==================== block 1
Figure 1. Metal 2 (block 1).
Cells faint in the background.
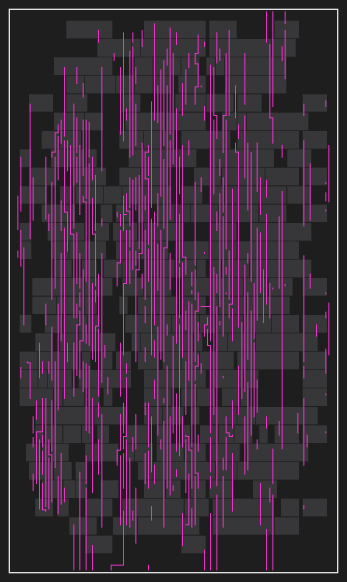
<file path="src/rtl/mips_pkg.sv">
`default_nettype none
// ============================================================================
// Module   : mips_pkg
// Purpose  : Shared FS codes, opcode/funct constants, FSM states and the
//            per-state registered output image for the MIPS control FSM.
// Revision : 1.0
// ============================================================================
package mips_pkg;

    localparam logic [4:0] FS_ADD     = 5'h02;
    localparam logic [4:0] FS_SUB     = 5'h03;
    localparam logic [4:0] FS_ADDU    = 5'h04;
    localparam logic [4:0] FS_SUBU    = 5'h05;
    localparam logic [4:0] FS_SLT     = 5'h06;
    localparam logic [4:0] FS_SLTU    = 5'h07;
    localparam logic [4:0] FS_AND     = 5'h08;
    localparam logic [4:0] FS_OR      = 5'h09;
    localparam logic [4:0] FS_XOR     = 5'h0A;
    localparam logic [4:0] FS_NOR     = 5'h0B;
    localparam logic [4:0] FS_SP_INIT = 5'h15;
    localparam logic [4:0] FS_ANDI    = 5'h16;
    localparam logic [4:0] FS_ORI     = 5'h17;
    localparam logic [4:0] FS_LUI     = 5'h18;
    localparam logic [4:0] FS_XORI    = 5'h19;

    localparam logic [5:0] OP_RTYPE = 6'h00;
    localparam logic [5:0] OP_J     = 6'h02;
    localparam logic [5:0] OP_BEQ   = 6'h04;
    localparam logic [5:0] OP_BNE   = 6'h05;
    localparam logic [5:0] OP_ADDI  = 6'h08;
    localparam logic [5:0] OP_SLTI  = 6'h0A;
    localparam logic [5:0] OP_ANDI  = 6'h0C;
    localparam logic [5:0] OP_ORI   = 6'h0D;
    localparam logic [5:0] OP_XORI  = 6'h0E;
    localparam logic [5:0] OP_LUI   = 6'h0F;
    localparam logic [5:0] OP_LW    = 6'h23;
    localparam logic [5:0] OP_SW    = 6'h2B;

    localparam logic [5:0] FN_HALT  = 6'h0D;
    localparam logic [5:0] FN_ADD   = 6'h20;
    localparam logic [5:0] FN_ADDU  = 6'h21;
    localparam logic [5:0] FN_SUB   = 6'h22;
    localparam logic [5:0] FN_SUBU  = 6'h23;
    localparam logic [5:0] FN_AND   = 6'h24;
    localparam logic [5:0] FN_OR    = 6'h25;
    localparam logic [5:0] FN_XOR   = 6'h26;
    localparam logic [5:0] FN_NOR   = 6'h27;
    localparam logic [5:0] FN_SLT   = 6'h2A;
    localparam logic [5:0] FN_SLTU  = 6'h2B;

    localparam logic [1:0] PCSEL_BRANCH = 2'b01;
    localparam logic [1:0] PCSEL_JUMP   = 2'b10;

    localparam logic [1:0] DEST_RD  = 2'b00;
    localparam logic [1:0] DEST_RT  = 2'b01;
    localparam logic [1:0] DEST_R29 = 2'b10;

    typedef enum logic [3:0] {
        S_RESET,
        S_FETCH,
        S_DECODE,
        S_EXEC_R,
        S_EXEC_I,
        S_WB_R,
        S_WB_I,
        S_MEM_ADDR,
        S_LW_RD,
        S_LW_WB,
        S_SW_WR,
        S_BR_CMP,
        S_BR_TAKE,
        S_JUMP,
        S_HALT,
        S_ILLEGAL
    } state_e;

    typedef struct packed {
        logic [4:0] fs;
        logic       pc_ld;
        logic [1:0] pc_sel;
        logic       pc_inc;
        logic       im_cs;
        logic       ir_ld;
        logic       t_sel;
        logic       alu_ld;
        logic       d_en;
        logic [1:0] dest_sel;
        logic       dm_cs;
        logic       dm_rd;
        logic       dm_wr;
        logic       halt;
        logic       illegal;
    } ctrl_out_t;

    // Output image of a state; dec_fs is only consulted for the EXEC states.
    function automatic ctrl_out_t state_outputs(input state_e s, input logic [4:0] dec_fs);
        ctrl_out_t o;
        o = '0;
        case (s)
            S_RESET: begin
                o.fs       = FS_SP_INIT;
                o.alu_ld   = 1'b1;
                o.d_en     = 1'b1;
                o.dest_sel = DEST_R29;
            end
            S_FETCH: begin
                o.im_cs  = 1'b1;
                o.ir_ld  = 1'b1;
                o.pc_inc = 1'b1;
            end
            S_EXEC_R: begin
                o.fs     = dec_fs;
                o.alu_ld = 1'b1;
            end
            S_EXEC_I: begin
                o.fs     = dec_fs;
                o.t_sel  = 1'b1;
                o.alu_ld = 1'b1;
            end
            S_WB_R: begin
                o.d_en     = 1'b1;
                o.dest_sel = DEST_RD;
            end
            S_WB_I, S_LW_WB: begin
                o.d_en     = 1'b1;
                o.dest_sel = DEST_RT;
            end
            S_MEM_ADDR: begin
                o.fs     = FS_ADD;
                o.t_sel  = 1'b1;
                o.alu_ld = 1'b1;
            end
            S_LW_RD: begin
                o.dm_cs = 1'b1;
                o.dm_rd = 1'b1;
            end
            S_SW_WR: begin
                o.dm_cs = 1'b1;
                o.dm_wr = 1'b1;
            end
            S_BR_CMP:  o.fs = FS_SUB;
            S_BR_TAKE: begin
                o.pc_ld  = 1'b1;
                o.pc_sel = PCSEL_BRANCH;
            end
            S_JUMP: begin
                o.pc_ld  = 1'b1;
                o.pc_sel = PCSEL_JUMP;
            end
            S_HALT:    o.halt = 1'b1;
            S_ILLEGAL: begin
                o.halt    = 1'b1;
                o.illegal = 1'b1;
            end
            default: o = '0;
        endcase
        return o;
    endfunction

endpackage
`default_nettype wire

</file>
<file path="src/rtl/mips_ctrl_decode.sv">
`default_nettype none
// ============================================================================
// Module   : mips_ctrl_decode
// Purpose  : Combinational opcode/funct decode into the post-DECODE state
//            class and the ALU function code for EXEC_R / EXEC_I.
// Revision : 1.0
// ============================================================================
module mips_ctrl_decode
    import mips_pkg::*;
(
    input  logic [5:0] opcode_i,
    input  logic [5:0] funct_i,
    output state_e     class_o,
    output logic [4:0] fs_o
);

    always_comb begin
        class_o = S_ILLEGAL;
        fs_o    = 5'h00;
        if (opcode_i == OP_RTYPE) begin
            class_o = S_EXEC_R;
            case (funct_i)
                FN_ADD:  fs_o = FS_ADD;
                FN_ADDU: fs_o = FS_ADDU;
                FN_SUB:  fs_o = FS_SUB;
                FN_SUBU: fs_o = FS_SUBU;
                FN_AND:  fs_o = FS_AND;
                FN_OR:   fs_o = FS_OR;
                FN_XOR:  fs_o = FS_XOR;
                FN_NOR:  fs_o = FS_NOR;
                FN_SLT:  fs_o = FS_SLT;
                FN_SLTU: fs_o = FS_SLTU;
                FN_HALT: class_o = S_HALT;
                default: class_o = S_ILLEGAL;
            endcase
        end else begin
            case (opcode_i)
                OP_ADDI: begin class_o = S_EXEC_I;  fs_o = FS_ADD;  end
                OP_SLTI: begin class_o = S_EXEC_I;  fs_o = FS_SLT;  end
                OP_ANDI: begin class_o = S_EXEC_I;  fs_o = FS_ANDI; end
                OP_ORI:  begin class_o = S_EXEC_I;  fs_o = FS_ORI;  end
                OP_XORI: begin class_o = S_EXEC_I;  fs_o = FS_XORI; end
                OP_LUI:  begin class_o = S_EXEC_I;  fs_o = FS_LUI;  end
                OP_LW,
                OP_SW:   class_o = S_MEM_ADDR;
                OP_BEQ,
                OP_BNE:  class_o = S_BR_CMP;
                OP_J:    class_o = S_JUMP;
                default: class_o = S_ILLEGAL;
            endcase
        end
    end

endmodule
`default_nettype wire

</file>
<file path="src/rtl/mips_ctrl_fsm.sv">
`default_nettype none
// ============================================================================
// Module   : mips_ctrl_fsm
// Purpose  : Multi-cycle MIPS control unit; Moore FSM whose outputs are
//            registered images of the state being entered.
// Revision : 1.0
// ============================================================================
module mips_ctrl_fsm
    import mips_pkg::*;
(
    input  logic        clk,
    input  logic        reset_n,
    input  logic [31:0] ir,
    input  logic        z,
    output logic [4:0]  fs,
    output logic        pc_ld,
    output logic [1:0]  pc_sel,
    output logic        pc_inc,
    output logic        im_cs,
    output logic        ir_ld,
    output logic        t_sel,
    output logic        alu_ld,
    output logic        d_en,
    output logic [1:0]  dest_sel,
    output logic        dm_cs,
    output logic        dm_rd,
    output logic        dm_wr,
    output logic        halt,
    output logic        illegal
);

    state_e     state_q;
    state_e     state_d;
    ctrl_out_t  out_q;
    logic       rst_done_q;

    logic [5:0] w_opcode;
    logic [5:0] w_funct;
    state_e     w_dec_class;
    logic [4:0] w_dec_fs;
    logic       w_br_taken;
    logic       w_unused_ir;

    assign w_opcode    = ir[31:26];
    assign w_funct     = ir[5:0];
    assign w_unused_ir = ^ir[25:6];

    mips_ctrl_decode u_decode (
        .opcode_i (w_opcode),
        .funct_i  (w_funct),
        .class_o  (w_dec_class),
        .fs_o     (w_dec_fs)
    );

    assign w_br_taken = ((w_opcode == OP_BEQ) &&  z) ||
                        ((w_opcode == OP_BNE) && !z);

    always_comb begin
        state_d = state_q;
        case (state_q)
            // Hold RESET for the first edge after release so its outputs show.
            S_RESET:    state_d = rst_done_q ? S_FETCH : S_RESET;
            S_FETCH:    state_d = S_DECODE;
            S_DECODE:   state_d = w_dec_class;
            S_EXEC_R:   state_d = S_WB_R;
            S_EXEC_I:   state_d = S_WB_I;
            S_MEM_ADDR: state_d = (w_opcode == OP_LW) ? S_LW_RD : S_SW_WR;
            S_LW_RD:    state_d = S_LW_WB;
            S_BR_CMP:   state_d = w_br_taken ? S_BR_TAKE : S_FETCH;
            S_WB_R, S_WB_I, S_LW_WB, S_SW_WR,
            S_BR_TAKE, S_JUMP:
                        state_d = S_FETCH;
            S_HALT:     state_d = S_HALT;
            S_ILLEGAL:  state_d = S_ILLEGAL;
            default:    state_d = S_ILLEGAL;
        endcase
    end

    always_ff @(posedge clk or negedge reset_n) begin
        if (!reset_n) begin
            state_q    <= S_RESET;
            out_q      <= '0;
            rst_done_q <= 1'b0;
        end else begin
            state_q    <= state_d;
            out_q      <= state_outputs(state_d, w_dec_fs);
            rst_done_q <= 1'b1;
        end
    end

    assign fs       = out_q.fs;
    assign pc_ld    = out_q.pc_ld;
    assign pc_sel   = out_q.pc_sel;
    assign pc_inc   = out_q.pc_inc;
    assign im_cs    = out_q.im_cs;
    assign ir_ld    = out_q.ir_ld;
    assign t_sel    = out_q.t_sel;
    assign alu_ld   = out_q.alu_ld;
    assign d_en     = out_q.d_en;
    assign dest_sel = out_q.dest_sel;
    assign dm_cs    = out_q.dm_cs;
    assign dm_rd    = out_q.dm_rd;
    assign dm_wr    = out_q.dm_wr;
    assign halt     = out_q.halt;
    assign illegal  = out_q.illegal;

endmodule
`default_nettype wire

</file>
<file path="config.mk">
export PLATFORM = sky130hd
export DESIGN_NAME = mips_ctrl_fsm
export DESIGN_NICKNAME = d
export VERILOG_FILES = /design/src/rtl/mips_pkg.sv /design/src/rtl/mips_ctrl_decode.sv /design/src/rtl/mips_ctrl_fsm.sv
export SDC_FILE = /design/constraint.sdc
export NUM_CORES = 1
export LEC_CHECK = 0
export CAP_MARGIN = 5
export CORE_ASPECT_RATIO = 1.75
export CORE_UTILIZATION = 39
export CTS_CLUSTER_DIAMETER = 30
export DETAILED_ROUTE_END_ITERATION = 6
export HOLD_SLACK_MARGIN = 0.1
export PLACE_DENSITY_LB_ADDON = 0.12
export SLEW_MARGIN = 5
export SYNTH_ARGS = -nofsm -noshare
export SYNTH_HDL_FRONTEND = slang
export SYNTH_HIERARCHICAL = 1
export SYNTH_SLANG_ARGS = --single-unit
</file>
<file path="constraint.sdc">
create_clock -name clk -period 1.7 [get_ports clk]
set_input_delay 0.255 -clock clk [delete_from_list [all_inputs] [get_ports clk]]
set_output_delay 0.255 -clock clk [all_outputs]
set_load 0.005 [all_outputs]
</file>
==> out/results.txt <==
outcome: complete, but fails checks
failing checks: negative setup slack
CP max stage cell: dfrtp_2
worst-skew pair later-pin latency: 0.27 ns
clock tree from TritonCTS: built
initial antenna violation count: 0
worst-path cell chain: buf_6 -> or3_1 -> o21ai_1 -> o31a_1 -> inv_2 -> nand2_1 -> o22ai_2 -> a31o_1
number of post-CTS setup repair buffers: 13
vias in the first global route: 1548
Placed Area: 0.00218 mm²
slew at the pin closest to its max-slew limit: 0.529 ns
final worst setup slack: -0.381 ns
Slew Limit Fails: 0
met3 WL: 85 µm
combinational power share: 0.738
Num Clock Sinks: 24
clk slew on worst S/H paths: 0.08 ns
Final Setup Violations: 21
Final Util: 0.731
comb area leader: simple AND/OR/NAND/NOR gates
YS chip area: 0.00147 mm²
maximum root-to-sink buffer count: 2
root buffer cell: clkbuf_8
Worst Hold Class: input pin to async pin
ys async rst share: 1.00
Avg Inst Size Synth: 9.65 µm²
crit path kind: flop to flop
About Figure 1:
main direction = vertical
share of all routed wire = 61%
wire length on this layer = 2510 µm
nets with wire on the layer = 232
longest straight run = 40.8 µm
drt total wl: 4140 µm
M2 GR Usage: 0.442
via count: 1486

## flip-flops by register name, indices dropped and copies added (netlist names)
register	count
pc_ld	1
pc_sel	2
state_q	4
illegal	1
dm_cs	1
rst_done_q	1
dm_rd	1
alu_ld	1
dm_wr	1
d_en	1
im_cs	1
t_sel	1
fs	5
halt	1
dest_sel	2
## final cells by class
class / instances / area [µm²] / area share
Multi-Input combinational cell: 113 / 992 / 0.378
Inverter: 7 / 43.8 / 0.0167
Sequential cell: 24 / 603 / 0.230
Tap cell: 46 / 57.6 / 0.0219
Clock buffer: 4 / 55.1 / 0.0210
Timing Repair Buffer: 96 / 875 / 0.333
## per-stage QoR
| stage | cells | hold WS (ns) | setup TNS, ns | total power [W] |
|---|---|---|---|---|
| 2_1_floorplan | 152 | -0.0406 | -5.57 | 0.00218 |
| 3_3_place_gp | 269 | 0.629 | -18.30 | 0.00322 |
| 3_5_place_dp | 269 | 0.629 | -18.89 | 0.00329 |
| 4_1_cts | 285 | 0.351 | -7.61 | 0.00431 |
| 5_1_grt | 290 | 0.369 | -6.36 | 0.00501 |
| 6_report | 290 | 0.336 | -4.89 | 0.00471 |

==================== block 2
[config.mk]
export PLATFORM = sky130hd
export DESIGN_NAME = pipeline_hazard_controller
export DESIGN_NICKNAME = d
export VERILOG_FILES = /design/src/rtl/cpu_ctrl_pkg.sv /design/src/rtl/sat_counter.sv /design/src/rtl/pipeline_hazard_controller.sv
export SDC_FILE = /design/constraint.sdc
export NUM_CORES = 1
export LEC_CHECK = 0
export ABC_AREA = 1
export CORE_MARGIN = 2
export CORE_UTILIZATION = 35
export DETAILED_ROUTE_END_ITERATION = 6
export GPL_TIMING_DRIVEN = 0
export MAX_ROUTING_LAYER = met4
export PLACE_DENSITY = 0.62
export SETUP_SLACK_MARGIN = 0.1
export SLEW_MARGIN = 20
export SYNTH_ARGS = -nofsm -noshare
export SYNTH_HDL_FRONTEND = slang
export SYNTH_SLANG_ARGS = --single-unit
[constraint.sdc]
create_clock -name clk -period 5.08 [get_ports clk]
set_clock_uncertainty 0.15 [all_clocks]
set_input_delay 1.016 -clock clk [delete_from_list [all_inputs] [get_ports clk]]
set_output_delay 1.016 -clock clk [all_outputs]
set_load 0.01 [all_outputs]
[src/rtl/cpu_ctrl_pkg.sv]
// ============================================================================
// cpu_ctrl_pkg
// Shared run-control state encoding and constants for the CPU control blocks.
// Revision: 1.0
// ============================================================================
`default_nettype none

package cpu_ctrl_pkg;

  typedef enum logic [2:0] {
    RUN      = 3'd0,
    MEM_WAIT = 3'd1,
    HALT     = 3'd2,
    STEP     = 3'd3,
    ERROR    = 3'd4
  } ctrl_state_e;

  // addi x0, x0, 0
  localparam logic [31:0] c_nop_insn      = 32'h0000_0013;
  localparam int          c_cnt_w_default = 32;

endpackage

`default_nettype wire

[src/rtl/sat_counter.sv]
// ============================================================================
// sat_counter
// Up counter that sticks at all-ones instead of wrapping; synchronous clear.
// Revision: 1.0
// ============================================================================
`default_nettype none

module sat_counter #(
  parameter int W = 32
) (
  input  logic         clk,
  input  logic         reset,
  input  logic         inc,
  input  logic         clr,
  output logic [W-1:0] count
);

  logic [W-1:0] r_count;

  always_ff @(posedge clk or posedge reset) begin
    if (reset) begin
      r_count <= '0;
    end else if (clr) begin
      r_count <= '0;
    end else if (inc && (r_count != {W{1'b1}})) begin
      r_count <= r_count + W'(1);
    end
  end

  assign count = r_count;

endmodule

`default_nettype wire

[src/rtl/pipeline_hazard_controller.sv]
// ============================================================================
// pipeline_hazard_controller
// Stall/flush/freeze sequencing for the 5-stage pipeline with debug run control.
// Revision: 1.0
// ============================================================================
`default_nettype none

module pipeline_hazard_controller
  import cpu_ctrl_pkg::*;
#(
  parameter int CNT_W       = c_cnt_w_default,
  parameter int TIMEOUT_W   = 8,
  parameter int MEM_TIMEOUT = 255
) (
  input  logic             clk,
  input  logic             reset,
  input  logic [4:0]       id_rs1,
  input  logic [4:0]       id_rs2,
  input  logic             id_uses_rs1,
  input  logic             id_uses_rs2,
  input  logic             ex_mem_read,
  input  logic [4:0]       ex_rd,
  input  logic             mem_redirect,
  input  logic             imem_ready,
  input  logic             dmem_req,
  input  logic             dmem_ready,
  input  logic             dbg_halt_req,
  input  logic             dbg_step,
  input  logic             dbg_resume,
  output logic             pc_en,
  output logic             pc_sel,
  output logic             if_id_stall,
  output logic             if_id_flush,
  output logic             id_ex_flush,
  output logic             ex_kill,
  output logic             back_freeze,
  output logic             halted,
  output logic             mem_timeout_err,
  output logic [CNT_W-1:0] perf_load_use,
  output logic [CNT_W-1:0] perf_flush,
  output logic [CNT_W-1:0] perf_mem_wait
);

  localparam logic [TIMEOUT_W-1:0] c_timeout = TIMEOUT_W'(MEM_TIMEOUT);

  ctrl_state_e          r_state, w_next;
  logic [TIMEOUT_W-1:0] r_wd, w_wd_next, w_wd_inc;
  logic                 r_halt_pending, w_pend_next;
  logic                 r_ret_halt, w_ret_next;
  logic                 w_load_use, w_dwait, w_run_eval;
  logic                 w_inc_lu, w_inc_fl, w_inc_mw;

  assign w_load_use = ex_mem_read && (ex_rd != 5'd0) &&
                      ((id_uses_rs1 && (id_rs1 == ex_rd)) ||
                       (id_uses_rs2 && (id_rs2 == ex_rd)));
  assign w_dwait    = dmem_req && !dmem_ready;
  assign w_wd_inc   = r_wd + TIMEOUT_W'(1);

  always_ff @(posedge clk or posedge reset) begin
    if (reset) begin
      r_state        <= RUN;
      r_wd           <= '0;
      r_halt_pending <= 1'b0;
      r_ret_halt     <= 1'b0;
    end else begin
      r_state        <= w_next;
      r_wd           <= w_wd_next;
      r_halt_pending <= w_pend_next;
      r_ret_halt     <= w_ret_next;
    end
  end

  always_comb begin
    w_next      = r_state;
    w_wd_next   = r_wd;
    w_pend_next = r_halt_pending;
    w_ret_next  = r_ret_halt;
    w_run_eval  = 1'b0;
    w_inc_lu    = 1'b0;
    w_inc_fl    = 1'b0;
    w_inc_mw    = 1'b0;
    pc_en       = 1'b0;
    pc_sel      = 1'b0;
    if_id_stall = 1'b0;
    if_id_flush = 1'b0;
    id_ex_flush = 1'b0;
    ex_kill     = 1'b0;
    back_freeze = 1'b0;

    case (r_state)
      RUN, STEP: w_run_eval = 1'b1;
      MEM_WAIT: begin
        if (dbg_halt_req) w_pend_next = 1'b1;
        if (w_dwait) begin
          back_freeze = 1'b1;
          if_id_stall = 1'b1;
          w_inc_mw    = 1'b1;
          w_wd_next   = w_wd_inc;
          if (w_wd_inc >= c_timeout) w_next = ERROR;
        end else begin
          // Memory completed: this cycle behaves as RUN with the freeze released.
          w_run_eval = 1'b1;
          w_wd_next  = '0;
          w_ret_next = 1'b0;
          w_next     = r_ret_halt ? HALT : RUN;
        end
      end
      HALT: begin
        if_id_stall = 1'b1;
        id_ex_flush = 1'b1;
        if (dbg_resume)    w_next = RUN;
        else if (dbg_step) w_next = STEP;
      end
      ERROR: begin
        back_freeze = 1'b1;
        if_id_stall = 1'b1;
      end
      default: w_next = RUN;
    endcase

    if (w_run_eval) begin
      if (w_dwait) begin
        back_freeze = 1'b1;
        if_id_stall = 1'b1;
        w_inc_mw    = 1'b1;
        w_wd_next   = w_wd_inc;
        w_next      = MEM_WAIT;
        w_ret_next  = (r_state == STEP);
        if (dbg_halt_req && (r_state == RUN)) w_pend_next = 1'b1;
      end else begin
        w_wd_next = '0;
        if (mem_redirect) begin
          pc_en       = 1'b1;
          pc_sel      = 1'b1;
          if_id_flush = 1'b1;
          id_ex_flush = 1'b1;
          ex_kill     = 1'b1;
          w_inc_fl    = 1'b1;
        end else if (w_load_use) begin
          if_id_stall = 1'b1;
          id_ex_flush = 1'b1;
          w_inc_lu    = 1'b1;
        end else if (!imem_ready) begin
          if_id_flush = 1'b1;
        end else begin
          pc_en = 1'b1;
        end
        if (r_state == STEP) begin
          w_next = HALT;
        end else if ((r_state == RUN) && (dbg_halt_req || r_halt_pending)) begin
          w_next = HALT;
        end
      end
    end

    if (w_next == HALT) w_pend_next = 1'b0;

    if (reset) begin
      pc_en       = 1'b0;
      pc_sel      = 1'b0;
      if_id_stall = 1'b0;
      if_id_flush = 1'b0;
      id_ex_flush = 1'b0;
      ex_kill     = 1'b0;
      back_freeze = 1'b0;
    end
  end

  assign halted          = (r_state == HALT)  && !reset;
  assign mem_timeout_err = (r_state == ERROR) && !reset;

  sat_counter #(.W(CNT_W)) u_cnt_load_use (
    .clk(clk), .reset(reset), .inc(w_inc_lu), .clr(1'b0), .count(perf_load_use)
  );

  sat_counter #(.W(CNT_W)) u_cnt_flush (
    .clk(clk), .reset(reset), .inc(w_inc_fl), .clr(1'b0), .count(perf_flush)
  );

  sat_counter #(.W(CNT_W)) u_cnt_mem_wait (
    .clk(clk), .reset(reset), .inc(w_inc_mw), .clr(1'b0), .count(perf_mem_wait)
  );

endmodule

`default_nettype wire

Figure 2. Sequential cells grouped by signal name (block 2).
Other sequential cells in the stronger grey, the rest of the logic in the fainter grey.
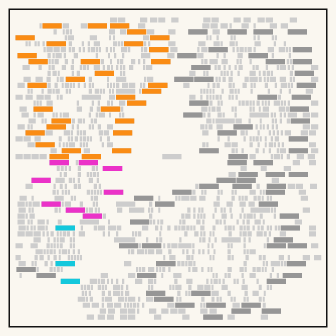
r_wd -> magenta  # flops 8, where left middle
u_cnt_mem_wait.count -> orange  # flops 32
r_state -> cyan  # flops 3
not coloured = 66

==> out/results.txt <==
outcome: complete, no violations
synthesis-to-layout area growth: 28.1%
most common logic cells in the final layout: nand2_1, clkdlybuf4s50_1, nor2_1
Synth Area in Adders: 0.00904
final total power: 0.00238 W
Final Hold Vio Count: 0
flip-flops: 109
Worst VDD drop: 0.150 mV
drt total wl: 19400 µm
count leader, synth: nand2_1
# resized after CTS: 0
clock share of power: 0.281
YS chip area: 0.00692 mm²
row count: 51
Initial Util: 0.356
clk slew on worst S/H paths: 0.07 ns
cells after synthesis: 975
final hold slack: 0.372 ns
crit path kind: input pin to primary output
root buffer cell: clkbuf_16
Post-Synthesis Cell Area: 0.00692 mm²
initial antenna violation count: 0
unrepaired setup endpoints after global routing: false
Slew Limit Fails: 0
Max-slew headroom: 0.629
# DRC: 0
area fraction in xor and xnor cells: 0.113
crit path buf inv count: 4
Switch Pwr: 0.000795 W
part of the power in registers: 0.449
ant diodes: 0
via count: 6741
required time of the critical path: 3.91 ns
CP Launch Type: input pin
highest clock rate: 0.229 GHz
DP Wirelength: 15100 µm
most frequent logic cell in the layout: nand2_1
largest class: multi-input combinational cells
worst-path fanout max: 4
Commonest cells post-synth: nand2_1, nor2_1, dfrtp_1
layout net count: 1150
gpl congestion: 0.930
die span in x: 145 µm
Pre-antenna DRT Iters: 5
largest net degree at the start of global routing: 59
antenna viol nets, final: 0
pwr dens: 269 mW/mm²
net count of the mapped netlist: 1007
simple-gate share of the synthesized area: 0.386
placed cells: 1372
vias in the first global route: 6425
Flop area: 0.00273 mm²
number of post-CTS setup repair buffers: 0
Top cells by area: dfrtp_1, nand2_1, xor2_1
# Cells Yosys: 975
CP endpoint kind: primary output
IO Port Bufs: 131
cell class contributing the biggest share of worst-path delay: buffers and inverters
==> power by group through the flow <==
stage               clock [W]  combinational [W]  sequential (W)
finish               0.000668           0.000643         0.00107
global route         0.000729           0.000725         0.00109
CTS                  0.000695           0.000650         0.00107
detailed placement          0           0.000647         0.00109
global placement            0           0.000636         0.00108
floorplan                   0           0.000330         0.00109
==> metal layers <==
layer  vias up  share of wire  GRT usage
li1       3402              -          -
met1      3152           0.48      0.270
met2       172           0.46      0.315
met3        15          0.048     0.0334
met4         0         0.0095     0.0419
met5         -              0          -
==> final timing paths <==
check | from | end | slack (ns) | cells after the start
min in group asynchronous | reset | u_cnt_mem_wait.count[16] | 1.11 | 2
min | u_cnt_mem_wait.count[6] | u_cnt_mem_wait.count[6] | 0.37 | 1
max reg2reg | u_cnt_load_use.count[0] | u_cnt_load_use.count[0] | 2.55 | 9
max in group asynchronous | reset | u_cnt_flush.count[5] | 3.01 | 3
min reg2reg | u_cnt_mem_wait.count[6] | u_cnt_mem_wait.count[6] | 0.37 | 1
max | dmem_ready | id_ex_flush | 0.71 | 10

==================== block 3
Figure 3. Sequential cells grouped by signal name (block 3).
Other sequential cells in the stronger grey, the rest of the logic in the fainter grey.
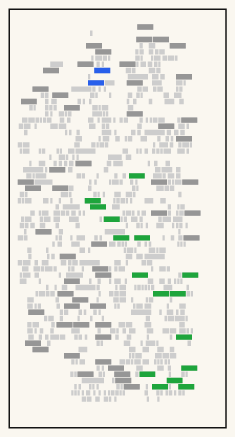
==> src/rtl/flag_pulse_gen_pkg.sv <==
// Shared definitions for the flag-driven pulse generator: state encoding and default width.
package flag_pulse_gen_pkg;

  localparam int unsigned DEFAULT_CNT_WIDTH = 16;

  localparam logic [1:0] ST_IDLE = 2'd0;
  localparam logic [1:0] ST_DLY  = 2'd1;
  localparam logic [1:0] ST_HIGH = 2'd2;

  typedef enum logic [1:0] {
    IDLE = ST_IDLE,
    DLY  = ST_DLY,
    HIGH = ST_HIGH
  } state_t;

endpackage

==> src/rtl/flag_pulse_gen_cnt.sv <==
// Loadable, CE-gated down counter that saturates at zero and reports when it is empty.
module pulse_cnt #(
  parameter int unsigned W = 16
) (
  input  logic         clk,
  input  logic         reset,
  input  logic         ce,
  input  logic         load,
  input  logic         dec,
  input  logic [W-1:0] value,
  output logic         zero_c
);

  logic [W-1:0] count;

  always_ff @(posedge clk) begin
    if (reset) begin
      count <= '0;
    end else if (ce) begin
      if (load) begin
        count <= value;
      end else if (dec && !zero_c) begin
        count <= count - W'(1);
      end
    end
  end

  assign zero_c = (count == '0);

endmodule

==> src/rtl/flag_pulse_gen.sv <==
// Flag-triggered pulse train generator: DELAY low / WIDTH high, REPEAT times (0 = forever),
// with abort, sticky overrun and a one-cycle completion flag.
module flag_pulse_gen
  import flag_pulse_gen_pkg::*;
#(
  parameter int unsigned CNT_WIDTH = DEFAULT_CNT_WIDTH
) (
  input  logic                 CLK,
  input  logic                 RESET,
  input  logic                 CE,
  input  logic                 START,
  input  logic                 STOP,
  input  logic [CNT_WIDTH-1:0] DELAY,
  input  logic [CNT_WIDTH-1:0] WIDTH,
  input  logic [CNT_WIDTH-1:0] REPEAT,
  output logic                 PULSE,
  output logic                 BUSY,
  output logic                 DONE,
  output logic                 OVERRUN
);

  state_t               state;
  state_t               state_d;
  logic [CNT_WIDTH-1:0] d_lat;
  logic [CNT_WIDTH-1:0] w_lat;
  logic                 cont;
  logic                 ph_load;
  logic                 ph_dec;
  logic [CNT_WIDTH-1:0] ph_val;
  logic                 ph_zero;
  logic                 rp_load;
  logic                 rp_dec;
  logic                 rp_zero;
  logic                 lat_en;
  logic                 done_c;
  logic                 ovr_c;

  pulse_cnt #(.W(CNT_WIDTH)) u_phase_cnt (
    .clk    (CLK),
    .reset  (RESET),
    .ce     (CE),
    .load   (ph_load),
    .dec    (ph_dec),
    .value  (ph_val),
    .zero_c (ph_zero)
  );

  // Holds the number of pulses still to follow the current one.
  pulse_cnt #(.W(CNT_WIDTH)) u_repeat_cnt (
    .clk    (CLK),
    .reset  (RESET),
    .ce     (CE),
    .load   (rp_load),
    .dec    (rp_dec),
    .value  (REPEAT - CNT_WIDTH'(1)),
    .zero_c (rp_zero)
  );

  // The accept cycle is itself a low cycle, so every run begins in DLY; a zero DELAY
  // between repeats still leaves one low cycle so consecutive pulses stay distinct.
  always_comb begin
    state_d = state;
    ph_load = 1'b0;
    ph_dec  = 1'b0;
    ph_val  = '0;
    rp_load = 1'b0;
    rp_dec  = 1'b0;
    lat_en  = 1'b0;
    done_c  = 1'b0;
    ovr_c   = OVERRUN | (START && (state != IDLE));
    case (state)
      IDLE: begin
        if (START && !STOP && (WIDTH != '0)) begin
          state_d = DLY;
          lat_en  = 1'b1;
          ph_load = 1'b1;
          ph_val  = DELAY;
          rp_load = 1'b1;
        end
      end
      DLY: begin
        if (STOP) begin
          state_d = IDLE;
        end else if (ph_zero) begin
          state_d = HIGH;
          ph_load = 1'b1;
          ph_val  = w_lat - CNT_WIDTH'(1);
        end else begin
          ph_dec = 1'b1;
        end
      end
      HIGH: begin
        if (STOP) begin
          state_d = IDLE;
        end else if (!ph_zero) begin
          ph_dec = 1'b1;
        end else if (!cont && rp_zero) begin
          state_d = IDLE;
          done_c  = 1'b1;
        end else begin
          state_d = DLY;
          ph_load = 1'b1;
          ph_val  = (d_lat == '0) ? '0 : d_lat - CNT_WIDTH'(1);
          rp_dec  = !cont;
        end
      end
      default: state_d = IDLE;
    endcase
  end

  always_ff @(posedge CLK) begin
    if (RESET) begin
      state   <= IDLE;
      PULSE   <= 1'b0;
      BUSY    <= 1'b0;
      DONE    <= 1'b0;
      OVERRUN <= 1'b0;
      d_lat   <= '0;
      w_lat   <= '0;
      cont    <= 1'b0;
    end else begin
      DONE <= CE && done_c;
      if (CE) begin
        state   <= state_d;
        PULSE   <= (state_d == HIGH);
        BUSY    <= (state_d != IDLE);
        OVERRUN <= ovr_c;
        if (lat_en) begin
          d_lat <= DELAY;
          w_lat <= WIDTH;
          cont  <= (REPEAT == '0);
        end
      end
    end
  end

endmodule
==> config.mk <==
export PLATFORM = sky130hd
export DESIGN_NAME = flag_pulse_gen
export DESIGN_NICKNAME = d
export VERILOG_FILES = /design/src/rtl/flag_pulse_gen_pkg.sv /design/src/rtl/flag_pulse_gen_cnt.sv /design/src/rtl/flag_pulse_gen.sv
export SDC_FILE = /design/constraint.sdc
export NUM_CORES = 1
export LEC_CHECK = 0
export CAP_MARGIN = 20
export CORE_ASPECT_RATIO = 2
export CORE_MARGIN = 3
export CORE_UTILIZATION = 30
export DETAILED_ROUTE_END_ITERATION = 7
export DONT_BUFFER_PORTS = 1
export GPL_TIMING_DRIVEN = 0
export PLACE_DENSITY_LB_ADDON = 0.12
export SETUP_SLACK_MARGIN = 0.05
export SYNTH_ARGS = -nofsm -noshare
export SYNTH_HDL_FRONTEND = slang
export SYNTH_SLANG_ARGS = --single-unit
export TNS_END_PERCENT = 20
==> constraint.sdc <==
create_clock -name CLK -period 3.6 [get_ports CLK]
set_input_delay 0.36 -clock CLK [delete_from_list [all_inputs] [get_ports CLK]]
set_output_delay 0.36 -clock CLK [all_outputs]
set_load 0.05 [all_outputs]
==> out/results.txt <==
vias per std cell: 5.68
tapcell count: 198
unrepaired setup endpoints after global routing: false
# DRC: 0
Die ar.: 0.0173 mm²
remaining global-route overflow: 0
worst-path cell chain: inv_1 -> ha_1 -> nand3b_1 -> buf_4 -> a41oi_4 -> buf_6 -> clkbuf_4 -> mux2i_4 -> ha_4 -> nand2b_1 -> nand3b_1 -> nor3_2 -> xnor2_1 -> nand2_1 -> a21oi_1 -> nor3_1
Clk power: 0.000847 W
root buffer cell: clkbuf_16
final total power: 0.00241 W
ys async rst share: 0
top cell type's share of synthesized area: 0.303
largest class: multi-input combinational cells
Synth flops: 71
placed cells: 830
GRT Total Usage: 0.211
Worst Skew: 0.00741 ns
Dominant flop cell: dfxtp_1
first-pass GRT wire length: 27300 µm
flop share of the area: 0.268
slew at the pin closest to its max-slew limit: 0.856 ns
count leader, synth: nand2_1
initial antenna violation count: 0
outcome: complete, no violations
Top power group: registers
part of the power in registers: 0.365
tool warning count: 29
antenna viol nets, final: 0
# Cells Yosys: 632
worst hold path startpoint: DELAY[6]
Final Setup Violations: 0
worst-skew pair later-pin latency: 0.34 ns
Pre-antenna DRT Iters: 5
Slew Limit Fails: 0
Tmin final: 3.29 ns
RR Startpoint: state[0]
setup_tns: 0 ns
final hold slack: 0.145 ns
via count: 4808
Logic inverters: 16
most frequent logic cell in the layout: nand2_1
final worst setup slack: 0.307 ns
layout net count: 705
Notes on Figure 3 above:
state -> blue  # flops 2
d_lat -> green  # flops 16
not coloured = 53

[what timing repair did]
action                     in CTS  in global routing
buffers inserted                2                  0
pin swaps                       1                  2
hold buffers                    0                  0
gates resized                   8                 10
setup endpoints to repair      10                  2
[final timing paths]
kind	cells past startpoint	slack, ns	endpoint
min reg2reg	2	0.47	w_lat[15]
max reg2reg	16	0.31	u_repeat_cnt.count[12]
max	16	0.31	u_repeat_cnt.count[12]
min	2	0.15	d_lat[6]
[cells by family (layout without fill, tap and decap cells)]
group / count (synthesis) / count (layout) / share of synthesized area
flip-flops: 71 / 71 / 0.303
AND/OR/NAND/NOR: 299 / 299 / 0.319
adder cells (fa/ha/maj): 8 / 8 / 0.0213
buffers and inverters: 47 / 64 / 0.0410
XOR/XNOR: 37 / 37 / 0.0690
AND-OR/OR-AND: 161 / 161 / 0.227
multiplexers: 9 / 9 / 0.0200
[routing by layer]
layer  vias up  wire (µm)  GRT usage
met5         -          0          0
met4         0        931      0.117
met3        44        802     0.0357
met2       160       9960      0.407
met1      2259       5850      0.203
li1       2345          -          -

==================== block 4
### config.mk
export PLATFORM = sky130hd
export DESIGN_NAME = tact_debouncer
export DESIGN_NICKNAME = d
export VERILOG_FILES = /design/src/rtl/tact_debouncer_pkg.sv /design/src/rtl/tact_debouncer_sync_chain.sv /design/src/rtl/tact_debouncer.sv
export SDC_FILE = /design/constraint.sdc
export NUM_CORES = 1
export LEC_CHECK = 0
export ABC_CLOCK_PERIOD_IN_PS = 2700
export CAP_MARGIN = 15
export CORE_MARGIN = 2
export CORE_UTILIZATION = 63
export CTS_BUF_LIST = sky130_fd_sc_hd__clkbuf_8
export DETAILED_ROUTE_END_ITERATION = 8
export GPL_ROUTABILITY_DRIVEN = 0
export MAX_ROUTING_LAYER = met4
export PLACE_DENSITY = 0.93
export SYNTH_ARGS = -nofsm -noshare
export SYNTH_HDL_FRONTEND = slang
export SYNTH_SLANG_ARGS = --single-unit
### constraint.sdc
create_clock -name Clock -period 2.7 [get_ports Clock]
set_clock_uncertainty 0.2 [all_clocks]
set_input_delay 0.27 -clock Clock [delete_from_list [all_inputs] [get_ports Clock]]
set_output_delay 0.27 -clock Clock [all_outputs]
set_load 0.01 [all_outputs]
### src/rtl/tact_debouncer_pkg.sv
// Shared definitions for the tact switch conditioner: FSM state encoding
// and the released-level helper used to preload the input synchronizer.
package tact_debouncer_pkg;

  // Debounce FSM states, 2-bit encoding.
  typedef enum logic [1:0] {
    RELEASED        = 2'd0,
    CONFIRM_PRESS   = 2'd1,
    HELD            = 2'd2,
    CONFIRM_RELEASE = 2'd3
  } state_t;

  // Pin level seen while the switch is not pressed.
  // Active-low switches idle high, active-high switches idle low.
  function automatic logic released_level(input int active_low);
    return (active_low != 0) ? 1'b1 : 1'b0;
  endfunction

endpackage

### src/rtl/tact_debouncer_sync_chain.sv
// Multi-flop synchronizer for asynchronous board inputs.
// The reset value is a parameter, so an idle input comes out of reset at
// its idle level and no false edge is seen after reset.
module sync_chain #(
  parameter int   STAGES = 2,
  parameter logic INIT   = 1'b0
) (
  input  logic Clock,
  input  logic Reset_n,
  input  logic D,
  output logic Q
);

  logic [STAGES-1:0] chain;

  // Shift the raw input through the chain; reset loads the idle level.
  always_ff @(posedge Clock or negedge Reset_n) begin
    if (!Reset_n) begin
      chain <= {STAGES{INIT}};
    end else begin
      chain <= {chain[STAGES-2:0], D};
    end
  end

  assign Q = chain[STAGES-1];

endmodule

### src/rtl/tact_debouncer.sv
// Tact switch conditioner: synchronizes the bouncing switch pin, then
// debounces it with a counter-qualified four-state FSM. It produces a clean
// Pressed level, one-cycle press/release events, and a one-shot long-press
// event that feeds the reset-pulse generator.
//
// There are no handshakes. Every output is a registered, free-running
// level or one-cycle pulse. The consumer samples it on any Clock edge, and
// no ready/acknowledge exists.
module tact_debouncer #(
  parameter int SYNC_STAGES       = 2,
  parameter int DEBOUNCE_CYCLES   = 50000,
  parameter int LONG_PRESS_CYCLES = 2000000,
  parameter int TACT_ACTIVE_LOW   = 1
) (
  input  logic       Clock,
  input  logic       Reset_n,
  input  logic       Tact,
  output logic       Pressed,
  output logic       PressPulse,
  output logic       ReleasePulse,
  output logic       LongPress,
  output logic [1:0] DbgState
);

  import tact_debouncer_pkg::*;

  localparam int CNT_W  = $clog2(DEBOUNCE_CYCLES);
  localparam int LONG_W = $clog2(LONG_PRESS_CYCLES);

  localparam logic [CNT_W-1:0]  CNT_LAST  = CNT_W'(DEBOUNCE_CYCLES - 1);
  localparam logic [LONG_W-1:0] LONG_LAST = LONG_W'(LONG_PRESS_CYCLES - 1);
  localparam logic [LONG_W-1:0] LONG_PRE  = LONG_W'(LONG_PRESS_CYCLES - 2);

  localparam logic ACTIVE_LOW   = (TACT_ACTIVE_LOW != 0);
  localparam logic RELEASED_LVL = released_level(TACT_ACTIVE_LOW);

  logic              tact_sync;
  logic              s;
  state_t            state, state_d;
  logic [CNT_W-1:0]  cnt, cnt_d;
  logic [LONG_W-1:0] long_cnt, long_cnt_d;
  logic              pressed_d, press_pulse_d, release_pulse_d, long_press_d;

  sync_chain #(
    .STAGES (SYNC_STAGES),
    .INIT   (RELEASED_LVL)
  ) u_sync (
    .Clock   (Clock),
    .Reset_n (Reset_n),
    .D       (Tact),
    .Q       (tact_sync)
  );

  // s = 1 means pressed, whatever the switch polarity.
  assign s = tact_sync ^ ACTIVE_LOW;

  // State and counter registers.
  always_ff @(posedge Clock or negedge Reset_n) begin
    if (!Reset_n) begin
      state    <= RELEASED;
      cnt      <= '0;
      long_cnt <= '0;
    end else begin
      state    <= state_d;
      cnt      <= cnt_d;
      long_cnt <= long_cnt_d;
    end
  end

  // Next-state, counter and pulse decisions.
  // The long counter runs in HELD only. It is frozen in CONFIRM_RELEASE, so
  // a release glitch only pauses it. It saturates at its last value, which
  // keeps LongPress to one shot per press.
  always_comb begin
    state_d         = state;
    cnt_d           = cnt;
    long_cnt_d      = long_cnt;
    press_pulse_d   = 1'b0;
    release_pulse_d = 1'b0;
    long_press_d    = 1'b0;
    case (state)
      RELEASED: begin
        if (s) begin
          state_d = CONFIRM_PRESS;
          cnt_d   = CNT_W'(1);
        end else begin
          cnt_d = '0;
        end
      end
      CONFIRM_PRESS: begin
        if (!s) begin
          state_d = RELEASED;
          cnt_d   = '0;
        end else if (cnt == CNT_LAST) begin
          state_d       = HELD;
          cnt_d         = '0;
          long_cnt_d    = '0;
          press_pulse_d = 1'b1;
        end else begin
          cnt_d = cnt + CNT_W'(1);
        end
      end
      HELD: begin
        if (long_cnt < LONG_LAST) begin
          long_cnt_d = long_cnt + LONG_W'(1);
          if (long_cnt == LONG_PRE) begin
            long_press_d = 1'b1;
          end
        end
        if (!s) begin
          state_d = CONFIRM_RELEASE;
          cnt_d   = CNT_W'(1);
        end
      end
      CONFIRM_RELEASE: begin
        if (s) begin
          state_d = HELD;
          cnt_d   = '0;
        end else if (cnt == CNT_LAST) begin
          state_d         = RELEASED;
          cnt_d           = '0;
          release_pulse_d = 1'b1;
        end else begin
          cnt_d = cnt + CNT_W'(1);
        end
      end
      default: begin
        state_d = RELEASED;
        cnt_d   = '0;
      end
    endcase
    pressed_d = (state_d == HELD) || (state_d == CONFIRM_RELEASE);
  end

  // Registered outputs; reset truncates any pulse in flight.
  always_ff @(posedge Clock or negedge Reset_n) begin
    if (!Reset_n) begin
      Pressed      <= 1'b0;
      PressPulse   <= 1'b0;
      ReleasePulse <= 1'b0;
      LongPress    <= 1'b0;
    end else begin
      Pressed      <= pressed_d;
      PressPulse   <= press_pulse_d;
      ReleasePulse <= release_pulse_d;
      LongPress    <= long_press_d;
    end
  end

  assign DbgState = state;

endmodule
==> out/results.txt <==
placed cells: 322
initial antenna violation count: 0
Synth flops: 44
clk slew on worst S/H paths: 0.08 ns
highest metal used: met4
most common logic cells in the final layout: dfrtp_1, nand2_1, o21ai_0
Int Power: 0.000948 W
highest clock rate: 0.401 GHz
CP max stage cell: or4b_1
comb area leader: simple AND/OR/NAND/NOR gates
antenna viol nets, final: 0
crit path kind: flop to flop
combinational power share: 0.032
Die ar.: 0.00433 mm²
share of cells above drive strength 1: 0.0954
number of post-CTS setup repair buffers: 0
cell class contributing the biggest share of worst-path delay: simple AND/OR/NAND/NOR gates
leading area contributor after synthesis: dfrtp_1
first-pass GRT wire length: 8740 µm
Pre-antenna DRT Iters: 5
max-cap violation count: 0
root buffer cell: clkbuf_8
Final Hold Vio Count: 0
Slew Limit Fails: 0
Num Clock Sinks: 44
Top cells by area: dfrtp_1, o21ai_0, o21ai_1
Dominant flop cell: dfrtp_1
CP endpoint kind: flop
io pins: 9
Core Region: 0.00366 mm²
pre-CTS setup slack: 0.219 ns
Synth Area in Adders: 0.0156
slew at the pin closest to its max-slew limit: 0.956 ns
Worst VDD drop: 0.424 mV
# resized after CTS: 0
Final Non-Filler Cells: 331
GRT Total Usage: 0.267
count leader, synth: dfrtp_1
P_seq: 0.000669 W
simple-gate share of the synthesized area: 0.248
H-Tree Depth: 2
Final Util: 0.716
met3 WL: 284 µm
final total power: 0.00120 W
IO Port Bufs: 8
yosys warns: 0
finished layout cell area: 0.00262 mm²
most frequent logic cell in the layout: dfrtp_1
cells after synthesis: 271
layout net count: 288
Worst EP arrival: 2.48 ns
Commonest cells post-synth: dfrtp_1, nand2_1, o21ai_0
Mux area share: 0
met3 usage: 0.0668
Switch Pwr: 0.000254 W
row count: 22
crit share post-route: 0.923
largest net degree at the start of global routing: 45
Top power group: registers
Max-slew headroom: 0.363
clock tree from TritonCTS: built
final hold slack: 0.159 ns
outcome: complete, no violations
DR iter-0 viols: 235
Synth cell types: 46
-- layout make-up --
type | count | area, µm² | share of cell area
repair buffers | 18 | 153 | 0.0582
flip-flops and latches | 44 | 1100 | 0.421
clock inverters | 3 | 38.8 | 0.0148
clock buffers | 5 | 68.8 | 0.0263
inverters | 5 | 18.8 | 0.00716
well taps | 48 | 60.1 | 0.0229
multi-input cells | 208 | 1180 | 0.450
-- worst paths after layout --
kind	from	to	slack [ns]	depth (start not counted)
hold / removal	u_sync.chain[0]	u_sync.chain[1]	0.16	0
hold reg to reg	u_sync.chain[0]	u_sync.chain[1]	0.16	0
setup reg to reg	cnt[11]	long_cnt[11]	0.21	6
setup / recovery	cnt[11]	long_cnt[11]	0.21	6
max in group asynchronous	Reset_n	long_cnt[18]	1.25	2
min in group asynchronous	Reset_n	long_cnt[17]	0.45	2
-- registers in the layout (all words and copies together), names as in the netlist --
register and cells:
u_sync.chain 2, DbgState 1, PressPulse 1, ReleasePulse 1
long_cnt 21, Pressed 1, cnt 16, LongPress 1
Figure 4. Placement view (block 4).
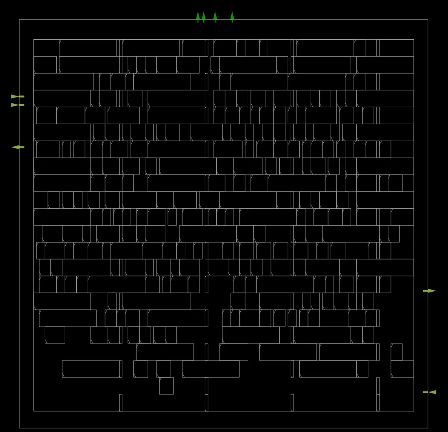
flop share of the area: 0.421
Fill cells: 250

Figure 5. Metal 2 (block 4).
Cells faint in the background.
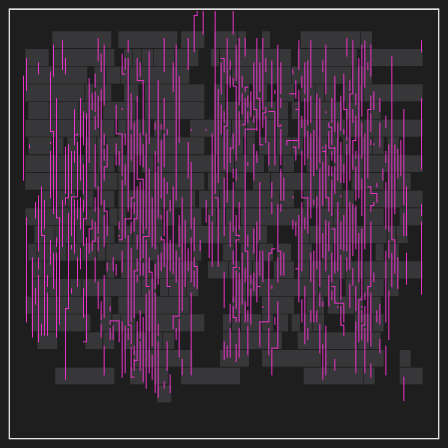
share of all routed wire = 52%
main direction = vertical
longest straight run = 28.2 µm
via count: 2096
drt total wl: 5070 µm


==================== block 5
Figure 6. Placement view (block 5).
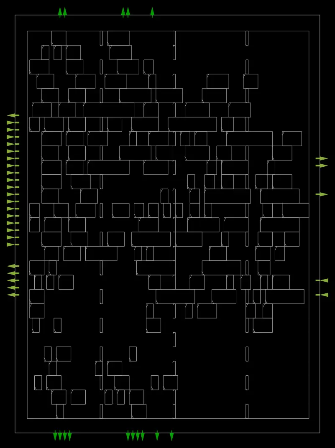
Figure 7. Placement density heat map (block 5).
6 x 8 tiles, from white (low) to dark blue (high), 0 to 100% covered.
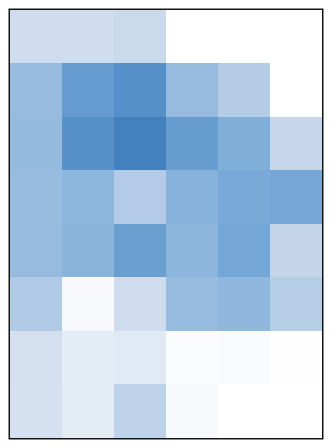
Figure 8. M1 wires (block 5).
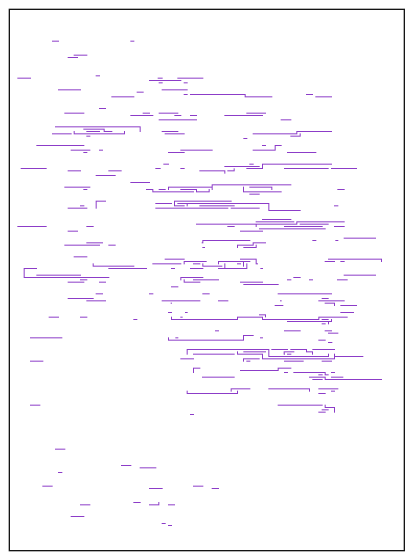
$ cat src/rtl/hazard_ctrl_if.sv
// Pipeline hazard-control bundle: ID/EX hazard inputs, memory/branch status
// and the stall/flush controls that hazard_ctrl drives back into the pipeline.
// The master side belongs to the pipeline; the slave side belongs to hazard_ctrl.
interface hazard_ctrl_if;
  logic        Id_Ex_MemRead;
  logic [2:0]  Id_Ex_LdRd;
  logic [2:0]  If_Id_RegRn1;
  logic [2:0]  If_Id_RegRn2;
  logic [2:0]  If_Id_RegRd1;
  logic [2:0]  If_Id_RegRd2;
  logic        Branch_Taken;
  logic        Mem_Busy;
  logic        PC_Write;
  logic        If_Id_Write;
  logic        Id_Ex_Bubble;
  logic        If_Id_Flush;
  logic        Pipe_Hold;
  logic        Mem_Timeout;
  logic [1:0]  Hz_State;
  logic [15:0] Stall_Cnt;

  modport master (
    output Id_Ex_MemRead, Id_Ex_LdRd, If_Id_RegRn1, If_Id_RegRn2,
           If_Id_RegRd1, If_Id_RegRd2, Branch_Taken, Mem_Busy,
    input  PC_Write, If_Id_Write, Id_Ex_Bubble, If_Id_Flush, Pipe_Hold,
           Mem_Timeout, Hz_State, Stall_Cnt
  );

  modport slave (
    input  Id_Ex_MemRead, Id_Ex_LdRd, If_Id_RegRn1, If_Id_RegRn2,
           If_Id_RegRd1, If_Id_RegRd2, Branch_Taken, Mem_Busy,
    output PC_Write, If_Id_Write, Id_Ex_Bubble, If_Id_Flush, Pipe_Hold,
           Mem_Timeout, Hz_State, Stall_Cnt
  );
endinterface

$ cat src/rtl/hazard_ctrl.sv
// hazard_ctrl: pipeline hazard FSM (RUN / LDSTALL / MEMWAIT / FLUSH).
// Detects load-use hazards, waits out a busy data memory with a timeout,
// and flushes IF/ID on a taken branch. Control outputs are combinational
// from the state register and the current inputs.
// Optional build macro HZ_PERF_CNT_EN adds a saturating stall-cycle counter
// on Stall_Cnt; without it Stall_Cnt is tied to zero.
module hazard_ctrl #(
  parameter int LD_STALL = 1,   // total stall cycles per load-use hazard, 1..3
  parameter int MEM_TMO  = 15   // MEMWAIT cycle limit, 1..15
) (
  input logic         clk,
  input logic         rst,
  hazard_ctrl_if.slave hz
);

  localparam logic [1:0] S_RUN     = 2'b00;
  localparam logic [1:0] S_LDSTALL = 2'b01;
  localparam logic [1:0] S_MEMWAIT = 2'b10;
  localparam logic [1:0] S_FLUSH   = 2'b11;

  // RUN spends one stall cycle itself, so LDSTALL covers the remainder.
  localparam logic [1:0] LD_INIT = 2'(LD_STALL - 1);
  localparam logic [3:0] TMO_LIM = 4'(MEM_TMO);

  logic [1:0] state_r;
  logic [1:0] state_nxt_s;
  logic [1:0] ld_cnt_r;
  logic [1:0] ld_cnt_nxt_s;
  logic [3:0] tmo_cnt_r;
  logic [3:0] tmo_cnt_nxt_s;
  logic       tmo_flag_r;
  logic       tmo_set_s;
  logic       lu_s;

  logic       pc_write_s;
  logic       if_id_write_s;
  logic       bubble_s;
  logic       flush_s;
  logic       hold_s;

  // Load-use hazard: EX load targets a nonzero register that ID reads.
  always_comb begin
    lu_s = 1'b0;
    if (hz.Id_Ex_MemRead && (hz.Id_Ex_LdRd != 3'd0)) begin
      lu_s = (hz.Id_Ex_LdRd == hz.If_Id_RegRn1) ||
             (hz.Id_Ex_LdRd == hz.If_Id_RegRn2) ||
             (hz.Id_Ex_LdRd == hz.If_Id_RegRd1) ||
             (hz.Id_Ex_LdRd == hz.If_Id_RegRd2);
    end else begin
      lu_s = 1'b0;
    end
  end

  // Next-state, counter updates and pipeline control outputs.
  always_comb begin
    pc_write_s    = 1'b1;
    if_id_write_s = 1'b1;
    bubble_s      = 1'b0;
    flush_s       = 1'b0;
    hold_s        = 1'b0;
    state_nxt_s   = state_r;
    ld_cnt_nxt_s  = ld_cnt_r;
    tmo_cnt_nxt_s = tmo_cnt_r;
    tmo_set_s     = 1'b0;
    if (rst) begin
      // Reset forces default controls and aborts any stall in progress.
      state_nxt_s   = S_RUN;
      ld_cnt_nxt_s  = 2'd0;
      tmo_cnt_nxt_s = 4'd0;
    end else begin
      case (state_r)
        S_RUN: begin
          if (hz.Branch_Taken) begin
            flush_s     = 1'b1;
            bubble_s    = 1'b1;
            state_nxt_s = S_FLUSH;
          end else if (hz.Mem_Busy) begin
            pc_write_s    = 1'b0;
            if_id_write_s = 1'b0;
            hold_s        = 1'b1;
            tmo_cnt_nxt_s = 4'd1;
            state_nxt_s   = S_MEMWAIT;
          end else if (lu_s) begin
            pc_write_s    = 1'b0;
            if_id_write_s = 1'b0;
            bubble_s      = 1'b1;
            if (LD_INIT != 2'd0) begin
              ld_cnt_nxt_s = LD_INIT;
              state_nxt_s  = S_LDSTALL;
            end else begin
              state_nxt_s  = S_RUN;
            end
          end else begin
            state_nxt_s = S_RUN;
          end
        end
        S_LDSTALL: begin
          // Branch and memory status are deliberately ignored here.
          pc_write_s    = 1'b0;
          if_id_write_s = 1'b0;
          bubble_s      = 1'b1;
          ld_cnt_nxt_s  = ld_cnt_r - 2'd1;
          if (ld_cnt_r <= 2'd1) begin
            ld_cnt_nxt_s = 2'd0;
            state_nxt_s  = S_RUN;
          end else begin
            state_nxt_s  = S_LDSTALL;
          end
        end
        S_MEMWAIT: begin
          // A pending branch is re-evaluated once back in RUN.
          pc_write_s    = 1'b0;
          if_id_write_s = 1'b0;
          hold_s        = 1'b1;
          if (!hz.Mem_Busy) begin
            tmo_cnt_nxt_s = 4'd0;
            state_nxt_s   = S_RUN;
          end else if (tmo_cnt_r == TMO_LIM) begin
            tmo_set_s     = 1'b1;
            tmo_cnt_nxt_s = 4'd0;
            state_nxt_s   = S_RUN;
          end else begin
            tmo_cnt_nxt_s = tmo_cnt_r + 4'd1;
            state_nxt_s   = S_MEMWAIT;
          end
        end
        S_FLUSH: begin
          flush_s     = 1'b1;
          bubble_s    = 1'b1;
          state_nxt_s = S_RUN;
        end
        default: begin
          state_nxt_s = S_RUN;
        end
      endcase
    end
  end

  // State, counters and sticky timeout flag.
  always_ff @(posedge clk) begin
    if (rst) begin
      state_r    <= S_RUN;
      ld_cnt_r   <= 2'd0;
      tmo_cnt_r  <= 4'd0;
      tmo_flag_r <= 1'b0;
    end else begin
      state_r    <= state_nxt_s;
      ld_cnt_r   <= ld_cnt_nxt_s;
      tmo_cnt_r  <= tmo_cnt_nxt_s;
      tmo_flag_r <= tmo_flag_r | tmo_set_s;
    end
  end

`ifdef HZ_PERF_CNT_EN
  logic [15:0] perf_cnt_r;

  // Saturating count of cycles in which the PC is held.
  always_ff @(posedge clk) begin
    if (rst) begin
      perf_cnt_r <= 16'h0000;
    end else if (!pc_write_s && (perf_cnt_r != 16'hFFFF)) begin
      perf_cnt_r <= perf_cnt_r + 16'h0001;
    end else begin
      perf_cnt_r <= perf_cnt_r;
    end
  end

  assign hz.Stall_Cnt = perf_cnt_r;
`else
  assign hz.Stall_Cnt = 16'h0000;
`endif

  assign hz.PC_Write     = pc_write_s;
  assign hz.If_Id_Write  = if_id_write_s;
  assign hz.Id_Ex_Bubble = bubble_s;
  assign hz.If_Id_Flush  = flush_s;
  assign hz.Pipe_Hold    = hold_s;
  assign hz.Mem_Timeout  = tmo_flag_r;
  assign hz.Hz_State     = state_r;

endmodule

$ cat src/flat_wrapper.sv
// flat-port wrapper written by rule: the top's interface ports become plain ports
module hazard_ctrl_flat 
#(
  parameter int LD_STALL = 1,                                                  
  parameter int MEM_TMO  = 15                                
)
  (clk, rst, hz_Id_Ex_MemRead, hz_Id_Ex_LdRd, hz_If_Id_RegRn1, hz_If_Id_RegRn2, hz_If_Id_RegRd1, hz_If_Id_RegRd2, hz_Branch_Taken, hz_Mem_Busy, hz_PC_Write, hz_If_Id_Write, hz_Id_Ex_Bubble, hz_If_Id_Flush, hz_Pipe_Hold, hz_Mem_Timeout, hz_Hz_State, hz_Stall_Cnt);
  hazard_ctrl_if hz_i ();
  input logic clk;
  input logic rst;
  input wire logic [$bits(hz_i.Id_Ex_MemRead)-1:0] hz_Id_Ex_MemRead;
  input wire logic [$bits(hz_i.Id_Ex_LdRd)-1:0] hz_Id_Ex_LdRd;
  input wire logic [$bits(hz_i.If_Id_RegRn1)-1:0] hz_If_Id_RegRn1;
  input wire logic [$bits(hz_i.If_Id_RegRn2)-1:0] hz_If_Id_RegRn2;
  input wire logic [$bits(hz_i.If_Id_RegRd1)-1:0] hz_If_Id_RegRd1;
  input wire logic [$bits(hz_i.If_Id_RegRd2)-1:0] hz_If_Id_RegRd2;
  input wire logic [$bits(hz_i.Branch_Taken)-1:0] hz_Branch_Taken;
  input wire logic [$bits(hz_i.Mem_Busy)-1:0] hz_Mem_Busy;
  output wire logic [$bits(hz_i.PC_Write)-1:0] hz_PC_Write;
  output wire logic [$bits(hz_i.If_Id_Write)-1:0] hz_If_Id_Write;
  output wire logic [$bits(hz_i.Id_Ex_Bubble)-1:0] hz_Id_Ex_Bubble;
  output wire logic [$bits(hz_i.If_Id_Flush)-1:0] hz_If_Id_Flush;
  output wire logic [$bits(hz_i.Pipe_Hold)-1:0] hz_Pipe_Hold;
  output wire logic [$bits(hz_i.Mem_Timeout)-1:0] hz_Mem_Timeout;
  output wire logic [$bits(hz_i.Hz_State)-1:0] hz_Hz_State;
  output wire logic [$bits(hz_i.Stall_Cnt)-1:0] hz_Stall_Cnt;
  assign hz_i.Id_Ex_MemRead = hz_Id_Ex_MemRead;
  assign hz_i.Id_Ex_LdRd = hz_Id_Ex_LdRd;
  assign hz_i.If_Id_RegRn1 = hz_If_Id_RegRn1;
  assign hz_i.If_Id_RegRn2 = hz_If_Id_RegRn2;
  assign hz_i.If_Id_RegRd1 = hz_If_Id_RegRd1;
  assign hz_i.If_Id_RegRd2 = hz_If_Id_RegRd2;
  assign hz_i.Branch_Taken = hz_Branch_Taken;
  assign hz_i.Mem_Busy = hz_Mem_Busy;
  assign hz_PC_Write = hz_i.PC_Write;
  assign hz_If_Id_Write = hz_i.If_Id_Write;
  assign hz_Id_Ex_Bubble = hz_i.Id_Ex_Bubble;
  assign hz_If_Id_Flush = hz_i.If_Id_Flush;
  assign hz_Pipe_Hold = hz_i.Pipe_Hold;
  assign hz_Mem_Timeout = hz_i.Mem_Timeout;
  assign hz_Hz_State = hz_i.Hz_State;
  assign hz_Stall_Cnt = hz_i.Stall_Cnt;
  hazard_ctrl #(.LD_STALL(LD_STALL), .MEM_TMO(MEM_TMO)) u_core (.clk(clk), .rst(rst), .hz(hz_i));
endmodule
$ cat config.mk
export PLATFORM = sky130hd
export DESIGN_NAME = hazard_ctrl_flat
export DESIGN_NICKNAME = d
export VERILOG_FILES = /design/src/rtl/hazard_ctrl_if.sv /design/src/rtl/hazard_ctrl.sv /design/src/flat_wrapper.sv
export SDC_FILE = /design/constraint.sdc
export NUM_CORES = 1
export LEC_CHECK = 0
export CELL_PAD_IN_SITES_DETAIL_PLACEMENT = 1
export CELL_PAD_IN_SITES_GLOBAL_PLACEMENT = 2
export CORE_ASPECT_RATIO = 1.4
export CORE_MARGIN = 2
export CORE_UTILIZATION = 21
export CTS_BUF_LIST = sky130_fd_sc_hd__clkbuf_4 sky130_fd_sc_hd__clkbuf_8
export CTS_CLUSTER_SIZE = 12
export DETAILED_ROUTE_END_ITERATION = 8
export GPL_TIMING_DRIVEN = 0
export PLACE_DENSITY = 0.78
export SYNTH_ARGS = -nofsm -noshare
export SYNTH_HDL_FRONTEND = slang
export SYNTH_SLANG_ARGS = --single-unit
export TNS_END_PERCENT = 100
$ cat constraint.sdc
create_clock -name clk -period 1.81 [get_ports clk]
set_input_delay 0.362 -clock clk [delete_from_list [all_inputs] [get_ports clk]]
set_output_delay 0.362 -clock clk [all_outputs]
set_load 0.02 [all_outputs]
==> out/results.txt <==
outcome: complete, but fails checks
failing checks: negative setup slack
Commonest cells post-synth: buf_4, xor2_1, dfxtp_1, nor2_1, inv_1
switching share of power: 0.325
RR Startpoint: u_core.hz.Hz_State[1]
final worst setup slack: -0.157 ns
crit path kind: flop to primary output
GRT Total Usage: 0.112
CP Launch Type: flop
Register-to-Register Path Depth: 7
CTS Buf Count: 3
Flop area: 188 µm²
Worst EP arrival: 1.60 ns
comb_multi_in: 82
combinational power share: 0.409
Top cells by area: dfxtp_1, buf_4, xor2_1
relative area of clock buffers and inverters in the final design: 0.0352
Final Setup Violations: 3
part of the power in registers: 0.271
H-Tree Depth: 1
P_seq: 0.000213 W
Final Hold Vio Count: 0
combinational gate area: 649 µm²
Worst Hold Class: flop to flop
required time of the critical path: 1.45 ns
worst-path fanout max: 4
yosys warns: 0
Int Power: 0.000530 W
## Picture notes: Figure 6
tapcell count: 43
Fill cells: 473

## Picture notes: Figure 7
mean over tiles = 29%
nearly empty tiles = 15%
emptiest ninth of the die = bottom right
fullest tile = 68%

## Picture notes: Figure 8
nets with wire on the layer = 132
wire length on this layer = 765 µm
longest straight run = 14.7 µm
drt total wl: 2230 µm
routing usage on met1: 0.104
via count: 821

-- worst max-delay path, cell delays in order (launching register included) --
cell	delay, ns
dfxtp_4	0.36
inv_4	0.06
ha_4	0.12
nor2b_4	0.16
o311ai_4	0.10
nand2b_4	0.15
o21ba_4	0.20
buf_6	0.11
buf_6	0.12
-- metrics by stage --
step	total power, W	util	instance area [µm²]	std cells	setup TNS, ns
3_5_place_dp	0.000504	0.315	1240	187	-4.42
6_report	0.000786	0.354	1390	195	-0.367
5_1_grt	0.000843	0.354	1390	195	-0.554
4_1_cts	0.000782	0.344	1350	194	-0.430
2_1_floorplan	0.000409	-	942	120	-0.0686
3_3_place_gp	0.000498	0.315	1240	187	-4.23
-- routing by layer --
layer  share of wire  global-route usage  wire [µm]
met1            0.34               0.104        765
met2            0.55               0.218       1220
met3           0.092              0.0375        206
met4           0.015              0.0419         33
met5               0                   0          0
-- timing repair --
| item | 4_1_cts | 5_1_grt |
|---|---|---|
| pin swaps | 7 | 5 |
| buffers inserted | 3 | 2 |
| gates resized | 60 | 12 |
| endpoints found under the setup margin | 7 | 5 |

==================== block 6
$ cat src/rtl/adder_pkg.sv
// Shared constants and helpers for the pipelined adder tree: sizing functions
// and the saturating truncation applied to the accumulated sum.
package adder_pkg;

  localparam int SAT_MAX_W = 64;
  localparam int WIDE_W    = 128;

  typedef logic signed [WIDE_W-1:0] wide_t;

  typedef struct packed {
    logic                 clip;
    logic [SAT_MAX_W-1:0] value;
  } sat_t;

  // Returns 0 for n <= 1, so a single-operand tree has no levels.
  function automatic int clog2(input int n);
    int r;
    r = 0;
    while ((1 << r) < n) r++;
    return r;
  endfunction

  function automatic int calc_levels(input int length);
    return clog2(length);
  endfunction

  function automatic int calc_nreg(input int levels, input int stride);
    return (levels + stride - 1) / stride;
  endfunction

  function automatic int calc_acc_w(input int q_size, input int levels, input int guard);
    return q_size + levels + guard;
  endfunction

  // Clamp v into a q-bit signed range; the low q bits of .value are the result.
  function automatic sat_t sat_trunc(input wide_t v, input int q);
    wide_t max_v;
    wide_t min_v;
    sat_t  res;
    max_v = (wide_t'(1) <<< (q - 1)) - wide_t'(1);
    min_v = -max_v - wide_t'(1);
    res.clip = 1'b0;
    if (v > max_v) begin
      res.value = max_v[SAT_MAX_W-1:0];
      res.clip  = 1'b1;
    end else if (v < min_v) begin
      res.value = min_v[SAT_MAX_W-1:0];
      res.clip  = 1'b1;
    end else begin
      res.value = v[SAT_MAX_W-1:0];
    end
    return res;
  endfunction

endpackage

$ cat src/rtl/adder_tree_level.sv
// One pairwise reduction level of the adder tree: N_IN signed operands of
// W_IN bits become N_IN/2 sums of W_IN+1 bits, optionally registered.
module adder_tree_level #(
  parameter int N_IN  = 2,
  parameter int W_IN  = 16,
  parameter bit REG   = 1'b1
) (
  input  logic                             clk,
  input  logic                             rst_n,
  input  logic                             hold,
  input  logic                             in_valid,
  input  logic                             in_last,
  input  logic [N_IN*W_IN-1:0]             in_data,
  output logic                             out_valid,
  output logic                             out_last,
  output logic [(N_IN/2)*(W_IN+1)-1:0]     out_data
);

  localparam int N_OUT = N_IN / 2;
  localparam int W_OUT = W_IN + 1;

  logic [N_OUT*W_OUT-1:0] sum;

  for (genvar j = 0; j < N_OUT; j++) begin : g_pair
    logic [W_IN-1:0] a;
    logic [W_IN-1:0] b;
    assign a = in_data[(2*j)*W_IN +: W_IN];
    assign b = in_data[(2*j+1)*W_IN +: W_IN];
    // One bit of sign extension per level keeps every sum exact.
    assign sum[j*W_OUT +: W_OUT] = {a[W_IN-1], a} + {b[W_IN-1], b};
  end

  if (REG) begin : g_reg
    // NOTE: sequential state uses non-blocking assignments so every flop
    // samples pre-edge values regardless of block evaluation order.
    always_ff @(posedge clk or negedge rst_n) begin
      if (!rst_n) begin
        out_valid <= 1'b0;
        out_last  <= 1'b0;
      end else if (!hold) begin
        out_valid <= in_valid;
        out_last  <= in_last;
      end
    end

    // NOTE: only the control bits need reset; data is qualified by out_valid,
    // so leaving the wide datapath unreset saves reset routing.
    always_ff @(posedge clk) begin
      if (!hold) out_data <= sum;
    end
  end else begin : g_comb
    assign out_valid = in_valid;
    assign out_last  = in_last;
    assign out_data  = sum;

    logic unused_ctrl;
    assign unused_ctrl = ^{clk, rst_n, hold};
  end

endmodule

$ cat src/rtl/pipelined_adder_tree.sv
// Pipelined signed adder tree with multi-beat accumulation and a saturating,
// back-pressured output register.
module pipelined_adder_tree
  import adder_pkg::*;
#(
  parameter int Q_SIZE     = 16,
  parameter int LENGTH     = 8,
  parameter int REG_STRIDE = 1,
  parameter int ACC_GUARD  = 8
) (
  input  logic                     clk,
  input  logic                     rst_n,
  input  logic                     in_valid,
  output logic                     in_ready,
  input  logic [LENGTH*Q_SIZE-1:0] in_data,
  input  logic                     in_last,
  output logic                     out_valid,
  input  logic                     out_ready,
  output logic [Q_SIZE-1:0]        out_data,
  output logic                     out_sat
);

  localparam int LEVELS = calc_levels(LENGTH);
  localparam int ACC_W  = calc_acc_w(Q_SIZE, LEVELS, ACC_GUARD);
  localparam int P2     = 1 << LEVELS;
  localparam int PAD_W  = P2 * Q_SIZE;
  localparam int TREE_W = Q_SIZE + LEVELS;

  logic                     stall;
  logic                     accept;
  logic signed [TREE_W-1:0] tree_sum;
  logic                     tree_valid;
  logic                     tree_last;

  // A held output freezes the whole pipeline, so nothing is dropped or reordered.
  assign stall    = out_valid && !out_ready;
  assign in_ready = !stall;
  assign accept   = in_valid && in_ready;

  if (LEVELS == 0) begin : g_flat
    assign tree_sum   = in_data;
    assign tree_valid = accept;
    assign tree_last  = in_last && accept;
  end else begin : g_tree
    logic [LEVELS:0][PAD_W-1:0] link;
    logic [LEVELS:0]            link_v;
    logic [LEVELS:0]            link_l;

    // Missing operands are zero-padded up to the next power of two.
    assign link[0]   = PAD_W'(in_data);
    assign link_v[0] = accept;
    assign link_l[0] = in_last && accept;

    for (genvar l = 0; l < LEVELS; l++) begin : g_lvl
      localparam int N_IN  = P2 >> l;
      localparam int W_IN  = Q_SIZE + l;
      localparam int OUT_W = (N_IN / 2) * (W_IN + 1);
      localparam bit REG   = (((l + 1) % REG_STRIDE) == 0) || (l == LEVELS - 1);

      logic [OUT_W-1:0] d_out;

      adder_tree_level #(
        .N_IN (N_IN),
        .W_IN (W_IN),
        .REG  (REG)
      ) u_level (
        .clk       (clk),
        .rst_n     (rst_n),
        .hold      (stall),
        .in_valid  (link_v[l]),
        .in_last   (link_l[l]),
        .in_data   (link[l][N_IN*W_IN-1:0]),
        .out_valid (link_v[l+1]),
        .out_last  (link_l[l+1]),
        .out_data  (d_out)
      );

      assign link[l+1] = PAD_W'(d_out);
    end

    assign tree_sum   = link[LEVELS][TREE_W-1:0];
    assign tree_valid = link_v[LEVELS];
    assign tree_last  = link_l[LEVELS];

    logic unused_link;
    assign unused_link = ^link;
  end

  logic signed [ACC_W-1:0] acc;
  logic signed [ACC_W-1:0] acc_next;
  logic                    first;
  sat_t                    sat_res;

  // NOTE: every always_comb output is assigned on every path, so no latch is inferred.
  always_comb begin
    acc_next = (first ? '0 : acc) + ACC_W'(tree_sum);
    sat_res  = sat_trunc(wide_t'(acc_next), Q_SIZE);
  end

  logic unused_sat;
  assign unused_sat = ^sat_res.value;

  always_ff @(posedge clk or negedge rst_n) begin
    if (!rst_n) begin
      acc       <= '0;
      first     <= 1'b1;
      out_valid <= 1'b0;
      out_data  <= '0;
      out_sat   <= 1'b0;
    end else if (!stall) begin
      // Not stalled means the current result is either absent or being taken.
      out_valid <= tree_valid && tree_last;
      if (tree_valid) begin
        if (tree_last) begin
          out_data <= sat_res.value[Q_SIZE-1:0];
          out_sat  <= sat_res.clip;
          first    <= 1'b1;
        end else begin
          acc   <= acc_next;
          first <= 1'b0;
        end
      end
    end
  end

endmodule

$ cat config.mk
export PLATFORM = sky130hd
export DESIGN_NAME = pipelined_adder_tree
export DESIGN_NICKNAME = d
export VERILOG_FILES = /design/src/rtl/adder_pkg.sv /design/src/rtl/adder_tree_level.sv /design/src/rtl/pipelined_adder_tree.sv
export SDC_FILE = /design/constraint.sdc
export NUM_CORES = 1
export LEC_CHECK = 0
export CAP_MARGIN = 20
export CORE_UTILIZATION = 50
export DETAILED_ROUTE_END_ITERATION = 8
export GPL_ROUTABILITY_DRIVEN = 0
export PLACE_DENSITY = 0.68
export SYNTH_ARGS = -nofsm -noshare
export SYNTH_HDL_FRONTEND = slang
export SYNTH_HIERARCHICAL = 1
export SYNTH_SLANG_ARGS = --single-unit
$ cat constraint.sdc
create_clock -name clk -period 7.5 [get_ports clk]
set_clock_uncertainty 0.1 [all_clocks]
set_input_delay 1.125 -clock clk [delete_from_list [all_inputs] [get_ports clk]]
set_output_delay 1.125 -clock clk [all_outputs]
set_load 0.005 [all_outputs]
==> out/results.txt <==
Placed Area: 0.0150 mm²
Num Clock Sinks: 175
met3 usage: 0.0311
clk slew on worst S/H paths: 0.07 ns
pwr dens: 443 mW/mm²
highest clock rate: 0.219 GHz
combinational gate area: 0.00784 mm²
comb_multi_in: 1096
antenna viol nets, final: 0
Switch Pwr: 0.00305 W
max-cap violation count: 0
yosys warns: 6
relative area of clock buffers and inverters in the final design: 0.0390
Seq/Total Area, Yosys: 0.379
die span in x: 164 µm
Avg Inst Size Synth: 9.74 µm²
most common logic cells in the final layout: clkdlybuf4s50_1, ha_1, nand2_1
cts hold-fix bufs: 0
# resized after CTS: 0
unrepaired setup endpoints after global routing: false
cell class contributing the biggest share of worst-path delay: AND-OR/OR-AND gates
largest class: multi-input combinational cells
Dominant flop cell: edfxtp_1
Synth flops: 175
area fraction in xor and xnor cells: 0.0705
placed cells: 1810
# Cells Yosys: 1351
cells after synthesis: 1351
largest net degree at the start of global routing: 69
Worst EP arrival: 4.73 ns
ant diodes: 0
outcome: complete, no violations
net count of the mapped netlist: 1634
root buffer cell: clkbuf_16
top cell type's share of synthesized area: 0.281
Flop area: 0.00500 mm²
Synth Area in Adders: 0.147
Leak Pwr: 6.49 nW
# DRC: 0
RR Startpoint: first
Buffers excl. clock: 155
flop share of the area: 0.321
count leader, synth: ha_1
Final Non-Filler Cells: 1842
via count: 10600
CTS Buf Count: 17
ys async rst share: 0.297
Die H: 164 µm
CP Launch Type: flop
## registers in the layout, indices dropped and copies added, names as in the netlist
signal                          cells
acc                                27
g_tree.g_lvl.u_level/out_data     123
g_tree.g_lvl.u_level/out_last       3
out_data                           16
out_sat                             1
out_valid                           1
g_tree.g_lvl.u_level/out_valid      3
first                               1
## path summary, 6_finish.rpt
path                           endpoint  slack (ns)  cells after the start
setup reg to reg           out_data[14]        2.94                     12
min in group asynchronous        acc[1]        0.70                      2
setup / recovery           out_data[14]        2.94                     12
hold / removal                  acc[13]        0.37                      2
hold reg to reg                 acc[13]        0.37                      2
max in group asynchronous        acc[5]        6.11                      2
## routing by layer
metal / routed length (µm) / vias up
met5: 0 / -
met4: 520 / 0
met3: 1130 / 45
met2: 13500 / 283
met1: 13300 / 4897
li1: - / 5330
## power groups by stage
stage / clock (W) / sequential (W) / combinational [W]
CTS: 0.000918 / 0.00186 / 0.00412
detailed placement: 0 / 0.00188 / 0.00409
floorplan: 0 / 0.00180 / 0.00318
finish: 0.000897 / 0.00185 / 0.00416
global route: 0.000957 / 0.00190 / 0.00461
global placement: 0 / 0.00187 / 0.00402
Figure 9. M1 wires (block 6).
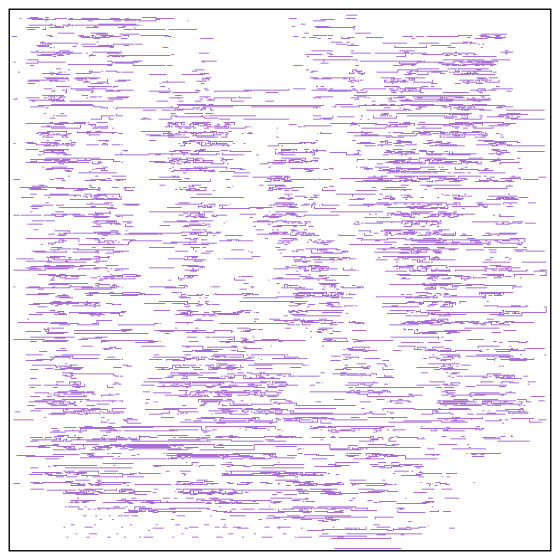
share of all routed wire = 47%
wire length on this layer = 13300 µm

Figure 10. Placement density heat map (block 6).
16 x 16 tiles, from white (low) to dark blue (high), 0 to 100% covered.
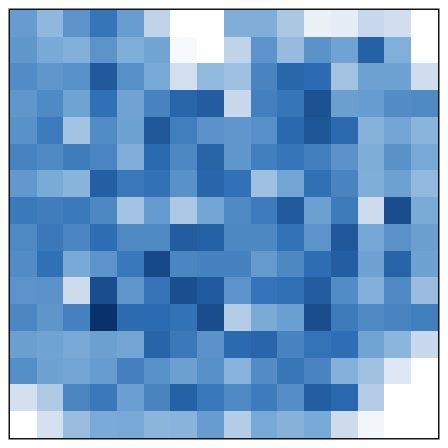
mean over tiles = 56%
nearly empty tiles = 4.3%
tiles over 75% full = 16%
fullest tile = 100%
Initial Util: 0.508
Core Region: 0.0259 mm²
Final Util: 0.602

Figure 11. Placement view (block 6).
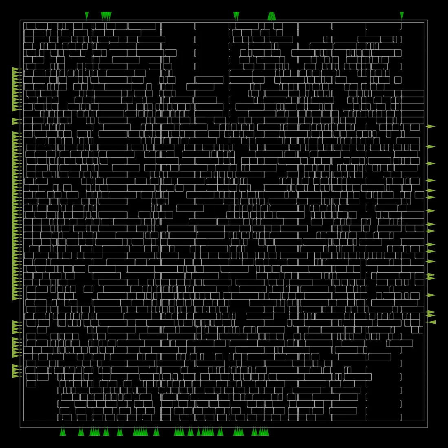
flip-flops: 175
Fill cells: 2194


==================== block 7
Figure 12. Placement density heat map (block 7).
15 x 15 tiles, from white (low) to dark blue (high), 0 to 100% covered.
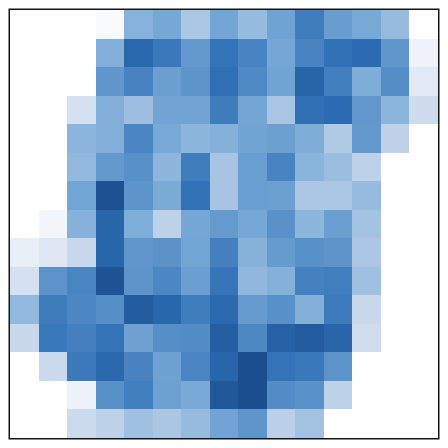
Figure 13. Sequential cells grouped by signal name (block 7).
Other sequential cells in the stronger grey, the rest of the logic in the fainter grey.
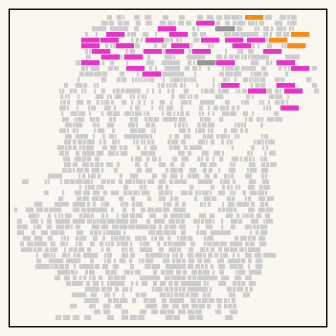
### src/rtl/pipelined_barrel_shifter.sv
// Handshaked barrel shifter (SLL/SRL/SRA/ROL/ROR/pass) with a global-stall valid/ready pipe.
// Define BSHIFT_PIPE_EN for one register per shift stage (L = SH_W); otherwise L = 1.
module pipelined_barrel_shifter #(
  parameter int unsigned WIDTH = 32,
  parameter int unsigned SH_W  = $clog2(WIDTH),
  parameter int unsigned TAG_W = 4
) (
  input  logic             clk,
  input  logic             rst_n,
  input  logic             in_valid,
  output logic             in_ready,
  input  logic [WIDTH-1:0] in_data,
  input  logic [SH_W-1:0]  in_sh,
  input  logic [2:0]       in_op,
  input  logic [TAG_W-1:0] in_tag,
  output logic             out_valid,
  input  logic             out_ready,
  output logic [WIDTH-1:0] out_data,
  output logic [TAG_W-1:0] out_tag,
  output logic             out_zero
);

  typedef enum logic [2:0] {
    OP_SLL = 3'b000,
    OP_SRL = 3'b001,
    OP_SRA = 3'b010,
    OP_ROL = 3'b011,
    OP_ROR = 3'b100
  } op_e;

  logic advance;

  assign advance  = !out_valid || out_ready;
  assign in_ready = advance;

  // One log-shifter stage: shift by 2^k when bit k of the amount is set.
  // SRA fills from the operand's original MSB, not the partially shifted value.
  function automatic logic [WIDTH-1:0] shift_stage(
    input logic [WIDTH-1:0] d,
    input logic [2:0]       op,
    input logic             sign,
    input logic [SH_W-1:0]  sh,
    input int unsigned      k
  );
    logic [WIDTH-1:0] fill;
    logic             en;
    int unsigned      amt;
    amt  = 1 << k;
    en   = |(sh & ({{(SH_W-1){1'b0}}, 1'b1} << k));
    fill = sign ? ~({WIDTH{1'b1}} >> amt) : '0;
    shift_stage = d;
    if (en) begin
      case (op)
        OP_SLL:  shift_stage = d << amt;
        OP_SRL:  shift_stage = d >> amt;
        OP_SRA:  shift_stage = (d >> amt) | fill;
        OP_ROL:  shift_stage = (d << amt) | (d >> (WIDTH - amt));
        OP_ROR:  shift_stage = (d >> amt) | (d << (WIDTH - amt));
        default: shift_stage = d;
      endcase
    end
  endfunction

`ifdef BSHIFT_PIPE_EN

  logic [SH_W-1:0]  v_q;
  logic [WIDTH-1:0] d_q    [SH_W];
  logic [TAG_W-1:0] tag_q  [SH_W];
  logic [2:0]       op_q   [SH_W-1];
  logic [SH_W-1:0]  sh_q   [SH_W-1];
  logic [SH_W-2:0]  sign_q;
  logic [WIDTH-1:0] nxt    [SH_W];
  logic             zero_q;

  always_comb begin
    nxt[0] = shift_stage(in_data, in_op, in_data[WIDTH-1], in_sh, 0);
    for (int unsigned k = 1; k < SH_W; k++) begin
      nxt[k] = shift_stage(d_q[k-1], op_q[k-1], sign_q[k-1], sh_q[k-1], k);
    end
  end

  // Control fields stop one stage early: the last stage only needs data and tag.
  always_ff @(posedge clk or negedge rst_n) begin
    if (!rst_n) begin
      v_q    <= '0;
      sign_q <= '0;
      zero_q <= 1'b0;
      for (int unsigned k = 0; k < SH_W; k++) begin
        d_q[k]   <= '0;
        tag_q[k] <= '0;
      end
      for (int unsigned k = 0; k < SH_W - 1; k++) begin
        op_q[k] <= '0;
        sh_q[k] <= '0;
      end
    end else if (advance) begin
      v_q[0]    <= in_valid && in_ready;
      d_q[0]    <= nxt[0];
      tag_q[0]  <= in_tag;
      op_q[0]   <= in_op;
      sh_q[0]   <= in_sh;
      sign_q[0] <= in_data[WIDTH-1];
      for (int unsigned k = 1; k < SH_W; k++) begin
        v_q[k]   <= v_q[k-1];
        d_q[k]   <= nxt[k];
        tag_q[k] <= tag_q[k-1];
      end
      for (int unsigned k = 1; k < SH_W - 1; k++) begin
        op_q[k]   <= op_q[k-1];
        sh_q[k]   <= sh_q[k-1];
        sign_q[k] <= sign_q[k-1];
      end
      zero_q <= (nxt[SH_W-1] == '0);
    end
  end

  assign out_valid = v_q[SH_W-1];
  assign out_data  = d_q[SH_W-1];
  assign out_tag   = tag_q[SH_W-1];
  assign out_zero  = zero_q;

`else

  logic [WIDTH-1:0] res;
  logic             v_q;
  logic [WIDTH-1:0] d_q;
  logic [TAG_W-1:0] tag_q;
  logic             zero_q;

  always_comb begin
    res = in_data;
    for (int unsigned k = 0; k < SH_W; k++) begin
      res = shift_stage(res, in_op, in_data[WIDTH-1], in_sh, k);
    end
  end

  always_ff @(posedge clk or negedge rst_n) begin
    if (!rst_n) begin
      v_q    <= 1'b0;
      d_q    <= '0;
      tag_q  <= '0;
      zero_q <= 1'b0;
    end else if (advance) begin
      v_q    <= in_valid && in_ready;
      d_q    <= res;
      tag_q  <= in_tag;
      zero_q <= (res == '0);
    end
  end

  assign out_valid = v_q;
  assign out_data  = d_q;
  assign out_tag   = tag_q;
  assign out_zero  = zero_q;

`endif

endmodule
### config.mk
export PLATFORM = sky130hd
export DESIGN_NAME = pipelined_barrel_shifter
export DESIGN_NICKNAME = d
export VERILOG_FILES = /design/src/rtl/pipelined_barrel_shifter.sv
export SDC_FILE = /design/constraint.sdc
export NUM_CORES = 1
export LEC_CHECK = 0
export ABC_AREA = 1
export CELL_PAD_IN_SITES_DETAIL_PLACEMENT = 0
export CELL_PAD_IN_SITES_GLOBAL_PLACEMENT = 2
export CORE_MARGIN = 1.5
export CORE_UTILIZATION = 26
export CTS_CLUSTER_DIAMETER = 100
export DETAILED_ROUTE_END_ITERATION = 7
export GPL_ROUTABILITY_DRIVEN = 0
export MAX_ROUTING_LAYER = met4
export PLACE_DENSITY = 0.8
export SLEW_MARGIN = 20
export SYNTH_ARGS = -nofsm -noshare
export SYNTH_HDL_FRONTEND = slang
export SYNTH_SLANG_ARGS = --single-unit
### constraint.sdc
create_clock -name clk -period 1.2 [get_ports clk]
set_input_delay 0.12 -clock clk [delete_from_list [all_inputs] [get_ports clk]]
set_output_delay 0.12 -clock clk [all_outputs]
set_load 0.03 [all_outputs]
==> out/results.txt <==
outcome: complete, but fails checks
failing checks: negative setup slack
Leak Pwr: 4.52 nW
met3 usage: 0.0265
ant diodes: 0
routing usage on met1: 0.277
Worst Skew: 0.00379 ns
Worst Setup SP: in_op[0]
WL met2: 12700 µm
initial antenna violation count: 0
Final Hold Vio Count: 0
Final Setup Violations: 34
met3 WL: 942 µm
Slew Limit Fails: 0
crit share post-route: 1.88
yosys warns: 0
GRT Total Usage: 0.221
Register-to-Register Path Depth: 7
max-cap violation count: 0
H-Tree Depth: 2
crit path kind: input pin to flop
final worst setup slack: -1.06 ns
row count: 54
Worst VDD drop: 0.549 mV
WL/cell: 17.1 µm
Synth cell types: 31
Post-Synthesis Cell Area: 0.00576 mm²
antenna viol nets, final: 0
Die ar.: 0.0230 mm²
DR iter-0 viols: 469
Synth flops: 38
required time of the critical path: 1.42 ns
clk slew on worst S/H paths: 0.06 ns
pwr dens: 884 mW/mm²
highest metal used: met4
layout net count: 1253
ao+oa area frac: 0.0867
ys async rst share: 1.00
comb area leader: simple AND/OR/NAND/NOR gates
highest clock rate: 0.443 GHz
cells after synthesis: 979
placed cells: 1436
total combinational power: 0.00573 W
CTS Buf Count: 5
Core Region: 0.0218 mm²
Crit Reg-Reg Endpoint: out_data[13]
cts hold-fix bufs: 1
combinational power share: 0.649
Initial Util: 0.265
share of cells above drive strength 1: 0.506
worst-path cell chain: buf_8 -> buf_6 -> o21ai_4 -> nand2_8 -> buf_12 -> a21oi_2 -> nand2_4 -> buf_4 -> nand2_1 -> nand2_2 -> a21o_1 -> nand2_1 -> nand2_1 -> nand3_1 -> nand2_1 -> nand2_2 -> nand2_1 -> nor2_1 -> nand2_1 -> nor2_1 -> nand2_1 -> nand2_1
Seq/Total Area, Yosys: 0.165
P_seq: 0.00163 W
Max-slew headroom: 0.742
finished layout cell area: 0.00999 mm²
via count: 7585
IO Port Bufs: 86
io pins: 87
RR Startpoint: out_valid
final hold slack: 0.287 ns
final total power: 0.00883 W
busiest grt layer: met2
Synth Area in Adders: 0
Tmin final: 2.26 ns
switching share of power: 0.448
leading area contributor after synthesis: nand3_1
Notes on Figure 12 above:
mean over tiles = 42%
densest ninth of the die = bottom middle
tiles over 75% full = 8.9%
fullest tile = 88%
nearly empty tiles = 22%

Notes on Figure 13 above:
out_tag -> orange  # flops 4, where top right
out_data -> magenta  # flops 32
not coloured = 2

-- registers in the layout, summed over array words and instances (netlist names) --
signal and count:
out_data 32, out_tag 4, out_valid 1, out_zero 1
-- final cells by class --
| type | count | area [µm²] |
|---|---|---|
| clock buffers | 7 | 133 |
| repair buffers | 280 | 2750 |
| well taps | 280 | 350 |
| inverters | 22 | 101 |
| clock inverters | 1 | 30.0 |
| multi-input cells | 858 | 5670 |
| fillers | 2268 | 11800 |
| flip-flops and latches | 38 | 952 |
-- layout by cell type, fill, tap and decap left out, types with 8 or more instances in the layout --
cell type	netlist	final
nand2_1	368	253
nand3_2	51	173
buf_4	8	156
nand3_1	279	136
nand2_2	19	115
clkdlybuf4s50_1	0	42
dfrtp_1	38	37
buf_6	17	29
nor2_1	30	27
a21oi_2	23	24
nand3_4	1	22
or2_1	21	21
dlygate4sd2_1	0	20
nand2_4	1	19
buf_12	0	19
o21ai_0	21	16
inv_1	15	11
or2_4	8	8
a21o_1	9	8
-- worst max-delay path, delay by kind of cell --
kind                   cells  cell delay, ns
and+or+nand+nor           15            1.18
AOI/OAI and AO/OA          3            0.63
buffers and inverters      4            0.54

==================== block 8
--- config.mk ---
export PLATFORM = sky130hd
export DESIGN_NAME = step_exec_controller
export DESIGN_NICKNAME = d
export VERILOG_FILES = /design/src/rtl/step_exec_controller.sv
export SDC_FILE = /design/constraint.sdc
export NUM_CORES = 1
export LEC_CHECK = 0
export CAP_MARGIN = 20
export CORE_MARGIN = 3
export CORE_UTILIZATION = 48
export CTS_BUF_LIST = sky130_fd_sc_hd__clkbuf_16
export DETAILED_ROUTE_END_ITERATION = 16
export PLACE_DENSITY = 0.9
export SLEW_MARGIN = 10
export SYNTH_ARGS = -nofsm -noshare
export SYNTH_HDL_FRONTEND = slang
export SYNTH_SLANG_ARGS = --single-unit
--- constraint.sdc ---
create_clock -name clk -period 4.8 [get_ports clk]
set_clock_uncertainty 0.2 [all_clocks]
set_input_delay 1.44 -clock clk [delete_from_list [all_inputs] [get_ports clk]]
set_output_delay 1.44 -clock clk [all_outputs]
set_load 0.02 [all_outputs]
--- src/rtl/step_exec_controller.sv ---
// Sequencer for the 4-bit datapath. It synchronises the step and switch buttons,
// fetches an instruction or takes one from the switches, and drives the RF, ALU and dmem controls.
module step_exec_controller #(
    parameter  int unsigned IM_AW   = 4,
    parameter  int unsigned RF_AW   = 3,
    localparam int unsigned INSTR_W = 12,
    localparam int unsigned DM_AW   = 4
) (
    input  logic               clk,
    input  logic               reset,
    input  logic               left_btn,
    input  logic               right_btn,
    input  logic               switch_en,
    input  logic [INSTR_W-1:0] switch_instr,
    input  logic [INSTR_W-1:0] im_rdata,
    output logic [IM_AW-1:0]   im_addr,
    output logic [IM_AW-1:0]   pc,
    output logic [INSTR_W-1:0] instr,
    output logic [RF_AW-1:0]   rf_ra1,
    output logic [RF_AW-1:0]   rf_ra2,
    output logic [RF_AW-1:0]   rf_waddr,
    output logic               rf_we,
    output logic [1:0]         rf_wsel,
    output logic               alu_op,
    output logic [DM_AW-1:0]   dm_addr,
    output logic               dm_we,
    output logic [DM_AW-1:0]   imm,
    output logic               busy,
    output logic               halted
);

    typedef enum logic [2:0] {
        S_IDLE, S_FETCH, S_DECODE, S_EXEC, S_WB, S_HALTED
    } state_e;

    localparam logic [2:0] OP_STORE = 3'd0;
    localparam logic [2:0] OP_LOAD  = 3'd1;
    localparam logic [2:0] OP_ADD   = 3'd2;
    localparam logic [2:0] OP_SUB   = 3'd3;
    localparam logic [2:0] OP_LDI   = 3'd4;
    localparam logic [2:0] OP_NOP0  = 3'd5;
    localparam logic [2:0] OP_NOP1  = 3'd6;
    localparam logic [2:0] OP_HALT  = 3'd7;

    state_e             state_q, state_d;
    logic [1:0]         prime_q;
    logic               l_s1_q, l_s2_q, l_prev_q;
    logic               r_s1_q, r_s2_q, r_prev_q;
    logic               l_pulse, r_pulse;
    logic [IM_AW-1:0]   pc_q, pc_d;
    logic [INSTR_W-1:0] instr_q, instr_d, new_instr;
    logic               load_instr;
    logic [2:0]         op_q, new_op;
    logic               new_alu;
    logic [RF_AW-1:0]   ra1_q, ra1_d, ra2_q, ra2_d, waddr_q, waddr_d;
    logic [1:0]         wsel_q, wsel_d;
    logic               alu_op_q, alu_op_d;
    logic [DM_AW-1:0]   dm_addr_q, dm_addr_d, imm_q, imm_d;
    logic               rf_we_q, rf_we_d, dm_we_q, dm_we_d;
    logic               busy_q, busy_d, halted_q, halted_d;

    // prev holds 1 until s2 carries a real post-reset sample, so a held button never steps
    assign l_pulse = l_s2_q & ~l_prev_q;
    assign r_pulse = r_s2_q & ~r_prev_q;
    assign op_q    = instr_q[11:9];

    always_comb begin
        state_d    = state_q;
        pc_d       = pc_q;
        instr_d    = instr_q;
        ra1_d      = ra1_q;
        ra2_d      = ra2_q;
        waddr_d    = waddr_q;
        wsel_d     = wsel_q;
        alu_op_d   = alu_op_q;
        dm_addr_d  = dm_addr_q;
        imm_d      = imm_q;
        rf_we_d    = 1'b0;
        dm_we_d    = 1'b0;
        load_instr = 1'b0;
        new_instr  = instr_q;

        case (state_q)
            S_IDLE: begin
                if (l_pulse) begin
                    state_d = S_FETCH;
                end else if (r_pulse && switch_en) begin
                    state_d    = S_DECODE;
                    load_instr = 1'b1;
                    new_instr  = switch_instr;
                end
            end
            S_FETCH: begin
                state_d    = S_DECODE;
                load_instr = 1'b1;
                new_instr  = im_rdata;
                pc_d       = pc_q + IM_AW'(1);
            end
            S_DECODE: begin
                if (op_q == OP_HALT)                         state_d = S_HALTED;
                else if (op_q == OP_NOP0 || op_q == OP_NOP1) state_d = S_IDLE;
                else                                         state_d = S_EXEC;
            end
            S_EXEC: begin
                state_d = S_WB;
                rf_we_d = (op_q == OP_LOAD) || (op_q == OP_ADD) ||
                          (op_q == OP_SUB)  || (op_q == OP_LDI);
                dm_we_d = (op_q == OP_STORE);
            end
            S_WB:     state_d = S_IDLE;
            S_HALTED: state_d = S_HALTED;
            default:  state_d = S_IDLE;
        endcase

        // Field outputs are registered as the instruction is latched, so they are valid in DECODE
        new_op  = new_instr[11:9];
        new_alu = (new_op == OP_ADD) || (new_op == OP_SUB);
        if (load_instr) begin
            instr_d   = new_instr;
            ra1_d     = new_alu ? new_instr[5:3] : new_instr[8:6];
            ra2_d     = new_alu ? new_instr[2:0] : new_instr[5:3];
            waddr_d   = new_instr[8:6];
            alu_op_d  = (new_op == OP_SUB);
            dm_addr_d = new_instr[3:0];
            imm_d     = new_instr[3:0];
            if (new_alu)                wsel_d = 2'd1;
            else if (new_op == OP_LDI)  wsel_d = 2'd2;
            else                        wsel_d = 2'd0;
        end

        busy_d   = (state_d == S_FETCH) || (state_d == S_DECODE) ||
                   (state_d == S_EXEC)  || (state_d == S_WB);
        halted_d = (state_d == S_HALTED);
    end

    always_ff @(posedge clk or negedge reset) begin
        if (!reset) begin
            state_q   <= S_IDLE;
            prime_q   <= 2'b00;
            l_s1_q    <= 1'b0;
            l_s2_q    <= 1'b0;
            l_prev_q  <= 1'b1;
            r_s1_q    <= 1'b0;
            r_s2_q    <= 1'b0;
            r_prev_q  <= 1'b1;
            pc_q      <= '0;
            instr_q   <= '0;
            ra1_q     <= '0;
            ra2_q     <= '0;
            waddr_q   <= '0;
            wsel_q    <= '0;
            alu_op_q  <= 1'b0;
            dm_addr_q <= '0;
            imm_q     <= '0;
            rf_we_q   <= 1'b0;
            dm_we_q   <= 1'b0;
            busy_q    <= 1'b0;
            halted_q  <= 1'b0;
        end else begin
            state_q   <= state_d;
            prime_q   <= {prime_q[0], 1'b1};
            l_s1_q    <= left_btn;
            l_s2_q    <= l_s1_q;
            l_prev_q  <= prime_q[1] ? l_s2_q : 1'b1;
            r_s1_q    <= right_btn;
            r_s2_q    <= r_s1_q;
            r_prev_q  <= prime_q[1] ? r_s2_q : 1'b1;
            pc_q      <= pc_d;
            instr_q   <= instr_d;
            ra1_q     <= ra1_d;
            ra2_q     <= ra2_d;
            waddr_q   <= waddr_d;
            wsel_q    <= wsel_d;
            alu_op_q  <= alu_op_d;
            dm_addr_q <= dm_addr_d;
            imm_q     <= imm_d;
            rf_we_q   <= rf_we_d;
            dm_we_q   <= dm_we_d;
            busy_q    <= busy_d;
            halted_q  <= halted_d;
        end
    end

    assign im_addr  = pc_q;
    assign pc       = pc_q;
    assign instr    = instr_q;
    assign rf_ra1   = ra1_q;
    assign rf_ra2   = ra2_q;
    assign rf_waddr = waddr_q;
    assign rf_wsel  = wsel_q;
    assign alu_op   = alu_op_q;
    assign dm_addr  = dm_addr_q;
    assign imm      = imm_q;
    assign rf_we    = rf_we_q;
    assign dm_we    = dm_we_q;
    assign busy     = busy_q;
    assign halted   = halted_q;

endmodule

Figure 14. Sequential cells grouped by signal name (block 8).
Other sequential cells in the stronger grey, the rest of the logic in the fainter grey.
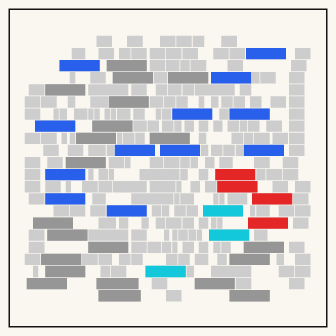
instr -> blue  # flops 12
state_q -> cyan  # flops 3
im_addr -> red  # flops 4, where right middle
not coloured = 21

==> out/results.txt <==
Slew Limit Fails: 0
crit share post-route: 0.698
H-Tree Depth: 2
area fraction in xor and xnor cells: 0.0173
Comb area share: 0.297
Die ar.: 0.00504 mm²
# resized after CTS: 0
CP Launch Type: input pin
remaining global-route overflow: 0
max-cap violation count: 0
tapcell count: 48
Die H: 71.0 µm
CTS Buf Count: 5
layout net count: 273
Logic inverters: 6
DP Wirelength: 3560 µm
slew at the pin closest to its max-slew limit: 0.873 ns
share of cells above drive strength 1: 0.0779
top cell type's share of synthesized area: 0.469
IO Port Bufs: 72
Max-slew headroom: 0.418
outcome: complete, no violations
vias in the first global route: 1573
switching share of power: 0.413
flop share of the area: 0.361
part of the power in registers: 0.302
routing usage on met1: 0.285
final total power: 0.00204 W
Worst EP arrival: 3.36 ns
DR iter-0 viols: 186
count leader, synth: dfrtp_1
Top cells by area: dfrtp_1, buf_4, a22oi_1
io pins: 73
GRT Total Usage: 0.208
Final Util: 0.721
CP endpoint kind: flop
number of post-CTS setup repair buffers: 0
drt total wl: 5000 µm
Non-clock buffer share: 0.263
flip-flops: 40
clk slew on worst S/H paths: 0.05 ns
Post-Synthesis Cell Area: 0.00203 mm²
final worst setup slack: 1.45 ns
root buffer cell: clkbuf_16
[power by group through the flow]
stage / Combinational [W] / Sequential, W / Clock, W
finish: 0.00111 / 0.000616 / 0.000311
global route: 0.00119 / 0.000638 / 0.000331
CTS: 0.00112 / 0.000613 / 0.000313
detailed placement: 0.00111 / 0.000617 / 0
global placement: 0.00109 / 0.000612 / 0
floorplan: 0.000656 / 0.000703 / 0
[per-layer routing]
metal,vias to the layer above,share of wire,wire [µm]
li1,779,-,-
met1,777,0.43,2170
met2,85,0.46,2300
met3,11,0.092,458
met4,0,0.015,74
met5,-,0,0
[final timing paths]
path | endpoint | depth (start not counted) | slack [ns] | start
setup / recovery | rf_ra2[0] | 6 | 1.45 | switch_en
hold / removal | r_s2_q | 0 | 0.15 | r_s1_q
setup reg to reg | rf_ra2[0] | 5 | 2.34 | state_q[0]
hold reg to reg | r_s2_q | 0 | 0.15 | r_s1_q
max in group asynchronous | prime_q[1] | 1 | 2.77 | reset
min in group asynchronous | instr[5] | 1 | 1.07 | reset
[critical path, stage by stage]
cell	delay, ns
clkdlybuf4s50_1	0.47
nor4bb_1	0.26
nand3_1	0.28
o221ai_4	0.38
mux2_1	0.39
o21ai_2	0.13

==================== block 9
--- config.mk ---
export PLATFORM = sky130hd
export DESIGN_NAME = sqrt_seq
export DESIGN_NICKNAME = d
export VERILOG_FILES = /design/src/rtl/sqrt_seq.sv
export SDC_FILE = /design/constraint.sdc
export NUM_CORES = 1
export LEC_CHECK = 0
export CORE_MARGIN = 2
export CORE_UTILIZATION = 55
export DETAILED_ROUTE_END_ITERATION = 8
export PLACE_DENSITY_LB_ADDON = 0.12
export SETUP_SLACK_MARGIN = 0.3
export SYNTH_ARGS = -nofsm -noshare
export SYNTH_HDL_FRONTEND = slang
export SYNTH_SLANG_ARGS = --single-unit
--- constraint.sdc ---
create_clock -name clk -period 3.5 [get_ports clk]
set_input_delay 0.35 -clock clk [delete_from_list [all_inputs] [get_ports clk]]
set_output_delay 0.35 -clock clk [all_outputs]
set_load 0.02 [all_outputs]
--- src/rtl/sqrt_seq.sv ---
// sqrt_seq: sequential radix-2 non-restoring integer square root.
// Produces one root bit per cycle. A single fix-up cycle then makes the
// remainder non-negative. Results stay on root/remainder until the next
// operand is accepted.
//
// Handshake: a transfer happens on a rising edge where valid and ready are
// both high. in_ready depends only on state. The producer holds radicand
// stable while in_valid is high. The unit holds root/remainder stable while
// out_valid is high.
module sqrt_seq #(
  parameter int WIDTH = 32
) (
  input  logic                 clk,
  input  logic                 rst_n,
  input  logic                 in_valid,
  output logic                 in_ready,
  input  logic [WIDTH-1:0]     radicand,
  input  logic                 abort,
  output logic                 out_valid,
  input  logic                 out_ready,
  output logic [WIDTH/2-1:0]   root,
  output logic [WIDTH/2:0]     remainder,
  output logic                 busy,
  output logic [1:0]           dbg_state
);

  localparam int N  = WIDTH / 2;
  localparam int CW = $clog2(N) + 1;

  typedef enum logic [1:0] {IDLE = 2'd0, ITER = 2'd1, FIX = 2'd2, DONE = 2'd3} state_t;

  state_t                state_q, state_nx;
  logic [WIDTH-1:0]      d_q, d_nx;
  logic [N-1:0]          q_q, q_nx;
  logic signed [N+1:0]   r_q, r_nx;
  logic [CW-1:0]         i_q, i_nx;

  // Shared iteration datapath. The partial remainder is shifted by two and
  // takes the next radicand bit pair. The sign of the old remainder selects
  // between subtracting (4Q+1) and adding (4Q+3).
  logic [1:0]            pair;
  logic signed [N+1:0]   r_shift;
  logic signed [N+1:0]   r_iter;
  logic signed [N+1:0]   r_fix;

  // Next partial remainder for one ITER step and for the FIX step.
  always_comb begin
    pair    = d_q[WIDTH-1 -: 2];
    r_shift = {r_q[N-1:0], pair};
    if (r_q[N+1])
      r_iter = r_shift + $signed({q_q, 2'b11});
    else
      r_iter = r_shift - $signed({q_q, 2'b01});
    r_fix = r_q + $signed({1'b0, q_q, 1'b1});
  end

  // State and datapath registers. Reset clears everything immediately.
  always_ff @(posedge clk or negedge rst_n) begin
    if (!rst_n) begin
      state_q <= IDLE;
      d_q     <= '0;
      q_q     <= '0;
      r_q     <= '0;
      i_q     <= '0;
    end else begin
      state_q <= state_nx;
      d_q     <= d_nx;
      q_q     <= q_nx;
      r_q     <= r_nx;
      i_q     <= i_nx;
    end
  end

  // Next-state and register-update logic. abort overrides everything and
  // freezes Q/R, so the last result stays visible.
  always_comb begin
    state_nx = state_q;
    d_nx     = d_q;
    q_nx     = q_q;
    r_nx     = r_q;
    i_nx     = i_q;
    case (state_q)
      IDLE: begin
        if (in_valid) begin
          d_nx     = radicand;
          q_nx     = '0;
          r_nx     = '0;
          i_nx     = CW'(N - 1);
          state_nx = ITER;
        end
      end
      ITER: begin
        r_nx = r_iter;
        q_nx = {q_q[N-2:0], ~r_iter[N+1]};
        d_nx = {d_q[WIDTH-3:0], 2'b00};
        if (i_q == '0)
          state_nx = FIX;
        else
          i_nx = i_q - CW'(1);
      end
      FIX: begin
        if (r_q[N+1])
          r_nx = r_fix;
        state_nx = DONE;
      end
      DONE: begin
        if (out_ready)
          state_nx = IDLE;
      end
      default: state_nx = IDLE;
    endcase
    if (abort) begin
      state_nx = IDLE;
      d_nx     = d_q;
      q_nx     = q_q;
      r_nx     = r_q;
      i_nx     = i_q;
    end
  end

  // Status and result outputs.
  always_comb begin
    in_ready  = (state_q == IDLE);
    out_valid = (state_q == DONE);
    busy      = (state_q == ITER) || (state_q == FIX);
    root      = q_q;
    remainder = r_q[N:0];
    dbg_state = state_q;
  end

endmodule

Figure 15. Placement view (block 9).
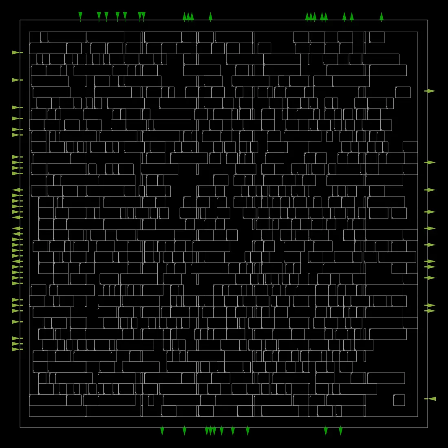
row count: 35
Final Non-Filler Cells: 730
Final Util: 0.661
Fill cells: 772
flop share of the area: 0.302

Figure 16. Sequential cells grouped by signal name (block 9).
Other sequential cells in the stronger grey, the rest of the logic in the fainter grey.
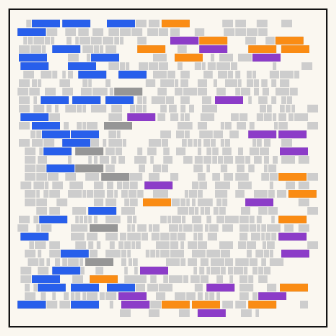
r_q -> purple  # flops 18
root -> orange  # flops 16
d_q -> blue  # flops 32
not coloured = 7
Flop area: 0.00183 mm²
P_seq: 0.00136 W

==> out/results.txt <==
clk slew on worst S/H paths: 0.09 ns
Synth cell types: 60
Synth flops: 73
Int Power: 0.00266 W
yosys warns: 0
root buffer cell: clkbuf_8
Commonest cells post-synth: dfrtp_1, nand2_1, o21ai_0
# DRC: 0
RR Startpoint: r_q[17]
via count: 4477
worst-path cell chain: buf_4 -> xnor2_1 -> ha_1 -> and2_1 -> and3_1 -> a221o_1 -> a31oi_1 -> xnor2_1 -> a32o_1
drt total wl: 13300 µm
most common logic cells in the final layout: dfrtp_1, clkdlybuf4s50_1, nand2_1
outcome: complete, no violations
combinational power share: 0.602
Figure 17. Placement density heat map (block 9).
10 x 10 tiles, from white (low) to dark blue (high), 0 to 100% covered.
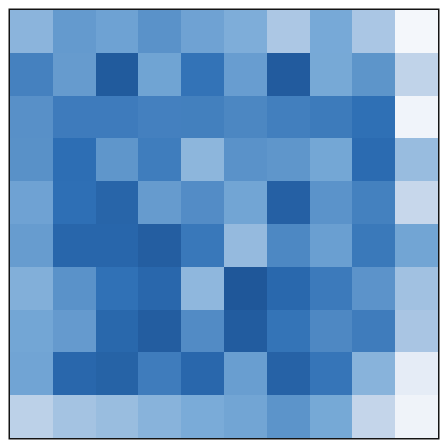
fullest tile = 84%
mean over tiles = 58%
tiles over 75% full = 18%

==> per-layer routing <==
| metal | routed length [µm] | global-route usage | share of wire | up-vias |
|---|---|---|---|---|
| li1 | - | - | - | 2139 |
| met1 | 5840 | 0.363 | 0.44 | 2160 |
| met2 | 6390 | 0.449 | 0.48 | 150 |
| met3 | 745 | 0.0562 | 0.056 | 28 |
| met4 | 292 | 0.0875 | 0.022 | 0 |
| met5 | 0 | 0 | 0 | - |
==> state kept, by name, summed over array words and instances (netlist names) <==
name       cells
root          16
d_q           32
dbg_state      2
r_q           18
i_q            5
==> final cells by class <==
cell class	instances	area, µm²	share of cell area
clock inverters	7	58.8	0.00972
repair buffers	81	791	0.131
flip-flops and latches	73	1830	0.302
clock buffers	9	124	0.0205
inverters	18	67.6	0.0112
multi-input cells	431	3040	0.503
well taps	111	139	0.0230
==> worst reg2reg max path: cells and delay by family (launching register included) <==
kind | cells | cell delay, ns
DFF | 1 | 0.69
adders and majority gates | 1 | 0.29
buffers and inverters | 1 | 0.31
and+or+nand+nor | 2 | 0.44
xor gates and xnor gates | 2 | 0.27
AOI/OAI and AO/OA | 3 | 0.72

==================== block 10
<file path="config.mk">
export PLATFORM = sky130hd
export DESIGN_NAME = rs232_rx_ctrl
export DESIGN_NICKNAME = d
export VERILOG_FILES = /design/src/rtl/rs232_rx_ctrl.sv
export SDC_FILE = /design/constraint.sdc
export NUM_CORES = 1
export LEC_CHECK = 0
export ABC_AREA = 1
export ABC_CLOCK_PERIOD_IN_PS = 1900
export CAP_MARGIN = 20
export CELL_PAD_IN_SITES_DETAIL_PLACEMENT = 0
export CELL_PAD_IN_SITES_GLOBAL_PLACEMENT = 1
export CORE_MARGIN = 1
export CORE_UTILIZATION = 42
export CTS_CLUSTER_DIAMETER = 200
export CTS_CLUSTER_SIZE = 24
export DETAILED_ROUTE_END_ITERATION = 10
export GPL_TIMING_DRIVEN = 0
export PLACE_DENSITY_LB_ADDON = 0.25
export SLEW_MARGIN = 15
export SYNTH_ARGS = -nofsm -noshare
export SYNTH_HDL_FRONTEND = slang
export SYNTH_SLANG_ARGS = --single-unit
</file>
<file path="constraint.sdc">
create_clock -name clk_ref -period 1.9 [get_ports clk_ref]
set_input_delay 0.19 -clock clk_ref [delete_from_list [all_inputs] [get_ports clk_ref]]
set_output_delay 0.19 -clock clk_ref [all_outputs]
set_load 0.05 [all_outputs]
</file>
<file path="src/rtl/rs232_rx_ctrl.sv">
// RS-232 receive controller: mid-bit sampling, 8N1 byte assembly LSB first,
// framing-error detection. Started by a one-cycle pulse from the RX start detector.
module rs232_rx_ctrl #(
    parameter int CLK_FREQ = 50_000_000,
    parameter int BAUD     = 115200
) (
    input  logic       clk_ref,
    input  logic       rst_n,
    input  logic       i_rx_start_en,
    input  logic       i_rx_pin,
    output logic       o_rs232_busy,
    output logic [3:0] o_ctrl_cnt,
    output logic [7:0] o_rx_dat,
    output logic       o_rx_vld,
    output logic       o_frame_err
);

    localparam int BIT_CYC  = CLK_FREQ / BAUD;
    localparam int HALF_CYC = BIT_CYC / 2;
    localparam int CNT_W    = $clog2(BIT_CYC);
    localparam logic [CNT_W-1:0] SAMPLE_AT   = CNT_W'(HALF_CYC - 1);
    localparam logic [CNT_W-1:0] BOUNDARY_AT = CNT_W'(BIT_CYC - 1);

    typedef enum logic [1:0] {IDLE, START, DATA, STOP} state_t;

    state_t           state;
    state_t           next_state;
    logic             sync1;
    logic             sync2;
    logic [CNT_W-1:0] baud_cnt;
    logic             sample;
    logic             boundary;
    logic [7:0]       shift;

    // Synchroniser flops reset to the idle line level so no false start follows reset.
    // NOTE: sequential state is always assigned with <=; blocking = here would race.
    always_ff @(posedge clk_ref or negedge rst_n) begin
        if (!rst_n) begin
            sync1 <= 1'b1;
            sync2 <= 1'b1;
        end else begin
            sync1 <= i_rx_pin;
            sync2 <= sync1;
        end
    end

    assign sample   = (baud_cnt == SAMPLE_AT);
    assign boundary = (baud_cnt == BOUNDARY_AT);

    always_ff @(posedge clk_ref or negedge rst_n) begin
        if (!rst_n) state <= IDLE;
        else        state <= next_state;
    end

    // NOTE: next_state gets a default before the case so no latch is inferred.
    always_comb begin
        next_state = state;
        case (state)
            IDLE:  if (i_rx_start_en) next_state = START;
            START: begin
                if (sample && sync2) next_state = IDLE;
                else if (boundary)   next_state = DATA;
            end
            DATA:  if (boundary && o_ctrl_cnt == 4'd8) next_state = STOP;
            STOP:  if (sample) next_state = IDLE;
            default: next_state = IDLE;
        endcase
    end

    always_comb begin
        o_rs232_busy = 1'b0;
        if (state != IDLE) o_rs232_busy = 1'b1;
    end

    // Counter is held at zero in IDLE, which also clears it on IDLE->START.
    always_ff @(posedge clk_ref or negedge rst_n) begin
        if (!rst_n)                                 baud_cnt <= '0;
        else if (state == IDLE || next_state == IDLE) baud_cnt <= '0;
        else if (boundary)                          baud_cnt <= '0;
        else                                        baud_cnt <= baud_cnt + CNT_W'(1);
    end

    always_ff @(posedge clk_ref or negedge rst_n) begin
        if (!rst_n)                                           o_ctrl_cnt <= 4'd0;
        else if (next_state == IDLE)                          o_ctrl_cnt <= 4'd0;
        else if ((state == START || state == DATA) && boundary) o_ctrl_cnt <= o_ctrl_cnt + 4'd1;
    end

    always_ff @(posedge clk_ref or negedge rst_n) begin
        if (!rst_n)                       shift <= 8'h00;
        else if (state == DATA && sample) shift <= {sync2, shift[7:1]};
    end

    always_ff @(posedge clk_ref or negedge rst_n) begin
        if (!rst_n) begin
            o_rx_dat    <= 8'h00;
            o_rx_vld    <= 1'b0;
            o_frame_err <= 1'b0;
        end else begin
            o_rx_vld    <= (state == STOP) && sample && sync2;
            o_frame_err <= (state == STOP) && sample && !sync2;
            if (state == STOP && sample && sync2) o_rx_dat <= shift;
        end
    end

endmodule
</file>
==> out/results.txt <==
worst hold path startpoint: i_rx_pin
placed cells: 263
Logic inverters: 34
area fraction in xor and xnor cells: 0.0493
max-cap violation count: 0
M1 WL: 1450 µm
finished layout cell area: 0.00217 mm²
relative area of clock buffers and inverters in the final design: 0.0541
Clock Buffer Count: 6
Comb area share: 0.357
comb_multi_in: 124
via count: 1313
vias per std cell: 4.79
part of the power in registers: 0.512
cells after synthesis: 195
root buffer cell: clkbuf_8
worst setup path end: o_rx_dat[7]
simple-gate share of the synthesized area: 0.237
DR iter-0 viols: 48
number of post-CTS setup repair buffers: 0
Hold Path Cell Cnt: 1
Post-Synthesis Cell Area: 0.00178 mm²
Num Clock Sinks: 35
ant diodes: 0
Buffers excl. clock: 23
number of enable flip-flop cells: 0
yosys warns: 0
outcome: complete, no violations
Fill cells: 376
CTS Buf Count: 5
ys async rst share: 1.00
Top cells by area: dfrtp_1, nand2_1, ha_1
busiest grt layer: met2
leading area contributor after synthesis: dfrtp_1
Max-slew headroom: 0.489
WL/cell: 12.1 µm
Initial Util: 0.441
# resized after CTS: 1
largest class: flip-flops and latches
comb area leader: simple AND/OR/NAND/NOR gates
highest metal used: met4
Slew Limit Fails: 0
worst-skew pair later-pin latency: 0.29 ns
met3 usage: 0.0616
Reg with most FFs: baud_cnt
layout by cell type, fill, tap and decap left out, drive strengths merged:
master and n:
clkdlybuf4s50 16, nand2 46, dfrtp 33, inv 34, nand3 12, dlygate4sd3 1
nand4 1, nor2 22, xor2 9, xnor2 1, ha 10, bufinv 1
dfstp 2, clkinv 1, nor3 4, clkbuf 8, buf 4, o21ai 16
a21oi 3
power by group through the flow:
stage | Clock, W | Sequential, W | Combinational [W]
floorplan | 0 | 0.000764 | 0.00000181
global placement | 0 | 0.000764 | 0.0000223
detailed placement | 0 | 0.000764 | 0.0000220
CTS | 0.000707 | 0.000750 | 0.0000234
global route | 0.000747 | 0.000750 | 0.0000259
finish | 0.000693 | 0.000750 | 0.0000221
stage by stage:
step	worst slack [ns]	power (W)
final	0.168	0.00146
after detailed placement	0.0687	0.000786
after global placement	-0.0586	0.000787
after CTS	0.0135	0.00148
after global routing	0.0129	0.00152
after floorplan	0.150	0.000766
critical path, stage by stage, from the launching register on:
cell,delay (ns)
dfrtp_1,0.40
inv_1,0.09
ha_2,0.19
nand2_1,0.07
nor3_2,0.17
nand2_1,0.14
nor3_4,0.18
inv_2,0.10
buf_6,0.16
nand2_1,0.07
o21ai_2,0.05
Figure 18. M1 wires (block 10).
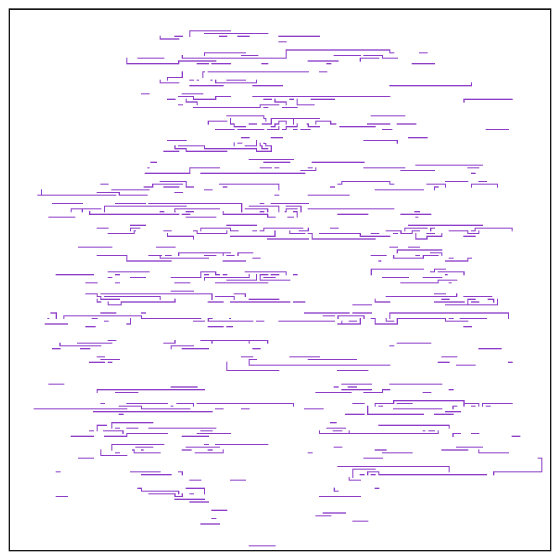
nets with wire on the layer = 211
longest straight run = 17.5 µm
main direction = horizontal

Figure 19. Placement view (block 10).
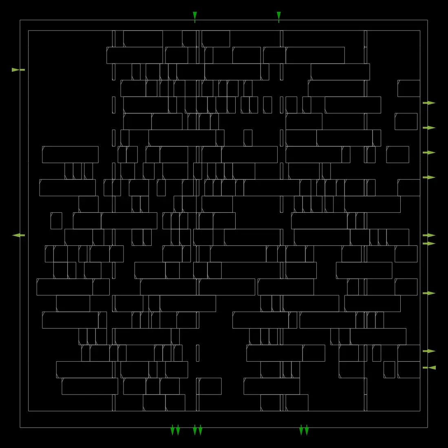
tapcell count: 50
Final Util: 0.539


==================== block 11
===== src/rtl/sky130_fd_io__pwrdet_multi_pkg.sv =====
// Shared types and width helpers for the multi-supply power detector.
package sky130_fd_io__pwrdet_multi_pkg;

    typedef enum logic [1:0] {
        ST_DOWN = 2'b00,
        ST_QUAL = 2'b01,
        ST_UP   = 2'b10
    } pwrdet_state_e;

    // Debounce counter must hold DEB_CYCLES-1 plus one spare bit of headroom.
    function automatic int deb_width(input int cycles);
        return $clog2(cycles) + 1;
    endfunction

    // Startup counter must hold STARTUP_CYCLES plus one spare bit of headroom.
    function automatic int su_width(input int cycles);
        return $clog2(cycles + 1) + 1;
    endfunction

endpackage


===== src/rtl/sky130_fd_io__pwrdet_supply_qual.sv =====
// One supply: two-flop synchroniser, DOWN/QUAL/UP debounce FSM, sticky brownout flag.
//
//   state   | meaning
//   --------+-----------------------------------------------------------
//   ST_DOWN | supply absent; waiting for the synchronised level to go high
//   ST_QUAL | level high; counting stable edges, any low sample restarts
//   ST_UP   | supply qualified; a single low sample drops straight to DOWN
module sky130_fd_io__pwrdet_supply_qual
    import sky130_fd_io__pwrdet_multi_pkg::*;
#(
    parameter int DEB_CYCLES = 16,
    parameter int DEB_W      = deb_width(DEB_CYCLES)
) (
    input  logic clk,
    input  logic rst_por_hv_n,
    input  logic sup_raw_i,
    input  logic flag_clr_i,
    output logic present_o,
    output logic brownout_o
);

    logic             s1_q;
    logic             s2_q;
    pwrdet_state_e    state_q, state_d;
    logic [DEB_W-1:0] cnt_q, cnt_d;
    logic             flag_q, flag_d;

    // Synchroniser for the asynchronous analog detector output; s1 feeds only s2.
    always_ff @(posedge clk or negedge rst_por_hv_n) begin
        if (!rst_por_hv_n) begin
            s1_q <= 1'b0;
            s2_q <= 1'b0;
        end else begin
            s1_q <= sup_raw_i;
            s2_q <= s1_q;
        end
    end

    // FSM, debounce counter and brownout flag registers.
    always_ff @(posedge clk or negedge rst_por_hv_n) begin
        if (!rst_por_hv_n) begin
            state_q <= ST_DOWN;
            cnt_q   <= '0;
            flag_q  <= 1'b0;
        end else begin
            state_q <= state_d;
            cnt_q   <= cnt_d;
            flag_q  <= flag_d;
        end
    end

    // Next-state logic; a brownout set in the same cycle as a clear wins.
    always_comb begin
        state_d = state_q;
        cnt_d   = cnt_q;
        flag_d  = flag_q;
        if (flag_clr_i) begin
            flag_d = 1'b0;
        end
        case (state_q)
            ST_DOWN: begin
                if (s2_q) begin
                    state_d = ST_QUAL;
                    cnt_d   = DEB_W'(1);
                end
            end
            ST_QUAL: begin
                if (!s2_q) begin
                    state_d = ST_DOWN;
                    cnt_d   = '0;
                end else if (cnt_q == DEB_W'(DEB_CYCLES - 1)) begin
                    state_d = ST_UP;
                end else if (cnt_q != '1) begin
                    cnt_d = cnt_q + DEB_W'(1);
                end
            end
            ST_UP: begin
                if (!s2_q) begin
                    state_d = ST_DOWN;
                    cnt_d   = '0;
                    flag_d  = 1'b1;
                end
            end
            default: begin
                state_d = ST_DOWN;
                cnt_d   = '0;
            end
        endcase
    end

    assign present_o  = (state_q == ST_UP);
    assign brownout_o = flag_q;

endmodule


===== src/rtl/sky130_fd_io__pwrdet_multi_seq.sv =====
// Multi-supply power detector: per-supply qualification, channel gating and
// a global startup delay that produces all_good.
module sky130_fd_io__pwrdet_multi_seq
    import sky130_fd_io__pwrdet_multi_pkg::*;
#(
    parameter int NUM_SUPPLY     = 2,
    parameter int NUM_CH         = 3,
    parameter int DEB_CYCLES     = 16,
    parameter int STARTUP_CYCLES = 2000,
    parameter int DEB_W          = deb_width(DEB_CYCLES),
    parameter int SU_W           = su_width(STARTUP_CYCLES)
) (
    input  logic                         clk,
    input  logic                         rst_por_hv_n,
    input  logic [NUM_SUPPLY-1:0]        sup_raw,
    input  logic [NUM_SUPPLY*NUM_CH-1:0] in_hv,
    output logic [NUM_SUPPLY*NUM_CH-1:0] out_hv,
    output logic [NUM_SUPPLY-1:0]        present,
    output logic                         all_good,
    output logic [NUM_SUPPLY-1:0]        brownout_flag,
    input  logic                         flag_clr,
    output logic                         tie_lo_esd
);

    logic all_pres;
    logic good_w;

    for (genvar s = 0; s < NUM_SUPPLY; s++) begin : g_sup
        sky130_fd_io__pwrdet_supply_qual #(
            .DEB_CYCLES (DEB_CYCLES),
            .DEB_W      (DEB_W)
        ) u_qual (
            .clk          (clk),
            .rst_por_hv_n (rst_por_hv_n),
            .sup_raw_i    (sup_raw[s]),
            .flag_clr_i   (flag_clr),
            .present_o    (present[s]),
            .brownout_o   (brownout_flag[s])
        );
        for (genvar c = 0; c < NUM_CH; c++) begin : g_ch
            assign out_hv[s*NUM_CH+c] = in_hv[s*NUM_CH+c] & present[s];
        end
    end

    assign all_pres = &present;

    if (STARTUP_CYCLES == 0) begin : g_no_delay
        assign good_w = 1'b1;
    end else begin : g_delay
        logic [SU_W-1:0] su_cnt_q, su_cnt_d;
        logic            good_q, good_d;

        // Startup counter and good latch registers.
        always_ff @(posedge clk or negedge rst_por_hv_n) begin
            if (!rst_por_hv_n) begin
                su_cnt_q <= '0;
                good_q   <= 1'b0;
            end else begin
                su_cnt_q <= su_cnt_d;
                good_q   <= good_d;
            end
        end

        // Losing any supply restarts the full delay; good latches once the count completes.
        always_comb begin
            su_cnt_d = su_cnt_q;
            good_d   = good_q;
            if (!all_pres) begin
                su_cnt_d = '0;
                good_d   = 1'b0;
            end else if (!good_q) begin
                if (su_cnt_q == SU_W'(STARTUP_CYCLES - 1)) begin
                    good_d = 1'b1;
                end
                if (su_cnt_q != '1) begin
                    su_cnt_d = su_cnt_q + SU_W'(1);
                end
            end
        end

        assign good_w = good_q;
    end

    assign all_good   = good_w & all_pres;
    assign tie_lo_esd = 1'b0;

endmodule


===== config.mk =====
export PLATFORM = sky130hd
export DESIGN_NAME = sky130_fd_io__pwrdet_multi_seq
export DESIGN_NICKNAME = d
export VERILOG_FILES = /design/src/rtl/sky130_fd_io__pwrdet_multi_pkg.sv /design/src/rtl/sky130_fd_io__pwrdet_supply_qual.sv /design/src/rtl/sky130_fd_io__pwrdet_multi_seq.sv
export SDC_FILE = /design/constraint.sdc
export NUM_CORES = 1
export LEC_CHECK = 0
export ABC_AREA = 0
export CORE_UTILIZATION = 41
export DETAILED_ROUTE_END_ITERATION = 7
export PLACE_DENSITY = 0.74
export SYNTH_ARGS = -nofsm -noshare
export SYNTH_HDL_FRONTEND = slang
export SYNTH_HIERARCHICAL = 1
export SYNTH_SLANG_ARGS = --single-unit

===== constraint.sdc =====
create_clock -name clk -period 1.86 [get_ports clk]
set_input_delay 0.372 -clock clk [delete_from_list [all_inputs] [get_ports clk]]
set_output_delay 0.372 -clock clk [all_outputs]
set_load 0.01 [all_outputs]

==> out/results.txt <==
Slew Limit Fails: 0
max reg flops: 12
Leak Pwr: 1.03 nW
largest net degree at the start of global routing: 34
die span in x: 67.1 µm
Logic inverters: 12
met3 usage: 0.0574
Num Clock Sinks: 33
outcome: complete, no violations
relative area of clock buffers and inverters in the final design: 0.0366
reg2reg setup slack: 0.09 ns
routing usage on met1: 0.216
row count: 23
M2 GR Usage: 0.291
Worst Hold Class: flop to flop
WHS Endpoint: g_sup[0].u_qual/s2_q
busiest grt layer: met2
worst max-delay path by stage:
stage,from,endpoint,slack [ns],depth (start not counted)
2_1_floorplan,g_sup[0].u_qual/cnt_q[0],g_sup[0].u_qual/cnt_q[3],0.12,7
3_3_place_gp,in_hv[0],out_hv[0],0.003,3
3_5_place_dp,in_hv[0],out_hv[0],-0.004,3
4_1_cts,g_sup[1].u_qual/state_q[0],all_good,0.006,5
5_1_grt,g_sup[1].u_qual/cnt_q[1],g_sup[1].u_qual/cnt_q[3],-0.003,7
6_report,g_sup[1].u_qual/state_q[0],out_hv[3],0.09,5
report_power, final:
part / internal (W) / switching (W) / total [W]
clock network: 0.000265 / 0.000242 / 0.000507
logic: 0.0000567 / 0.0000497 / 0.000106
registers: 0.000735 / 0.0000124 / 0.000747
total: 0.00106 / 0.000304 / 0.00136
per-stage QoR:
stage                     utilization  setup slack (ns)  TNS [ns]
final                           0.543            0.0900         0
after global routing            0.543          -0.00340  -0.00340
after CTS                       0.545           0.00598         0
after detailed placement        0.527          -0.00418  -0.00418
after global placement          0.527           0.00336         0
after floorplan                     -             0.123         0
what timing repair did:
item | in CTS | in global routing
resized | 12 | 15
pin swaps | 0 | 7
endpoints found under the setup margin | 9 | 13
Figure 20. Sequential cells grouped by signal name (block 11).
Other sequential cells in the stronger grey, the rest of the logic in the fainter grey.
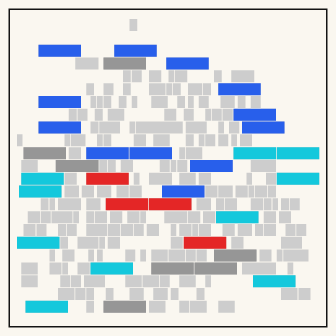
g_sup.u_qual/state_q -> red  # flops 4, where middle
g_sup.u_qual/cnt_q -> cyan  # flops 10
g_delay.su_cnt_q -> blue  # flops 12
not coloured = 7

Figure 21. Placement density heat map (block 11).
7 x 7 tiles, from white (low) to dark blue (high), 0 to 100% covered.
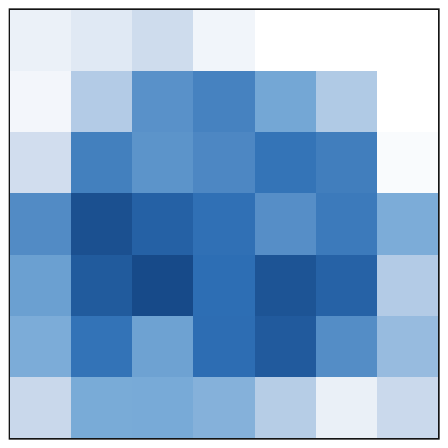
fullest tile = 90%
tiles over 75% full = 16%
emptiest ninth of the die = top right
mean over tiles = 47%
nearly empty tiles = 8.2%
densest ninth of the die = middle
Initial Util: 0.432
Core Region: 0.00403 mm²

Figure 22. Placement view (block 11).
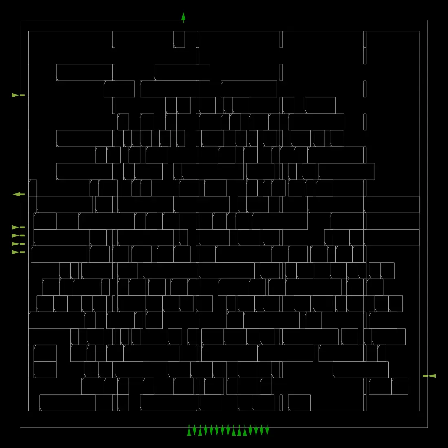
Fill cells: 380
flip-flops: 33


==================== block 12
Figure 23. Placement view (block 12).
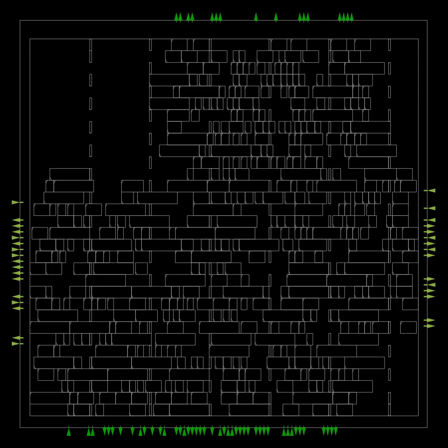
Figure 24. Sequential cells grouped by signal name (block 12).
Other sequential cells in the stronger grey, the rest of the logic in the fainter grey.
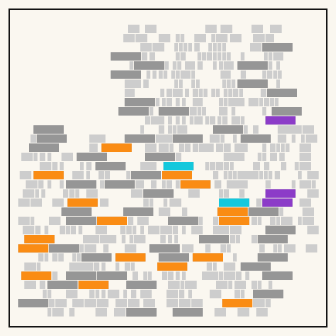
===== src/rtl/psum_split3.sv =====
// psum_split3: fans one partial-sum stream out to three registered lanes,
// either round-robin (one lane per word) or broadcast (every lane per word).
module psum_split3 #(
    parameter int DATA_BITWIDTH = 16
) (
    input  logic                     clk,
    input  logic                     rst_n,
    input  logic                     clr,
    input  logic                     bcast,
    input  logic [DATA_BITWIDTH-1:0] in_data,
    input  logic                     in_valid,
    output logic                     in_ready,
    output logic [DATA_BITWIDTH-1:0] out0_data,
    output logic [DATA_BITWIDTH-1:0] out1_data,
    output logic [DATA_BITWIDTH-1:0] out2_data,
    output logic                     out0_valid,
    output logic                     out1_valid,
    output logic                     out2_valid,
    input  logic                     out0_ready,
    input  logic                     out1_ready,
    input  logic                     out2_ready,
    output logic [DATA_BITWIDTH-1:0] word_cnt
);

    logic [2:0]                        v_q, v_d;
    logic [2:0][DATA_BITWIDTH-1:0]     d_q, d_d;
    logic [1:0]                        ptr_q, ptr_d;
    logic [DATA_BITWIDTH-1:0]          cnt_q, cnt_d;

    logic [2:0] rdy;
    logic [2:0] free;
    logic [2:0] ptr_oh;
    logic [2:0] load;
    logic       accept;

    assign rdy  = {out2_ready, out1_ready, out0_ready};
    // A full lane still counts as free when its consumer drains it this cycle.
    assign free = ~v_q | rdy;

    always_comb begin
        ptr_oh = 3'b000;
        unique case (ptr_q)
            2'd0:    ptr_oh = 3'b001;
            2'd1:    ptr_oh = 3'b010;
            2'd2:    ptr_oh = 3'b100;
            default: ptr_oh = 3'b000;
        endcase
    end

    assign in_ready = !clr && (bcast ? (&free) : (|(free & ptr_oh)));
    assign accept   = in_valid && in_ready;
    assign load     = accept ? (bcast ? 3'b111 : ptr_oh) : 3'b000;

    always_comb begin
        v_d   = v_q & ~rdy;
        d_d   = d_q;
        ptr_d = ptr_q;
        cnt_d = cnt_q;
        for (int i = 0; i < 3; i++) begin
            if (load[i]) begin
                v_d[i] = 1'b1;
                d_d[i] = in_data;
            end
        end
        if (accept) begin
            cnt_d = cnt_q + 1'b1;
            if (!bcast) begin
                ptr_d = (ptr_q == 2'd2) ? 2'd0 : ptr_q + 2'd1;
            end
        end
        if (clr) begin
            v_d   = 3'b000;
            ptr_d = 2'd0;
            cnt_d = '0;
        end
    end

    always_ff @(posedge clk or negedge rst_n) begin
        if (!rst_n) begin
            v_q   <= 3'b000;
            d_q   <= '0;
            ptr_q <= 2'd0;
            cnt_q <= '0;
        end else begin
            v_q   <= v_d;
            d_q   <= d_d;
            ptr_q <= ptr_d;
            cnt_q <= cnt_d;
        end
    end

    assign out0_data  = d_q[0];
    assign out1_data  = d_q[1];
    assign out2_data  = d_q[2];
    assign out0_valid = v_q[0];
    assign out1_valid = v_q[1];
    assign out2_valid = v_q[2];
    assign word_cnt   = cnt_q;

endmodule


===== config.mk =====
export PLATFORM = sky130hd
export DESIGN_NAME = psum_split3
export DESIGN_NICKNAME = d
export VERILOG_FILES = /design/src/rtl/psum_split3.sv
export SDC_FILE = /design/constraint.sdc
export NUM_CORES = 1
export LEC_CHECK = 0
export ABC_AREA = 1
export CAP_MARGIN = 20
export CORE_MARGIN = 2
export CORE_UTILIZATION = 39
export CTS_CLUSTER_DIAMETER = 100
export DETAILED_ROUTE_END_ITERATION = 12
export MAX_ROUTING_LAYER = met4
export PLACE_DENSITY = 0.71
export SLEW_MARGIN = 0
export SYNTH_ARGS = -nofsm -noshare
export SYNTH_HDL_FRONTEND = slang
export SYNTH_SLANG_ARGS = --single-unit

===== constraint.sdc =====
create_clock -name clk -period 4.22 [get_ports clk]
set_input_delay 0.422 -clock clk [delete_from_list [all_inputs] [get_ports clk]]
set_output_delay 0.422 -clock clk [all_outputs]
set_load 0.02 [all_outputs]

==> out/results.txt <==
Die ar.: 0.00884 mm²
Num Clock Sinks: 69
Worst VDD drop: 0.260 mV
H-Tree Depth: 3
drt total wl: 7420 µm
part of the power in registers: 0.443
outcome: complete, no violations
tool warning count: 26
switching share of power: 0.337
number of post-CTS setup repair buffers: 0
worst-path cell chain: clkdlybuf4s50_1 -> inv_1 -> nand2_1 -> nor2_8 -> clkdlybuf4s50_1
CP max stage cell: clkdlybuf4s50_1
# resized after CTS: 0
Stages on worst setup path: 5
die span in x: 94.0 µm
IO Port Bufs: 91
max-cap violation count: 0
Top power group: registers
Commonest cells post-synth: nand2_1, dfrtp_1, o21ai_1
RR Startpoint: ptr_q[1]
unrepaired setup endpoints after global routing: false
CTS Buf Count: 9
Core Region: 0.00781 mm²
Leak Pwr: 1.95 nW
Final Setup Violations: 0
top cell type's share of synthesized area: 0.546
P_seq: 0.000841 W
cts hold-fix bufs: 0
highest clock rate: 0.355 GHz
largest net degree at the start of global routing: 49
finished layout cell area: 0.00428 mm²
worst-skew pair later-pin latency: 0.34 ns
leading area contributor after synthesis: dfrtp_1
Clk power: 0.000470 W
final worst setup slack: 1.41 ns
reg2reg setup slack: 2.41 ns
M1 WL: 3390 µm
Pre-antenna DRT Iters: 4
remaining global-route overflow: 0
About Figure 23:
row count: 32
flop share of the area: 0.403
Final Util: 0.548

About Figure 24:
out2_data -> orange  # flops 16
ptr_q -> cyan  # flops 2
v_q -> purple  # flops 3
not coloured = 48

## flip-flops by register name, summed over array words and instances, names as in the netlist
signal,flops
out0_data,16
word_cnt,16
out2_data,16
ptr_q,2
v_q,3
out1_data,16
## routing by layer
metal | global-route usage | vias up
met1 | 0.235 | 1263
met2 | 0.293 | 65
met5 | - | -
li1 | - | 1347
met3 | 0.0498 | 6
met4 | 0.0543 | 0
## logic make-up after synthesis
kind of cell    share of synthesized area
simple gates                        0.256
xor+xnor                           0.0277
fa+ha+maj                         0.00396
flops                               0.546
buf+inv                            0.0712
compound gates                     0.0950
## worst register-to-register path, cell delays in order, from the launching register on
cell	delay (ns)
dfrtp_1	0.44
nor2_1	0.18
nand2_1	0.09
nand2_1	0.07
nor2_2	0.07
nor2_8	0.23
nand3_4	0.36
nand2_1	0.19
o21ai_1	0.08
## final cells by class
type | count | area (µm²) | area share
Sequential cell | 69 | 1730 | 0.403
Clock inverter | 7 | 50.0 | 0.0117
Inverter | 27 | 101 | 0.0237
Timing Repair Buffer | 94 | 941 | 0.220
Clock buffer | 9 | 124 | 0.0289
Multi-Input combinational cell | 252 | 1210 | 0.283
Tap cell | 102 | 128 | 0.0298

==================== block 13
File: config.mk
export PLATFORM = sky130hd
export DESIGN_NAME = win_detect
export DESIGN_NICKNAME = d
export VERILOG_FILES = /design/src/rtl/ttt_pkg.sv /design/src/rtl/win_detect.sv
export SDC_FILE = /design/constraint.sdc
export NUM_CORES = 1
export LEC_CHECK = 0
export CAP_MARGIN = 20
export CORE_AREA = 2 2 39 41
export DETAILED_ROUTE_END_ITERATION = 8
export DIE_AREA = 0 0 41 43
export PLACE_DENSITY = 0.68
export SYNTH_ARGS = -nofsm -noshare
export SYNTH_HDL_FRONTEND = slang
export SYNTH_SLANG_ARGS = --single-unit
File: constraint.sdc
create_clock -name vclk -period 1.1
set_clock_uncertainty 0.2 [all_clocks]
set_input_delay 0.11 -clock vclk [all_inputs]
set_output_delay 0.11 -clock vclk [all_outputs]
set_load 0.01 [all_outputs]
File: src/rtl/ttt_pkg.sv
// ttt_pkg: shared types, encodings and win-line table for the tic-tac-toe sequencer
package ttt_pkg;
  localparam int NUM_CELLS = 9;
  typedef enum logic [1:0] {EMPTY = 2'b00, P1 = 2'b01, P2 = 2'b10} cell_t;
  typedef enum logic [2:0] {IDLE = 3'd0, WAIT_P1 = 3'd1, WAIT_P2 = 3'd2, EVAL = 3'd3, DONE = 3'd4} state_t;
  localparam logic [1:0] WIN_NONE = 2'b00;
  localparam logic [1:0] WIN_P1 = 2'b01;
  localparam logic [1:0] WIN_P2 = 2'b10;
  localparam logic [3:0] WIN_LINES [8][3] = '{
    '{4'd0, 4'd1, 4'd2}, '{4'd3, 4'd4, 4'd5}, '{4'd6, 4'd7, 4'd8},
    '{4'd0, 4'd3, 4'd6}, '{4'd1, 4'd4, 4'd7}, '{4'd2, 4'd5, 4'd8},
    '{4'd0, 4'd4, 4'd8}, '{4'd2, 4'd4, 4'd6}
  };
  // out-of-range indices read as EMPTY so callers never slice past the board
  function automatic cell_t cell_at(input logic [17:0] b, input logic [3:0] c);
    cell_t r;
    r = EMPTY;
    for (int i = 0; i < NUM_CELLS; i++)
      if (c == 4'(i)) r = cell_t'(b[2*i +: 2]);
    return r;
  endfunction
endpackage

File: src/rtl/win_detect.sv
// win_detect: combinational line/full check of the packed board
module win_detect
  import ttt_pkg::*;
(
  input  logic [17:0] i_board,
  output logic        o_p1_win,
  output logic        o_p2_win,
  output logic        o_full
);
  // scan all eight lines and every cell for emptiness
  always_comb begin
    o_p1_win = 1'b0;
    o_p2_win = 1'b0;
    o_full = 1'b1;
    for (int l = 0; l < 8; l++) begin
      o_p1_win |= (cell_at(i_board, WIN_LINES[l][0]) == P1) && (cell_at(i_board, WIN_LINES[l][1]) == P1) && (cell_at(i_board, WIN_LINES[l][2]) == P1);
      o_p2_win |= (cell_at(i_board, WIN_LINES[l][0]) == P2) && (cell_at(i_board, WIN_LINES[l][1]) == P2) && (cell_at(i_board, WIN_LINES[l][2]) == P2);
    end
    for (int c = 0; c < NUM_CELLS; c++)
      if (i_board[2*c +: 2] == EMPTY) o_full = 1'b0;
  end
endmodule

Figure 25. Placement density heat map (block 13).
8 x 9 tiles, from white (low) to dark blue (high), 0 to 100% covered.
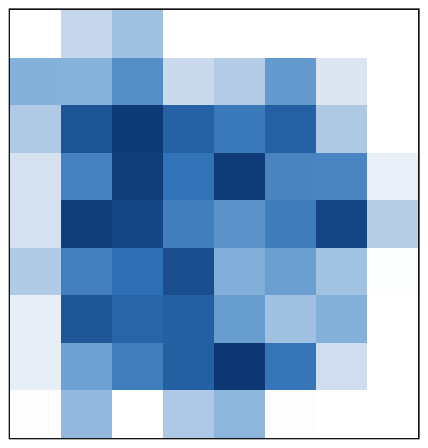
tiles over 75% full = 21%
densest ninth of the die = middle
nearly empty tiles = 22%
mean over tiles = 44%
fullest tile = 97%
Initial Util: 0.239
Final Util: 0.573
Core Region: 0.00138 mm²

==> out/results.txt <==
Placed Area: 598 µm²
Worst Hold Class: input pin to primary output
IO Port Bufs: 21
part of the power in registers: 0
vias per std cell: 5.91
remaining global-route overflow: 0
cts hold-fix bufs: 0
Leak Pwr: 0.343 nW
clock share of power: 0
# Cells Yosys: 41
DP Wirelength: 937 µm
drt total wl: 1580 µm
outcome: complete, but fails checks
antenna viol nets, final: 0
Post-Synthesis Cell Area: 330 µm²
Clk power: 0 W
Die ar.: 0.00176 mm²
Worst VDD drop: 0.177 mV
Final Setup Violations: 3
M2 GR Usage: 0.288
CP endpoint kind: primary output
Tmin final: 1.28 ns
failing checks: negative setup slack
CP Launch Type: input pin
max-cap violation count: 0
met3 usage: 0.0157
WL/cell: 18.1 µm
final worst setup slack: -0.182 ns
Max-slew headroom: 0.798
Avg Inst Size Synth: 8.06 µm²
Die H: 43 µm
Int Power: 0.000164 W
layout net count: 91
Synth cell types: 11
cells after synthesis: 41
unrepaired setup endpoints after global routing: true
final total power: 0.000270 W
P_seq: 0 W
yosys warns: 0
crit share post-route: 1.17
pre-CTS setup slack: -1.09 ns
setup_tns: -0.440 ns
DR iter-0 viols: 0
leading area contributor after synthesis: nor4bb_1
largest net degree at the start of global routing: 8
initial antenna violation count: 0
die span in x: 41 µm
combinational power share: 1.000
Switch Pwr: 0.000106 W
Clock Buffer Count: 0
worst-path fanout max: 3
tool warning count: 35
Top cells by area: nor4bb_1, and4bb_2, nor2b_1
Slew Limit Fails: 0
synthesis-to-layout area growth: 140%
count leader, synth: nor4bb_1
Worst EP arrival: 0.97 ns
Figure 26. Placement view (block 13).
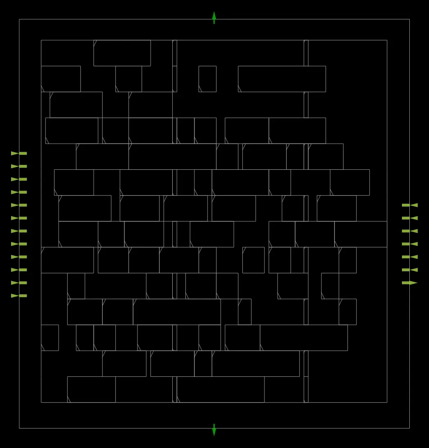
flip-flops: 0
Fill cells: 129
Final Non-Filler Cells: 87
row count: 14

-- layer usage --
layer	routed length, µm	part of all wire	vias up
met5	0	0	-
met4	19	0.012	0
met3	113	0.072	2
met2	828	0.53	23
met1	616	0.39	249
li1	-	-	240
-- cell families (layout without fill, tap and decap cells) --
kind of cell    count (synthesis)  in the layout  synth area share
compound gates                 12             12             0.212
buf+inv                         0             30                 0
simple gates                   29             29             0.788
-- final cells by class --
class	instances	area, µm²	area share
multi-input combinational	41	479	0.604
timing repair buffer	30	294	0.371
tap	16	20.0	0.0252
-- layout by cell type (no fill, tap or decap) --
master,n
buf_6,9
buf_8,7
buf_2,7
nor4bb_4,6
and4bb_2,5
buf_4,5
nor2b_1,4
o21ai_1,4
nor4bb_2,3
nor4bb_1,2
and2b_2,2
a22oi_2,2
nand4_1,2
o21ai_2,2
o22ai_1,2
o22ai_2,2
nor2b_4,1
nor2b_2,1
nor2_1,1
or3_1,1
nor3_2,1
clkdlybuf4s15_1,1
clkbuf_2,1
-- worst paths after layout --
kind | start | to | slack (ns) | depth (start not counted)
setup / recovery | i_board[14] | o_p2_win | -0.18 | 6
hold / removal | i_board[6] | o_p2_win | 0.42 | 5

==================== block 14
**src/rtl/prod_accum_if.sv**
```systemverilog
// Product-in / sum-out handshake bundle for prod_accum.
// slave is the accumulator side, master the producer/consumer side.
interface prod_accum_if #(
    parameter int ACC_W = 40
);
    logic [31:0]      prod_in;
    logic             prod_valid;
    logic             prod_ready;
    logic [ACC_W-1:0] acc_out;
    logic             acc_valid;
    logic             acc_ready;
    logic             ovf;

    modport slave (
        input  prod_in,
        input  prod_valid,
        output prod_ready,
        output acc_out,
        output acc_valid,
        input  acc_ready,
        output ovf
    );

    modport master (
        output prod_in,
        output prod_valid,
        input  prod_ready,
        input  acc_out,
        input  acc_valid,
        output acc_ready,
        input  ovf
    );
endinterface

```
**src/rtl/prod_accum.sv**
```systemverilog
// Sums N_TERMS consecutive 32-bit products into an ACC_W-bit result.
// Optional PROD_ACCUM_SAT_EN: clamp to all-ones on carry-out instead of wrapping.
module prod_accum #(
    parameter int N_TERMS = 8,
    parameter int ACC_W   = 40
) (
    input  logic          clk,
    input  logic          rst_n,
    input  logic          clear,
    prod_accum_if.slave   bus
);
    localparam int CNT_W = (N_TERMS > 1) ? $clog2(N_TERMS) : 1;
    localparam logic [CNT_W-1:0] LAST = CNT_W'(N_TERMS - 1);

    typedef enum logic [1:0] {
        S_IDLE  = 2'd0,
        S_ACCUM = 2'd1,
        S_DONE  = 2'd2
    } state_t;

    state_t           r_state;
    state_t           w_next;
    logic [ACC_W-1:0] r_acc;
    logic [ACC_W-1:0] w_acc_nx;
    logic [CNT_W-1:0] r_cnt;
    logic [CNT_W-1:0] w_cnt_nx;
    logic [ACC_W-1:0] r_out;
    logic [ACC_W-1:0] w_out_nx;
    logic             r_valid;
    logic             w_valid_nx;
    logic             r_ovf;
    logic             w_ovf_nx;
    logic             r_ready;
    logic             w_fire;
    logic [ACC_W:0]   w_sum;
    logic             w_carry;
    logic [ACC_W-1:0] w_add;

    assign w_fire  = bus.prod_valid & r_ready;
    assign w_sum   = {1'b0, r_acc} + (ACC_W+1)'(bus.prod_in);
    assign w_carry = w_sum[ACC_W];

`ifdef PROD_ACCUM_SAT_EN
    assign w_add = w_carry ? {ACC_W{1'b1}} : w_sum[ACC_W-1:0];
`else
    assign w_add = w_sum[ACC_W-1:0];
`endif

    always_comb begin
        w_next     = r_state;
        w_acc_nx   = r_acc;
        w_cnt_nx   = r_cnt;
        w_out_nx   = r_out;
        w_valid_nx = r_valid;
        w_ovf_nx   = r_ovf;
        if (clear) begin
            w_acc_nx   = '0;
            w_cnt_nx   = '0;
            w_ovf_nx   = 1'b0;
            w_valid_nx = 1'b0;
            w_next     = S_ACCUM;
        end else begin
            unique case (r_state)
                S_IDLE: w_next = S_ACCUM;
                S_ACCUM: begin
                    if (w_fire) begin
                        w_acc_nx = w_add;
                        w_ovf_nx = r_ovf | w_carry;
                        if (r_cnt == LAST) begin
                            w_out_nx   = w_add;
                            w_valid_nx = 1'b1;
                            w_next     = S_DONE;
                        end else begin
                            w_cnt_nx = r_cnt + 1'b1;
                        end
                    end
                end
                S_DONE: begin
                    if (r_valid && bus.acc_ready) begin
                        w_valid_nx = 1'b0;
                        w_acc_nx   = '0;
                        w_cnt_nx   = '0;
                        w_ovf_nx   = 1'b0;
                        w_next     = S_ACCUM;
                    end
                end
                default: w_next = S_IDLE;
            endcase
        end
    end

    always_ff @(posedge clk or negedge rst_n) begin
        if (!rst_n) begin
            r_state <= S_IDLE;
            r_acc   <= '0;
            r_cnt   <= '0;
            r_out   <= '0;
            r_valid <= 1'b0;
            r_ovf   <= 1'b0;
            r_ready <= 1'b0;
        end else begin
            r_state <= w_next;
            r_acc   <= w_acc_nx;
            r_cnt   <= w_cnt_nx;
            r_out   <= w_out_nx;
            r_valid <= w_valid_nx;
            r_ovf   <= w_ovf_nx;
            r_ready <= (w_next == S_ACCUM);
        end
    end

    assign bus.prod_ready = r_ready;
    assign bus.acc_out    = r_out;
    assign bus.acc_valid  = r_valid;
    assign bus.ovf        = r_ovf;
endmodule

```
**src/flat_wrapper.sv**
```systemverilog
// flat-port wrapper written by rule: the top's interface ports become plain ports
module prod_accum_flat 
#(
    parameter int N_TERMS = 8,
    parameter int ACC_W   = 40
)
  (clk, rst_n, clear, bus_prod_in, bus_prod_valid, bus_prod_ready, bus_acc_out, bus_acc_valid, bus_acc_ready, bus_ovf);
  prod_accum_if #(.ACC_W(ACC_W)) bus_i ();
  input  logic clk;
  input  logic rst_n;
  input  logic clear;
  input wire logic [$bits(bus_i.prod_in)-1:0] bus_prod_in;
  input wire logic [$bits(bus_i.prod_valid)-1:0] bus_prod_valid;
  output wire logic [$bits(bus_i.prod_ready)-1:0] bus_prod_ready;
  output wire logic [$bits(bus_i.acc_out)-1:0] bus_acc_out;
  output wire logic [$bits(bus_i.acc_valid)-1:0] bus_acc_valid;
  input wire logic [$bits(bus_i.acc_ready)-1:0] bus_acc_ready;
  output wire logic [$bits(bus_i.ovf)-1:0] bus_ovf;
  assign bus_i.prod_in = bus_prod_in;
  assign bus_i.prod_valid = bus_prod_valid;
  assign bus_prod_ready = bus_i.prod_ready;
  assign bus_acc_out = bus_i.acc_out;
  assign bus_acc_valid = bus_i.acc_valid;
  assign bus_i.acc_ready = bus_acc_ready;
  assign bus_ovf = bus_i.ovf;
  prod_accum #(.N_TERMS(N_TERMS), .ACC_W(ACC_W)) u_core (.clk(clk), .rst_n(rst_n), .clear(clear), .bus(bus_i));
endmodule
```
**config.mk**
```make
export PLATFORM = sky130hd
export DESIGN_NAME = prod_accum_flat
export DESIGN_NICKNAME = d
export VERILOG_FILES = /design/src/rtl/prod_accum_if.sv /design/src/rtl/prod_accum.sv /design/src/flat_wrapper.sv
export SDC_FILE = /design/constraint.sdc
export NUM_CORES = 1
export LEC_CHECK = 0
export CELL_PAD_IN_SITES_DETAIL_PLACEMENT = 0
export CELL_PAD_IN_SITES_GLOBAL_PLACEMENT = 1
export CORE_ASPECT_RATIO = 0.8
export CORE_MARGIN = 3
export CORE_UTILIZATION = 45
export CTS_BUF_LIST = sky130_fd_sc_hd__clkbuf_4 sky130_fd_sc_hd__clkbuf_8 sky130_fd_sc_hd__clkbuf_16
export DETAILED_ROUTE_END_ITERATION = 7
export GPL_TIMING_DRIVEN = 0
export PLACE_DENSITY = 0.84
export SLEW_MARGIN = 25
export SYNTH_ARGS = -nofsm -noshare
export SYNTH_HDL_FRONTEND = slang
export SYNTH_SLANG_ARGS = --single-unit
```
**constraint.sdc**
```tcl
create_clock -name clk -period 4.68 [get_ports clk]
set_input_delay 0.702 -clock clk [delete_from_list [all_inputs] [get_ports clk]]
set_output_delay 0.702 -clock clk [all_outputs]
set_load 0.05 [all_outputs]
```
Figure 27. Metal 2 (block 14).
Cells faint in the background.
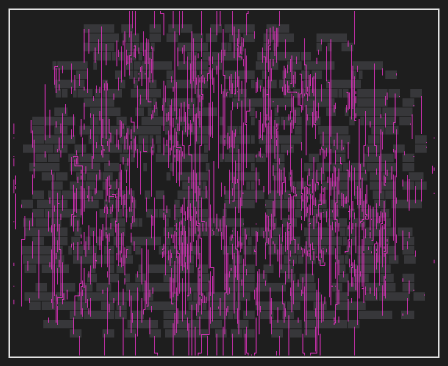
nets with wire on the layer = 593
wire length on this layer = 5690 µm
share of all routed wire = 46%
longest straight run = 63.2 µm

==> out/results.txt <==
Crit Reg-Reg Endpoint: u_core.bus.acc_out[28]
synthesis-to-layout area growth: 24.7%
Leak Pwr: 2.92 nW
number of post-CTS setup repair buffers: 0
IO Port Bufs: 78
cts hold-fix bufs: 0
flop share of the area: 0.340
cells after synthesis: 524
Synth cell types: 54
final worst setup slack: 1.22 ns
CP Launch Type: input pin
Die H: 102 µm
Placed Area: 0.00618 mm²
finished layout cell area: 0.00647 mm²
CTS Buf Count: 9
ys async rst share: 1.00
crit-path max cell delay: 0.42 ns
worst-path fanout max: 4
Dominant flop cell: dfrtp_1
Pre-antenna DRT Iters: 4
Max-slew headroom: 0.558
die span in x: 126 µm
Worst Setup SP: bus_prod_in[0]
count leader, synth: dfrtp_1
worst-path cell chain: clkdlybuf4s50_1 -> ha_1 -> fa_1 -> a21oi_1 -> o22ai_1 -> nand2_1 -> a31oi_1 -> o211ai_1 -> o21ai_0 -> a221oi_1 -> xnor2_1 -> mux2_2
tapcell count: 144
net count of the mapped netlist: 596
tool warning count: 26
CP endpoint kind: flop
Tmin final: 3.46 ns
comb_multi_in: 408
crit share post-route: 0.740
slew at the pin closest to its max-slew limit: 0.661 ns
RR Startpoint: u_core.r_acc[0]
reg2reg setup slack: 1.65 ns
remaining global-route overflow: 0
final total power: 0.00340 W
ant diodes: 0
highest clock rate: 0.289 GHz
Buffers excl. clock: 99
pre-CTS setup slack: 0.874 ns
Comb area share: 0.444
Top cells by area: dfrtp_1, ha_1, mux2_2
Final Non-Filler Cells: 763
Flop area: 0.00220 mm²
Worst Hold Class: input pin to async pin
DP Wirelength: 9400 µm
first-pass GRT wire length: 20700 µm
clock tree from TritonCTS: built
DR iter-0 viols: 244
layout net count: 686
unrepaired setup endpoints after global routing: false
Die ar.: 0.0129 mm²
WL/cell: 16.2 µm
worst setup path end: u_core.bus.acc_out[28]
gpl congestion: 0.876
outcome: complete, no violations
leading area contributor after synthesis: dfrtp_1
Stages on worst setup path: 12
setup_tns: 0 ns
Commonest cells post-synth: dfrtp_1, nand2_1, o21ai_0
share of cells above drive strength 1: 0.0985
most common logic cells in the final layout: dfrtp_1, clkdlybuf4s50_1, nand2_1
maximum root-to-sink buffer count: 2
cell class contributing the biggest share of worst-path delay: AND-OR/OR-AND gates
initial antenna violation count: 0
root buffer cell: clkbuf_16
Avg Inst Size Synth: 9.90 µm²
via count: 4242
top cell type's share of synthesized area: 0.425
Figure 28. M1 wires (block 14).
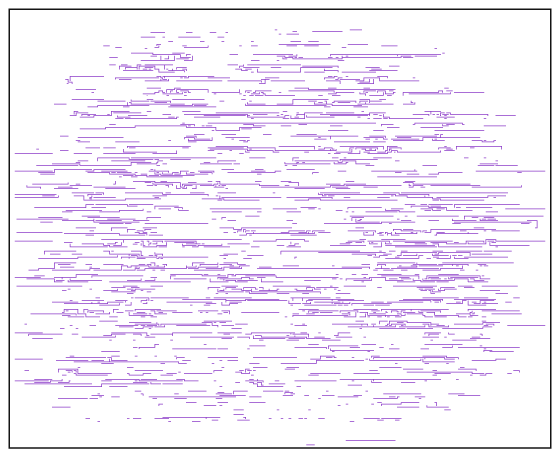
wire length on this layer = 6020 µm
share of all routed wire = 49%
main direction = horizontal
longest straight run = 39.1 µm
nets with wire on the layer = 644

## worst register-to-register path, stage by stage (launching register included)
cell and delay (ns):
dfrtp_1 0.38, ha_1 0.21, fa_1 0.41, a21oi_1 0.22
o22ai_1 0.14, nand2_1 0.08, a31oi_1 0.16, o211ai_1 0.35
o21ai_0 0.20, a221oi_1 0.33, xnor2_1 0.14, mux2_2 0.27
## logic make-up (layout without fill, tap and decap cells)
logic type,count (synthesis),count (layout),share of synthesized area
simple gates,144,144,0.133
fa+ha+maj,35,35,0.0859
mux,29,29,0.0625
compound gates,162,162,0.207
flops,88,88,0.425
xor+xnor,38,38,0.0642
buf+inv,28,123,0.0222
## per-layer routing
| metal | global-route usage | vias to the layer above | part of all wire |
|---|---|---|---|
| li1 | - | 2075 | - |
| met1 | 0.275 | 2060 | 0.49 |
| met2 | 0.321 | 98 | 0.46 |
| met3 | 0.0434 | 9 | 0.042 |
| met4 | 0.0519 | 0 | 0.011 |
| met5 | 0 | - | 0 |
## power by group
part           total, W  internal (W)  switching, W
logic           0.00167      0.000693      0.000975
registers       0.00102      0.000923     0.0000920
clock network  0.000715      0.000417      0.000298
total           0.00340       0.00203       0.00137

==================== block 15
Figure 29. M1 wires (block 15).
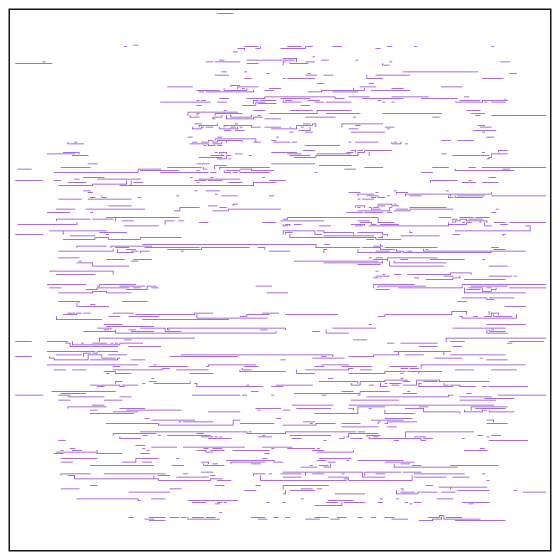
Figure 30. Sequential cells grouped by signal name (block 15).
Other sequential cells in the stronger grey, the rest of the logic in the fainter grey.
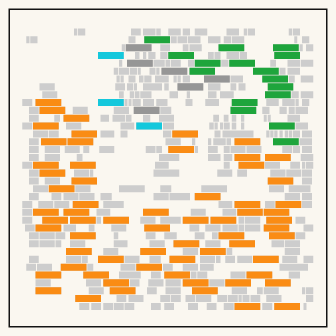
**src/rtl/inst_mem_fetch_if.sv**
```systemverilog
// Fetch/response/load bundle between an instruction consumer and inst_mem_fetch.
// Signal names follow the fetch block's external pin names.
interface inst_mem_fetch_if;
    logic        req_valid;
    logic        req_ready;
    logic [63:0] Inst_Address;
    logic        rsp_valid;
    logic        rsp_ready;
    logic [31:0] Instruction;
    logic [1:0]  rsp_fault;
    logic        load_valid;
    logic [63:0] load_addr;
    logic [7:0]  load_data;
    logic        busy;

    modport slave (
        input  req_valid, Inst_Address, rsp_ready, load_valid, load_addr, load_data,
        output req_ready, rsp_valid, Instruction, rsp_fault, busy
    );

    modport master (
        output req_valid, Inst_Address, rsp_ready, load_valid, load_addr, load_data,
        input  req_ready, rsp_valid, Instruction, rsp_fault, busy
    );
endinterface

```
**src/rtl/inst_mem_fetch.sv**
```systemverilog
// Byte-addressed instruction memory with 32-bit little-endian fetch and fault codes; INST_MEM_LOAD_PORT_EN enables the byte load port.
// Latency: rsp_valid rises LATENCY+1 edges after the accepting edge (first RESP cycle registers the read).
// Backpressure: response held stable until rsp_ready; one request in flight, req_ready low while busy or loading.
module inst_mem_fetch #(
    parameter int unsigned DEPTH_BYTES = 64,
    parameter int unsigned LATENCY     = 1
) (
    input logic           clk,
    input logic           reset_n,
    inst_mem_fetch_if.slave bus
);

    localparam int unsigned AW        = $clog2(DEPTH_BYTES);
    localparam logic [63:0] DEPTH64   = 64'(DEPTH_BYTES);
    localparam logic [63:0] LAST_WORD = 64'(DEPTH_BYTES - 4);
    localparam logic [2:0]  LAT_M1    = (LATENCY > 0) ? 3'(LATENCY - 1) : 3'd0;

    typedef enum logic [1:0] {
        IDLE = 2'd0,
        WAIT = 2'd1,
        RESP = 2'd2
    } state_t;

    state_t      state_q;
    logic [2:0]  cnt_q;
    logic [63:0] addr_q;
    logic        rsp_valid_q;
    logic        busy_q;
    logic [31:0] inst_q;
    logic [1:0]  fault_q;

    logic [AW-1:0] idx;
    logic [31:0]   rd_word;
    logic [1:0]    fault_d;

    assign idx = addr_q[AW-1:0];

`ifdef INST_MEM_LOAD_PORT_EN
    // Boot word 0x00300293 at bytes 0..3; contents survive reset.
    logic [7:0] mem_q [DEPTH_BYTES] = '{0: 8'h93, 1: 8'h02, 2: 8'h30, default: 8'h00};
    logic       load_en;

    assign load_en       = (state_q == IDLE) && bus.load_valid;
    assign bus.req_ready = (state_q == IDLE) && !bus.load_valid;

    always_ff @(posedge clk) begin
        if (load_en && (bus.load_addr < DEPTH64)) begin
            mem_q[bus.load_addr[AW-1:0]] <= bus.load_data;
        end
    end

    assign rd_word = {mem_q[idx + AW'(3)], mem_q[idx + AW'(2)],
                      mem_q[idx + AW'(1)], mem_q[idx]};
`else
    // Read-only build: the memory is the fixed boot image.
    function automatic logic [7:0] rom_byte(input logic [AW-1:0] a);
        logic [7:0] b;
        b = 8'h00;
        if (a == AW'(0))      b = 8'h93;
        else if (a == AW'(1)) b = 8'h02;
        else if (a == AW'(2)) b = 8'h30;
        return b;
    endfunction

    logic unused_load;
    assign unused_load   = ^{bus.load_valid, bus.load_addr, bus.load_data};
    assign bus.req_ready = (state_q == IDLE);

    assign rd_word = {rom_byte(idx + AW'(3)), rom_byte(idx + AW'(2)),
                      rom_byte(idx + AW'(1)), rom_byte(idx)};
`endif

    // Misalignment wins over range; range check uses all 64 bits so high addresses never alias.
    always_comb begin
        fault_d = 2'b00;
        if (addr_q[1:0] != 2'b00) begin
            fault_d = 2'b01;
        end else if (addr_q > LAST_WORD) begin
            fault_d = 2'b10;
        end
    end

    always_ff @(posedge clk or negedge reset_n) begin
        if (!reset_n) begin
            state_q     <= IDLE;
            cnt_q       <= 3'd0;
            addr_q      <= 64'd0;
            rsp_valid_q <= 1'b0;
            busy_q      <= 1'b0;
            inst_q      <= 32'd0;
            fault_q     <= 2'b00;
        end else begin
            case (state_q)
                IDLE: begin
                    if (bus.req_valid && bus.req_ready) begin
                        addr_q <= bus.Inst_Address;
                        busy_q <= 1'b1;
                        if (LATENCY > 0) begin
                            state_q <= WAIT;
                            cnt_q   <= LAT_M1;
                        end else begin
                            state_q <= RESP;
                        end
                    end
                end
                WAIT: begin
                    if (cnt_q == 3'd0) begin
                        state_q <= RESP;
                    end else begin
                        cnt_q <= cnt_q - 3'd1;
                    end
                end
                RESP: begin
                    if (!rsp_valid_q) begin
                        rsp_valid_q <= 1'b1;
                        fault_q     <= fault_d;
                        inst_q      <= (fault_d == 2'b00) ? rd_word : 32'd0;
                    end else if (bus.rsp_ready) begin
                        rsp_valid_q <= 1'b0;
                        fault_q     <= 2'b00;
                        inst_q      <= 32'd0;
                        busy_q      <= 1'b0;
                        state_q     <= IDLE;
                    end
                end
                default: begin
                    state_q <= IDLE;
                    busy_q  <= 1'b0;
                end
            endcase
        end
    end

    assign bus.rsp_valid   = rsp_valid_q;
    assign bus.Instruction = inst_q;
    assign bus.rsp_fault   = fault_q;
    assign bus.busy        = busy_q;

endmodule
```
**src/flat_wrapper.sv**
```systemverilog
// flat-port wrapper written by rule: the top's interface ports become plain ports
module inst_mem_fetch_flat 
#(
    parameter int unsigned DEPTH_BYTES = 64,
    parameter int unsigned LATENCY     = 1
)
  (clk, reset_n, bus_req_valid, bus_Inst_Address, bus_rsp_ready, bus_load_valid, bus_load_addr, bus_load_data, bus_req_ready, bus_rsp_valid, bus_Instruction, bus_rsp_fault, bus_busy);
  inst_mem_fetch_if bus_i ();
  input logic clk;
  input logic reset_n;
  input wire logic [$bits(bus_i.req_valid)-1:0] bus_req_valid;
  input wire logic [$bits(bus_i.Inst_Address)-1:0] bus_Inst_Address;
  input wire logic [$bits(bus_i.rsp_ready)-1:0] bus_rsp_ready;
  input wire logic [$bits(bus_i.load_valid)-1:0] bus_load_valid;
  input wire logic [$bits(bus_i.load_addr)-1:0] bus_load_addr;
  input wire logic [$bits(bus_i.load_data)-1:0] bus_load_data;
  output wire logic [$bits(bus_i.req_ready)-1:0] bus_req_ready;
  output wire logic [$bits(bus_i.rsp_valid)-1:0] bus_rsp_valid;
  output wire logic [$bits(bus_i.Instruction)-1:0] bus_Instruction;
  output wire logic [$bits(bus_i.rsp_fault)-1:0] bus_rsp_fault;
  output wire logic [$bits(bus_i.busy)-1:0] bus_busy;
  assign bus_i.req_valid = bus_req_valid;
  assign bus_i.Inst_Address = bus_Inst_Address;
  assign bus_i.rsp_ready = bus_rsp_ready;
  assign bus_i.load_valid = bus_load_valid;
  assign bus_i.load_addr = bus_load_addr;
  assign bus_i.load_data = bus_load_data;
  assign bus_req_ready = bus_i.req_ready;
  assign bus_rsp_valid = bus_i.rsp_valid;
  assign bus_Instruction = bus_i.Instruction;
  assign bus_rsp_fault = bus_i.rsp_fault;
  assign bus_busy = bus_i.busy;
  inst_mem_fetch #(.DEPTH_BYTES(DEPTH_BYTES), .LATENCY(LATENCY)) u_core (.clk(clk), .reset_n(reset_n), .bus(bus_i));
endmodule
```
**config.mk**
```make
export PLATFORM = sky130hd
export DESIGN_NAME = inst_mem_fetch_flat
export DESIGN_NICKNAME = d
export VERILOG_FILES = /design/src/rtl/inst_mem_fetch_if.sv /design/src/rtl/inst_mem_fetch.sv /design/src/flat_wrapper.sv
export SDC_FILE = /design/constraint.sdc
export NUM_CORES = 1
export LEC_CHECK = 0
export ABC_AREA = 0
export CAP_MARGIN = 10
export CORE_MARGIN = 4
export CORE_UTILIZATION = 38
export DETAILED_ROUTE_END_ITERATION = 7
export GPL_TIMING_DRIVEN = 0
export PLACE_DENSITY = 0.77
export SKIP_CTS_REPAIR_TIMING = 1
export SLEW_MARGIN = 25
export SYNTH_ARGS = -nofsm -noshare
export SYNTH_HDL_FRONTEND = slang
export SYNTH_SLANG_ARGS = --single-unit
```
**constraint.sdc**
```tcl
create_clock -name clk -period 1.5 [get_ports clk]
set_clock_uncertainty 0.1 [all_clocks]
set_input_delay 0.15 -clock clk [delete_from_list [all_inputs] [get_ports clk]]
set_output_delay 0.15 -clock clk [all_outputs]
set_load 0.005 [all_outputs]
```
==> out/results.txt <==
outcome: complete, but fails checks
failing checks: negative setup slack
Final Setup Violations: 66
most common logic cells in the final layout: dfrtp_1, clkdlybuf4s50_1, mux2_4
Crit Reg-Reg Endpoint: u_core.bus.Instruction[1]
most frequent logic cell in the layout: dfrtp_1
ant diodes: 0
ao+oa area frac: 0.0316
count leader, synth: dfrtp_1
final total power: 0.00960 W
reg2reg setup slack: -0.18 ns
antenna viol nets, final: 0
switching share of power: 0.296
M1 WL: 3990 µm
Seq/Total Area, Yosys: 0.567
finished layout cell area: 0.00572 mm²
Post-Synthesis Cell Area: 0.00393 mm²
RR Startpoint: u_core.addr_q[63]
total combinational power: 0.00382 W
# Cells Yosys: 276
Die H: 110 µm
final worst setup slack: -0.180 ns
Initial Util: 0.396
Switch Pwr: 0.00284 W
Worst EP arrival: 1.86 ns
WL met2: 4110 µm
via count: 2546
drt total wl: 8670 µm
worst-path fanout max: 4
required time of the critical path: 1.68 ns
Slew Limit Fails: 0
Synth Area in Adders: 0.0128
GRT Total Usage: 0.138
synthesis-to-layout area growth: 45.6%
Worst VDD drop: 0.860 mV
YS chip area: 0.00393 mm²
Commonest cells post-synth: dfrtp_1, mux2_4, buf_4, nand2_1, nor4_1
Num Clock Sinks: 89
About Figure 29:
share of all routed wire = 46%
longest straight run = 35.2 µm
nets with wire on the layer = 428
main direction = horizontal

About Figure 30:
u_core.bus.Instruction -> green  # flops 16, where top right
u_core.addr_q -> orange  # flops 64
u_core.cnt_q -> cyan  # flops 3
not coloured = 6
P_seq: 0.00416 W
flop share of the area: 0.390
Flop area: 0.00223 mm²
Final Util: 0.577

[flip-flops by register name, summed over array words and instances (netlist names)]
signal	count
u_core.bus.Instruction	16
u_core.state_q	2
u_core.bus.rsp_fault	2
u_core.bus.rsp_valid	1
u_core.cnt_q	3
u_core.addr_q	64
u_core.bus.busy	1
[stage by stage]
step / setup TNS, ns / setup slack [ns] / hold slack, ns / instances / util
2_1_floorplan: -2.16 / -0.0498 / -0.246 / 287 / -
3_3_place_gp: -282.75 / -2.94 / 0.348 / 512 / 0.511
3_5_place_dp: -22.37 / -0.442 / -0.0854 / 513 / 0.514
4_1_cts: -12.16 / -0.470 / -0.482 / 528 / 0.533
5_1_grt: -12.65 / -0.299 / 0.113 / 547 / 0.577
6_report: -8.48 / -0.180 / 0.112 / 547 / 0.577
[critical path, cell delays in order (launching register included)]
cell and delay [ns]:
dfrtp_1 0.38, nor4_1 0.35, nand4_1 0.22, nor3_2 0.22
nand4_1 0.22, nand2_1 0.14
[layout make-up]
cell class                 instances  area [µm²]
tap                              133         166
fill                             797        4190
buffer                            26         272
clock buffer                      10         138
timing repair buffer             112        1230
multi-input combinational        166        1610
sequential                        89        2230
inverter                           6        22.5
clock inverter                     5        56.3

==================== block 16
<file path="config.mk">
export PLATFORM = sky130hd
export DESIGN_NAME = dsi_lanes_distributor_flat
export DESIGN_NICKNAME = d
export VERILOG_FILES = /design/src/rtl/dsi_lanes_distributor_pkg.sv /design/src/rtl/dsi_lanes_distributor_if.sv /design/src/rtl/dsi_lanes_distributor_byte_buffer.sv /design/src/rtl/dsi_lanes_distributor.sv /design/src/flat_wrapper.sv
export SDC_FILE = /design/constraint.sdc
export NUM_CORES = 1
export LEC_CHECK = 0
export CORE_MARGIN = 4
export CORE_UTILIZATION = 40
export DETAILED_ROUTE_END_ITERATION = 8
export DONT_BUFFER_PORTS = 1
export PLACE_DENSITY = 0.58
export SKIP_LAST_GASP = 1
export SYNTH_ARGS = -nofsm -noshare
export SYNTH_HDL_FRONTEND = slang
export SYNTH_SLANG_ARGS = --single-unit
</file>
<file path="constraint.sdc">
create_clock -name clk -period 11.2 [get_ports clk]
set_clock_uncertainty 0.15 [all_clocks]
set_input_delay 2.24 -clock clk [delete_from_list [all_inputs] [get_ports clk]]
set_output_delay 2.24 -clock clk [all_outputs]
set_load 0.1 [all_outputs]
</file>
<file path="src/rtl/dsi_lanes_distributor_pkg.sv">
// Shared types and helpers for the DSI lane distributor.
// Holds the burst FSM states and the strobe decoding helpers.
package dsi_pkg;

  localparam int LANES_MAX = 4;
  localparam int BUF_BYTES = 8;

  typedef enum logic [1:0] {
    IDLE,
    WAKE,
    SEND,
    TRAIL
  } dist_state_t;

  function automatic logic [2:0] strb_to_nbytes(
    input logic [3:0] s
  );
    if (s[3]) return 3'd4;
    else if (s[2]) return 3'd3;
    else if (s[1]) return 3'd2;
    else if (s[0]) return 3'd1;
    else return 3'd0;
  endfunction

  function automatic logic strb_ok(
    input logic [3:0] s
  );
    return s inside {4'b0000, 4'b0001,
                     4'b0011, 4'b0111,
                     4'b1111};
  endfunction

endpackage

</file>
<file path="src/rtl/dsi_lanes_distributor_if.sv">
// Word stream from the packets assembler into the distributor.
// master = assembler side, slave = distributor side.
interface dsi_lanes_distributor_if;

  logic [31:0] in_write_data;
  logic [3:0]  in_write_strb;
  logic        in_write_rqst;
  logic        in_last_word;
  logic        in_data_rqst;

  modport master (
    output in_write_data,
    output in_write_strb,
    output in_write_rqst,
    output in_last_word,
    input  in_data_rqst
  );

  modport slave (
    input  in_write_data,
    input  in_write_strb,
    input  in_write_rqst,
    input  in_last_word,
    output in_data_rqst
  );

endinterface

</file>
<file path="src/rtl/dsi_lanes_distributor_byte_buffer.sv">
// Byte staging FIFO: append up to 4 bytes at the tail and
// drop up to LANES_MAX bytes from the head in the same cycle.
module dsi_byte_buffer #(
  parameter int BUF_BYTES = 8,
  parameter int LANES_MAX = 4
) (
  input  logic                          clk,
  input  logic                          rst_n,
  input  logic [31:0]                   push_data,
  input  logic [2:0]                    push_n,
  input  logic [2:0]                    pop_n,
  output logic [8*LANES_MAX-1:0]        head,
  output logic [$clog2(BUF_BYTES+1)-1:0] cnt
);

  localparam int CW = $clog2(BUF_BYTES+1);

  logic [7:0]    mem   [BUF_BYTES];
  logic [7:0]    mem_d [BUF_BYTES];
  logic [CW-1:0] cnt_d;

  // Shift out popped bytes, then land pushed bytes right after survivors.
  always_comb begin
    int c;
    int p;
    int n;
    int base;
    c = int'(cnt);
    p = int'(pop_n);
    n = int'(push_n);
    base = c - p;
    for (int i = 0; i < BUF_BYTES; i++) begin
      mem_d[i] = 8'h00;
      if (i + p < c) begin
        mem_d[i] = mem[i+p];
      end else if (i >= base && i < base + n) begin
        mem_d[i] = push_data[8*(i-base) +: 8];
      end
    end
    cnt_d = CW'(c + n - p);
  end

  always_ff @(posedge clk or negedge rst_n) begin
    if (!rst_n) begin
      cnt <= '0;
      for (int i = 0; i < BUF_BYTES; i++) begin
        mem[i] <= 8'h00;
      end
    end else begin
      cnt <= cnt_d;
      for (int i = 0; i < BUF_BYTES; i++) begin
        mem[i] <= mem_d[i];
      end
    end
  end

  for (genvar k = 0; k < LANES_MAX; k++) begin : g_head
    assign head[8*k +: 8] = mem[k];
  end

endmodule

</file>
<file path="src/rtl/dsi_lanes_distributor.sv">
// Splits the assembled DSI byte stream over 1..LANES_MAX HS lanes
// and sequences each HS burst (request, beats, EoT, back to LP-11).
module dsi_lanes_distributor #(
  parameter int LANES_MAX = dsi_pkg::LANES_MAX,
  parameter int BUF_BYTES = dsi_pkg::BUF_BYTES
) (
  input  logic                     clk,
  input  logic                     rst_n,
  input  logic                     enable,
  input  logic [1:0]               lanes_number,
  dsi_lanes_distributor_if.slave   bus,
  output logic [LANES_MAX-1:0]     lane_hs_rqst,
  output logic [8*LANES_MAX-1:0]   lane_data,
  output logic [LANES_MAX-1:0]     lane_valid,
  input  logic                     phy_hs_ready,
  input  logic                     phy_stop_state,
  output logic                     err_strb
);

  import dsi_pkg::*;

  localparam int CW = $clog2(BUF_BYTES+1);

  dist_state_t state;
  dist_state_t state_d;

  logic [1:0]           lanes_q;
  logic [1:0]           lanes_lim;
  logic                 last_q;
  logic                 err_q;
  logic                 hs_on;
  logic [CW-1:0]        cnt;
  logic [8*LANES_MAX-1:0] head;
  logic [2:0]           n_lanes;
  logic [2:0]           n_pop;
  logic [2:0]           push_n;
  logic [2:0]           pop_n;
  logic                 accept;
  logic                 avail;
  logic [LANES_MAX-1:0] lane_mask;

  assign lanes_lim = (int'(lanes_number) > LANES_MAX-1)
                   ? 2'(LANES_MAX-1) : lanes_number;
  assign n_lanes = {1'b0, lanes_q} + 3'd1;
  assign n_pop   = (int'(cnt) < int'(n_lanes))
                 ? cnt[2:0] : n_lanes;

  assign bus.in_data_rqst = (state == WAKE || state == SEND)
                          && int'(cnt) <= BUF_BYTES-4
                          && !last_q;
  assign accept = bus.in_write_rqst & bus.in_data_rqst;
  assign push_n = accept ? strb_to_nbytes(bus.in_write_strb) : 3'd0;

  // A short final beat is allowed only once the last word is in.
  assign avail = state == SEND
              && (int'(cnt) >= int'(n_lanes)
                  || (last_q && cnt != '0));
  assign pop_n = (avail && phy_hs_ready) ? n_pop : 3'd0;

  dsi_byte_buffer #(
    .BUF_BYTES (BUF_BYTES),
    .LANES_MAX (LANES_MAX)
  ) u_buf (
    .clk       (clk),
    .rst_n     (rst_n),
    .push_data (bus.in_write_data),
    .push_n    (push_n),
    .pop_n     (pop_n),
    .head      (head),
    .cnt       (cnt)
  );

  always_comb begin
    state_d = state;
    hs_on   = 1'b0;
    unique case (state)
      IDLE: begin
        if (enable && bus.in_write_rqst) state_d = WAKE;
      end
      WAKE: begin
        hs_on = 1'b1;
        if (phy_hs_ready) state_d = SEND;
      end
      SEND: begin
        hs_on = 1'b1;
        if (last_q && cnt == CW'(pop_n)) state_d = TRAIL;
      end
      TRAIL: begin
        if (phy_stop_state) state_d = IDLE;
      end
      default: state_d = IDLE;
    endcase
  end

  always_ff @(posedge clk or negedge rst_n) begin
    if (!rst_n) begin
      state   <= IDLE;
      lanes_q <= 2'd0;
      last_q  <= 1'b0;
      err_q   <= 1'b0;
    end else begin
      state <= state_d;
      if (state == IDLE && state_d == WAKE) lanes_q <= lanes_lim;
      if (accept && bus.in_last_word) last_q <= 1'b1;
      else if (state == TRAIL && phy_stop_state) last_q <= 1'b0;
      if (accept && !strb_ok(bus.in_write_strb)) err_q <= 1'b1;
    end
  end

  for (genvar k = 0; k < LANES_MAX; k++) begin : g_lane
    assign lane_mask[k]  = k < int'(n_lanes);
    assign lane_valid[k] = avail && (k < int'(n_pop));
    assign lane_data[8*k +: 8] = lane_valid[k]
                               ? head[8*k +: 8] : 8'h00;
  end

  assign lane_hs_rqst = hs_on ? lane_mask : '0;
  assign err_strb     = err_q;

endmodule
</file>
<file path="src/flat_wrapper.sv">
// flat-port wrapper written by rule: the top's interface ports become plain ports
module dsi_lanes_distributor_flat import dsi_pkg::*;
#(
  parameter int LANES_MAX = dsi_pkg::LANES_MAX,
  parameter int BUF_BYTES = dsi_pkg::BUF_BYTES
)
  (clk, rst_n, enable, lanes_number, lane_hs_rqst, lane_data, lane_valid, phy_hs_ready, phy_stop_state, err_strb, bus_in_write_data, bus_in_write_strb, bus_in_write_rqst, bus_in_last_word, bus_in_data_rqst);
  dsi_lanes_distributor_if bus_i ();
  input  logic clk;
  input  logic rst_n;
  input  logic enable;
  input  logic [1:0] lanes_number;
  output logic [LANES_MAX-1:0] lane_hs_rqst;
  output logic [8*LANES_MAX-1:0] lane_data;
  output logic [LANES_MAX-1:0] lane_valid;
  input  logic phy_hs_ready;
  input  logic phy_stop_state;
  output logic err_strb;
  input wire logic [$bits(bus_i.in_write_data)-1:0] bus_in_write_data;
  input wire logic [$bits(bus_i.in_write_strb)-1:0] bus_in_write_strb;
  input wire logic [$bits(bus_i.in_write_rqst)-1:0] bus_in_write_rqst;
  input wire logic [$bits(bus_i.in_last_word)-1:0] bus_in_last_word;
  output wire logic [$bits(bus_i.in_data_rqst)-1:0] bus_in_data_rqst;
  assign bus_i.in_write_data = bus_in_write_data;
  assign bus_i.in_write_strb = bus_in_write_strb;
  assign bus_i.in_write_rqst = bus_in_write_rqst;
  assign bus_i.in_last_word = bus_in_last_word;
  assign bus_in_data_rqst = bus_i.in_data_rqst;
  dsi_lanes_distributor #(.LANES_MAX(LANES_MAX), .BUF_BYTES(BUF_BYTES)) u_core (.clk(clk), .rst_n(rst_n), .enable(enable), .lanes_number(lanes_number), .bus(bus_i), .lane_hs_rqst(lane_hs_rqst), .lane_data(lane_data), .lane_valid(lane_valid), .phy_hs_ready(phy_hs_ready), .phy_stop_state(phy_stop_state), .err_strb(err_strb));
endmodule
</file>
Figure 31. Sequential cells grouped by signal name (block 16).
Other sequential cells in the stronger grey, the rest of the logic in the fainter grey.
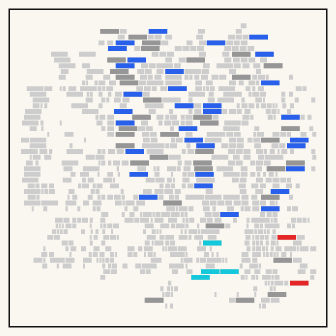
u_core.u_buf.cnt -> cyan  # flops 4
u_core.u_buf.head -> blue  # flops 32
u_core.lanes_q -> red  # flops 2

==> out/results.txt <==
combinational gate area: 0.00595 mm²
outcome: complete, no violations
largest class: multi-input combinational cells
worst-path cell chain: ha_1 -> inv_1 -> ha_1 -> a211oi_1 -> nand2_1 -> o21ai_1 -> and2_2 -> buf_4 -> inv_1 -> ha_1 -> or2_2 -> o211ai_1 -> nand2_1 -> inv_1 -> ha_1 -> o21ai_0 -> o31ai_1 -> nand4_1 -> a211oi_1 -> a221o_1
io pins: 87
number of enable flip-flop cells: 0
pre-CTS setup slack: 3.41 ns
most common logic cells in the final layout: mux2i_1, dfrtp_1, ha_1
Pre-antenna DRT Iters: 5
cells after synthesis: 809
max-cap violation count: 0
WL/cell: 26.4 µm
flip-flops: 74
remaining global-route overflow: 0
worst setup path end: u_core.u_buf.head[6]
layout net count: 898
crit path kind: flop to flop
Hold Path Cell Cnt: 1
Initial Util: 0.412
relative area of clock buffers and inverters in the final design: 0.0355
Crit Reg-Reg Endpoint: u_core.u_buf.head[6]
largest net degree at the start of global routing: 75
highest clock rate: 0.129 GHz
Comb area share: 0.683
Figure 32. Placement density heat map (block 16).
15 x 15 tiles, from white (low) to dark blue (high), 0 to 100% covered.
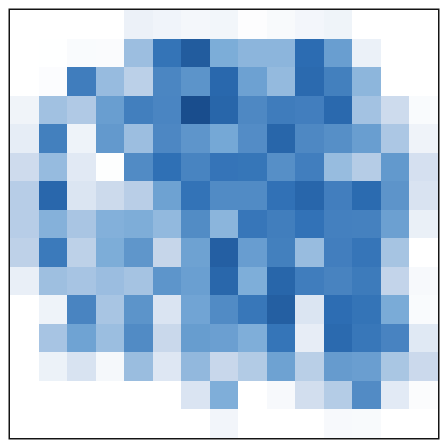
fullest tile = 89%
tiles over 75% full = 7.6%
emptiest ninth of the die = bottom left
nearly empty tiles = 18%

[registers in the layout, indices dropped and copies added, names as in the netlist]
register and flops:
u_core.err_strb 1, u_core.u_buf.cnt 4, u_core.lanes_q 2, u_core.u_buf.head 32, u_core.last_q 1, u_core.u_buf.mem 32, u_core.state 2
[logic make-up (layout without fill, tap and decap cells)]
| kind of cell | Yosys count | in the layout | share of synthesized area |
|---|---|---|---|
| AND-OR/OR-AND | 217 | 217 | 0.207 |
| XOR/XNOR | 9 | 9 | 0.0148 |
| AND/OR/NAND/NOR | 189 | 189 | 0.130 |
| buffers and inverters | 90 | 76 | 0.0447 |
| multiplexers | 167 | 167 | 0.273 |
| adder cells (fa/ha/maj) | 63 | 63 | 0.102 |
| flip-flops | 74 | 74 | 0.229 |

==================== block 17
Figure 33. M1 wires (block 17).
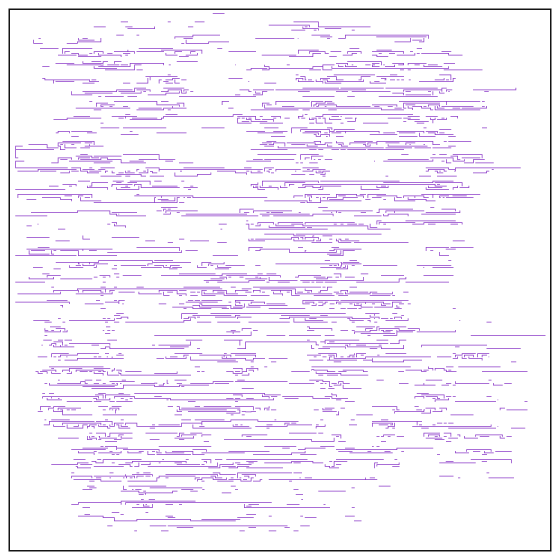
**src/rtl/mole_auto_player.sv**
```systemverilog
// mole_auto_player: closed-loop stimulus agent for the whack-a-mole game.
// Watches the game's active-low 7-segment bus, presses the button matching the lit
// segment long enough to pass the game's debouncer, and at game over decodes the hex
// score digit shown on the display and compares it with the score bus.
//
// Ports:
//   clk, rst_n      clock, synchronous active-low reset
//   en              agent enable; low forces IDLE with buttons released
//   seg_in, dp_in   game display (active-low segments; dp 1 = playing, 0 = game over)
//   score_in        game score bus (low nibble compared against the decoded digit)
//   miss_en         press the neighbouring button instead of the target
//   auto_restart    press pb0 after a successful game-over decode
//   btn_out         registered button drive, at most one bit high
//   busy            agent not idle
//   hits, misses    saturating counts of correct / deliberately wrong presses
//   final_score     decoded game-over digit, qualified by score_valid
//   score_mismatch  decoded digit differed from score_in[3:0]
//   decode_err      one-cycle pulse on an illegal segment pattern
module mole_auto_player #(
  parameter int unsigned REACT_CYCLES = 8,
  parameter int unsigned HOLD_CYCLES  = 6,
  parameter int unsigned GAP_CYCLES   = 6,
  parameter int unsigned CNT_W        = 20
) (
  input  logic       clk,
  input  logic       rst_n,
  input  logic       en,
  input  logic [6:0] seg_in,
  input  logic       dp_in,
  input  logic [7:0] score_in,
  input  logic       miss_en,
  input  logic       auto_restart,
  output logic [7:0] btn_out,
  output logic       busy,
  output logic [7:0] hits,
  output logic [7:0] misses,
  output logic [3:0] final_score,
  output logic       score_valid,
  output logic       score_mismatch,
  output logic       decode_err
);

  typedef enum logic [2:0] {
    StIdle, StWatch, StReact, StPress, StRelease, StOver, StRestart
  } state_e;

  localparam logic [CNT_W-1:0] ReactLast   = CNT_W'(REACT_CYCLES - 1);
  localparam logic [CNT_W-1:0] HoldLast    = CNT_W'(HOLD_CYCLES - 1);
  localparam logic [CNT_W-1:0] RestartLast = CNT_W'(HOLD_CYCLES + GAP_CYCLES - 1);
  localparam logic [CNT_W-1:0] GapLast     = CNT_W'(GAP_CYCLES - 1);

  state_e           state_q, state_d;
  logic [CNT_W-1:0] cnt_q, cnt_d;
  logic [2:0]       target_q, target_d;
  logic [6:0]       pat_q, pat_d;
  logic [6:0]       prev_seg_q;
  logic [7:0]       btn_q, btn_d;
  logic [7:0]       hits_q, hits_d;
  logic [7:0]       misses_q, misses_d;
  logic [3:0]       final_q, final_d;
  logic             valid_q, valid_d;
  logic             mismatch_q, mismatch_d;
  logic             err_q, err_d;
  logic             done_q, done_d;  // game-over digit decoded for this OVER entry
  logic             bad_q, bad_d;    // pat_q holds a pattern that already failed to decode

  logic unused_score_hi;
  assign unused_score_hi = ^score_in[7:4];

  function automatic logic [2:0] zero_count(input logic [6:0] s);
    logic [2:0] c;
    c = 3'd0;
    for (int i = 0; i < 7; i++) c = c + {2'b00, ~s[i]};
    return c;
  endfunction

  function automatic logic [2:0] zero_index(input logic [6:0] s);
    logic [2:0] idx;
    idx = 3'd0;
    for (int i = 0; i < 7; i++) if (!s[i]) idx = 3'(i);
    return idx;
  endfunction

  // Returns {legal, digit}.
  function automatic logic [4:0] hex_decode(input logic [6:0] s);
    logic [4:0] r;
    case (s)
      7'b1000000: r = 5'h10;
      7'b1111001: r = 5'h11;
      7'b0100100: r = 5'h12;
      7'b0110000: r = 5'h13;
      7'b0011001: r = 5'h14;
      7'b0010010: r = 5'h15;
      7'b0000010: r = 5'h16;
      7'b1111000: r = 5'h17;
      7'b0000000: r = 5'h18;
      7'b0010000: r = 5'h19;
      7'b0001000: r = 5'h1A;
      7'b0000011: r = 5'h1B;
      7'b1000110: r = 5'h1C;
      7'b0100001: r = 5'h1D;
      7'b0000110: r = 5'h1E;
      7'b0001110: r = 5'h1F;
      default:    r = 5'h00;
    endcase
    return r;
  endfunction

  logic [2:0] zeros;
  logic [2:0] miss_tgt;
  logic [4:0] hex;
  logic       in_play;

  assign zeros    = zero_count(seg_in);
  assign miss_tgt = (target_q == 3'd6) ? 3'd0 : target_q + 3'd1;
  assign hex      = hex_decode(seg_in);
  assign in_play  = (state_q == StWatch) || (state_q == StReact) ||
                    (state_q == StPress) || (state_q == StRelease);

  always_comb begin
    state_d    = state_q;
    cnt_d      = cnt_q;
    target_d   = target_q;
    pat_d      = pat_q;
    btn_d      = btn_q;
    hits_d     = hits_q;
    misses_d   = misses_q;
    final_d    = final_q;
    valid_d    = valid_q;
    mismatch_d = mismatch_q;
    err_d      = 1'b0;
    done_d     = done_q;
    bad_d      = bad_q;

    if (!en) begin
      state_d = StIdle;
      btn_d   = 8'h00;
    end else if (!dp_in && in_play) begin
      state_d    = StOver;
      btn_d      = 8'h00;
      done_d     = 1'b0;
      bad_d      = 1'b0;
      valid_d    = 1'b0;
      mismatch_d = 1'b0;
    end else begin
      unique case (state_q)
        StIdle: begin
          btn_d   = 8'h00;
          state_d = StWatch;
        end
        StWatch: begin
          if (zeros == 3'd1) begin
            target_d = zero_index(seg_in);
            pat_d    = seg_in;
            cnt_d    = '0;
            state_d  = StReact;
          end else if (zeros != 3'd0) begin
            err_d = 1'b1;
          end
        end
        StReact: begin
          if (seg_in != pat_q) begin
            state_d = StWatch;
          end else if (cnt_q == ReactLast) begin
            state_d = StPress;
            cnt_d   = '0;
            if (miss_en) begin
              btn_d = 8'h01 << miss_tgt;
              if (misses_q != 8'hFF) misses_d = misses_q + 8'd1;
            end else begin
              btn_d = 8'h01 << target_q;
              if (hits_q != 8'hFF) hits_d = hits_q + 8'd1;
            end
          end else begin
            cnt_d = cnt_q + 1'b1;
          end
        end
        StPress: begin
          if (cnt_q == HoldLast) begin
            btn_d   = 8'h00;
            cnt_d   = '0;
            state_d = StRelease;
          end else begin
            cnt_d = cnt_q + 1'b1;
          end
        end
        StRelease: begin
          if (cnt_q == GapLast) begin
            cnt_d   = '0;
            state_d = StWatch;
          end else begin
            cnt_d = cnt_q + 1'b1;
          end
        end
        StOver: begin
          btn_d = 8'h00;
          if (done_q && auto_restart) begin
            state_d = StRestart;
            btn_d   = 8'h01;
            cnt_d   = '0;
          end else if (dp_in) begin
            state_d    = StWatch;
            valid_d    = 1'b0;
            mismatch_d = 1'b0;
          end else if (!done_q && (seg_in == prev_seg_q) && !(bad_q && (seg_in == pat_q))) begin
            // Decode only a pattern held for two cycles; a failed pattern is not retried
            // until the display changes.
            if (hex[4]) begin
              final_d    = hex[3:0];
              valid_d    = 1'b1;
              mismatch_d = (hex[3:0] != score_in[3:0]);
              done_d     = 1'b1;
              bad_d      = 1'b0;
            end else begin
              err_d = 1'b1;
              bad_d = 1'b1;
              pat_d = seg_in;
            end
          end
        end
        StRestart: begin
          if (cnt_q == HoldLast) btn_d = 8'h00;
          if (cnt_q == RestartLast) begin
            cnt_d      = '0;
            state_d    = StWatch;
            valid_d    = 1'b0;
            mismatch_d = 1'b0;
          end else begin
            cnt_d = cnt_q + 1'b1;
          end
        end
        default: begin
          state_d = StIdle;
          btn_d   = 8'h00;
        end
      endcase
    end
  end

  always_ff @(posedge clk) begin
    if (!rst_n) begin
      state_q    <= StIdle;
      cnt_q      <= '0;
      target_q   <= 3'd0;
      pat_q      <= 7'h7F;
      prev_seg_q <= 7'h7F;
      btn_q      <= 8'h00;
      hits_q     <= 8'h00;
      misses_q   <= 8'h00;
      final_q    <= 4'h0;
      valid_q    <= 1'b0;
      mismatch_q <= 1'b0;
      err_q      <= 1'b0;
      done_q     <= 1'b0;
      bad_q      <= 1'b0;
    end else begin
      state_q    <= state_d;
      cnt_q      <= cnt_d;
      target_q   <= target_d;
      pat_q      <= pat_d;
      prev_seg_q <= seg_in;
      btn_q      <= btn_d;
      hits_q     <= hits_d;
      misses_q   <= misses_d;
      final_q    <= final_d;
      valid_q    <= valid_d;
      mismatch_q <= mismatch_d;
      err_q      <= err_d;
      done_q     <= done_d;
      bad_q      <= bad_d;
    end
  end

  assign btn_out        = btn_q;
  assign busy           = (state_q != StIdle);
  assign hits           = hits_q;
  assign misses         = misses_q;
  assign final_score    = final_q;
  assign score_valid    = valid_q;
  assign score_mismatch = mismatch_q;
  assign decode_err     = err_q;

endmodule

```
**config.mk**
```make
export PLATFORM = sky130hd
export DESIGN_NAME = mole_auto_player
export DESIGN_NICKNAME = d
export VERILOG_FILES = /design/src/rtl/mole_auto_player.sv
export SDC_FILE = /design/constraint.sdc
export NUM_CORES = 1
export LEC_CHECK = 0
export ABC_AREA = 1
export CAP_MARGIN = 20
export CORE_UTILIZATION = 40
export DETAILED_ROUTE_END_ITERATION = 8
export PLACE_DENSITY_LB_ADDON = 0.15
export SYNTH_ARGS = -nofsm -noshare
export SYNTH_HDL_FRONTEND = slang
export SYNTH_SLANG_ARGS = --single-unit
```
**constraint.sdc**
```tcl
create_clock -name clk -period 4.97 [get_ports clk]
set_clock_uncertainty 0.1 [all_clocks]
set_input_delay 0.994 -clock clk [delete_from_list [all_inputs] [get_ports clk]]
set_output_delay 0.994 -clock clk [all_outputs]
set_load 0.02 [all_outputs]
```
==> out/results.txt <==
Die H: 111 µm
synthesis-to-layout area growth: 21.9%
Hold Path Cell Cnt: 2
tapcell count: 143
root buffer cell: clkbuf_16
Num Clock Sinks: 73
worst-path fanout max: 13
crit share post-route: 0.920
largest net degree at the start of global routing: 23
Avg Inst Size Synth: 6.24 µm²
vias in the first global route: 4585
Clock Buffer Count: 9
top cell type's share of synthesized area: 0.309
Synth Area in Adders: 0.0381
Initial Util: 0.412
clk slew on worst S/H paths: 0.06 ns
WL/cell: 12.7 µm
reg2reg setup slack: 2.27 ns
first-pass GRT wire length: 21100 µm
WHS Endpoint: score_valid
pre-CTS setup slack: 0.0157 ns
GRT Total Usage: 0.210
CP Launch Type: input pin
pwr dens: 285 mW/mm²
# Cells Yosys: 758
drt total wl: 12200 µm
Worst VDD drop: 0.175 mV
outcome: complete, no violations
share of cells above drive strength 1: 0.0741
flip-flops: 73
final worst setup slack: 0.395 ns
placed cells: 950
Register-to-Register Path Depth: 10
CP most frequent cell: fa_1
WL met2: 5440 µm
remaining global-route overflow: 0
slew at the pin closest to its max-slew limit: 0.638 ns
clock tree from TritonCTS: built
crit path kind: input pin to flop
antenna viol nets, final: 0
worst-path cell chain: clkdlybuf4s50_1 -> fa_1 -> inv_1 -> fa_1 -> fa_1 -> fa_1 -> nor2_1 -> nand2_1 -> nand2_1 -> nand2_2 -> nor3_4 -> nand2_2 -> inv_4 -> nand2_1 -> nand2_2 -> nor2_1
CP max stage cell: fa_1
final hold slack: 0.359 ns
via count: 4902
# resized after CTS: 0
IO Port Bufs: 48
H-Tree Depth: 3
ant diodes: 0
RR Startpoint: cnt_q[0]
crit path buf inv count: 3
Worst Hold Class: flop to flop
DP Wirelength: 9410 µm
setup_tns: 0 ns
met3 WL: 726 µm
worst hold path startpoint: score_valid
crit-path max cell delay: 0.56 ns
Dominant flop cell: dfxtp_1
Placed Area: 0.00543 mm²
relative area of clock buffers and inverters in the final design: 0.0569
## Picture notes: Figure 33
wire length on this layer = 5760 µm
main direction = horizontal
nets with wire on the layer = 784
share of all routed wire = 47%
longest straight run = 29.9 µm

report_power, final:
part	total [W]	switching, W	internal, W
Combinational	0.000297	0.000186	0.000111
Sequential	0.000623	0.0000170	0.000606
Clock	0.000720	0.000277	0.000444
Total	0.00164	0.000480	0.00116
worst max path at each step:
| stage | startpoint | to | cells after the start |
|---|---|---|---|
| finish | seg_in[0] | cnt_q[8] | 16 |
| global route | seg_in[0] | cnt_q[8] | 16 |
| CTS | seg_in[0] | cnt_q[16] | 16 |
| floorplan | seg_in[0] | cnt_q[4] | 16 |
| global placement | seg_in[0] | cnt_q[6] | 16 |
| detailed placement | seg_in[0] | cnt_q[16] | 16 |
registers in the layout, indices dropped and copies added, names as in the netlist, 3 cells and up:
| register | cells |
|---|---|
| hits | 8 |
| state_q | 3 |
| pat_q | 7 |
| prev_seg_q | 7 |
| misses | 8 |
| cnt_q | 20 |
| target_q | 3 |
| final_score | 4 |
| btn_out | 8 |
worst min-delay path, stage by stage, from the launching register on:
cell	delay [ns]
dfxtp_1	0.31
inv_1	0.05
a21oi_1	0.05

==================== block 18
Figure 34. Placement density heat map (block 18).
10 x 10 tiles, from white (low) to dark blue (high), 0 to 100% covered.
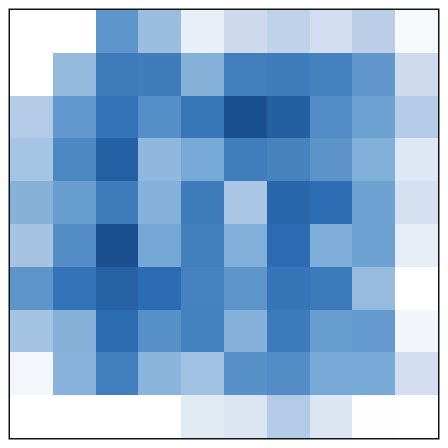
Figure 35. Sequential cells grouped by signal name (block 18).
Other sequential cells in the stronger grey, the rest of the logic in the fainter grey.
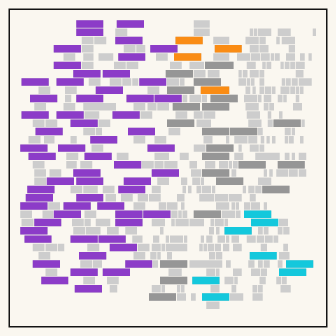
Figure 36. Placement view (block 18).
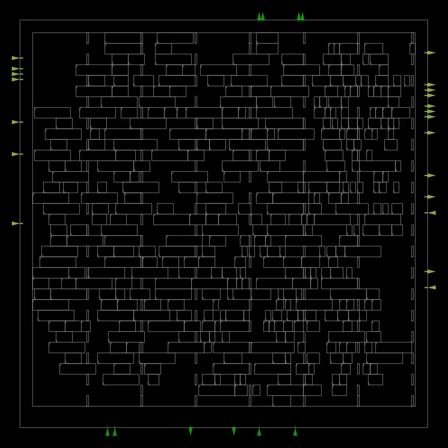
## src/rtl/zrb_at_responder.sv

```systemverilog
// zrb_at_responder
// Module-side model of the HC-06 style AT command interface. It pops bytes from
// an RX FIFO and frames a command when the inter-byte gap times out or the
// buffer fills. It accepts exactly "AT" and "AT+BAUDn" (n = 1..8) and pushes
// the reply into a TX FIFO. A new baud code is only published once the whole
// reply has been queued, so the TX generator keeps the old rate while the
// reply is still draining.

module zrb_at_responder #(
    parameter int           GAP_TICKS = 16,
    parameter logic [3:0]   BAUD_INIT = 4'd4
) (
    input  logic       clk,
    input  logic       reset,
    input  logic       tick,
    input  logic [7:0] rx_data,
    input  logic       rx_empty,
    output logic       rx_rd,
    input  logic       tx_full,
    output logic       tx_wr,
    output logic [7:0] tx_data,
    output logic [3:0] baud_sel,
    output logic       cmd_ok,
    output logic       cmd_err,
    output logic       busy
);

    typedef enum logic [1:0] {
        IDLE,
        COLLECT,
        EVAL,
        SEND
    } state_t;

    localparam logic [8:0] GAP_LIMIT = 9'(GAP_TICKS);
    localparam logic [3:0] BUF_DEPTH = 4'd8;

    state_t     state_q, state_d;
    logic [3:0] len_q, len_d;
    logic [7:0] gap_q, gap_d;
    logic [2:0] idx_q, idx_d;
    logic [3:0] replyLen_q, replyLen_d;
    logic [3:0] pend_q, pend_d;
    logic       isBaud_q, isBaud_d;
    logic [3:0] baud_q, baud_d;
    logic [7:0] rxBuf_q [0:7];

    logic       consume;
    logic [8:0] gapNext;
    logic       atOk;
    logic       baudOk;
    logic [3:0] digit;
    logic       lastByte;

    // Length of the rate text that follows "OK" for a given baud code.
    function automatic logic [3:0] rateLen(input logic [3:0] code);
        logic [3:0] n;
        case (code)
            4'd1, 4'd2, 4'd3, 4'd4: n = 4'd4;
            4'd5, 4'd6, 4'd7:       n = 4'd5;
            4'd8:                   n = 4'd6;
            default:                n = 4'd0;
        endcase
        return n;
    endfunction

    // Rate text for a baud code, left-justified in six byte lanes.
    function automatic logic [47:0] rateStr(input logic [3:0] code);
        logic [47:0] s;
        case (code)
            4'd1:    s = {"1200", 16'h0000};
            4'd2:    s = {"2400", 16'h0000};
            4'd3:    s = {"4800", 16'h0000};
            4'd4:    s = {"9600", 16'h0000};
            4'd5:    s = {"19200", 8'h00};
            4'd6:    s = {"38400", 8'h00};
            4'd7:    s = {"57600", 8'h00};
            4'd8:    s = "115200";
            default: s = 48'h0;
        endcase
        return s;
    endfunction

    // Byte idx of the reply: "OK" first, then the rate text for BAUD commands.
    function automatic logic [7:0] replyByte(input logic [3:0] code, input logic [2:0] idx);
        logic [47:0] s;
        logic [2:0]  pos;
        logic [7:0]  b;
        s   = rateStr(code);
        pos = idx - 3'd2;
        case (idx)
            3'd0:    b = 8'h4F;
            3'd1:    b = 8'h4B;
            default: begin
                case (pos)
                    3'd0:    b = s[47:40];
                    3'd1:    b = s[39:32];
                    3'd2:    b = s[31:24];
                    3'd3:    b = s[23:16];
                    3'd4:    b = s[15:8];
                    3'd5:    b = s[7:0];
                    default: b = 8'h00;
                endcase
            end
        endcase
        return b;
    endfunction

    assign rx_rd    = ((state_q == IDLE) || (state_q == COLLECT)) && !rx_empty && (len_q < BUF_DEPTH);
    assign consume  = rx_rd;
    assign gapNext  = {1'b0, gap_q} + 9'd1;
    assign busy     = (state_q != IDLE);
    assign baud_sel = baud_q;

    assign atOk   = (len_q == 4'd2) && (rxBuf_q[0] == 8'h41) && (rxBuf_q[1] == 8'h54);
    assign baudOk = (len_q == 4'd8)
                 && (rxBuf_q[0] == 8'h41) && (rxBuf_q[1] == 8'h54) && (rxBuf_q[2] == 8'h2B)
                 && (rxBuf_q[3] == 8'h42) && (rxBuf_q[4] == 8'h41) && (rxBuf_q[5] == 8'h55)
                 && (rxBuf_q[6] == 8'h44)
                 && (rxBuf_q[7] >= 8'h31) && (rxBuf_q[7] <= 8'h38);
    assign digit    = rxBuf_q[7][3:0];
    assign lastByte = ({1'b0, idx_q} == (replyLen_q - 4'd1));

    // Next-state and output decode: framing, command check and reply streaming.
    always_comb begin
        state_d    = state_q;
        len_d      = len_q;
        gap_d      = gap_q;
        idx_d      = idx_q;
        replyLen_d = replyLen_q;
        pend_d     = pend_q;
        isBaud_d   = isBaud_q;
        baud_d     = baud_q;
        tx_wr      = 1'b0;
        tx_data    = 8'h00;
        cmd_ok     = 1'b0;
        cmd_err    = 1'b0;

        if (consume) begin
            len_d = len_q + 4'd1;
            gap_d = 8'h00;
        end

        case (state_q)
            IDLE: begin
                if (consume) begin
                    state_d = COLLECT;
                end
            end
            COLLECT: begin
                if (len_q == BUF_DEPTH) begin
                    state_d = EVAL;
                end else if (!consume && tick) begin
                    gap_d = (gap_q == 8'hFF) ? gap_q : gapNext[7:0];
                    if (gapNext >= GAP_LIMIT) begin
                        state_d = EVAL;
                    end
                end
            end
            EVAL: begin
                len_d = 4'd0;
                gap_d = 8'h00;
                idx_d = 3'd0;
                if (atOk) begin
                    replyLen_d = 4'd2;
                    isBaud_d   = 1'b0;
                    state_d    = SEND;
                end else if (baudOk) begin
                    replyLen_d = 4'd2 + rateLen(digit);
                    pend_d     = digit;
                    isBaud_d   = 1'b1;
                    state_d    = SEND;
                end else begin
                    cmd_err = 1'b1;
                    state_d = IDLE;
                end
            end
            SEND: begin
                tx_data = replyByte(pend_q, idx_q);
                if (!tx_full) begin
                    tx_wr = 1'b1;
                    if (lastByte) begin
                        idx_d   = 3'd0;
                        cmd_ok  = 1'b1;
                        state_d = IDLE;
                        if (isBaud_q) begin
                            baud_d = pend_q;
                        end
                    end else begin
                        idx_d = idx_q + 3'd1;
                    end
                end
            end
            default: begin
                state_d = IDLE;
            end
        endcase
    end

    // Control registers; reset drops any partial command and unsent reply.
    always_ff @(posedge clk or posedge reset) begin
        if (reset) begin
            state_q    <= IDLE;
            len_q      <= 4'd0;
            gap_q      <= 8'h00;
            idx_q      <= 3'd0;
            replyLen_q <= 4'd0;
            pend_q     <= BAUD_INIT;
            isBaud_q   <= 1'b0;
            baud_q     <= BAUD_INIT;
        end else begin
            state_q    <= state_d;
            len_q      <= len_d;
            gap_q      <= gap_d;
            idx_q      <= idx_d;
            replyLen_q <= replyLen_d;
            pend_q     <= pend_d;
            isBaud_q   <= isBaud_d;
            baud_q     <= baud_d;
        end
    end

    // Command buffer: each popped byte lands at the current length position.
    always_ff @(posedge clk or posedge reset) begin
        if (reset) begin
            for (int i = 0; i < 8; i++) begin
                rxBuf_q[i] <= 8'h00;
            end
        end else if (consume) begin
            rxBuf_q[len_q[2:0]] <= rx_data;
        end
    end

endmodule

```

## config.mk

```make
export PLATFORM = sky130hd
export DESIGN_NAME = zrb_at_responder
export DESIGN_NICKNAME = d
export VERILOG_FILES = /design/src/rtl/zrb_at_responder.sv
export SDC_FILE = /design/constraint.sdc
export NUM_CORES = 1
export LEC_CHECK = 0
export CAP_MARGIN = 10
export CORE_MARGIN = 3
export CORE_UTILIZATION = 50
export DETAILED_ROUTE_END_ITERATION = 10
export DONT_BUFFER_PORTS = 1
export HOLD_SLACK_MARGIN = 0.02
export PLACE_DENSITY = 0.61
export SLEW_MARGIN = 20
export SYNTH_ARGS = -nofsm -noshare
export SYNTH_HDL_FRONTEND = slang
export SYNTH_SLANG_ARGS = --single-unit
```

## constraint.sdc

```tcl
create_clock -name clk -period 8.55 [get_ports clk]
set_clock_uncertainty 0.1 [all_clocks]
set_input_delay 2.565 -clock clk [delete_from_list [all_inputs] [get_ports clk]]
set_output_delay 2.565 -clock clk [all_outputs]
set_load 0.02 [all_outputs]
```

==> out/results.txt <==
outcome: complete, no violations
# resized after CTS: 0
reg2reg setup slack: 6.03 ns
Crit Reg-Reg Endpoint: replyLen_q[1]
Commonest cells post-synth: dfrtp_1, mux2_2, inv_1
unrepaired setup endpoints after global routing: false
cells after synthesis: 406
met3 usage: 0.0484
Synth flops: 94
GRT Total Usage: 0.180
drt total wl: 9210 µm
final total power: 0.000780 W
layout net count: 437
leading area contributor after synthesis: dfrtp_1
top cell type's share of synthesized area: 0.481
routing usage on met1: 0.261
setup_tns: 0 ns
count leader, synth: dfrtp_1
highest metal used: met4
crit path kind: input pin to primary output
RR Startpoint: len_q[0]
DP Wirelength: 6420 µm
pre-CTS setup slack: 2.72 ns
max-cap violation count: 0
number of post-CTS setup repair buffers: 0
worst-path cell chain: or2b_1 -> nor2_1
antenna viol nets, final: 0
## Picture notes: Figure 34
tiles over 75% full = 10%
fullest tile = 88%
nearly empty tiles = 10%
Final Util: 0.551
Initial Util: 0.516
Core Region: 0.00928 mm²

## Picture notes: Figure 35
gap_q -> cyan  # flops 8, where bottom right
baud_sel -> orange  # flops 4, where top middle
rxBuf_q -> purple  # flops 60

## Picture notes: Figure 36
row count: 35
Final Non-Filler Cells: 537
tapcell count: 129

[cells by family (layout without fill, tap and decap cells)]
family / count (synthesis) / in the layout / synth area share
simple gates: 105 / 105 / 0.134
flops: 94 / 94 / 0.492
mux: 74 / 74 / 0.177
compound gates: 67 / 67 / 0.0935
buf+inv: 37 / 39 / 0.0337
fa+ha+maj: 20 / 20 / 0.0522
xor+xnor: 8 / 8 / 0.0175
other cells: 1 / 1 / 0.000783
[layout make-up]
class / count / area, µm² / share of cell area
flip-flops and latches: 94 / 2350 / 0.461
multi-input cells: 275 / 2280 / 0.446
well taps: 129 / 161 / 0.0316
clock buffers: 10 / 138 / 0.0269
inverters: 23 / 87.6 / 0.0171
clock inverters: 5 / 82.6 / 0.0162
repair buffers: 1 / 7.51 / 0.00147
[where the power goes]
part	total [W]	internal [W]	switching, W
clock	0.000326	0.000172	0.000154
combinational	0.00000938	0.000000673	0.00000870
sequential	0.000444	0.000444	0
total	0.000780	0.000617	0.000163
[worst min-delay path by stage]
stage                       end
global placement    rxBuf_q[17]
global route        rxBuf_q[17]
detailed placement  rxBuf_q[17]
floorplan           rxBuf_q[52]
finish              rxBuf_q[62]
CTS                 rxBuf_q[17]

==================== block 19
Figure 37. Placement view (block 19).
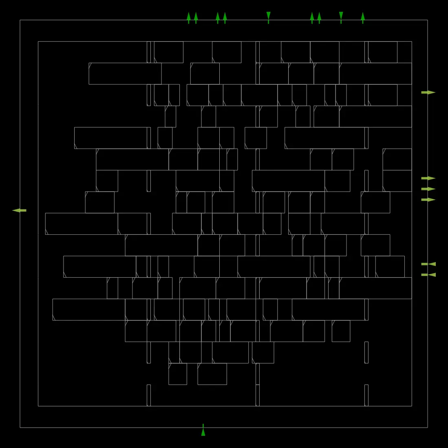
Figure 38. Metal 2 (block 19).
Cells faint in the background.
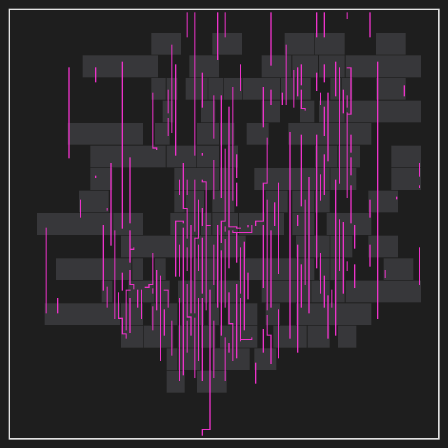
==> config.mk <==
export PLATFORM = sky130hd
export DESIGN_NAME = nand_stim_gen_flat
export DESIGN_NICKNAME = d
export VERILOG_FILES = /design/src/rtl/nand_stim_gen_if.sv /design/src/rtl/nand_stim_gen.sv /design/src/flat_wrapper.sv
export SDC_FILE = /design/constraint.sdc
export NUM_CORES = 1
export LEC_CHECK = 0
export CORE_MARGIN = 2
export CORE_UTILIZATION = 40
export CTS_BUF_LIST = sky130_fd_sc_hd__clkbuf_4
export CTS_CLUSTER_DIAMETER = 120
export CTS_CLUSTER_SIZE = 30
export DETAILED_ROUTE_END_ITERATION = 8
export PLACE_DENSITY = 0.71
export SLEW_MARGIN = 20
export SYNTH_ARGS = -nofsm -noshare
export SYNTH_HDL_FRONTEND = slang
export SYNTH_SLANG_ARGS = --single-unit
export TNS_END_PERCENT = 1
==> constraint.sdc <==
create_clock -name clk -period 2.5 [get_ports clk]
set_clock_uncertainty 0.1 [all_clocks]
set_input_delay 0.625 -clock clk [delete_from_list [all_inputs] [get_ports clk]]
set_output_delay 0.625 -clock clk [all_outputs]
set_load 0.01 [all_outputs]
==> src/rtl/nand_stim_gen_if.sv <==
// Control and pattern bundle between the NAND stimulus generator and whatever drives/consumes it.
// The master side is the generator; the slave side issues start/pause/abort and reads the pattern.
interface nand_stim_gen_if;
  logic       start;
  logic       pause;
  logic       abort;
  logic       a;
  logic       b;
  logic       c;
  logic       d;
  logic [3:0] step;
  logic       sample;
  logic       valid;
  logic       busy;
  logic       done;

  modport master (
    input  start, pause, abort,
    output a, b, c, d, step, sample, valid, busy, done
  );

  modport slave (
    output start, pause, abort,
    input  a, b, c, d, step, sample, valid, busy, done
  );
endinterface

==> src/rtl/nand_stim_gen.sv <==
// Binary-count stimulus for the 4-input NAND block: holds each pattern TICKS_PER_STEP clocks,
// strobes sample in the last cycle of each step, and supports start/pause/abort.
module nand_stim_gen #(
  parameter int TICKS_PER_STEP = 50,
  parameter int NUM_STEPS      = 16
) (
  input  logic               clk,
  input  logic               rst_n,
  nand_stim_gen_if.master    bus
);

  localparam int TW = (TICKS_PER_STEP > 1) ? $clog2(TICKS_PER_STEP) : 1;
  localparam logic [TW-1:0] LAST_TICK = TW'(TICKS_PER_STEP - 1);
  localparam logic [3:0]    LAST_STEP = 4'(NUM_STEPS - 1);

  typedef enum logic [1:0] {ST_IDLE, ST_RUN, ST_PAUSE, ST_DONE} state_t;

  state_t          state_reg, state_next;
  logic [TW-1:0]   tick_reg, tick_next;
  logic [3:0]      step_reg, step_next;
  logic            sample_reg, sample_next;

  always_ff @(posedge clk or negedge rst_n) begin
    if (!rst_n) begin
      state_reg  <= ST_IDLE;
      tick_reg   <= '0;
      step_reg   <= '0;
      sample_reg <= 1'b0;
    end else begin
      state_reg  <= state_next;
      tick_reg   <= tick_next;
      step_reg   <= step_next;
      sample_reg <= sample_next;
    end
  end

  always_comb begin
    state_next = state_reg;
    tick_next  = tick_reg;
    step_next  = step_reg;

    case (state_reg)
      ST_IDLE, ST_DONE: begin
        if (bus.start) begin
          state_next = ST_RUN;
          tick_next  = '0;
          step_next  = '0;
        end
      end
      ST_RUN, ST_PAUSE: begin
        if (bus.pause) begin
          state_next = ST_PAUSE;
        end else begin
          // The release cycle counts as a run cycle, so paused time is exactly the pause-high time.
          state_next = ST_RUN;
          if (tick_reg == LAST_TICK) begin
            tick_next = '0;
            if (step_reg == LAST_STEP) begin
              state_next = ST_DONE;
            end else begin
              step_next = step_reg + 4'd1;
            end
          end else begin
            tick_next = tick_reg + 1'b1;
          end
        end
      end
      default: state_next = ST_IDLE;
    endcase

    if (bus.abort) begin
      state_next = ST_IDLE;
      tick_next  = '0;
      step_next  = '0;
    end

    // Registered strobe lines up with the cycle in which tick_cnt sits at its last value.
    sample_next = (state_next == ST_RUN) && (tick_next == LAST_TICK);
  end

  assign bus.a      = step_reg[0];
  assign bus.b      = step_reg[1];
  assign bus.c      = step_reg[2];
  assign bus.d      = step_reg[3];
  assign bus.step   = step_reg;
  assign bus.sample = sample_reg;
  assign bus.busy   = (state_reg == ST_RUN) || (state_reg == ST_PAUSE);
  assign bus.valid  = (state_reg == ST_RUN) || (state_reg == ST_PAUSE);
  assign bus.done   = (state_reg == ST_DONE);

endmodule

==> src/flat_wrapper.sv <==
// flat-port wrapper written by rule: the top's interface ports become plain ports
module nand_stim_gen_flat 
#(
  parameter int TICKS_PER_STEP = 50,
  parameter int NUM_STEPS      = 16
)
  (clk, rst_n, bus_start, bus_pause, bus_abort, bus_a, bus_b, bus_c, bus_d, bus_step, bus_sample, bus_valid, bus_busy, bus_done);
  nand_stim_gen_if bus_i ();
  input  logic clk;
  input  logic rst_n;
  input wire logic [$bits(bus_i.start)-1:0] bus_start;
  input wire logic [$bits(bus_i.pause)-1:0] bus_pause;
  input wire logic [$bits(bus_i.abort)-1:0] bus_abort;
  output wire logic [$bits(bus_i.a)-1:0] bus_a;
  output wire logic [$bits(bus_i.b)-1:0] bus_b;
  output wire logic [$bits(bus_i.c)-1:0] bus_c;
  output wire logic [$bits(bus_i.d)-1:0] bus_d;
  output wire logic [$bits(bus_i.step)-1:0] bus_step;
  output wire logic [$bits(bus_i.sample)-1:0] bus_sample;
  output wire logic [$bits(bus_i.valid)-1:0] bus_valid;
  output wire logic [$bits(bus_i.busy)-1:0] bus_busy;
  output wire logic [$bits(bus_i.done)-1:0] bus_done;
  assign bus_i.start = bus_start;
  assign bus_i.pause = bus_pause;
  assign bus_i.abort = bus_abort;
  assign bus_a = bus_i.a;
  assign bus_b = bus_i.b;
  assign bus_c = bus_i.c;
  assign bus_d = bus_i.d;
  assign bus_step = bus_i.step;
  assign bus_sample = bus_i.sample;
  assign bus_valid = bus_i.valid;
  assign bus_busy = bus_i.busy;
  assign bus_done = bus_i.done;
  nand_stim_gen #(.TICKS_PER_STEP(TICKS_PER_STEP), .NUM_STEPS(NUM_STEPS)) u_core (.clk(clk), .rst_n(rst_n), .bus(bus_i));
endmodule
==> out/results.txt <==
Flop area: 325 µm²
relative area of clock buffers and inverters in the final design: 0.0268
remaining global-route overflow: 0
Final Hold Vio Count: 0
Leak Pwr: 0.462 nW
outcome: complete, no violations
flop share of the area: 0.290
worst hold path startpoint: u_core.bus.step[1]
H-Tree Depth: 1
RR Startpoint: u_core.state_reg[1]
slew at the pin closest to its max-slew limit: 0.599 ns
pwr dens: 723 mW/mm²
first-pass GRT wire length: 3360 µm
Dominant flop cell: dfrtp_1
crit path buf inv count: 1
Worst EP arrival: 1.69 ns
max reg flops: 6
max-cap violation count: 0
worst-path fanout max: 12
YS chip area: 910 µm²
root buffer cell: clkbuf_4
net count of the mapped netlist: 102
drt total wl: 1990 µm
Die H: 51.7 µm
Die ar.: 0.00267 mm²
cell class contributing the biggest share of worst-path delay: buffers and inverters
final hold slack: 0.500 ns
Core Region: 0.00219 mm²
IO Port Bufs: 16
Max-slew headroom: 0.600
Top cells by area: dfrtp_1, ha_1, buf_4
Post-Synthesis Cell Area: 910 µm²
Commonest cells post-synth: dfrtp_1, a21oi_1, nor2_1
Seq/Total Area, Yosys: 0.358
crit path kind: flop to primary output
Worst Setup SP: u_core.state_reg[1]
crit share post-route: 0.966
clock tree from TritonCTS: built
tapcell count: 28
Tmin final: 2.42 ns
CP endpoint kind: primary output
Worst Hold Class: flop to flop
Final Setup Violations: 0
top cell type's share of synthesized area: 0.358
die span in x: 51.7 µm
# DRC: 0
reg2reg setup slack: 0.29 ns
count leader, synth: dfrtp_1
Avg Inst Size Synth: 9.78 µm²
share of cells above drive strength 1: 0.189
area fraction in xor and xnor cells: 0.0193
About Figure 37:
row count: 17
Final Util: 0.512

About Figure 38:
wire length on this layer = 937 µm
longest straight run = 30.9 µm
nets with wire on the layer = 99
main direction = vertical
share of all routed wire = 47%

[metal layers]
layer	global-route usage	wire length [µm]	share of wire	up-vias
met2	0.271	936	0.47	19
li1	-	-	-	379
met5	0	0	0	-
met4	0.0482	16	0.0080	0
met3	0.0546	86	0.043	2
met1	0.220	949	0.48	351
[worst paths after layout]
kind / endpoint / cells after the start
setup / recovery: bus_valid / 2
hold / removal: u_core.bus.step[1] / 2
setup reg to reg: u_core.bus.sample / 6
hold reg to reg: u_core.bus.step[1] / 2
max in group asynchronous: u_core.tick_reg[0] / 1
min in group asynchronous: u_core.state_reg[0] / 1
[per-stage QoR]
stage          TNS, ns  worst slack [ns]  cells  total power (W)
2_1_floorplan        0             0.431     93         0.000575
3_3_place_gp         0            0.0469    135         0.000655
3_5_place_dp   -0.0590           -0.0590    135         0.000667
4_1_cts              0            0.0710    139         0.000815
5_1_grt              0            0.0211    139         0.000859
6_report             0            0.0838    139         0.000811
[power breakdown]
part / leakage, nW / internal, W / switching (W) / total (W)
clock: 0.0184 / 0.0000727 / 0.0000661 / 0.000139
combinational: 0.264 / 0.000198 / 0.000217 / 0.000415
sequential: 0.179 / 0.000233 / 0.0000233 / 0.000257

==================== block 20
Figure 39. Placement view (block 20).
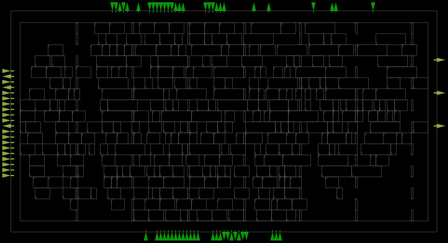
Figure 40. M1 wires (block 20).
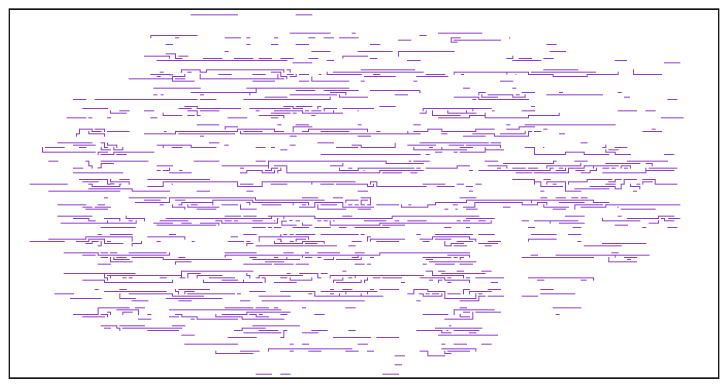
File: src/rtl/ssd_display_scheduler.sv
// Round-robin scheduler time-sharing one N-digit seven-segment display between R requesters.
// Define SSD_SCHED_GAP_EN to blank the display for GAP cycles between consecutive slots.
module ssd_display_scheduler #(
    parameter int N    = 4,
    parameter int R    = 3,
    parameter int HOLD = 750,
    parameter int GAP  = 75
) (
    input  logic             clk,
    input  logic             reset,
    input  logic [R-1:0]     req,
    input  logic [R*N*4-1:0] data,
    output logic [R-1:0]     grant,
    output logic [R-1:0]     done,
    output logic [N*4-1:0]   numbers,
    output logic             blank,
    output logic             active
);
    localparam int DW = N * 4;
    localparam int IW = $clog2(R);
    localparam int CW = (HOLD > 1) ? $clog2(HOLD) : 1;
    localparam logic [CW-1:0] HOLD_LAST = CW'(HOLD - 1);

    typedef enum logic [1:0] {ST_IDLE, ST_SHOW, ST_GAP} state_t;

    state_t          state;
    logic [CW-1:0]   cnt;
    logic [IW-1:0]   ptr;
    logic [IW-1:0]   owner;
    logic [IW-1:0]   win;
    logic [IW-1:0]   next_ptr;
    logic [R-1:0]    win_oh;
    logic [R-1:0]    owner_oh;
    logic            any_req;
    logic            take;
    logic            last;

`ifdef SSD_SCHED_GAP_EN
    localparam int GW = (GAP > 1) ? $clog2(GAP) : 1;
    localparam logic [GW-1:0] GAP_LAST = GW'(GAP - 1);
    logic [GW-1:0]   gcnt;
    logic            gap_last;
    assign gap_last = (gcnt == GAP_LAST);
`else
    assign blank = 1'b0;
`endif

    assign last     = (cnt == HOLD_LAST);
    assign next_ptr = (win == IW'(R - 1)) ? '0 : win + 1'b1;
    assign win_oh   = {{(R-1){1'b0}}, 1'b1} << win;
    assign owner_oh = {{(R-1){1'b0}}, 1'b1} << owner;

    // Scan from the highest offset down so the lowest offset from ptr wins.
    always_comb begin
        any_req = 1'b0;
        win     = '0;
        for (int k = R - 1; k >= 0; k--) begin
            if (req[(int'(ptr) + k) % R]) begin
                any_req = 1'b1;
                win     = IW'((int'(ptr) + k) % R);
            end
        end
    end

    // take: a new slot starts on the coming edge.
    always_comb begin
        take = 1'b0;
        case (state)
            ST_IDLE: take = any_req;
`ifdef SSD_SCHED_GAP_EN
            ST_SHOW: take = 1'b0;
            ST_GAP:  take = gap_last && any_req;
`else
            ST_SHOW: take = last && any_req;
`endif
            default: take = 1'b0;
        endcase
    end

    always_ff @(posedge clk) begin
        if (reset) begin
            state   <= ST_IDLE;
            cnt     <= '0;
            ptr     <= '0;
            owner   <= '0;
            grant   <= '0;
            done    <= '0;
            numbers <= '0;
            active  <= 1'b0;
`ifdef SSD_SCHED_GAP_EN
            gcnt    <= '0;
            blank   <= 1'b0;
`endif
        end else begin
            grant <= '0;
            done  <= '0;
            if (state == ST_SHOW && last)
                done <= owner_oh;
            if (take) begin
                grant   <= win_oh;
                numbers <= data[win*DW +: DW];
                owner   <= win;
                ptr     <= next_ptr;
                active  <= 1'b1;
                cnt     <= '0;
                state   <= ST_SHOW;
`ifdef SSD_SCHED_GAP_EN
                blank   <= 1'b0;
`endif
            end else begin
                case (state)
                    ST_SHOW: begin
                        if (last) begin
                            active <= 1'b0;
`ifdef SSD_SCHED_GAP_EN
                            state  <= ST_GAP;
                            blank  <= 1'b1;
                            gcnt   <= '0;
`else
                            state  <= ST_IDLE;
`endif
                        end else begin
                            cnt <= cnt + 1'b1;
                        end
                    end
`ifdef SSD_SCHED_GAP_EN
                    ST_GAP: begin
                        if (gap_last) begin
                            state <= ST_IDLE;
                            blank <= 1'b0;
                        end else begin
                            gcnt <= gcnt + 1'b1;
                        end
                    end
`endif
                    default: ;
                endcase
            end
        end
    end
endmodule

File: config.mk
export PLATFORM = sky130hd
export DESIGN_NAME = ssd_display_scheduler
export DESIGN_NICKNAME = d
export VERILOG_FILES = /design/src/rtl/ssd_display_scheduler.sv
export SDC_FILE = /design/constraint.sdc
export NUM_CORES = 1
export LEC_CHECK = 0
export CORE_ASPECT_RATIO = 0.5
export CORE_MARGIN = 2
export CORE_UTILIZATION = 43
export DETAILED_ROUTE_END_ITERATION = 10
export HOLD_SLACK_MARGIN = 0.1
export PLACE_DENSITY = 0.83
export SLEW_MARGIN = 40
export SYNTH_ARGS = -nofsm -noshare
export SYNTH_HDL_FRONTEND = slang
export SYNTH_SLANG_ARGS = --single-unit
File: constraint.sdc
create_clock -name clk -period 5.7 [get_ports clk]
set_clock_uncertainty 0.05 [all_clocks]
set_input_delay 1.14 -clock clk [delete_from_list [all_inputs] [get_ports clk]]
set_output_delay 1.14 -clock clk [all_outputs]
set_load 0.05 [all_outputs]
==> out/results.txt <==
part of the power in registers: 0.252
GRT Total Usage: 0.226
Tmin final: 4.22 ns
Logic inverters: 6
placed cells: 395
IO Port Bufs: 75
cells after synthesis: 273
pre-CTS setup slack: 1.22 ns
Final Non-Filler Cells: 403
Core Region: 0.00493 mm²
Die ar.: 0.00575 mm²
setup_tns: 0 ns
leading area contributor after synthesis: dfxtp_1
worst-path cell chain: clkdlybuf4s50_1 -> mux2i_1 -> o21a_1 -> buf_4 -> nor4b_1 -> or2_1 -> or2_1 -> o211ai_1
# resized after CTS: 0
largest net degree at the start of global routing: 39
gpl congestion: 0.811
# DRC: 0
initial antenna violation count: 0
number of enable flip-flop cells: 0
final worst setup slack: 1.48 ns
crit path buf inv count: 2
comb_multi_in: 205
Clock Buffer Count: 5
Final Setup Violations: 0
Worst VDD drop: 0.215 mV
Top power group: combinational logic
most common logic cells in the final layout: clkdlybuf4s50_1, nand3_1, dfxtp_1
max-cap violation count: 0
CTS Buf Count: 5
total combinational power: 0.000970 W
Switch Pwr: 0.000777 W
worst-path fanout max: 38
Commonest cells post-synth: nand3_1, dfxtp_1, nor2_1
M2 GR Usage: 0.428
crit-path max cell delay: 0.69 ns
Avg Inst Size Synth: 8.07 µm²
crit path kind: input pin to flop
Clk power: 0.000185 W
Leak Pwr: 1.09 nW
outcome: complete, no violations
share of cells above drive strength 1: 0.0601
pwr dens: 511 mW/mm²
Worst Setup SP: req[1]
unrepaired setup endpoints after global routing: false
max reg flops: 16
remaining global-route overflow: 0
busiest grt layer: met2
Flop area: 741 µm²
Worst EP arrival: 4.33 ns
finished layout cell area: 0.00303 mm²
Comb area share: 0.437
Final Hold Vio Count: 0
P_seq: 0.000390 W
crit share post-route: 0.741
Dominant flop cell: dfxtp_1
count leader, synth: nand3_1
ant diodes: 0
maximum root-to-sink buffer count: 2
RR Startpoint: ptr[1]
H-Tree Depth: 2
Max-slew headroom: 0.463
root buffer cell: clkbuf_8
Initial Util: 0.447
met3 usage: 0.0560
Seq/Total Area, Yosys: 0.336
cts hold-fix bufs: 0
Notes on Figure 39 above:
Final Util: 0.613
tapcell count: 70
Fill cells: 440
flip-flops: 37

Notes on Figure 40 above:
nets with wire on the layer = 344
wire length on this layer = 2660 µm
drt total wl: 6490 µm
via count: 2356
routing usage on met1: 0.250

metal layers:
layer,part of all wire,vias up
li1,-,1127
met1,0.41,1127
met2,0.51,84
met3,0.055,18
met4,0.024,0
met5,0,-
kinds of logic (layout without fill, tap and decap cells):
| group | count (synthesis) | after routing | share of synthesized area |
|---|---|---|---|
| buffers and inverters | 31 | 91 | 0.0687 |
| adders and majority gates | 6 | 6 | 0.0341 |
| other | 1 | 1 | 0.00170 |
| AOI/OAI and AO/OA | 61 | 61 | 0.224 |
| DFF | 37 | 37 | 0.336 |
| muxes | 5 | 5 | 0.0233 |
| xor gates and xnor gates | 9 | 9 | 0.0358 |
| and+or+nand+nor | 123 | 123 | 0.277 |
per-stage QoR:
step | hold slack [ns] | util
CTS | 0.428 | 0.613
finish | 0.422 | 0.613
floorplan | 0.381 | -
global placement | 0.405 | 0.593
global route | 0.456 | 0.613
detailed placement | 0.417 | 0.596
path summary, 6_finish.rpt:
path | end | slack [ns] | cells past startpoint
setup / recovery | numbers[8] | 1.48 | 8
hold / removal | done[2] | 0.42 | 1
hold reg to reg | done[2] | 0.42 | 1
setup reg to reg | numbers[8] | 1.99 | 9

==================== block 21
Figure 41. Sequential cells grouped by signal name (block 21).
Other sequential cells in the stronger grey, the rest of the logic in the fainter grey.
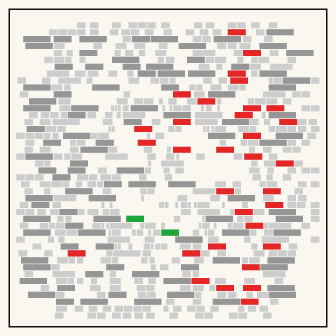
Figure 42. Placement view (block 21).
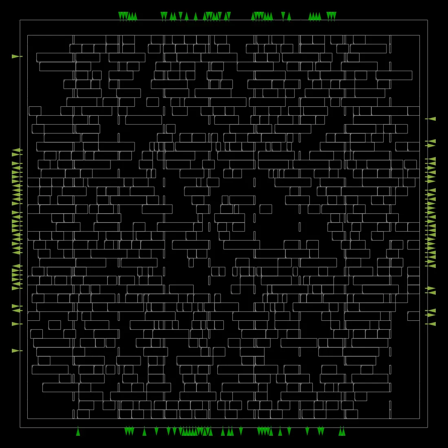
==> config.mk <==
export PLATFORM = sky130hd
export DESIGN_NAME = fetch_stage_skid_reg
export DESIGN_NICKNAME = d
export VERILOG_FILES = /design/src/rtl/fetch_stage_skid_reg.sv
export SDC_FILE = /design/constraint.sdc
export NUM_CORES = 1
export LEC_CHECK = 0
export CAP_MARGIN = 30
export CORE_MARGIN = 2
export CORE_UTILIZATION = 38
export CTS_CLUSTER_SIZE = 14
export DETAILED_ROUTE_END_ITERATION = 8
export GPL_TIMING_DRIVEN = 0
export SYNTH_ARGS = -nofsm -noshare
export SYNTH_HDL_FRONTEND = slang
export SYNTH_SLANG_ARGS = --single-unit
==> constraint.sdc <==
create_clock -name clk_i -period 12.07 [get_ports clk_i]
set_clock_uncertainty 0.2 [all_clocks]
set_input_delay 3.0175 -clock clk_i [delete_from_list [all_inputs] [get_ports clk_i]]
set_output_delay 3.0175 -clock clk_i [all_outputs]
set_load 0.02 [all_outputs]
==> src/rtl/fetch_stage_skid_reg.sv <==
// Fetch-stage pipeline register with a 2-entry skid buffer, valid/ready handshake and synchronous flush.
// Latency 1 cycle in_fire->out_valid; in_ready depends only on registered state, so a late stall never reaches upstream combinationally.
module fetch_stage_skid_reg #(
    parameter int unsigned           PC_W   = 32,
    parameter int unsigned           DATA_W = 32,
    parameter logic [PC_W-1:0]       PC_RST = 32'h1c000000
) (
    input  logic              clk_i,
    input  logic              rst_i,
    input  logic              flush_i,
    input  logic              in_valid_i,
    output logic              in_ready_o,
    input  logic [PC_W-1:0]   in_pc_i,
    input  logic [DATA_W-1:0] in_data_i,
    output logic              out_valid_o,
    input  logic              out_ready_i,
    output logic [PC_W-1:0]   out_pc_o,
    output logic [DATA_W-1:0] out_data_o,
    output logic [1:0]        occupancy_o
);

    // Encoding equals the number of held entries, so occupancy is the state itself.
    typedef enum logic [1:0] {
        EMPTY = 2'd0,
        ONE   = 2'd1,
        FULL  = 2'd2
    } state_t;

    state_t              state_q = EMPTY;
    state_t              state_d;
    logic [PC_W-1:0]     head_pc_q = PC_RST;
    logic [PC_W-1:0]     head_pc_d;
    logic [DATA_W-1:0]   head_data_q = '0;
    logic [DATA_W-1:0]   head_data_d;
    logic [PC_W-1:0]     skid_pc_q = '0;
    logic [PC_W-1:0]     skid_pc_d;
    logic [DATA_W-1:0]   skid_data_q = '0;
    logic [DATA_W-1:0]   skid_data_d;

    logic in_fire;
    logic out_fire;

    assign out_valid_o = (state_q != EMPTY);
    assign in_ready_o  = (state_q != FULL);
    assign occupancy_o = state_q;
    assign out_pc_o    = head_pc_q;
    assign out_data_o  = head_data_q;

    assign in_fire  = in_valid_i & in_ready_o;
    assign out_fire = out_valid_o & out_ready_i;

    always_comb begin
        state_d     = state_q;
        head_pc_d   = head_pc_q;
        head_data_d = head_data_q;
        skid_pc_d   = skid_pc_q;
        skid_data_d = skid_data_q;

        if (flush_i) begin
            state_d     = EMPTY;
            head_pc_d   = PC_RST;
            head_data_d = '0;
        end else begin
            unique case (state_q)
                EMPTY: begin
                    if (in_fire) begin
                        head_pc_d   = in_pc_i;
                        head_data_d = in_data_i;
                        state_d     = ONE;
                    end
                end
                ONE: begin
                    if (in_fire && out_fire) begin
                        head_pc_d   = in_pc_i;
                        head_data_d = in_data_i;
                    end else if (in_fire) begin
                        skid_pc_d   = in_pc_i;
                        skid_data_d = in_data_i;
                        state_d     = FULL;
                    end else if (out_fire) begin
                        state_d     = EMPTY;
                    end
                end
                FULL: begin
                    if (out_fire) begin
                        head_pc_d   = skid_pc_q;
                        head_data_d = skid_data_q;
                        state_d     = ONE;
                    end
                end
                default: begin
                    state_d = EMPTY;
                end
            endcase
        end
    end

    // Skid contents are don't-care after reset; only the state (its valid flag) is cleared.
    always_ff @(posedge clk_i) begin
        if (rst_i) begin
            state_q     <= EMPTY;
            head_pc_q   <= PC_RST;
            head_data_q <= '0;
        end else begin
            state_q     <= state_d;
            head_pc_q   <= head_pc_d;
            head_data_q <= head_data_d;
        end
        skid_pc_q   <= skid_pc_d;
        skid_data_q <= skid_data_d;
    end

endmodule

==> out/results.txt <==
IO Port Bufs: 136
unrepaired setup endpoints after global routing: false
ys async rst share: 0
placed cells: 712
DP Wirelength: 9710 µm
worst setup path end: skid_data_q[0]
WL/cell: 19.0 µm
final worst setup slack: 6.71 ns
GRT Total Usage: 0.188
Final Setup Violations: 0
outcome: complete, no violations
CP max stage cell: nor4_2
CTS Buf Count: 17
Mux area share: 0.118
worst-skew pair later-pin latency: 0.42 ns
finished layout cell area: 0.00781 mm²
Placed Area: 0.00717 mm²
total combinational power: 0.000143 W
Final Util: 0.558
Top cells by area: edfxtp_1, dfxtp_1, a211oi_2
YS chip area: 0.00550 mm²
Notes on Figure 41 above:
out_pc_o -> red  # flops 32
occupancy_o -> green  # flops 2
P_seq: 0.000485 W
flop share of the area: 0.415
Flop area: 0.00324 mm²

Notes on Figure 42 above:
Fill cells: 1171
tapcell count: 180

[logic make-up (layout without fill, tap and decap cells)]
| family | count (synthesis) | after routing |
|---|---|---|
| flip-flops | 130 | 130 |
| multiplexers | 65 | 65 |
| AND-OR/OR-AND | 130 | 130 |
| AND/OR/NAND/NOR | 16 | 16 |
| buffers and inverters | 45 | 223 |
[placed cells by master, fill, tap and decap left out]
| cell type | n |
|---|---|
| clkdlybuf4s50_1 | 136 |
| a211oi_1 | 66 |
| dfxtp_1 | 66 |
| mux2i_1 | 64 |
| edfxtp_1 | 64 |
| a211oi_2 | 60 |
| clkbuf_1 | 26 |
| clkbuf_16 | 17 |
| buf_4 | 10 |
| buf_2 | 9 |
| buf_6 | 8 |
| and3b_1 | 4 |
| clkinvlp_4 | 4 |
| bufinv_16 | 4 |
| or2_2 | 3 |
| nor2_1 | 3 |
| clkinv_2 | 3 |
| inv_1 | 2 |
| a21oi_1 | 2 |
| a21o_1 | 2 |
| nand2_1 | 2 |
| clkbuf_8 | 2 |
| nand2b_1 | 1 |
| nor4_2 | 1 |
| nor2b_1 | 1 |
| mux2_1 | 1 |
| or3b_2 | 1 |
| clkinv_4 | 1 |
| inv_6 | 1 |

==================== block 22
**config.mk**
```make
export PLATFORM = sky130hd
export DESIGN_NAME = fir_result_fifo
export DESIGN_NICKNAME = d
export VERILOG_FILES = /design/src/rtl/fir_result_fifo.sv
export SDC_FILE = /design/constraint.sdc
export NUM_CORES = 1
export LEC_CHECK = 0
export CAP_MARGIN = 30
export CORE_ASPECT_RATIO = 1.2
export CORE_UTILIZATION = 65
export DETAILED_ROUTE_END_ITERATION = 10
export GPL_ROUTABILITY_DRIVEN = 0
export MAX_ROUTING_LAYER = met4
export PLACE_DENSITY = 0.83
export SLEW_MARGIN = 20
export SYNTH_ARGS = -nofsm -noshare
export SYNTH_HDL_FRONTEND = slang
export SYNTH_SLANG_ARGS = --single-unit
```
**constraint.sdc**
```tcl
create_clock -name clk -period 10.75 [get_ports clk]
set_input_delay 1.6125 -clock clk [delete_from_list [all_inputs] [get_ports clk]]
set_output_delay 1.6125 -clock clk [all_outputs]
set_load 0.01 [all_outputs]
```
**src/rtl/fir_result_fifo.sv**
```systemverilog
// ---------------------------------------------------------------------------
// fir_result_fifo
//
// Downstream capture stage for the FIR filter core. Each rising edge of the
// FIR's result strobe (fir_ready) captures one 32-bit fp32 result (fir_out)
// into a circular FIFO. The FIFO drains first-word-fall-through over a
// valid/ready stream. fir_stop back-pressures the FIR when the number of free
// entries drops to STOP_MARGIN or below.
//
// Parameters:
//   DEPTH        FIFO entries, power of 2, >= 4
//   STOP_MARGIN  fir_stop asserts when free entries <= STOP_MARGIN (1..DEPTH-1)
//
// Ports:
//   clk        clock
//   rst        synchronous active-high reset
//   fir_ready  result-valid strobe from FIR (captured on its rising edge)
//   fir_out    FIR result, passed bit-exact
//   fir_stop   registered back-pressure to the FIR stop input
//   m_valid    head entry available
//   m_ready    consumer accepts head
//   m_data     head entry (don't-care while m_valid = 0)
//   count      current occupancy, 0..DEPTH
//   overflow   sticky: a captured result was dropped because the FIFO was full
//   nan_seen   sticky: an accepted result had an all-ones exponent (NaN/Inf)
//   nan_count  saturating count of accepted NaN/Inf results
//
// Optional feature macro: FIR_RES_NAN_FLAG_EN
//   When defined, nan_seen and nan_count (ports and logic) are present.
//   When undefined, they are absent and all other behaviour is identical.
// ---------------------------------------------------------------------------
module fir_result_fifo #(
    parameter int unsigned DEPTH       = 16,
    parameter int unsigned STOP_MARGIN = 2
) (
    input  logic                     clk,
    input  logic                     rst,
    input  logic                     fir_ready,
    input  logic [31:0]              fir_out,
    output logic                     fir_stop,
    output logic                     m_valid,
    input  logic                     m_ready,
    output logic [31:0]              m_data,
    output logic [$clog2(DEPTH):0]   count,
    output logic                     overflow
`ifdef FIR_RES_NAN_FLAG_EN
    ,
    output logic                     nan_seen,
    output logic [7:0]               nan_count
`endif
);

    localparam int unsigned PtrW = $clog2(DEPTH);
    localparam int unsigned CntW = PtrW + 1;

    localparam logic [CntW-1:0] DepthCnt  = CntW'(DEPTH);
    localparam logic [CntW-1:0] MarginCnt = CntW'(STOP_MARGIN);

    // State
    logic              fir_ready_q, fir_ready_d;
    logic [PtrW-1:0]   wr_ptr_q,    wr_ptr_d;
    logic [PtrW-1:0]   rd_ptr_q,    rd_ptr_d;
    logic [CntW-1:0]   count_q,     count_d;
    logic              fir_stop_q,  fir_stop_d;
    logic              overflow_q,  overflow_d;

    // Storage, intentionally not reset
    logic [31:0]       mem [DEPTH];

    // Events
    logic              cap;
    logic              pop;
    logic              full;
    logic              wr_en;
    logic              drop;

`ifdef FIR_RES_NAN_FLAG_EN
    logic              nan_seen_q,  nan_seen_d;
    logic [7:0]        nan_count_q, nan_count_d;
    logic              nonfinite;
`endif

    // -----------------------------------------------------------------------
    // Event decode and next-state
    // -----------------------------------------------------------------------
    always_comb begin
        // Rising edge of the FIR strobe: a held level captures only once.
        cap   = fir_ready & ~fir_ready_q;
        pop   = (count_q != '0) & m_ready;
        full  = (count_q == DepthCnt);
        // When full, a same-cycle pop frees the head slot for the new write.
        wr_en = cap & (~full | pop);
        drop  = cap & full & ~pop;

        fir_ready_d = fir_ready;

        wr_ptr_d = wr_ptr_q;
        if (wr_en) begin
            wr_ptr_d = wr_ptr_q + PtrW'(1);
        end

        rd_ptr_d = rd_ptr_q;
        if (pop) begin
            rd_ptr_d = rd_ptr_q + PtrW'(1);
        end

        count_d = count_q;
        unique case ({wr_en, pop})
            2'b10:   count_d = count_q + CntW'(1);
            2'b01:   count_d = count_q - CntW'(1);
            default: count_d = count_q;
        endcase

        overflow_d = overflow_q | drop;

        // Based on post-update occupancy so fir_stop tracks count exactly.
        fir_stop_d = (DepthCnt - count_d) <= MarginCnt;
    end

`ifdef FIR_RES_NAN_FLAG_EN
    always_comb begin
        // All-ones exponent covers both NaN and +/-Inf.
        nonfinite   = (fir_out[30:23] == 8'hFF);
        nan_seen_d  = nan_seen_q;
        nan_count_d = nan_count_q;
        // Dropped samples are never inspected, only accepted writes.
        if (wr_en && nonfinite) begin
            nan_seen_d = 1'b1;
            if (nan_count_q != 8'hFF) begin
                nan_count_d = nan_count_q + 8'd1;
            end
        end
    end
`endif

    // -----------------------------------------------------------------------
    // Control state
    // -----------------------------------------------------------------------
    always_ff @(posedge clk) begin
        if (rst) begin
            fir_ready_q <= 1'b0;
            wr_ptr_q    <= '0;
            rd_ptr_q    <= '0;
            count_q     <= '0;
            fir_stop_q  <= 1'b0;
            overflow_q  <= 1'b0;
        end else begin
            fir_ready_q <= fir_ready_d;
            wr_ptr_q    <= wr_ptr_d;
            rd_ptr_q    <= rd_ptr_d;
            count_q     <= count_d;
            fir_stop_q  <= fir_stop_d;
            overflow_q  <= overflow_d;
        end
    end

`ifdef FIR_RES_NAN_FLAG_EN
    always_ff @(posedge clk) begin
        if (rst) begin
            nan_seen_q  <= 1'b0;
            nan_count_q <= 8'd0;
        end else begin
            nan_seen_q  <= nan_seen_d;
            nan_count_q <= nan_count_d;
        end
    end
`endif

    // -----------------------------------------------------------------------
    // Storage write port
    // -----------------------------------------------------------------------
    always_ff @(posedge clk) begin
        if (!rst && wr_en) begin
            mem[wr_ptr_q] <= fir_out;
        end
    end

    // -----------------------------------------------------------------------
    // Outputs: first-word-fall-through head read from the registered pointer
    // -----------------------------------------------------------------------
    assign m_valid  = (count_q != '0);
    assign m_data   = mem[rd_ptr_q];
    assign count    = count_q;
    assign fir_stop = fir_stop_q;
    assign overflow = overflow_q;

`ifdef FIR_RES_NAN_FLAG_EN
    assign nan_seen  = nan_seen_q;
    assign nan_count = nan_count_q;
`endif

endmodule

```
==> out/results.txt <==
outcome: complete, no violations
Post-Synthesis Cell Area: 0.0203 mm²
Max-slew headroom: 0.411
clock share of power: 0.357
Buffers excl. clock: 98
M2 GR Usage: 0.482
Dominant flop cell: edfxtp_1
Initial Util: 0.663
unrepaired setup endpoints after global routing: false
final total power: 0.00507 W
Fill cells: 1569
Core Region: 0.0307 mm²
crit path kind: flop to primary output
clk slew on worst S/H paths: 0.06 ns
Register-to-Register Path Depth: 7
leading area contributor after synthesis: edfxtp_1
largest class: flip-flops and latches
Worst VDD drop: 0.193 mV
Switch Pwr: 0.00120 W
Seq/Total Area, Yosys: 0.776
DR iter-0 viols: 910
Comb area share: 0.189
# DRC: 0
Avg Inst Size Synth: 23.7 µm²
synthesis-to-layout area growth: 15.1%
WL met2: 23100 µm
share of cells above drive strength 1: 0.279
switching share of power: 0.236
most common logic cells in the final layout: edfxtp_1, mux4_2, clkdlybuf4s50_1
tool warning count: 30
initial antenna violation count: 1
Hold Path Cell Cnt: 2
-- worst paths after layout --
check | startpoint | endpoint | slack (ns)
worst min register to register | overflow | overflow | 0.48
worst min-delay path | overflow | overflow | 0.48
worst max register to register | count[0] | mem[0][15] | 7.21
worst max-delay path | flop | m_data[4] | 5.28
-- cell families after synthesis --
logic type / after synthesis / synth area share
xor gates and xnor gates: 10 / 0.00431
muxes: 166 / 0.180
buffers and inverters: 51 / 0.0110
and+or+nand+nor: 72 / 0.0167
AOI/OAI and AO/OA: 18 / 0.00616
DFF: 532 / 0.776
adders and majority gates: 8 / 0.00493
-- power by group through the flow --
stage,Combinational [W],Clock [W],Sequential (W)
6_report,0.000886,0.00181,0.00237
5_1_grt,0.000950,0.00190,0.00238
4_1_cts,0.000895,0.00183,0.00238
3_5_place_dp,0.000877,0,0.00242
3_3_place_gp,0.000814,0,0.00245
2_1_floorplan,0.000668,0,0.00236
-- registers in the layout, indices dropped and copies added (netlist names), named ones only --
name and cells:
count 5, fir_ready_q 1, fir_stop 1, mem 512, overflow 1, rd_ptr_q 4
wr_ptr_q 4
Figure 43. Sequential cells grouped by signal name (block 22).
Other sequential cells in the stronger grey, the rest of the logic in the fainter grey.
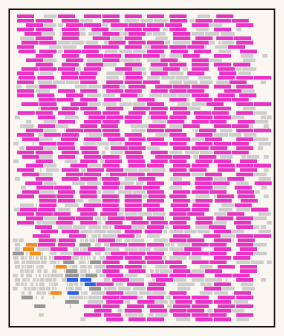
rd_ptr_q -> blue  # flops 4, where bottom left
count -> orange  # flops 5, where bottom left
mem -> magenta  # flops 512, where all over the die
not coloured = 11

Figure 44. M1 wires (block 22).
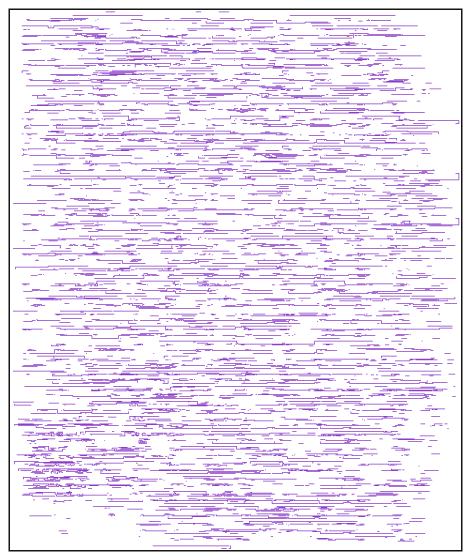
main direction = horizontal
share of all routed wire = 36%
nets with wire on the layer = 951
longest straight run = 49.7 µm
wire length on this layer = 16000 µm
routing usage on met1: 0.398
drt total wl: 44900 µm
via count: 9479


==================== block 23
## src/rtl/cpu_types_pkg.sv

```systemverilog
// ---------------------------------------------------------------------------
// cpu_types_pkg : shared CPU types (word, icache FSM state, icache frame)
// Revision      : 1.0
// ---------------------------------------------------------------------------
`default_nettype none

package cpu_types_pkg;

  typedef logic [31:0] word_t;

  // Widest possible tag (index width 0); narrower tags are zero-extended.
  localparam int ICACHE_TAG_MAX = 30;

  typedef enum logic [0:0] {
    COMPARE = 1'b0,
    FETCH   = 1'b1
  } icache_state_t;

  typedef struct packed {
    logic                      valid;
    logic [ICACHE_TAG_MAX-1:0] tag;
    word_t                     data;
  } icache_frame_t;

endpackage

`default_nettype wire

```

## src/rtl/icache_responder_if.sv

```systemverilog
// ---------------------------------------------------------------------------
// icache_responder_if : datapath-side and memory-side icache signals
// Revision            : 1.0
// ---------------------------------------------------------------------------
`default_nettype none

interface icache_responder_if;
  import cpu_types_pkg::*;

  logic  imemREN;
  word_t imemaddr;
  logic  ihit;
  word_t imemload;
  logic  flush;
  logic  iREN;
  word_t iaddr;
  logic  iwait;
  word_t iload;
  word_t hitcnt;
  word_t misscnt;

  modport master (
    output imemREN, imemaddr, flush, iwait, iload,
    input  ihit, imemload, iREN, iaddr, hitcnt, misscnt
  );

  modport slave (
    input  imemREN, imemaddr, flush, iwait, iload,
    output ihit, imemload, iREN, iaddr, hitcnt, misscnt
  );

endinterface

`default_nettype wire

```

## src/rtl/icache_frames.sv

```systemverilog
// ---------------------------------------------------------------------------
// icache_frames : direct-mapped valid/tag/data store, one write port and a
//                 combinational read port
// Revision      : 1.0
// ---------------------------------------------------------------------------
`default_nettype none

module icache_frames
  import cpu_types_pkg::*;
#(
  parameter int SETS  = 16,
  parameter int IDX_W = 4,
  parameter int TAG_W = 32 - IDX_W - 2
) (
  input  logic              clk,
  input  logic              rst,
  input  logic              i_clr_all,
  input  logic              i_we,
  input  logic [IDX_W-1:0]  i_wr_idx,
  input  logic [TAG_W-1:0]  i_wr_tag,
  input  word_t             i_wr_data,
  input  logic [IDX_W-1:0]  i_rd_idx,
  output icache_frame_t     o_rd
);

  logic [SETS-1:0]  r_valid;
  logic [TAG_W-1:0] r_tag  [SETS];
  word_t            r_data [SETS];

  // A clear on the same edge as a write wins, so a flushed fill stays invalid.
  always_ff @(posedge clk or posedge rst) begin
    if (rst) begin
      r_valid <= '0;
    end else if (i_clr_all) begin
      r_valid <= '0;
    end else if (i_we) begin
      r_valid[i_wr_idx] <= 1'b1;
    end
  end

  always_ff @(posedge clk) begin
    if (i_we) begin
      r_tag[i_wr_idx]  <= i_wr_tag;
      r_data[i_wr_idx] <= i_wr_data;
    end
  end

  always_comb begin
    o_rd.valid = r_valid[i_rd_idx];
    o_rd.tag   = ICACHE_TAG_MAX'(r_tag[i_rd_idx]);
    o_rd.data  = r_data[i_rd_idx];
  end

endmodule

`default_nettype wire

```

## src/rtl/icache_responder.sv

```systemverilog
// ---------------------------------------------------------------------------
// icache_responder : direct-mapped one-word-per-frame instruction cache with
//                    a COMPARE/FETCH miss handler and hit/miss counters
// Revision         : 1.0
// ---------------------------------------------------------------------------
`default_nettype none

module icache_responder
  import cpu_types_pkg::*;
#(
  parameter int SETS  = 16,
  parameter int IDX_W = 4
) (
  input  logic                CLK,
  input  logic                nRST,
  icache_responder_if.slave   bus
);

  localparam int TAG_W = 32 - IDX_W - 2;

  icache_state_t    r_state;
  word_t            r_miss_addr;
  word_t            r_hitcnt;
  word_t            r_misscnt;
  logic             r_flush_pend;

  icache_state_t    w_next;
  icache_frame_t    w_rd;
  logic             w_hit;
  logic             w_miss;
  logic             w_fill;
  logic             w_clr_all;
  logic [IDX_W-1:0] w_rd_idx;
  logic [IDX_W-1:0] w_wr_idx;
  logic [TAG_W-1:0] w_req_tag;
  logic [TAG_W-1:0] w_fill_tag;
  logic             w_unused_addr_lsbs;

  assign w_rd_idx           = bus.imemaddr[IDX_W+1:2];
  assign w_req_tag          = bus.imemaddr[31:IDX_W+2];
  assign w_wr_idx           = r_miss_addr[IDX_W+1:2];
  assign w_fill_tag         = r_miss_addr[31:IDX_W+2];
  assign w_unused_addr_lsbs = ^{bus.imemaddr[1:0], r_miss_addr[1:0]};

  icache_frames #(
    .SETS  (SETS),
    .IDX_W (IDX_W),
    .TAG_W (TAG_W)
  ) u_frames (
    .clk       (CLK),
    .rst       (nRST),
    .i_clr_all (w_clr_all),
    .i_we      (w_fill),
    .i_wr_idx  (w_wr_idx),
    .i_wr_tag  (w_fill_tag),
    .i_wr_data (bus.iload),
    .i_rd_idx  (w_rd_idx),
    .o_rd      (w_rd)
  );

  always_comb begin
    w_next    = r_state;
    w_hit     = 1'b0;
    w_miss    = 1'b0;
    w_fill    = 1'b0;
    w_clr_all = 1'b0;
    bus.iREN  = 1'b0;
    bus.iaddr = '0;
    case (r_state)
      COMPARE: begin
        w_hit     = bus.imemREN & w_rd.valid & ~bus.flush &
                    (w_rd.tag == ICACHE_TAG_MAX'(w_req_tag));
        w_miss    = bus.imemREN & ~w_hit;
        w_clr_all = bus.flush;
        if (w_miss) w_next = FETCH;
      end
      FETCH: begin
        bus.iREN  = 1'b1;
        bus.iaddr = {r_miss_addr[31:2], 2'b00};
        if (!bus.iwait) begin
          w_fill    = 1'b1;
          // A flush seen at any point of the fetch lands on the returning edge.
          w_clr_all = r_flush_pend | bus.flush;
          w_next    = COMPARE;
        end
      end
      default: w_next = COMPARE;
    endcase
    bus.ihit     = w_hit;
    bus.imemload = w_hit ? w_rd.data : '0;
  end

  assign bus.hitcnt  = r_hitcnt;
  assign bus.misscnt = r_misscnt;

  always_ff @(posedge CLK or posedge nRST) begin
    if (nRST) begin
      r_state      <= COMPARE;
      r_miss_addr  <= '0;
      r_hitcnt     <= '0;
      r_misscnt    <= '0;
      r_flush_pend <= 1'b0;
    end else begin
      r_state <= w_next;
      if (w_miss) r_miss_addr <= bus.imemaddr;
      if (w_hit && (r_hitcnt != '1)) r_hitcnt <= r_hitcnt + 32'd1;
      if (w_miss && (r_misscnt != '1)) r_misscnt <= r_misscnt + 32'd1;
      if (r_state == FETCH && bus.iwait) r_flush_pend <= r_flush_pend | bus.flush;
      else                               r_flush_pend <= 1'b0;
    end
  end

endmodule

`default_nettype wire

```

## src/flat_wrapper.sv

```systemverilog
// flat-port wrapper written by rule: the top's interface ports become plain ports
module icache_responder_flat import cpu_types_pkg::*;
#(
  parameter int SETS  = 16,
  parameter int IDX_W = 4
)
  (CLK, nRST, bus_imemREN, bus_imemaddr, bus_flush, bus_iwait, bus_iload, bus_ihit, bus_imemload, bus_iREN, bus_iaddr, bus_hitcnt, bus_misscnt);
  icache_responder_if bus_i ();
  input  logic CLK;
  input  logic nRST;
  input wire logic [$bits(bus_i.imemREN)-1:0] bus_imemREN;
  input wire logic [$bits(bus_i.imemaddr)-1:0] bus_imemaddr;
  input wire logic [$bits(bus_i.flush)-1:0] bus_flush;
  input wire logic [$bits(bus_i.iwait)-1:0] bus_iwait;
  input wire logic [$bits(bus_i.iload)-1:0] bus_iload;
  output wire logic [$bits(bus_i.ihit)-1:0] bus_ihit;
  output wire logic [$bits(bus_i.imemload)-1:0] bus_imemload;
  output wire logic [$bits(bus_i.iREN)-1:0] bus_iREN;
  output wire logic [$bits(bus_i.iaddr)-1:0] bus_iaddr;
  output wire logic [$bits(bus_i.hitcnt)-1:0] bus_hitcnt;
  output wire logic [$bits(bus_i.misscnt)-1:0] bus_misscnt;
  assign bus_i.imemREN = bus_imemREN;
  assign bus_i.imemaddr = bus_imemaddr;
  assign bus_i.flush = bus_flush;
  assign bus_i.iwait = bus_iwait;
  assign bus_i.iload = bus_iload;
  assign bus_ihit = bus_i.ihit;
  assign bus_imemload = bus_i.imemload;
  assign bus_iREN = bus_i.iREN;
  assign bus_iaddr = bus_i.iaddr;
  assign bus_hitcnt = bus_i.hitcnt;
  assign bus_misscnt = bus_i.misscnt;
  icache_responder #(.SETS(SETS), .IDX_W(IDX_W)) u_core (.CLK(CLK), .nRST(nRST), .bus(bus_i));
endmodule
```

## config.mk

```make
export PLATFORM = sky130hd
export DESIGN_NAME = icache_responder_flat
export DESIGN_NICKNAME = d
export VERILOG_FILES = /design/src/rtl/cpu_types_pkg.sv /design/src/rtl/icache_responder_if.sv /design/src/rtl/icache_frames.sv /design/src/rtl/icache_responder.sv /design/src/flat_wrapper.sv
export SDC_FILE = /design/constraint.sdc
export NUM_CORES = 1
export LEC_CHECK = 0
export ABC_AREA = 1
export CORE_ASPECT_RATIO = 2
export CORE_UTILIZATION = 39
export DETAILED_ROUTE_END_ITERATION = 12
export PLACE_DENSITY = 0.64
export SYNTH_ARGS = -nofsm -noshare
export SYNTH_HDL_FRONTEND = slang
export SYNTH_HIERARCHICAL = 1
export SYNTH_SLANG_ARGS = --single-unit
export TNS_END_PERCENT = 100
```

## constraint.sdc

```tcl
create_clock -name CLK -period 4.6 [get_ports CLK]
set_clock_uncertainty 0.05 [all_clocks]
set_input_delay 0.69 -clock CLK [delete_from_list [all_inputs] [get_ports CLK]]
set_output_delay 0.69 -clock CLK [all_outputs]
set_load 0.05 [all_outputs]
```

Figure 45. Placement view (block 23).
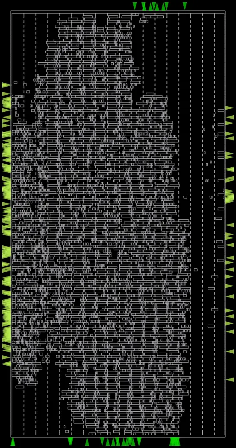
Final Non-Filler Cells: 6787
Fill cells: 10900
row count: 180
tapcell count: 1547

==> out/results.txt <==
YS chip area: 0.0475 mm²
Slew Limit Fails: 0
via count: 34100
tool warning count: 30
highest clock rate: 0.232 GHz
comb_multi_in: 2800
number of enable flip-flop cells: 928
Synth Area in Adders: 0.000527
Leak Pwr: 24.0 nW
drt total wl: 126000 µm
vias per std cell: 5.02
Final Setup Violations: 0
first-pass GRT wire length: 191000 µm
clock tree from TritonCTS: built
cts hold-fix bufs: 0
crit path kind: input pin to primary output
worst-path cell chain: buf_8 -> inv_8 -> buf_4 -> nand2_1 -> nand2_1 -> nand2_1 -> nand3_1 -> nand3_1 -> nand2_1 -> inv_1 -> nand2_1 -> nand2_1 -> inv_1 -> nand2_1 -> nor2_1 -> nand3_1 -> nor3_4 -> inv_2 -> buf_12 -> nor2_1 -> buf_12
Die ar.: 0.123 mm²
Top cells by area: edfxtp_1, nand2_1, nand3_1
CP max stage cell: buf_4
Final Hold Vio Count: 0
ant diodes: 4
Placed Area: 0.0518 mm²
number of post-CTS setup repair buffers: 0
Dominant flop cell: edfxtp_1
outcome: complete, no violations
routing usage on met1: 0.238
required time of the critical path: 3.86 ns
Figure 46. Sequential cells grouped by signal name (block 23).
Other sequential cells in the stronger grey, the rest of the logic in the fainter grey.
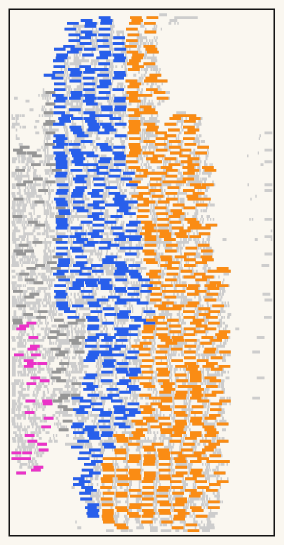
u_core/bus.misscnt -> magenta  # flops 32, where bottom left
u_core/u_frames/r_data -> orange  # flops 512
u_core/u_frames/r_tag -> blue  # flops 416
not coloured = 80
Flop area: 0.0307 mm²
Final Util: 0.455

worst max-delay path by stage:
stage	endpoint	slack, ns	depth (start not counted)	from
floorplan	u_core/u_frames/r_data[10][0]	-0.12	7	u_core/r_state
global placement	bus_imemload[16]	0.25	19	bus_imemaddr[2]
detailed placement	bus_imemload[16]	0.21	19	bus_imemaddr[2]
CTS	bus_imemload[16]	0.19	19	bus_imemaddr[2]
global route	bus_imemload[16]	0.05	21	bus_imemaddr[2]
finish	bus_imemload[16]	0.29	21	bus_imemaddr[2]
critical path, delay by kind of cell:
| family | cells | cell delay, ns |
|---|---|---|
| and+or+nand+nor | 13 | 1.39 |
| buffers and inverters | 8 | 1.41 |
power by group:
group	total, W	internal (W)	switching (W)
Sequential	0.0111	0.0108	0.000325
Combinational	0.00194	0.000564	0.00137
Clock	0.00789	0.00443	0.00346
Total	0.0209	0.0157	0.00516
sequential cells by signal, indices dropped and copies added (netlist names):
| signal | cells |
|---|---|
| u_core/u_frames/r_data | 512 |
| u_core/u_frames/r_tag | 416 |
| u_core/bus.hitcnt | 32 |
| u_core/bus.misscnt | 32 |
| u_core/r_miss_addr | 30 |
| u_core/u_frames/r_valid | 16 |
| u_core/r_flush_pend | 1 |
| u_core/r_state | 1 |


==> layout pictures side by side <==
Metal 2.
Cells faint in the background.
shot_01.png
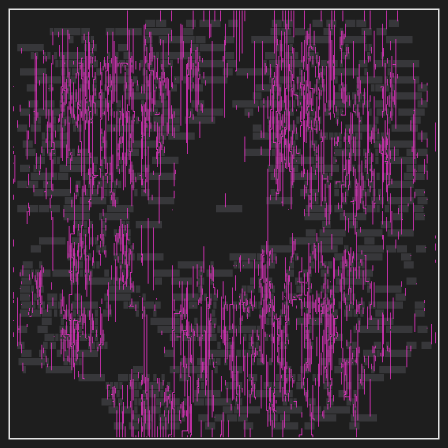
shot_02.png
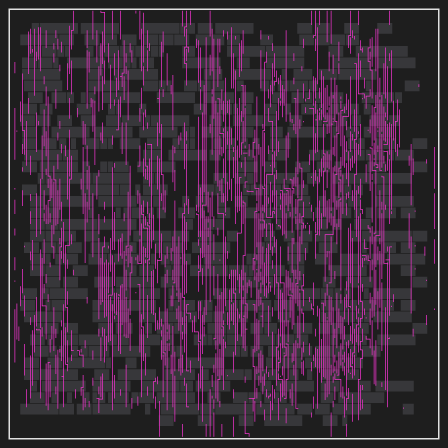
shot_03.png
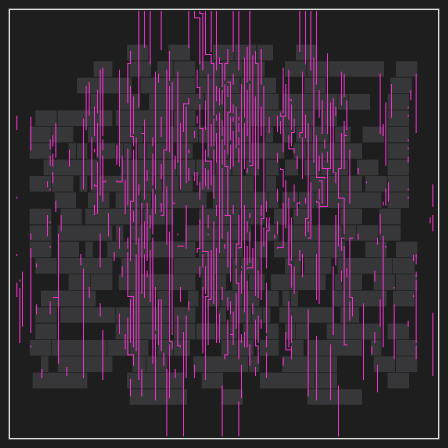
shot_04.png
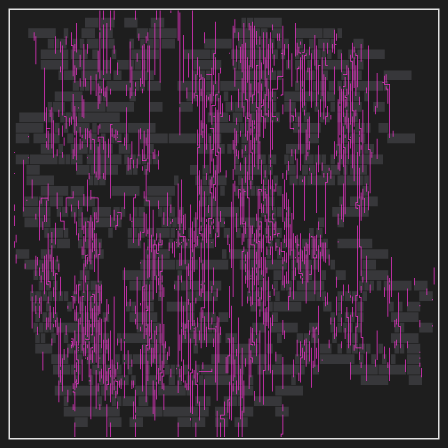
shot_05.png
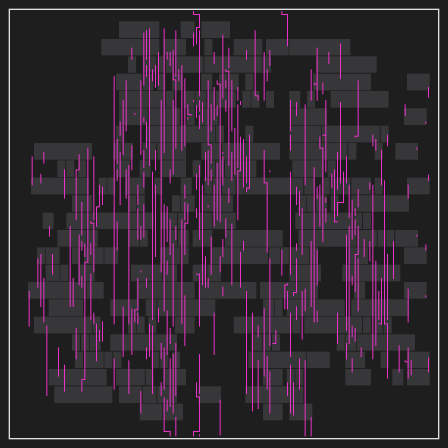
shot_06.png
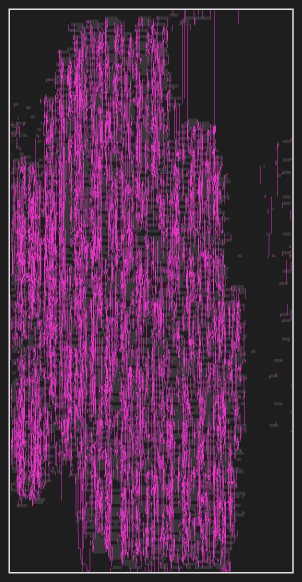
| picture | from |
|---|---|
| shot_02.png | block 9 |
| shot_04.png | block 17 |
| shot_05.png | block 10 |
| shot_03.png | block 8 |
| shot_06.png | block 23 |
| shot_01.png | block 2 |


==> gallery <==
Placement view.
panel A
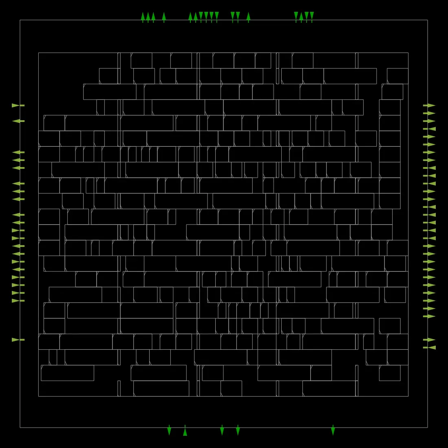
panel B
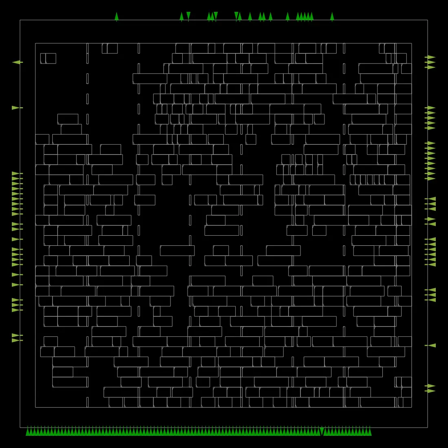
panel C
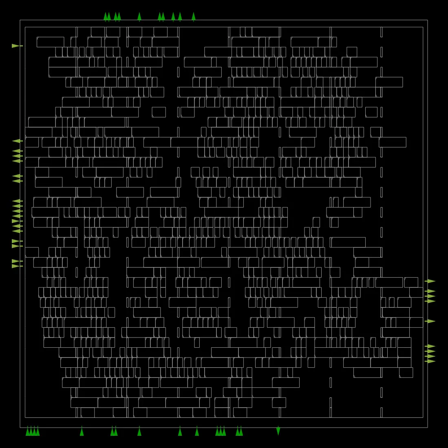
panel D
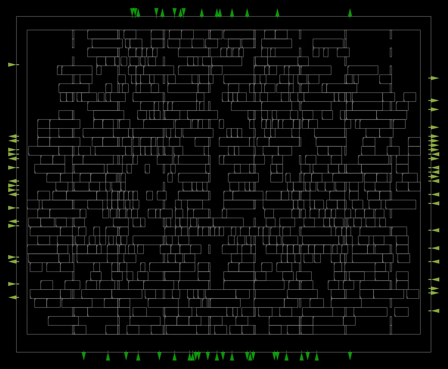
panel E
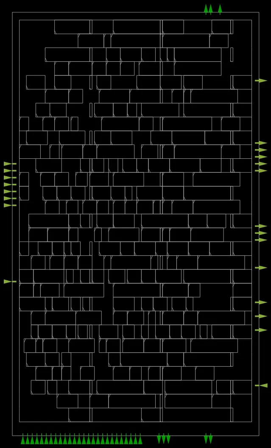
panel F
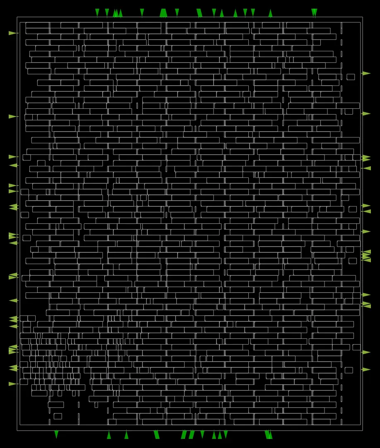
Panel C is block 17.
Panel F is block 22.
Panel D is block 14.
Panel B is block 15.
Panel E is block 1.
Panel A is block 8.

Power is estimated from default activity; no workload was simulated.
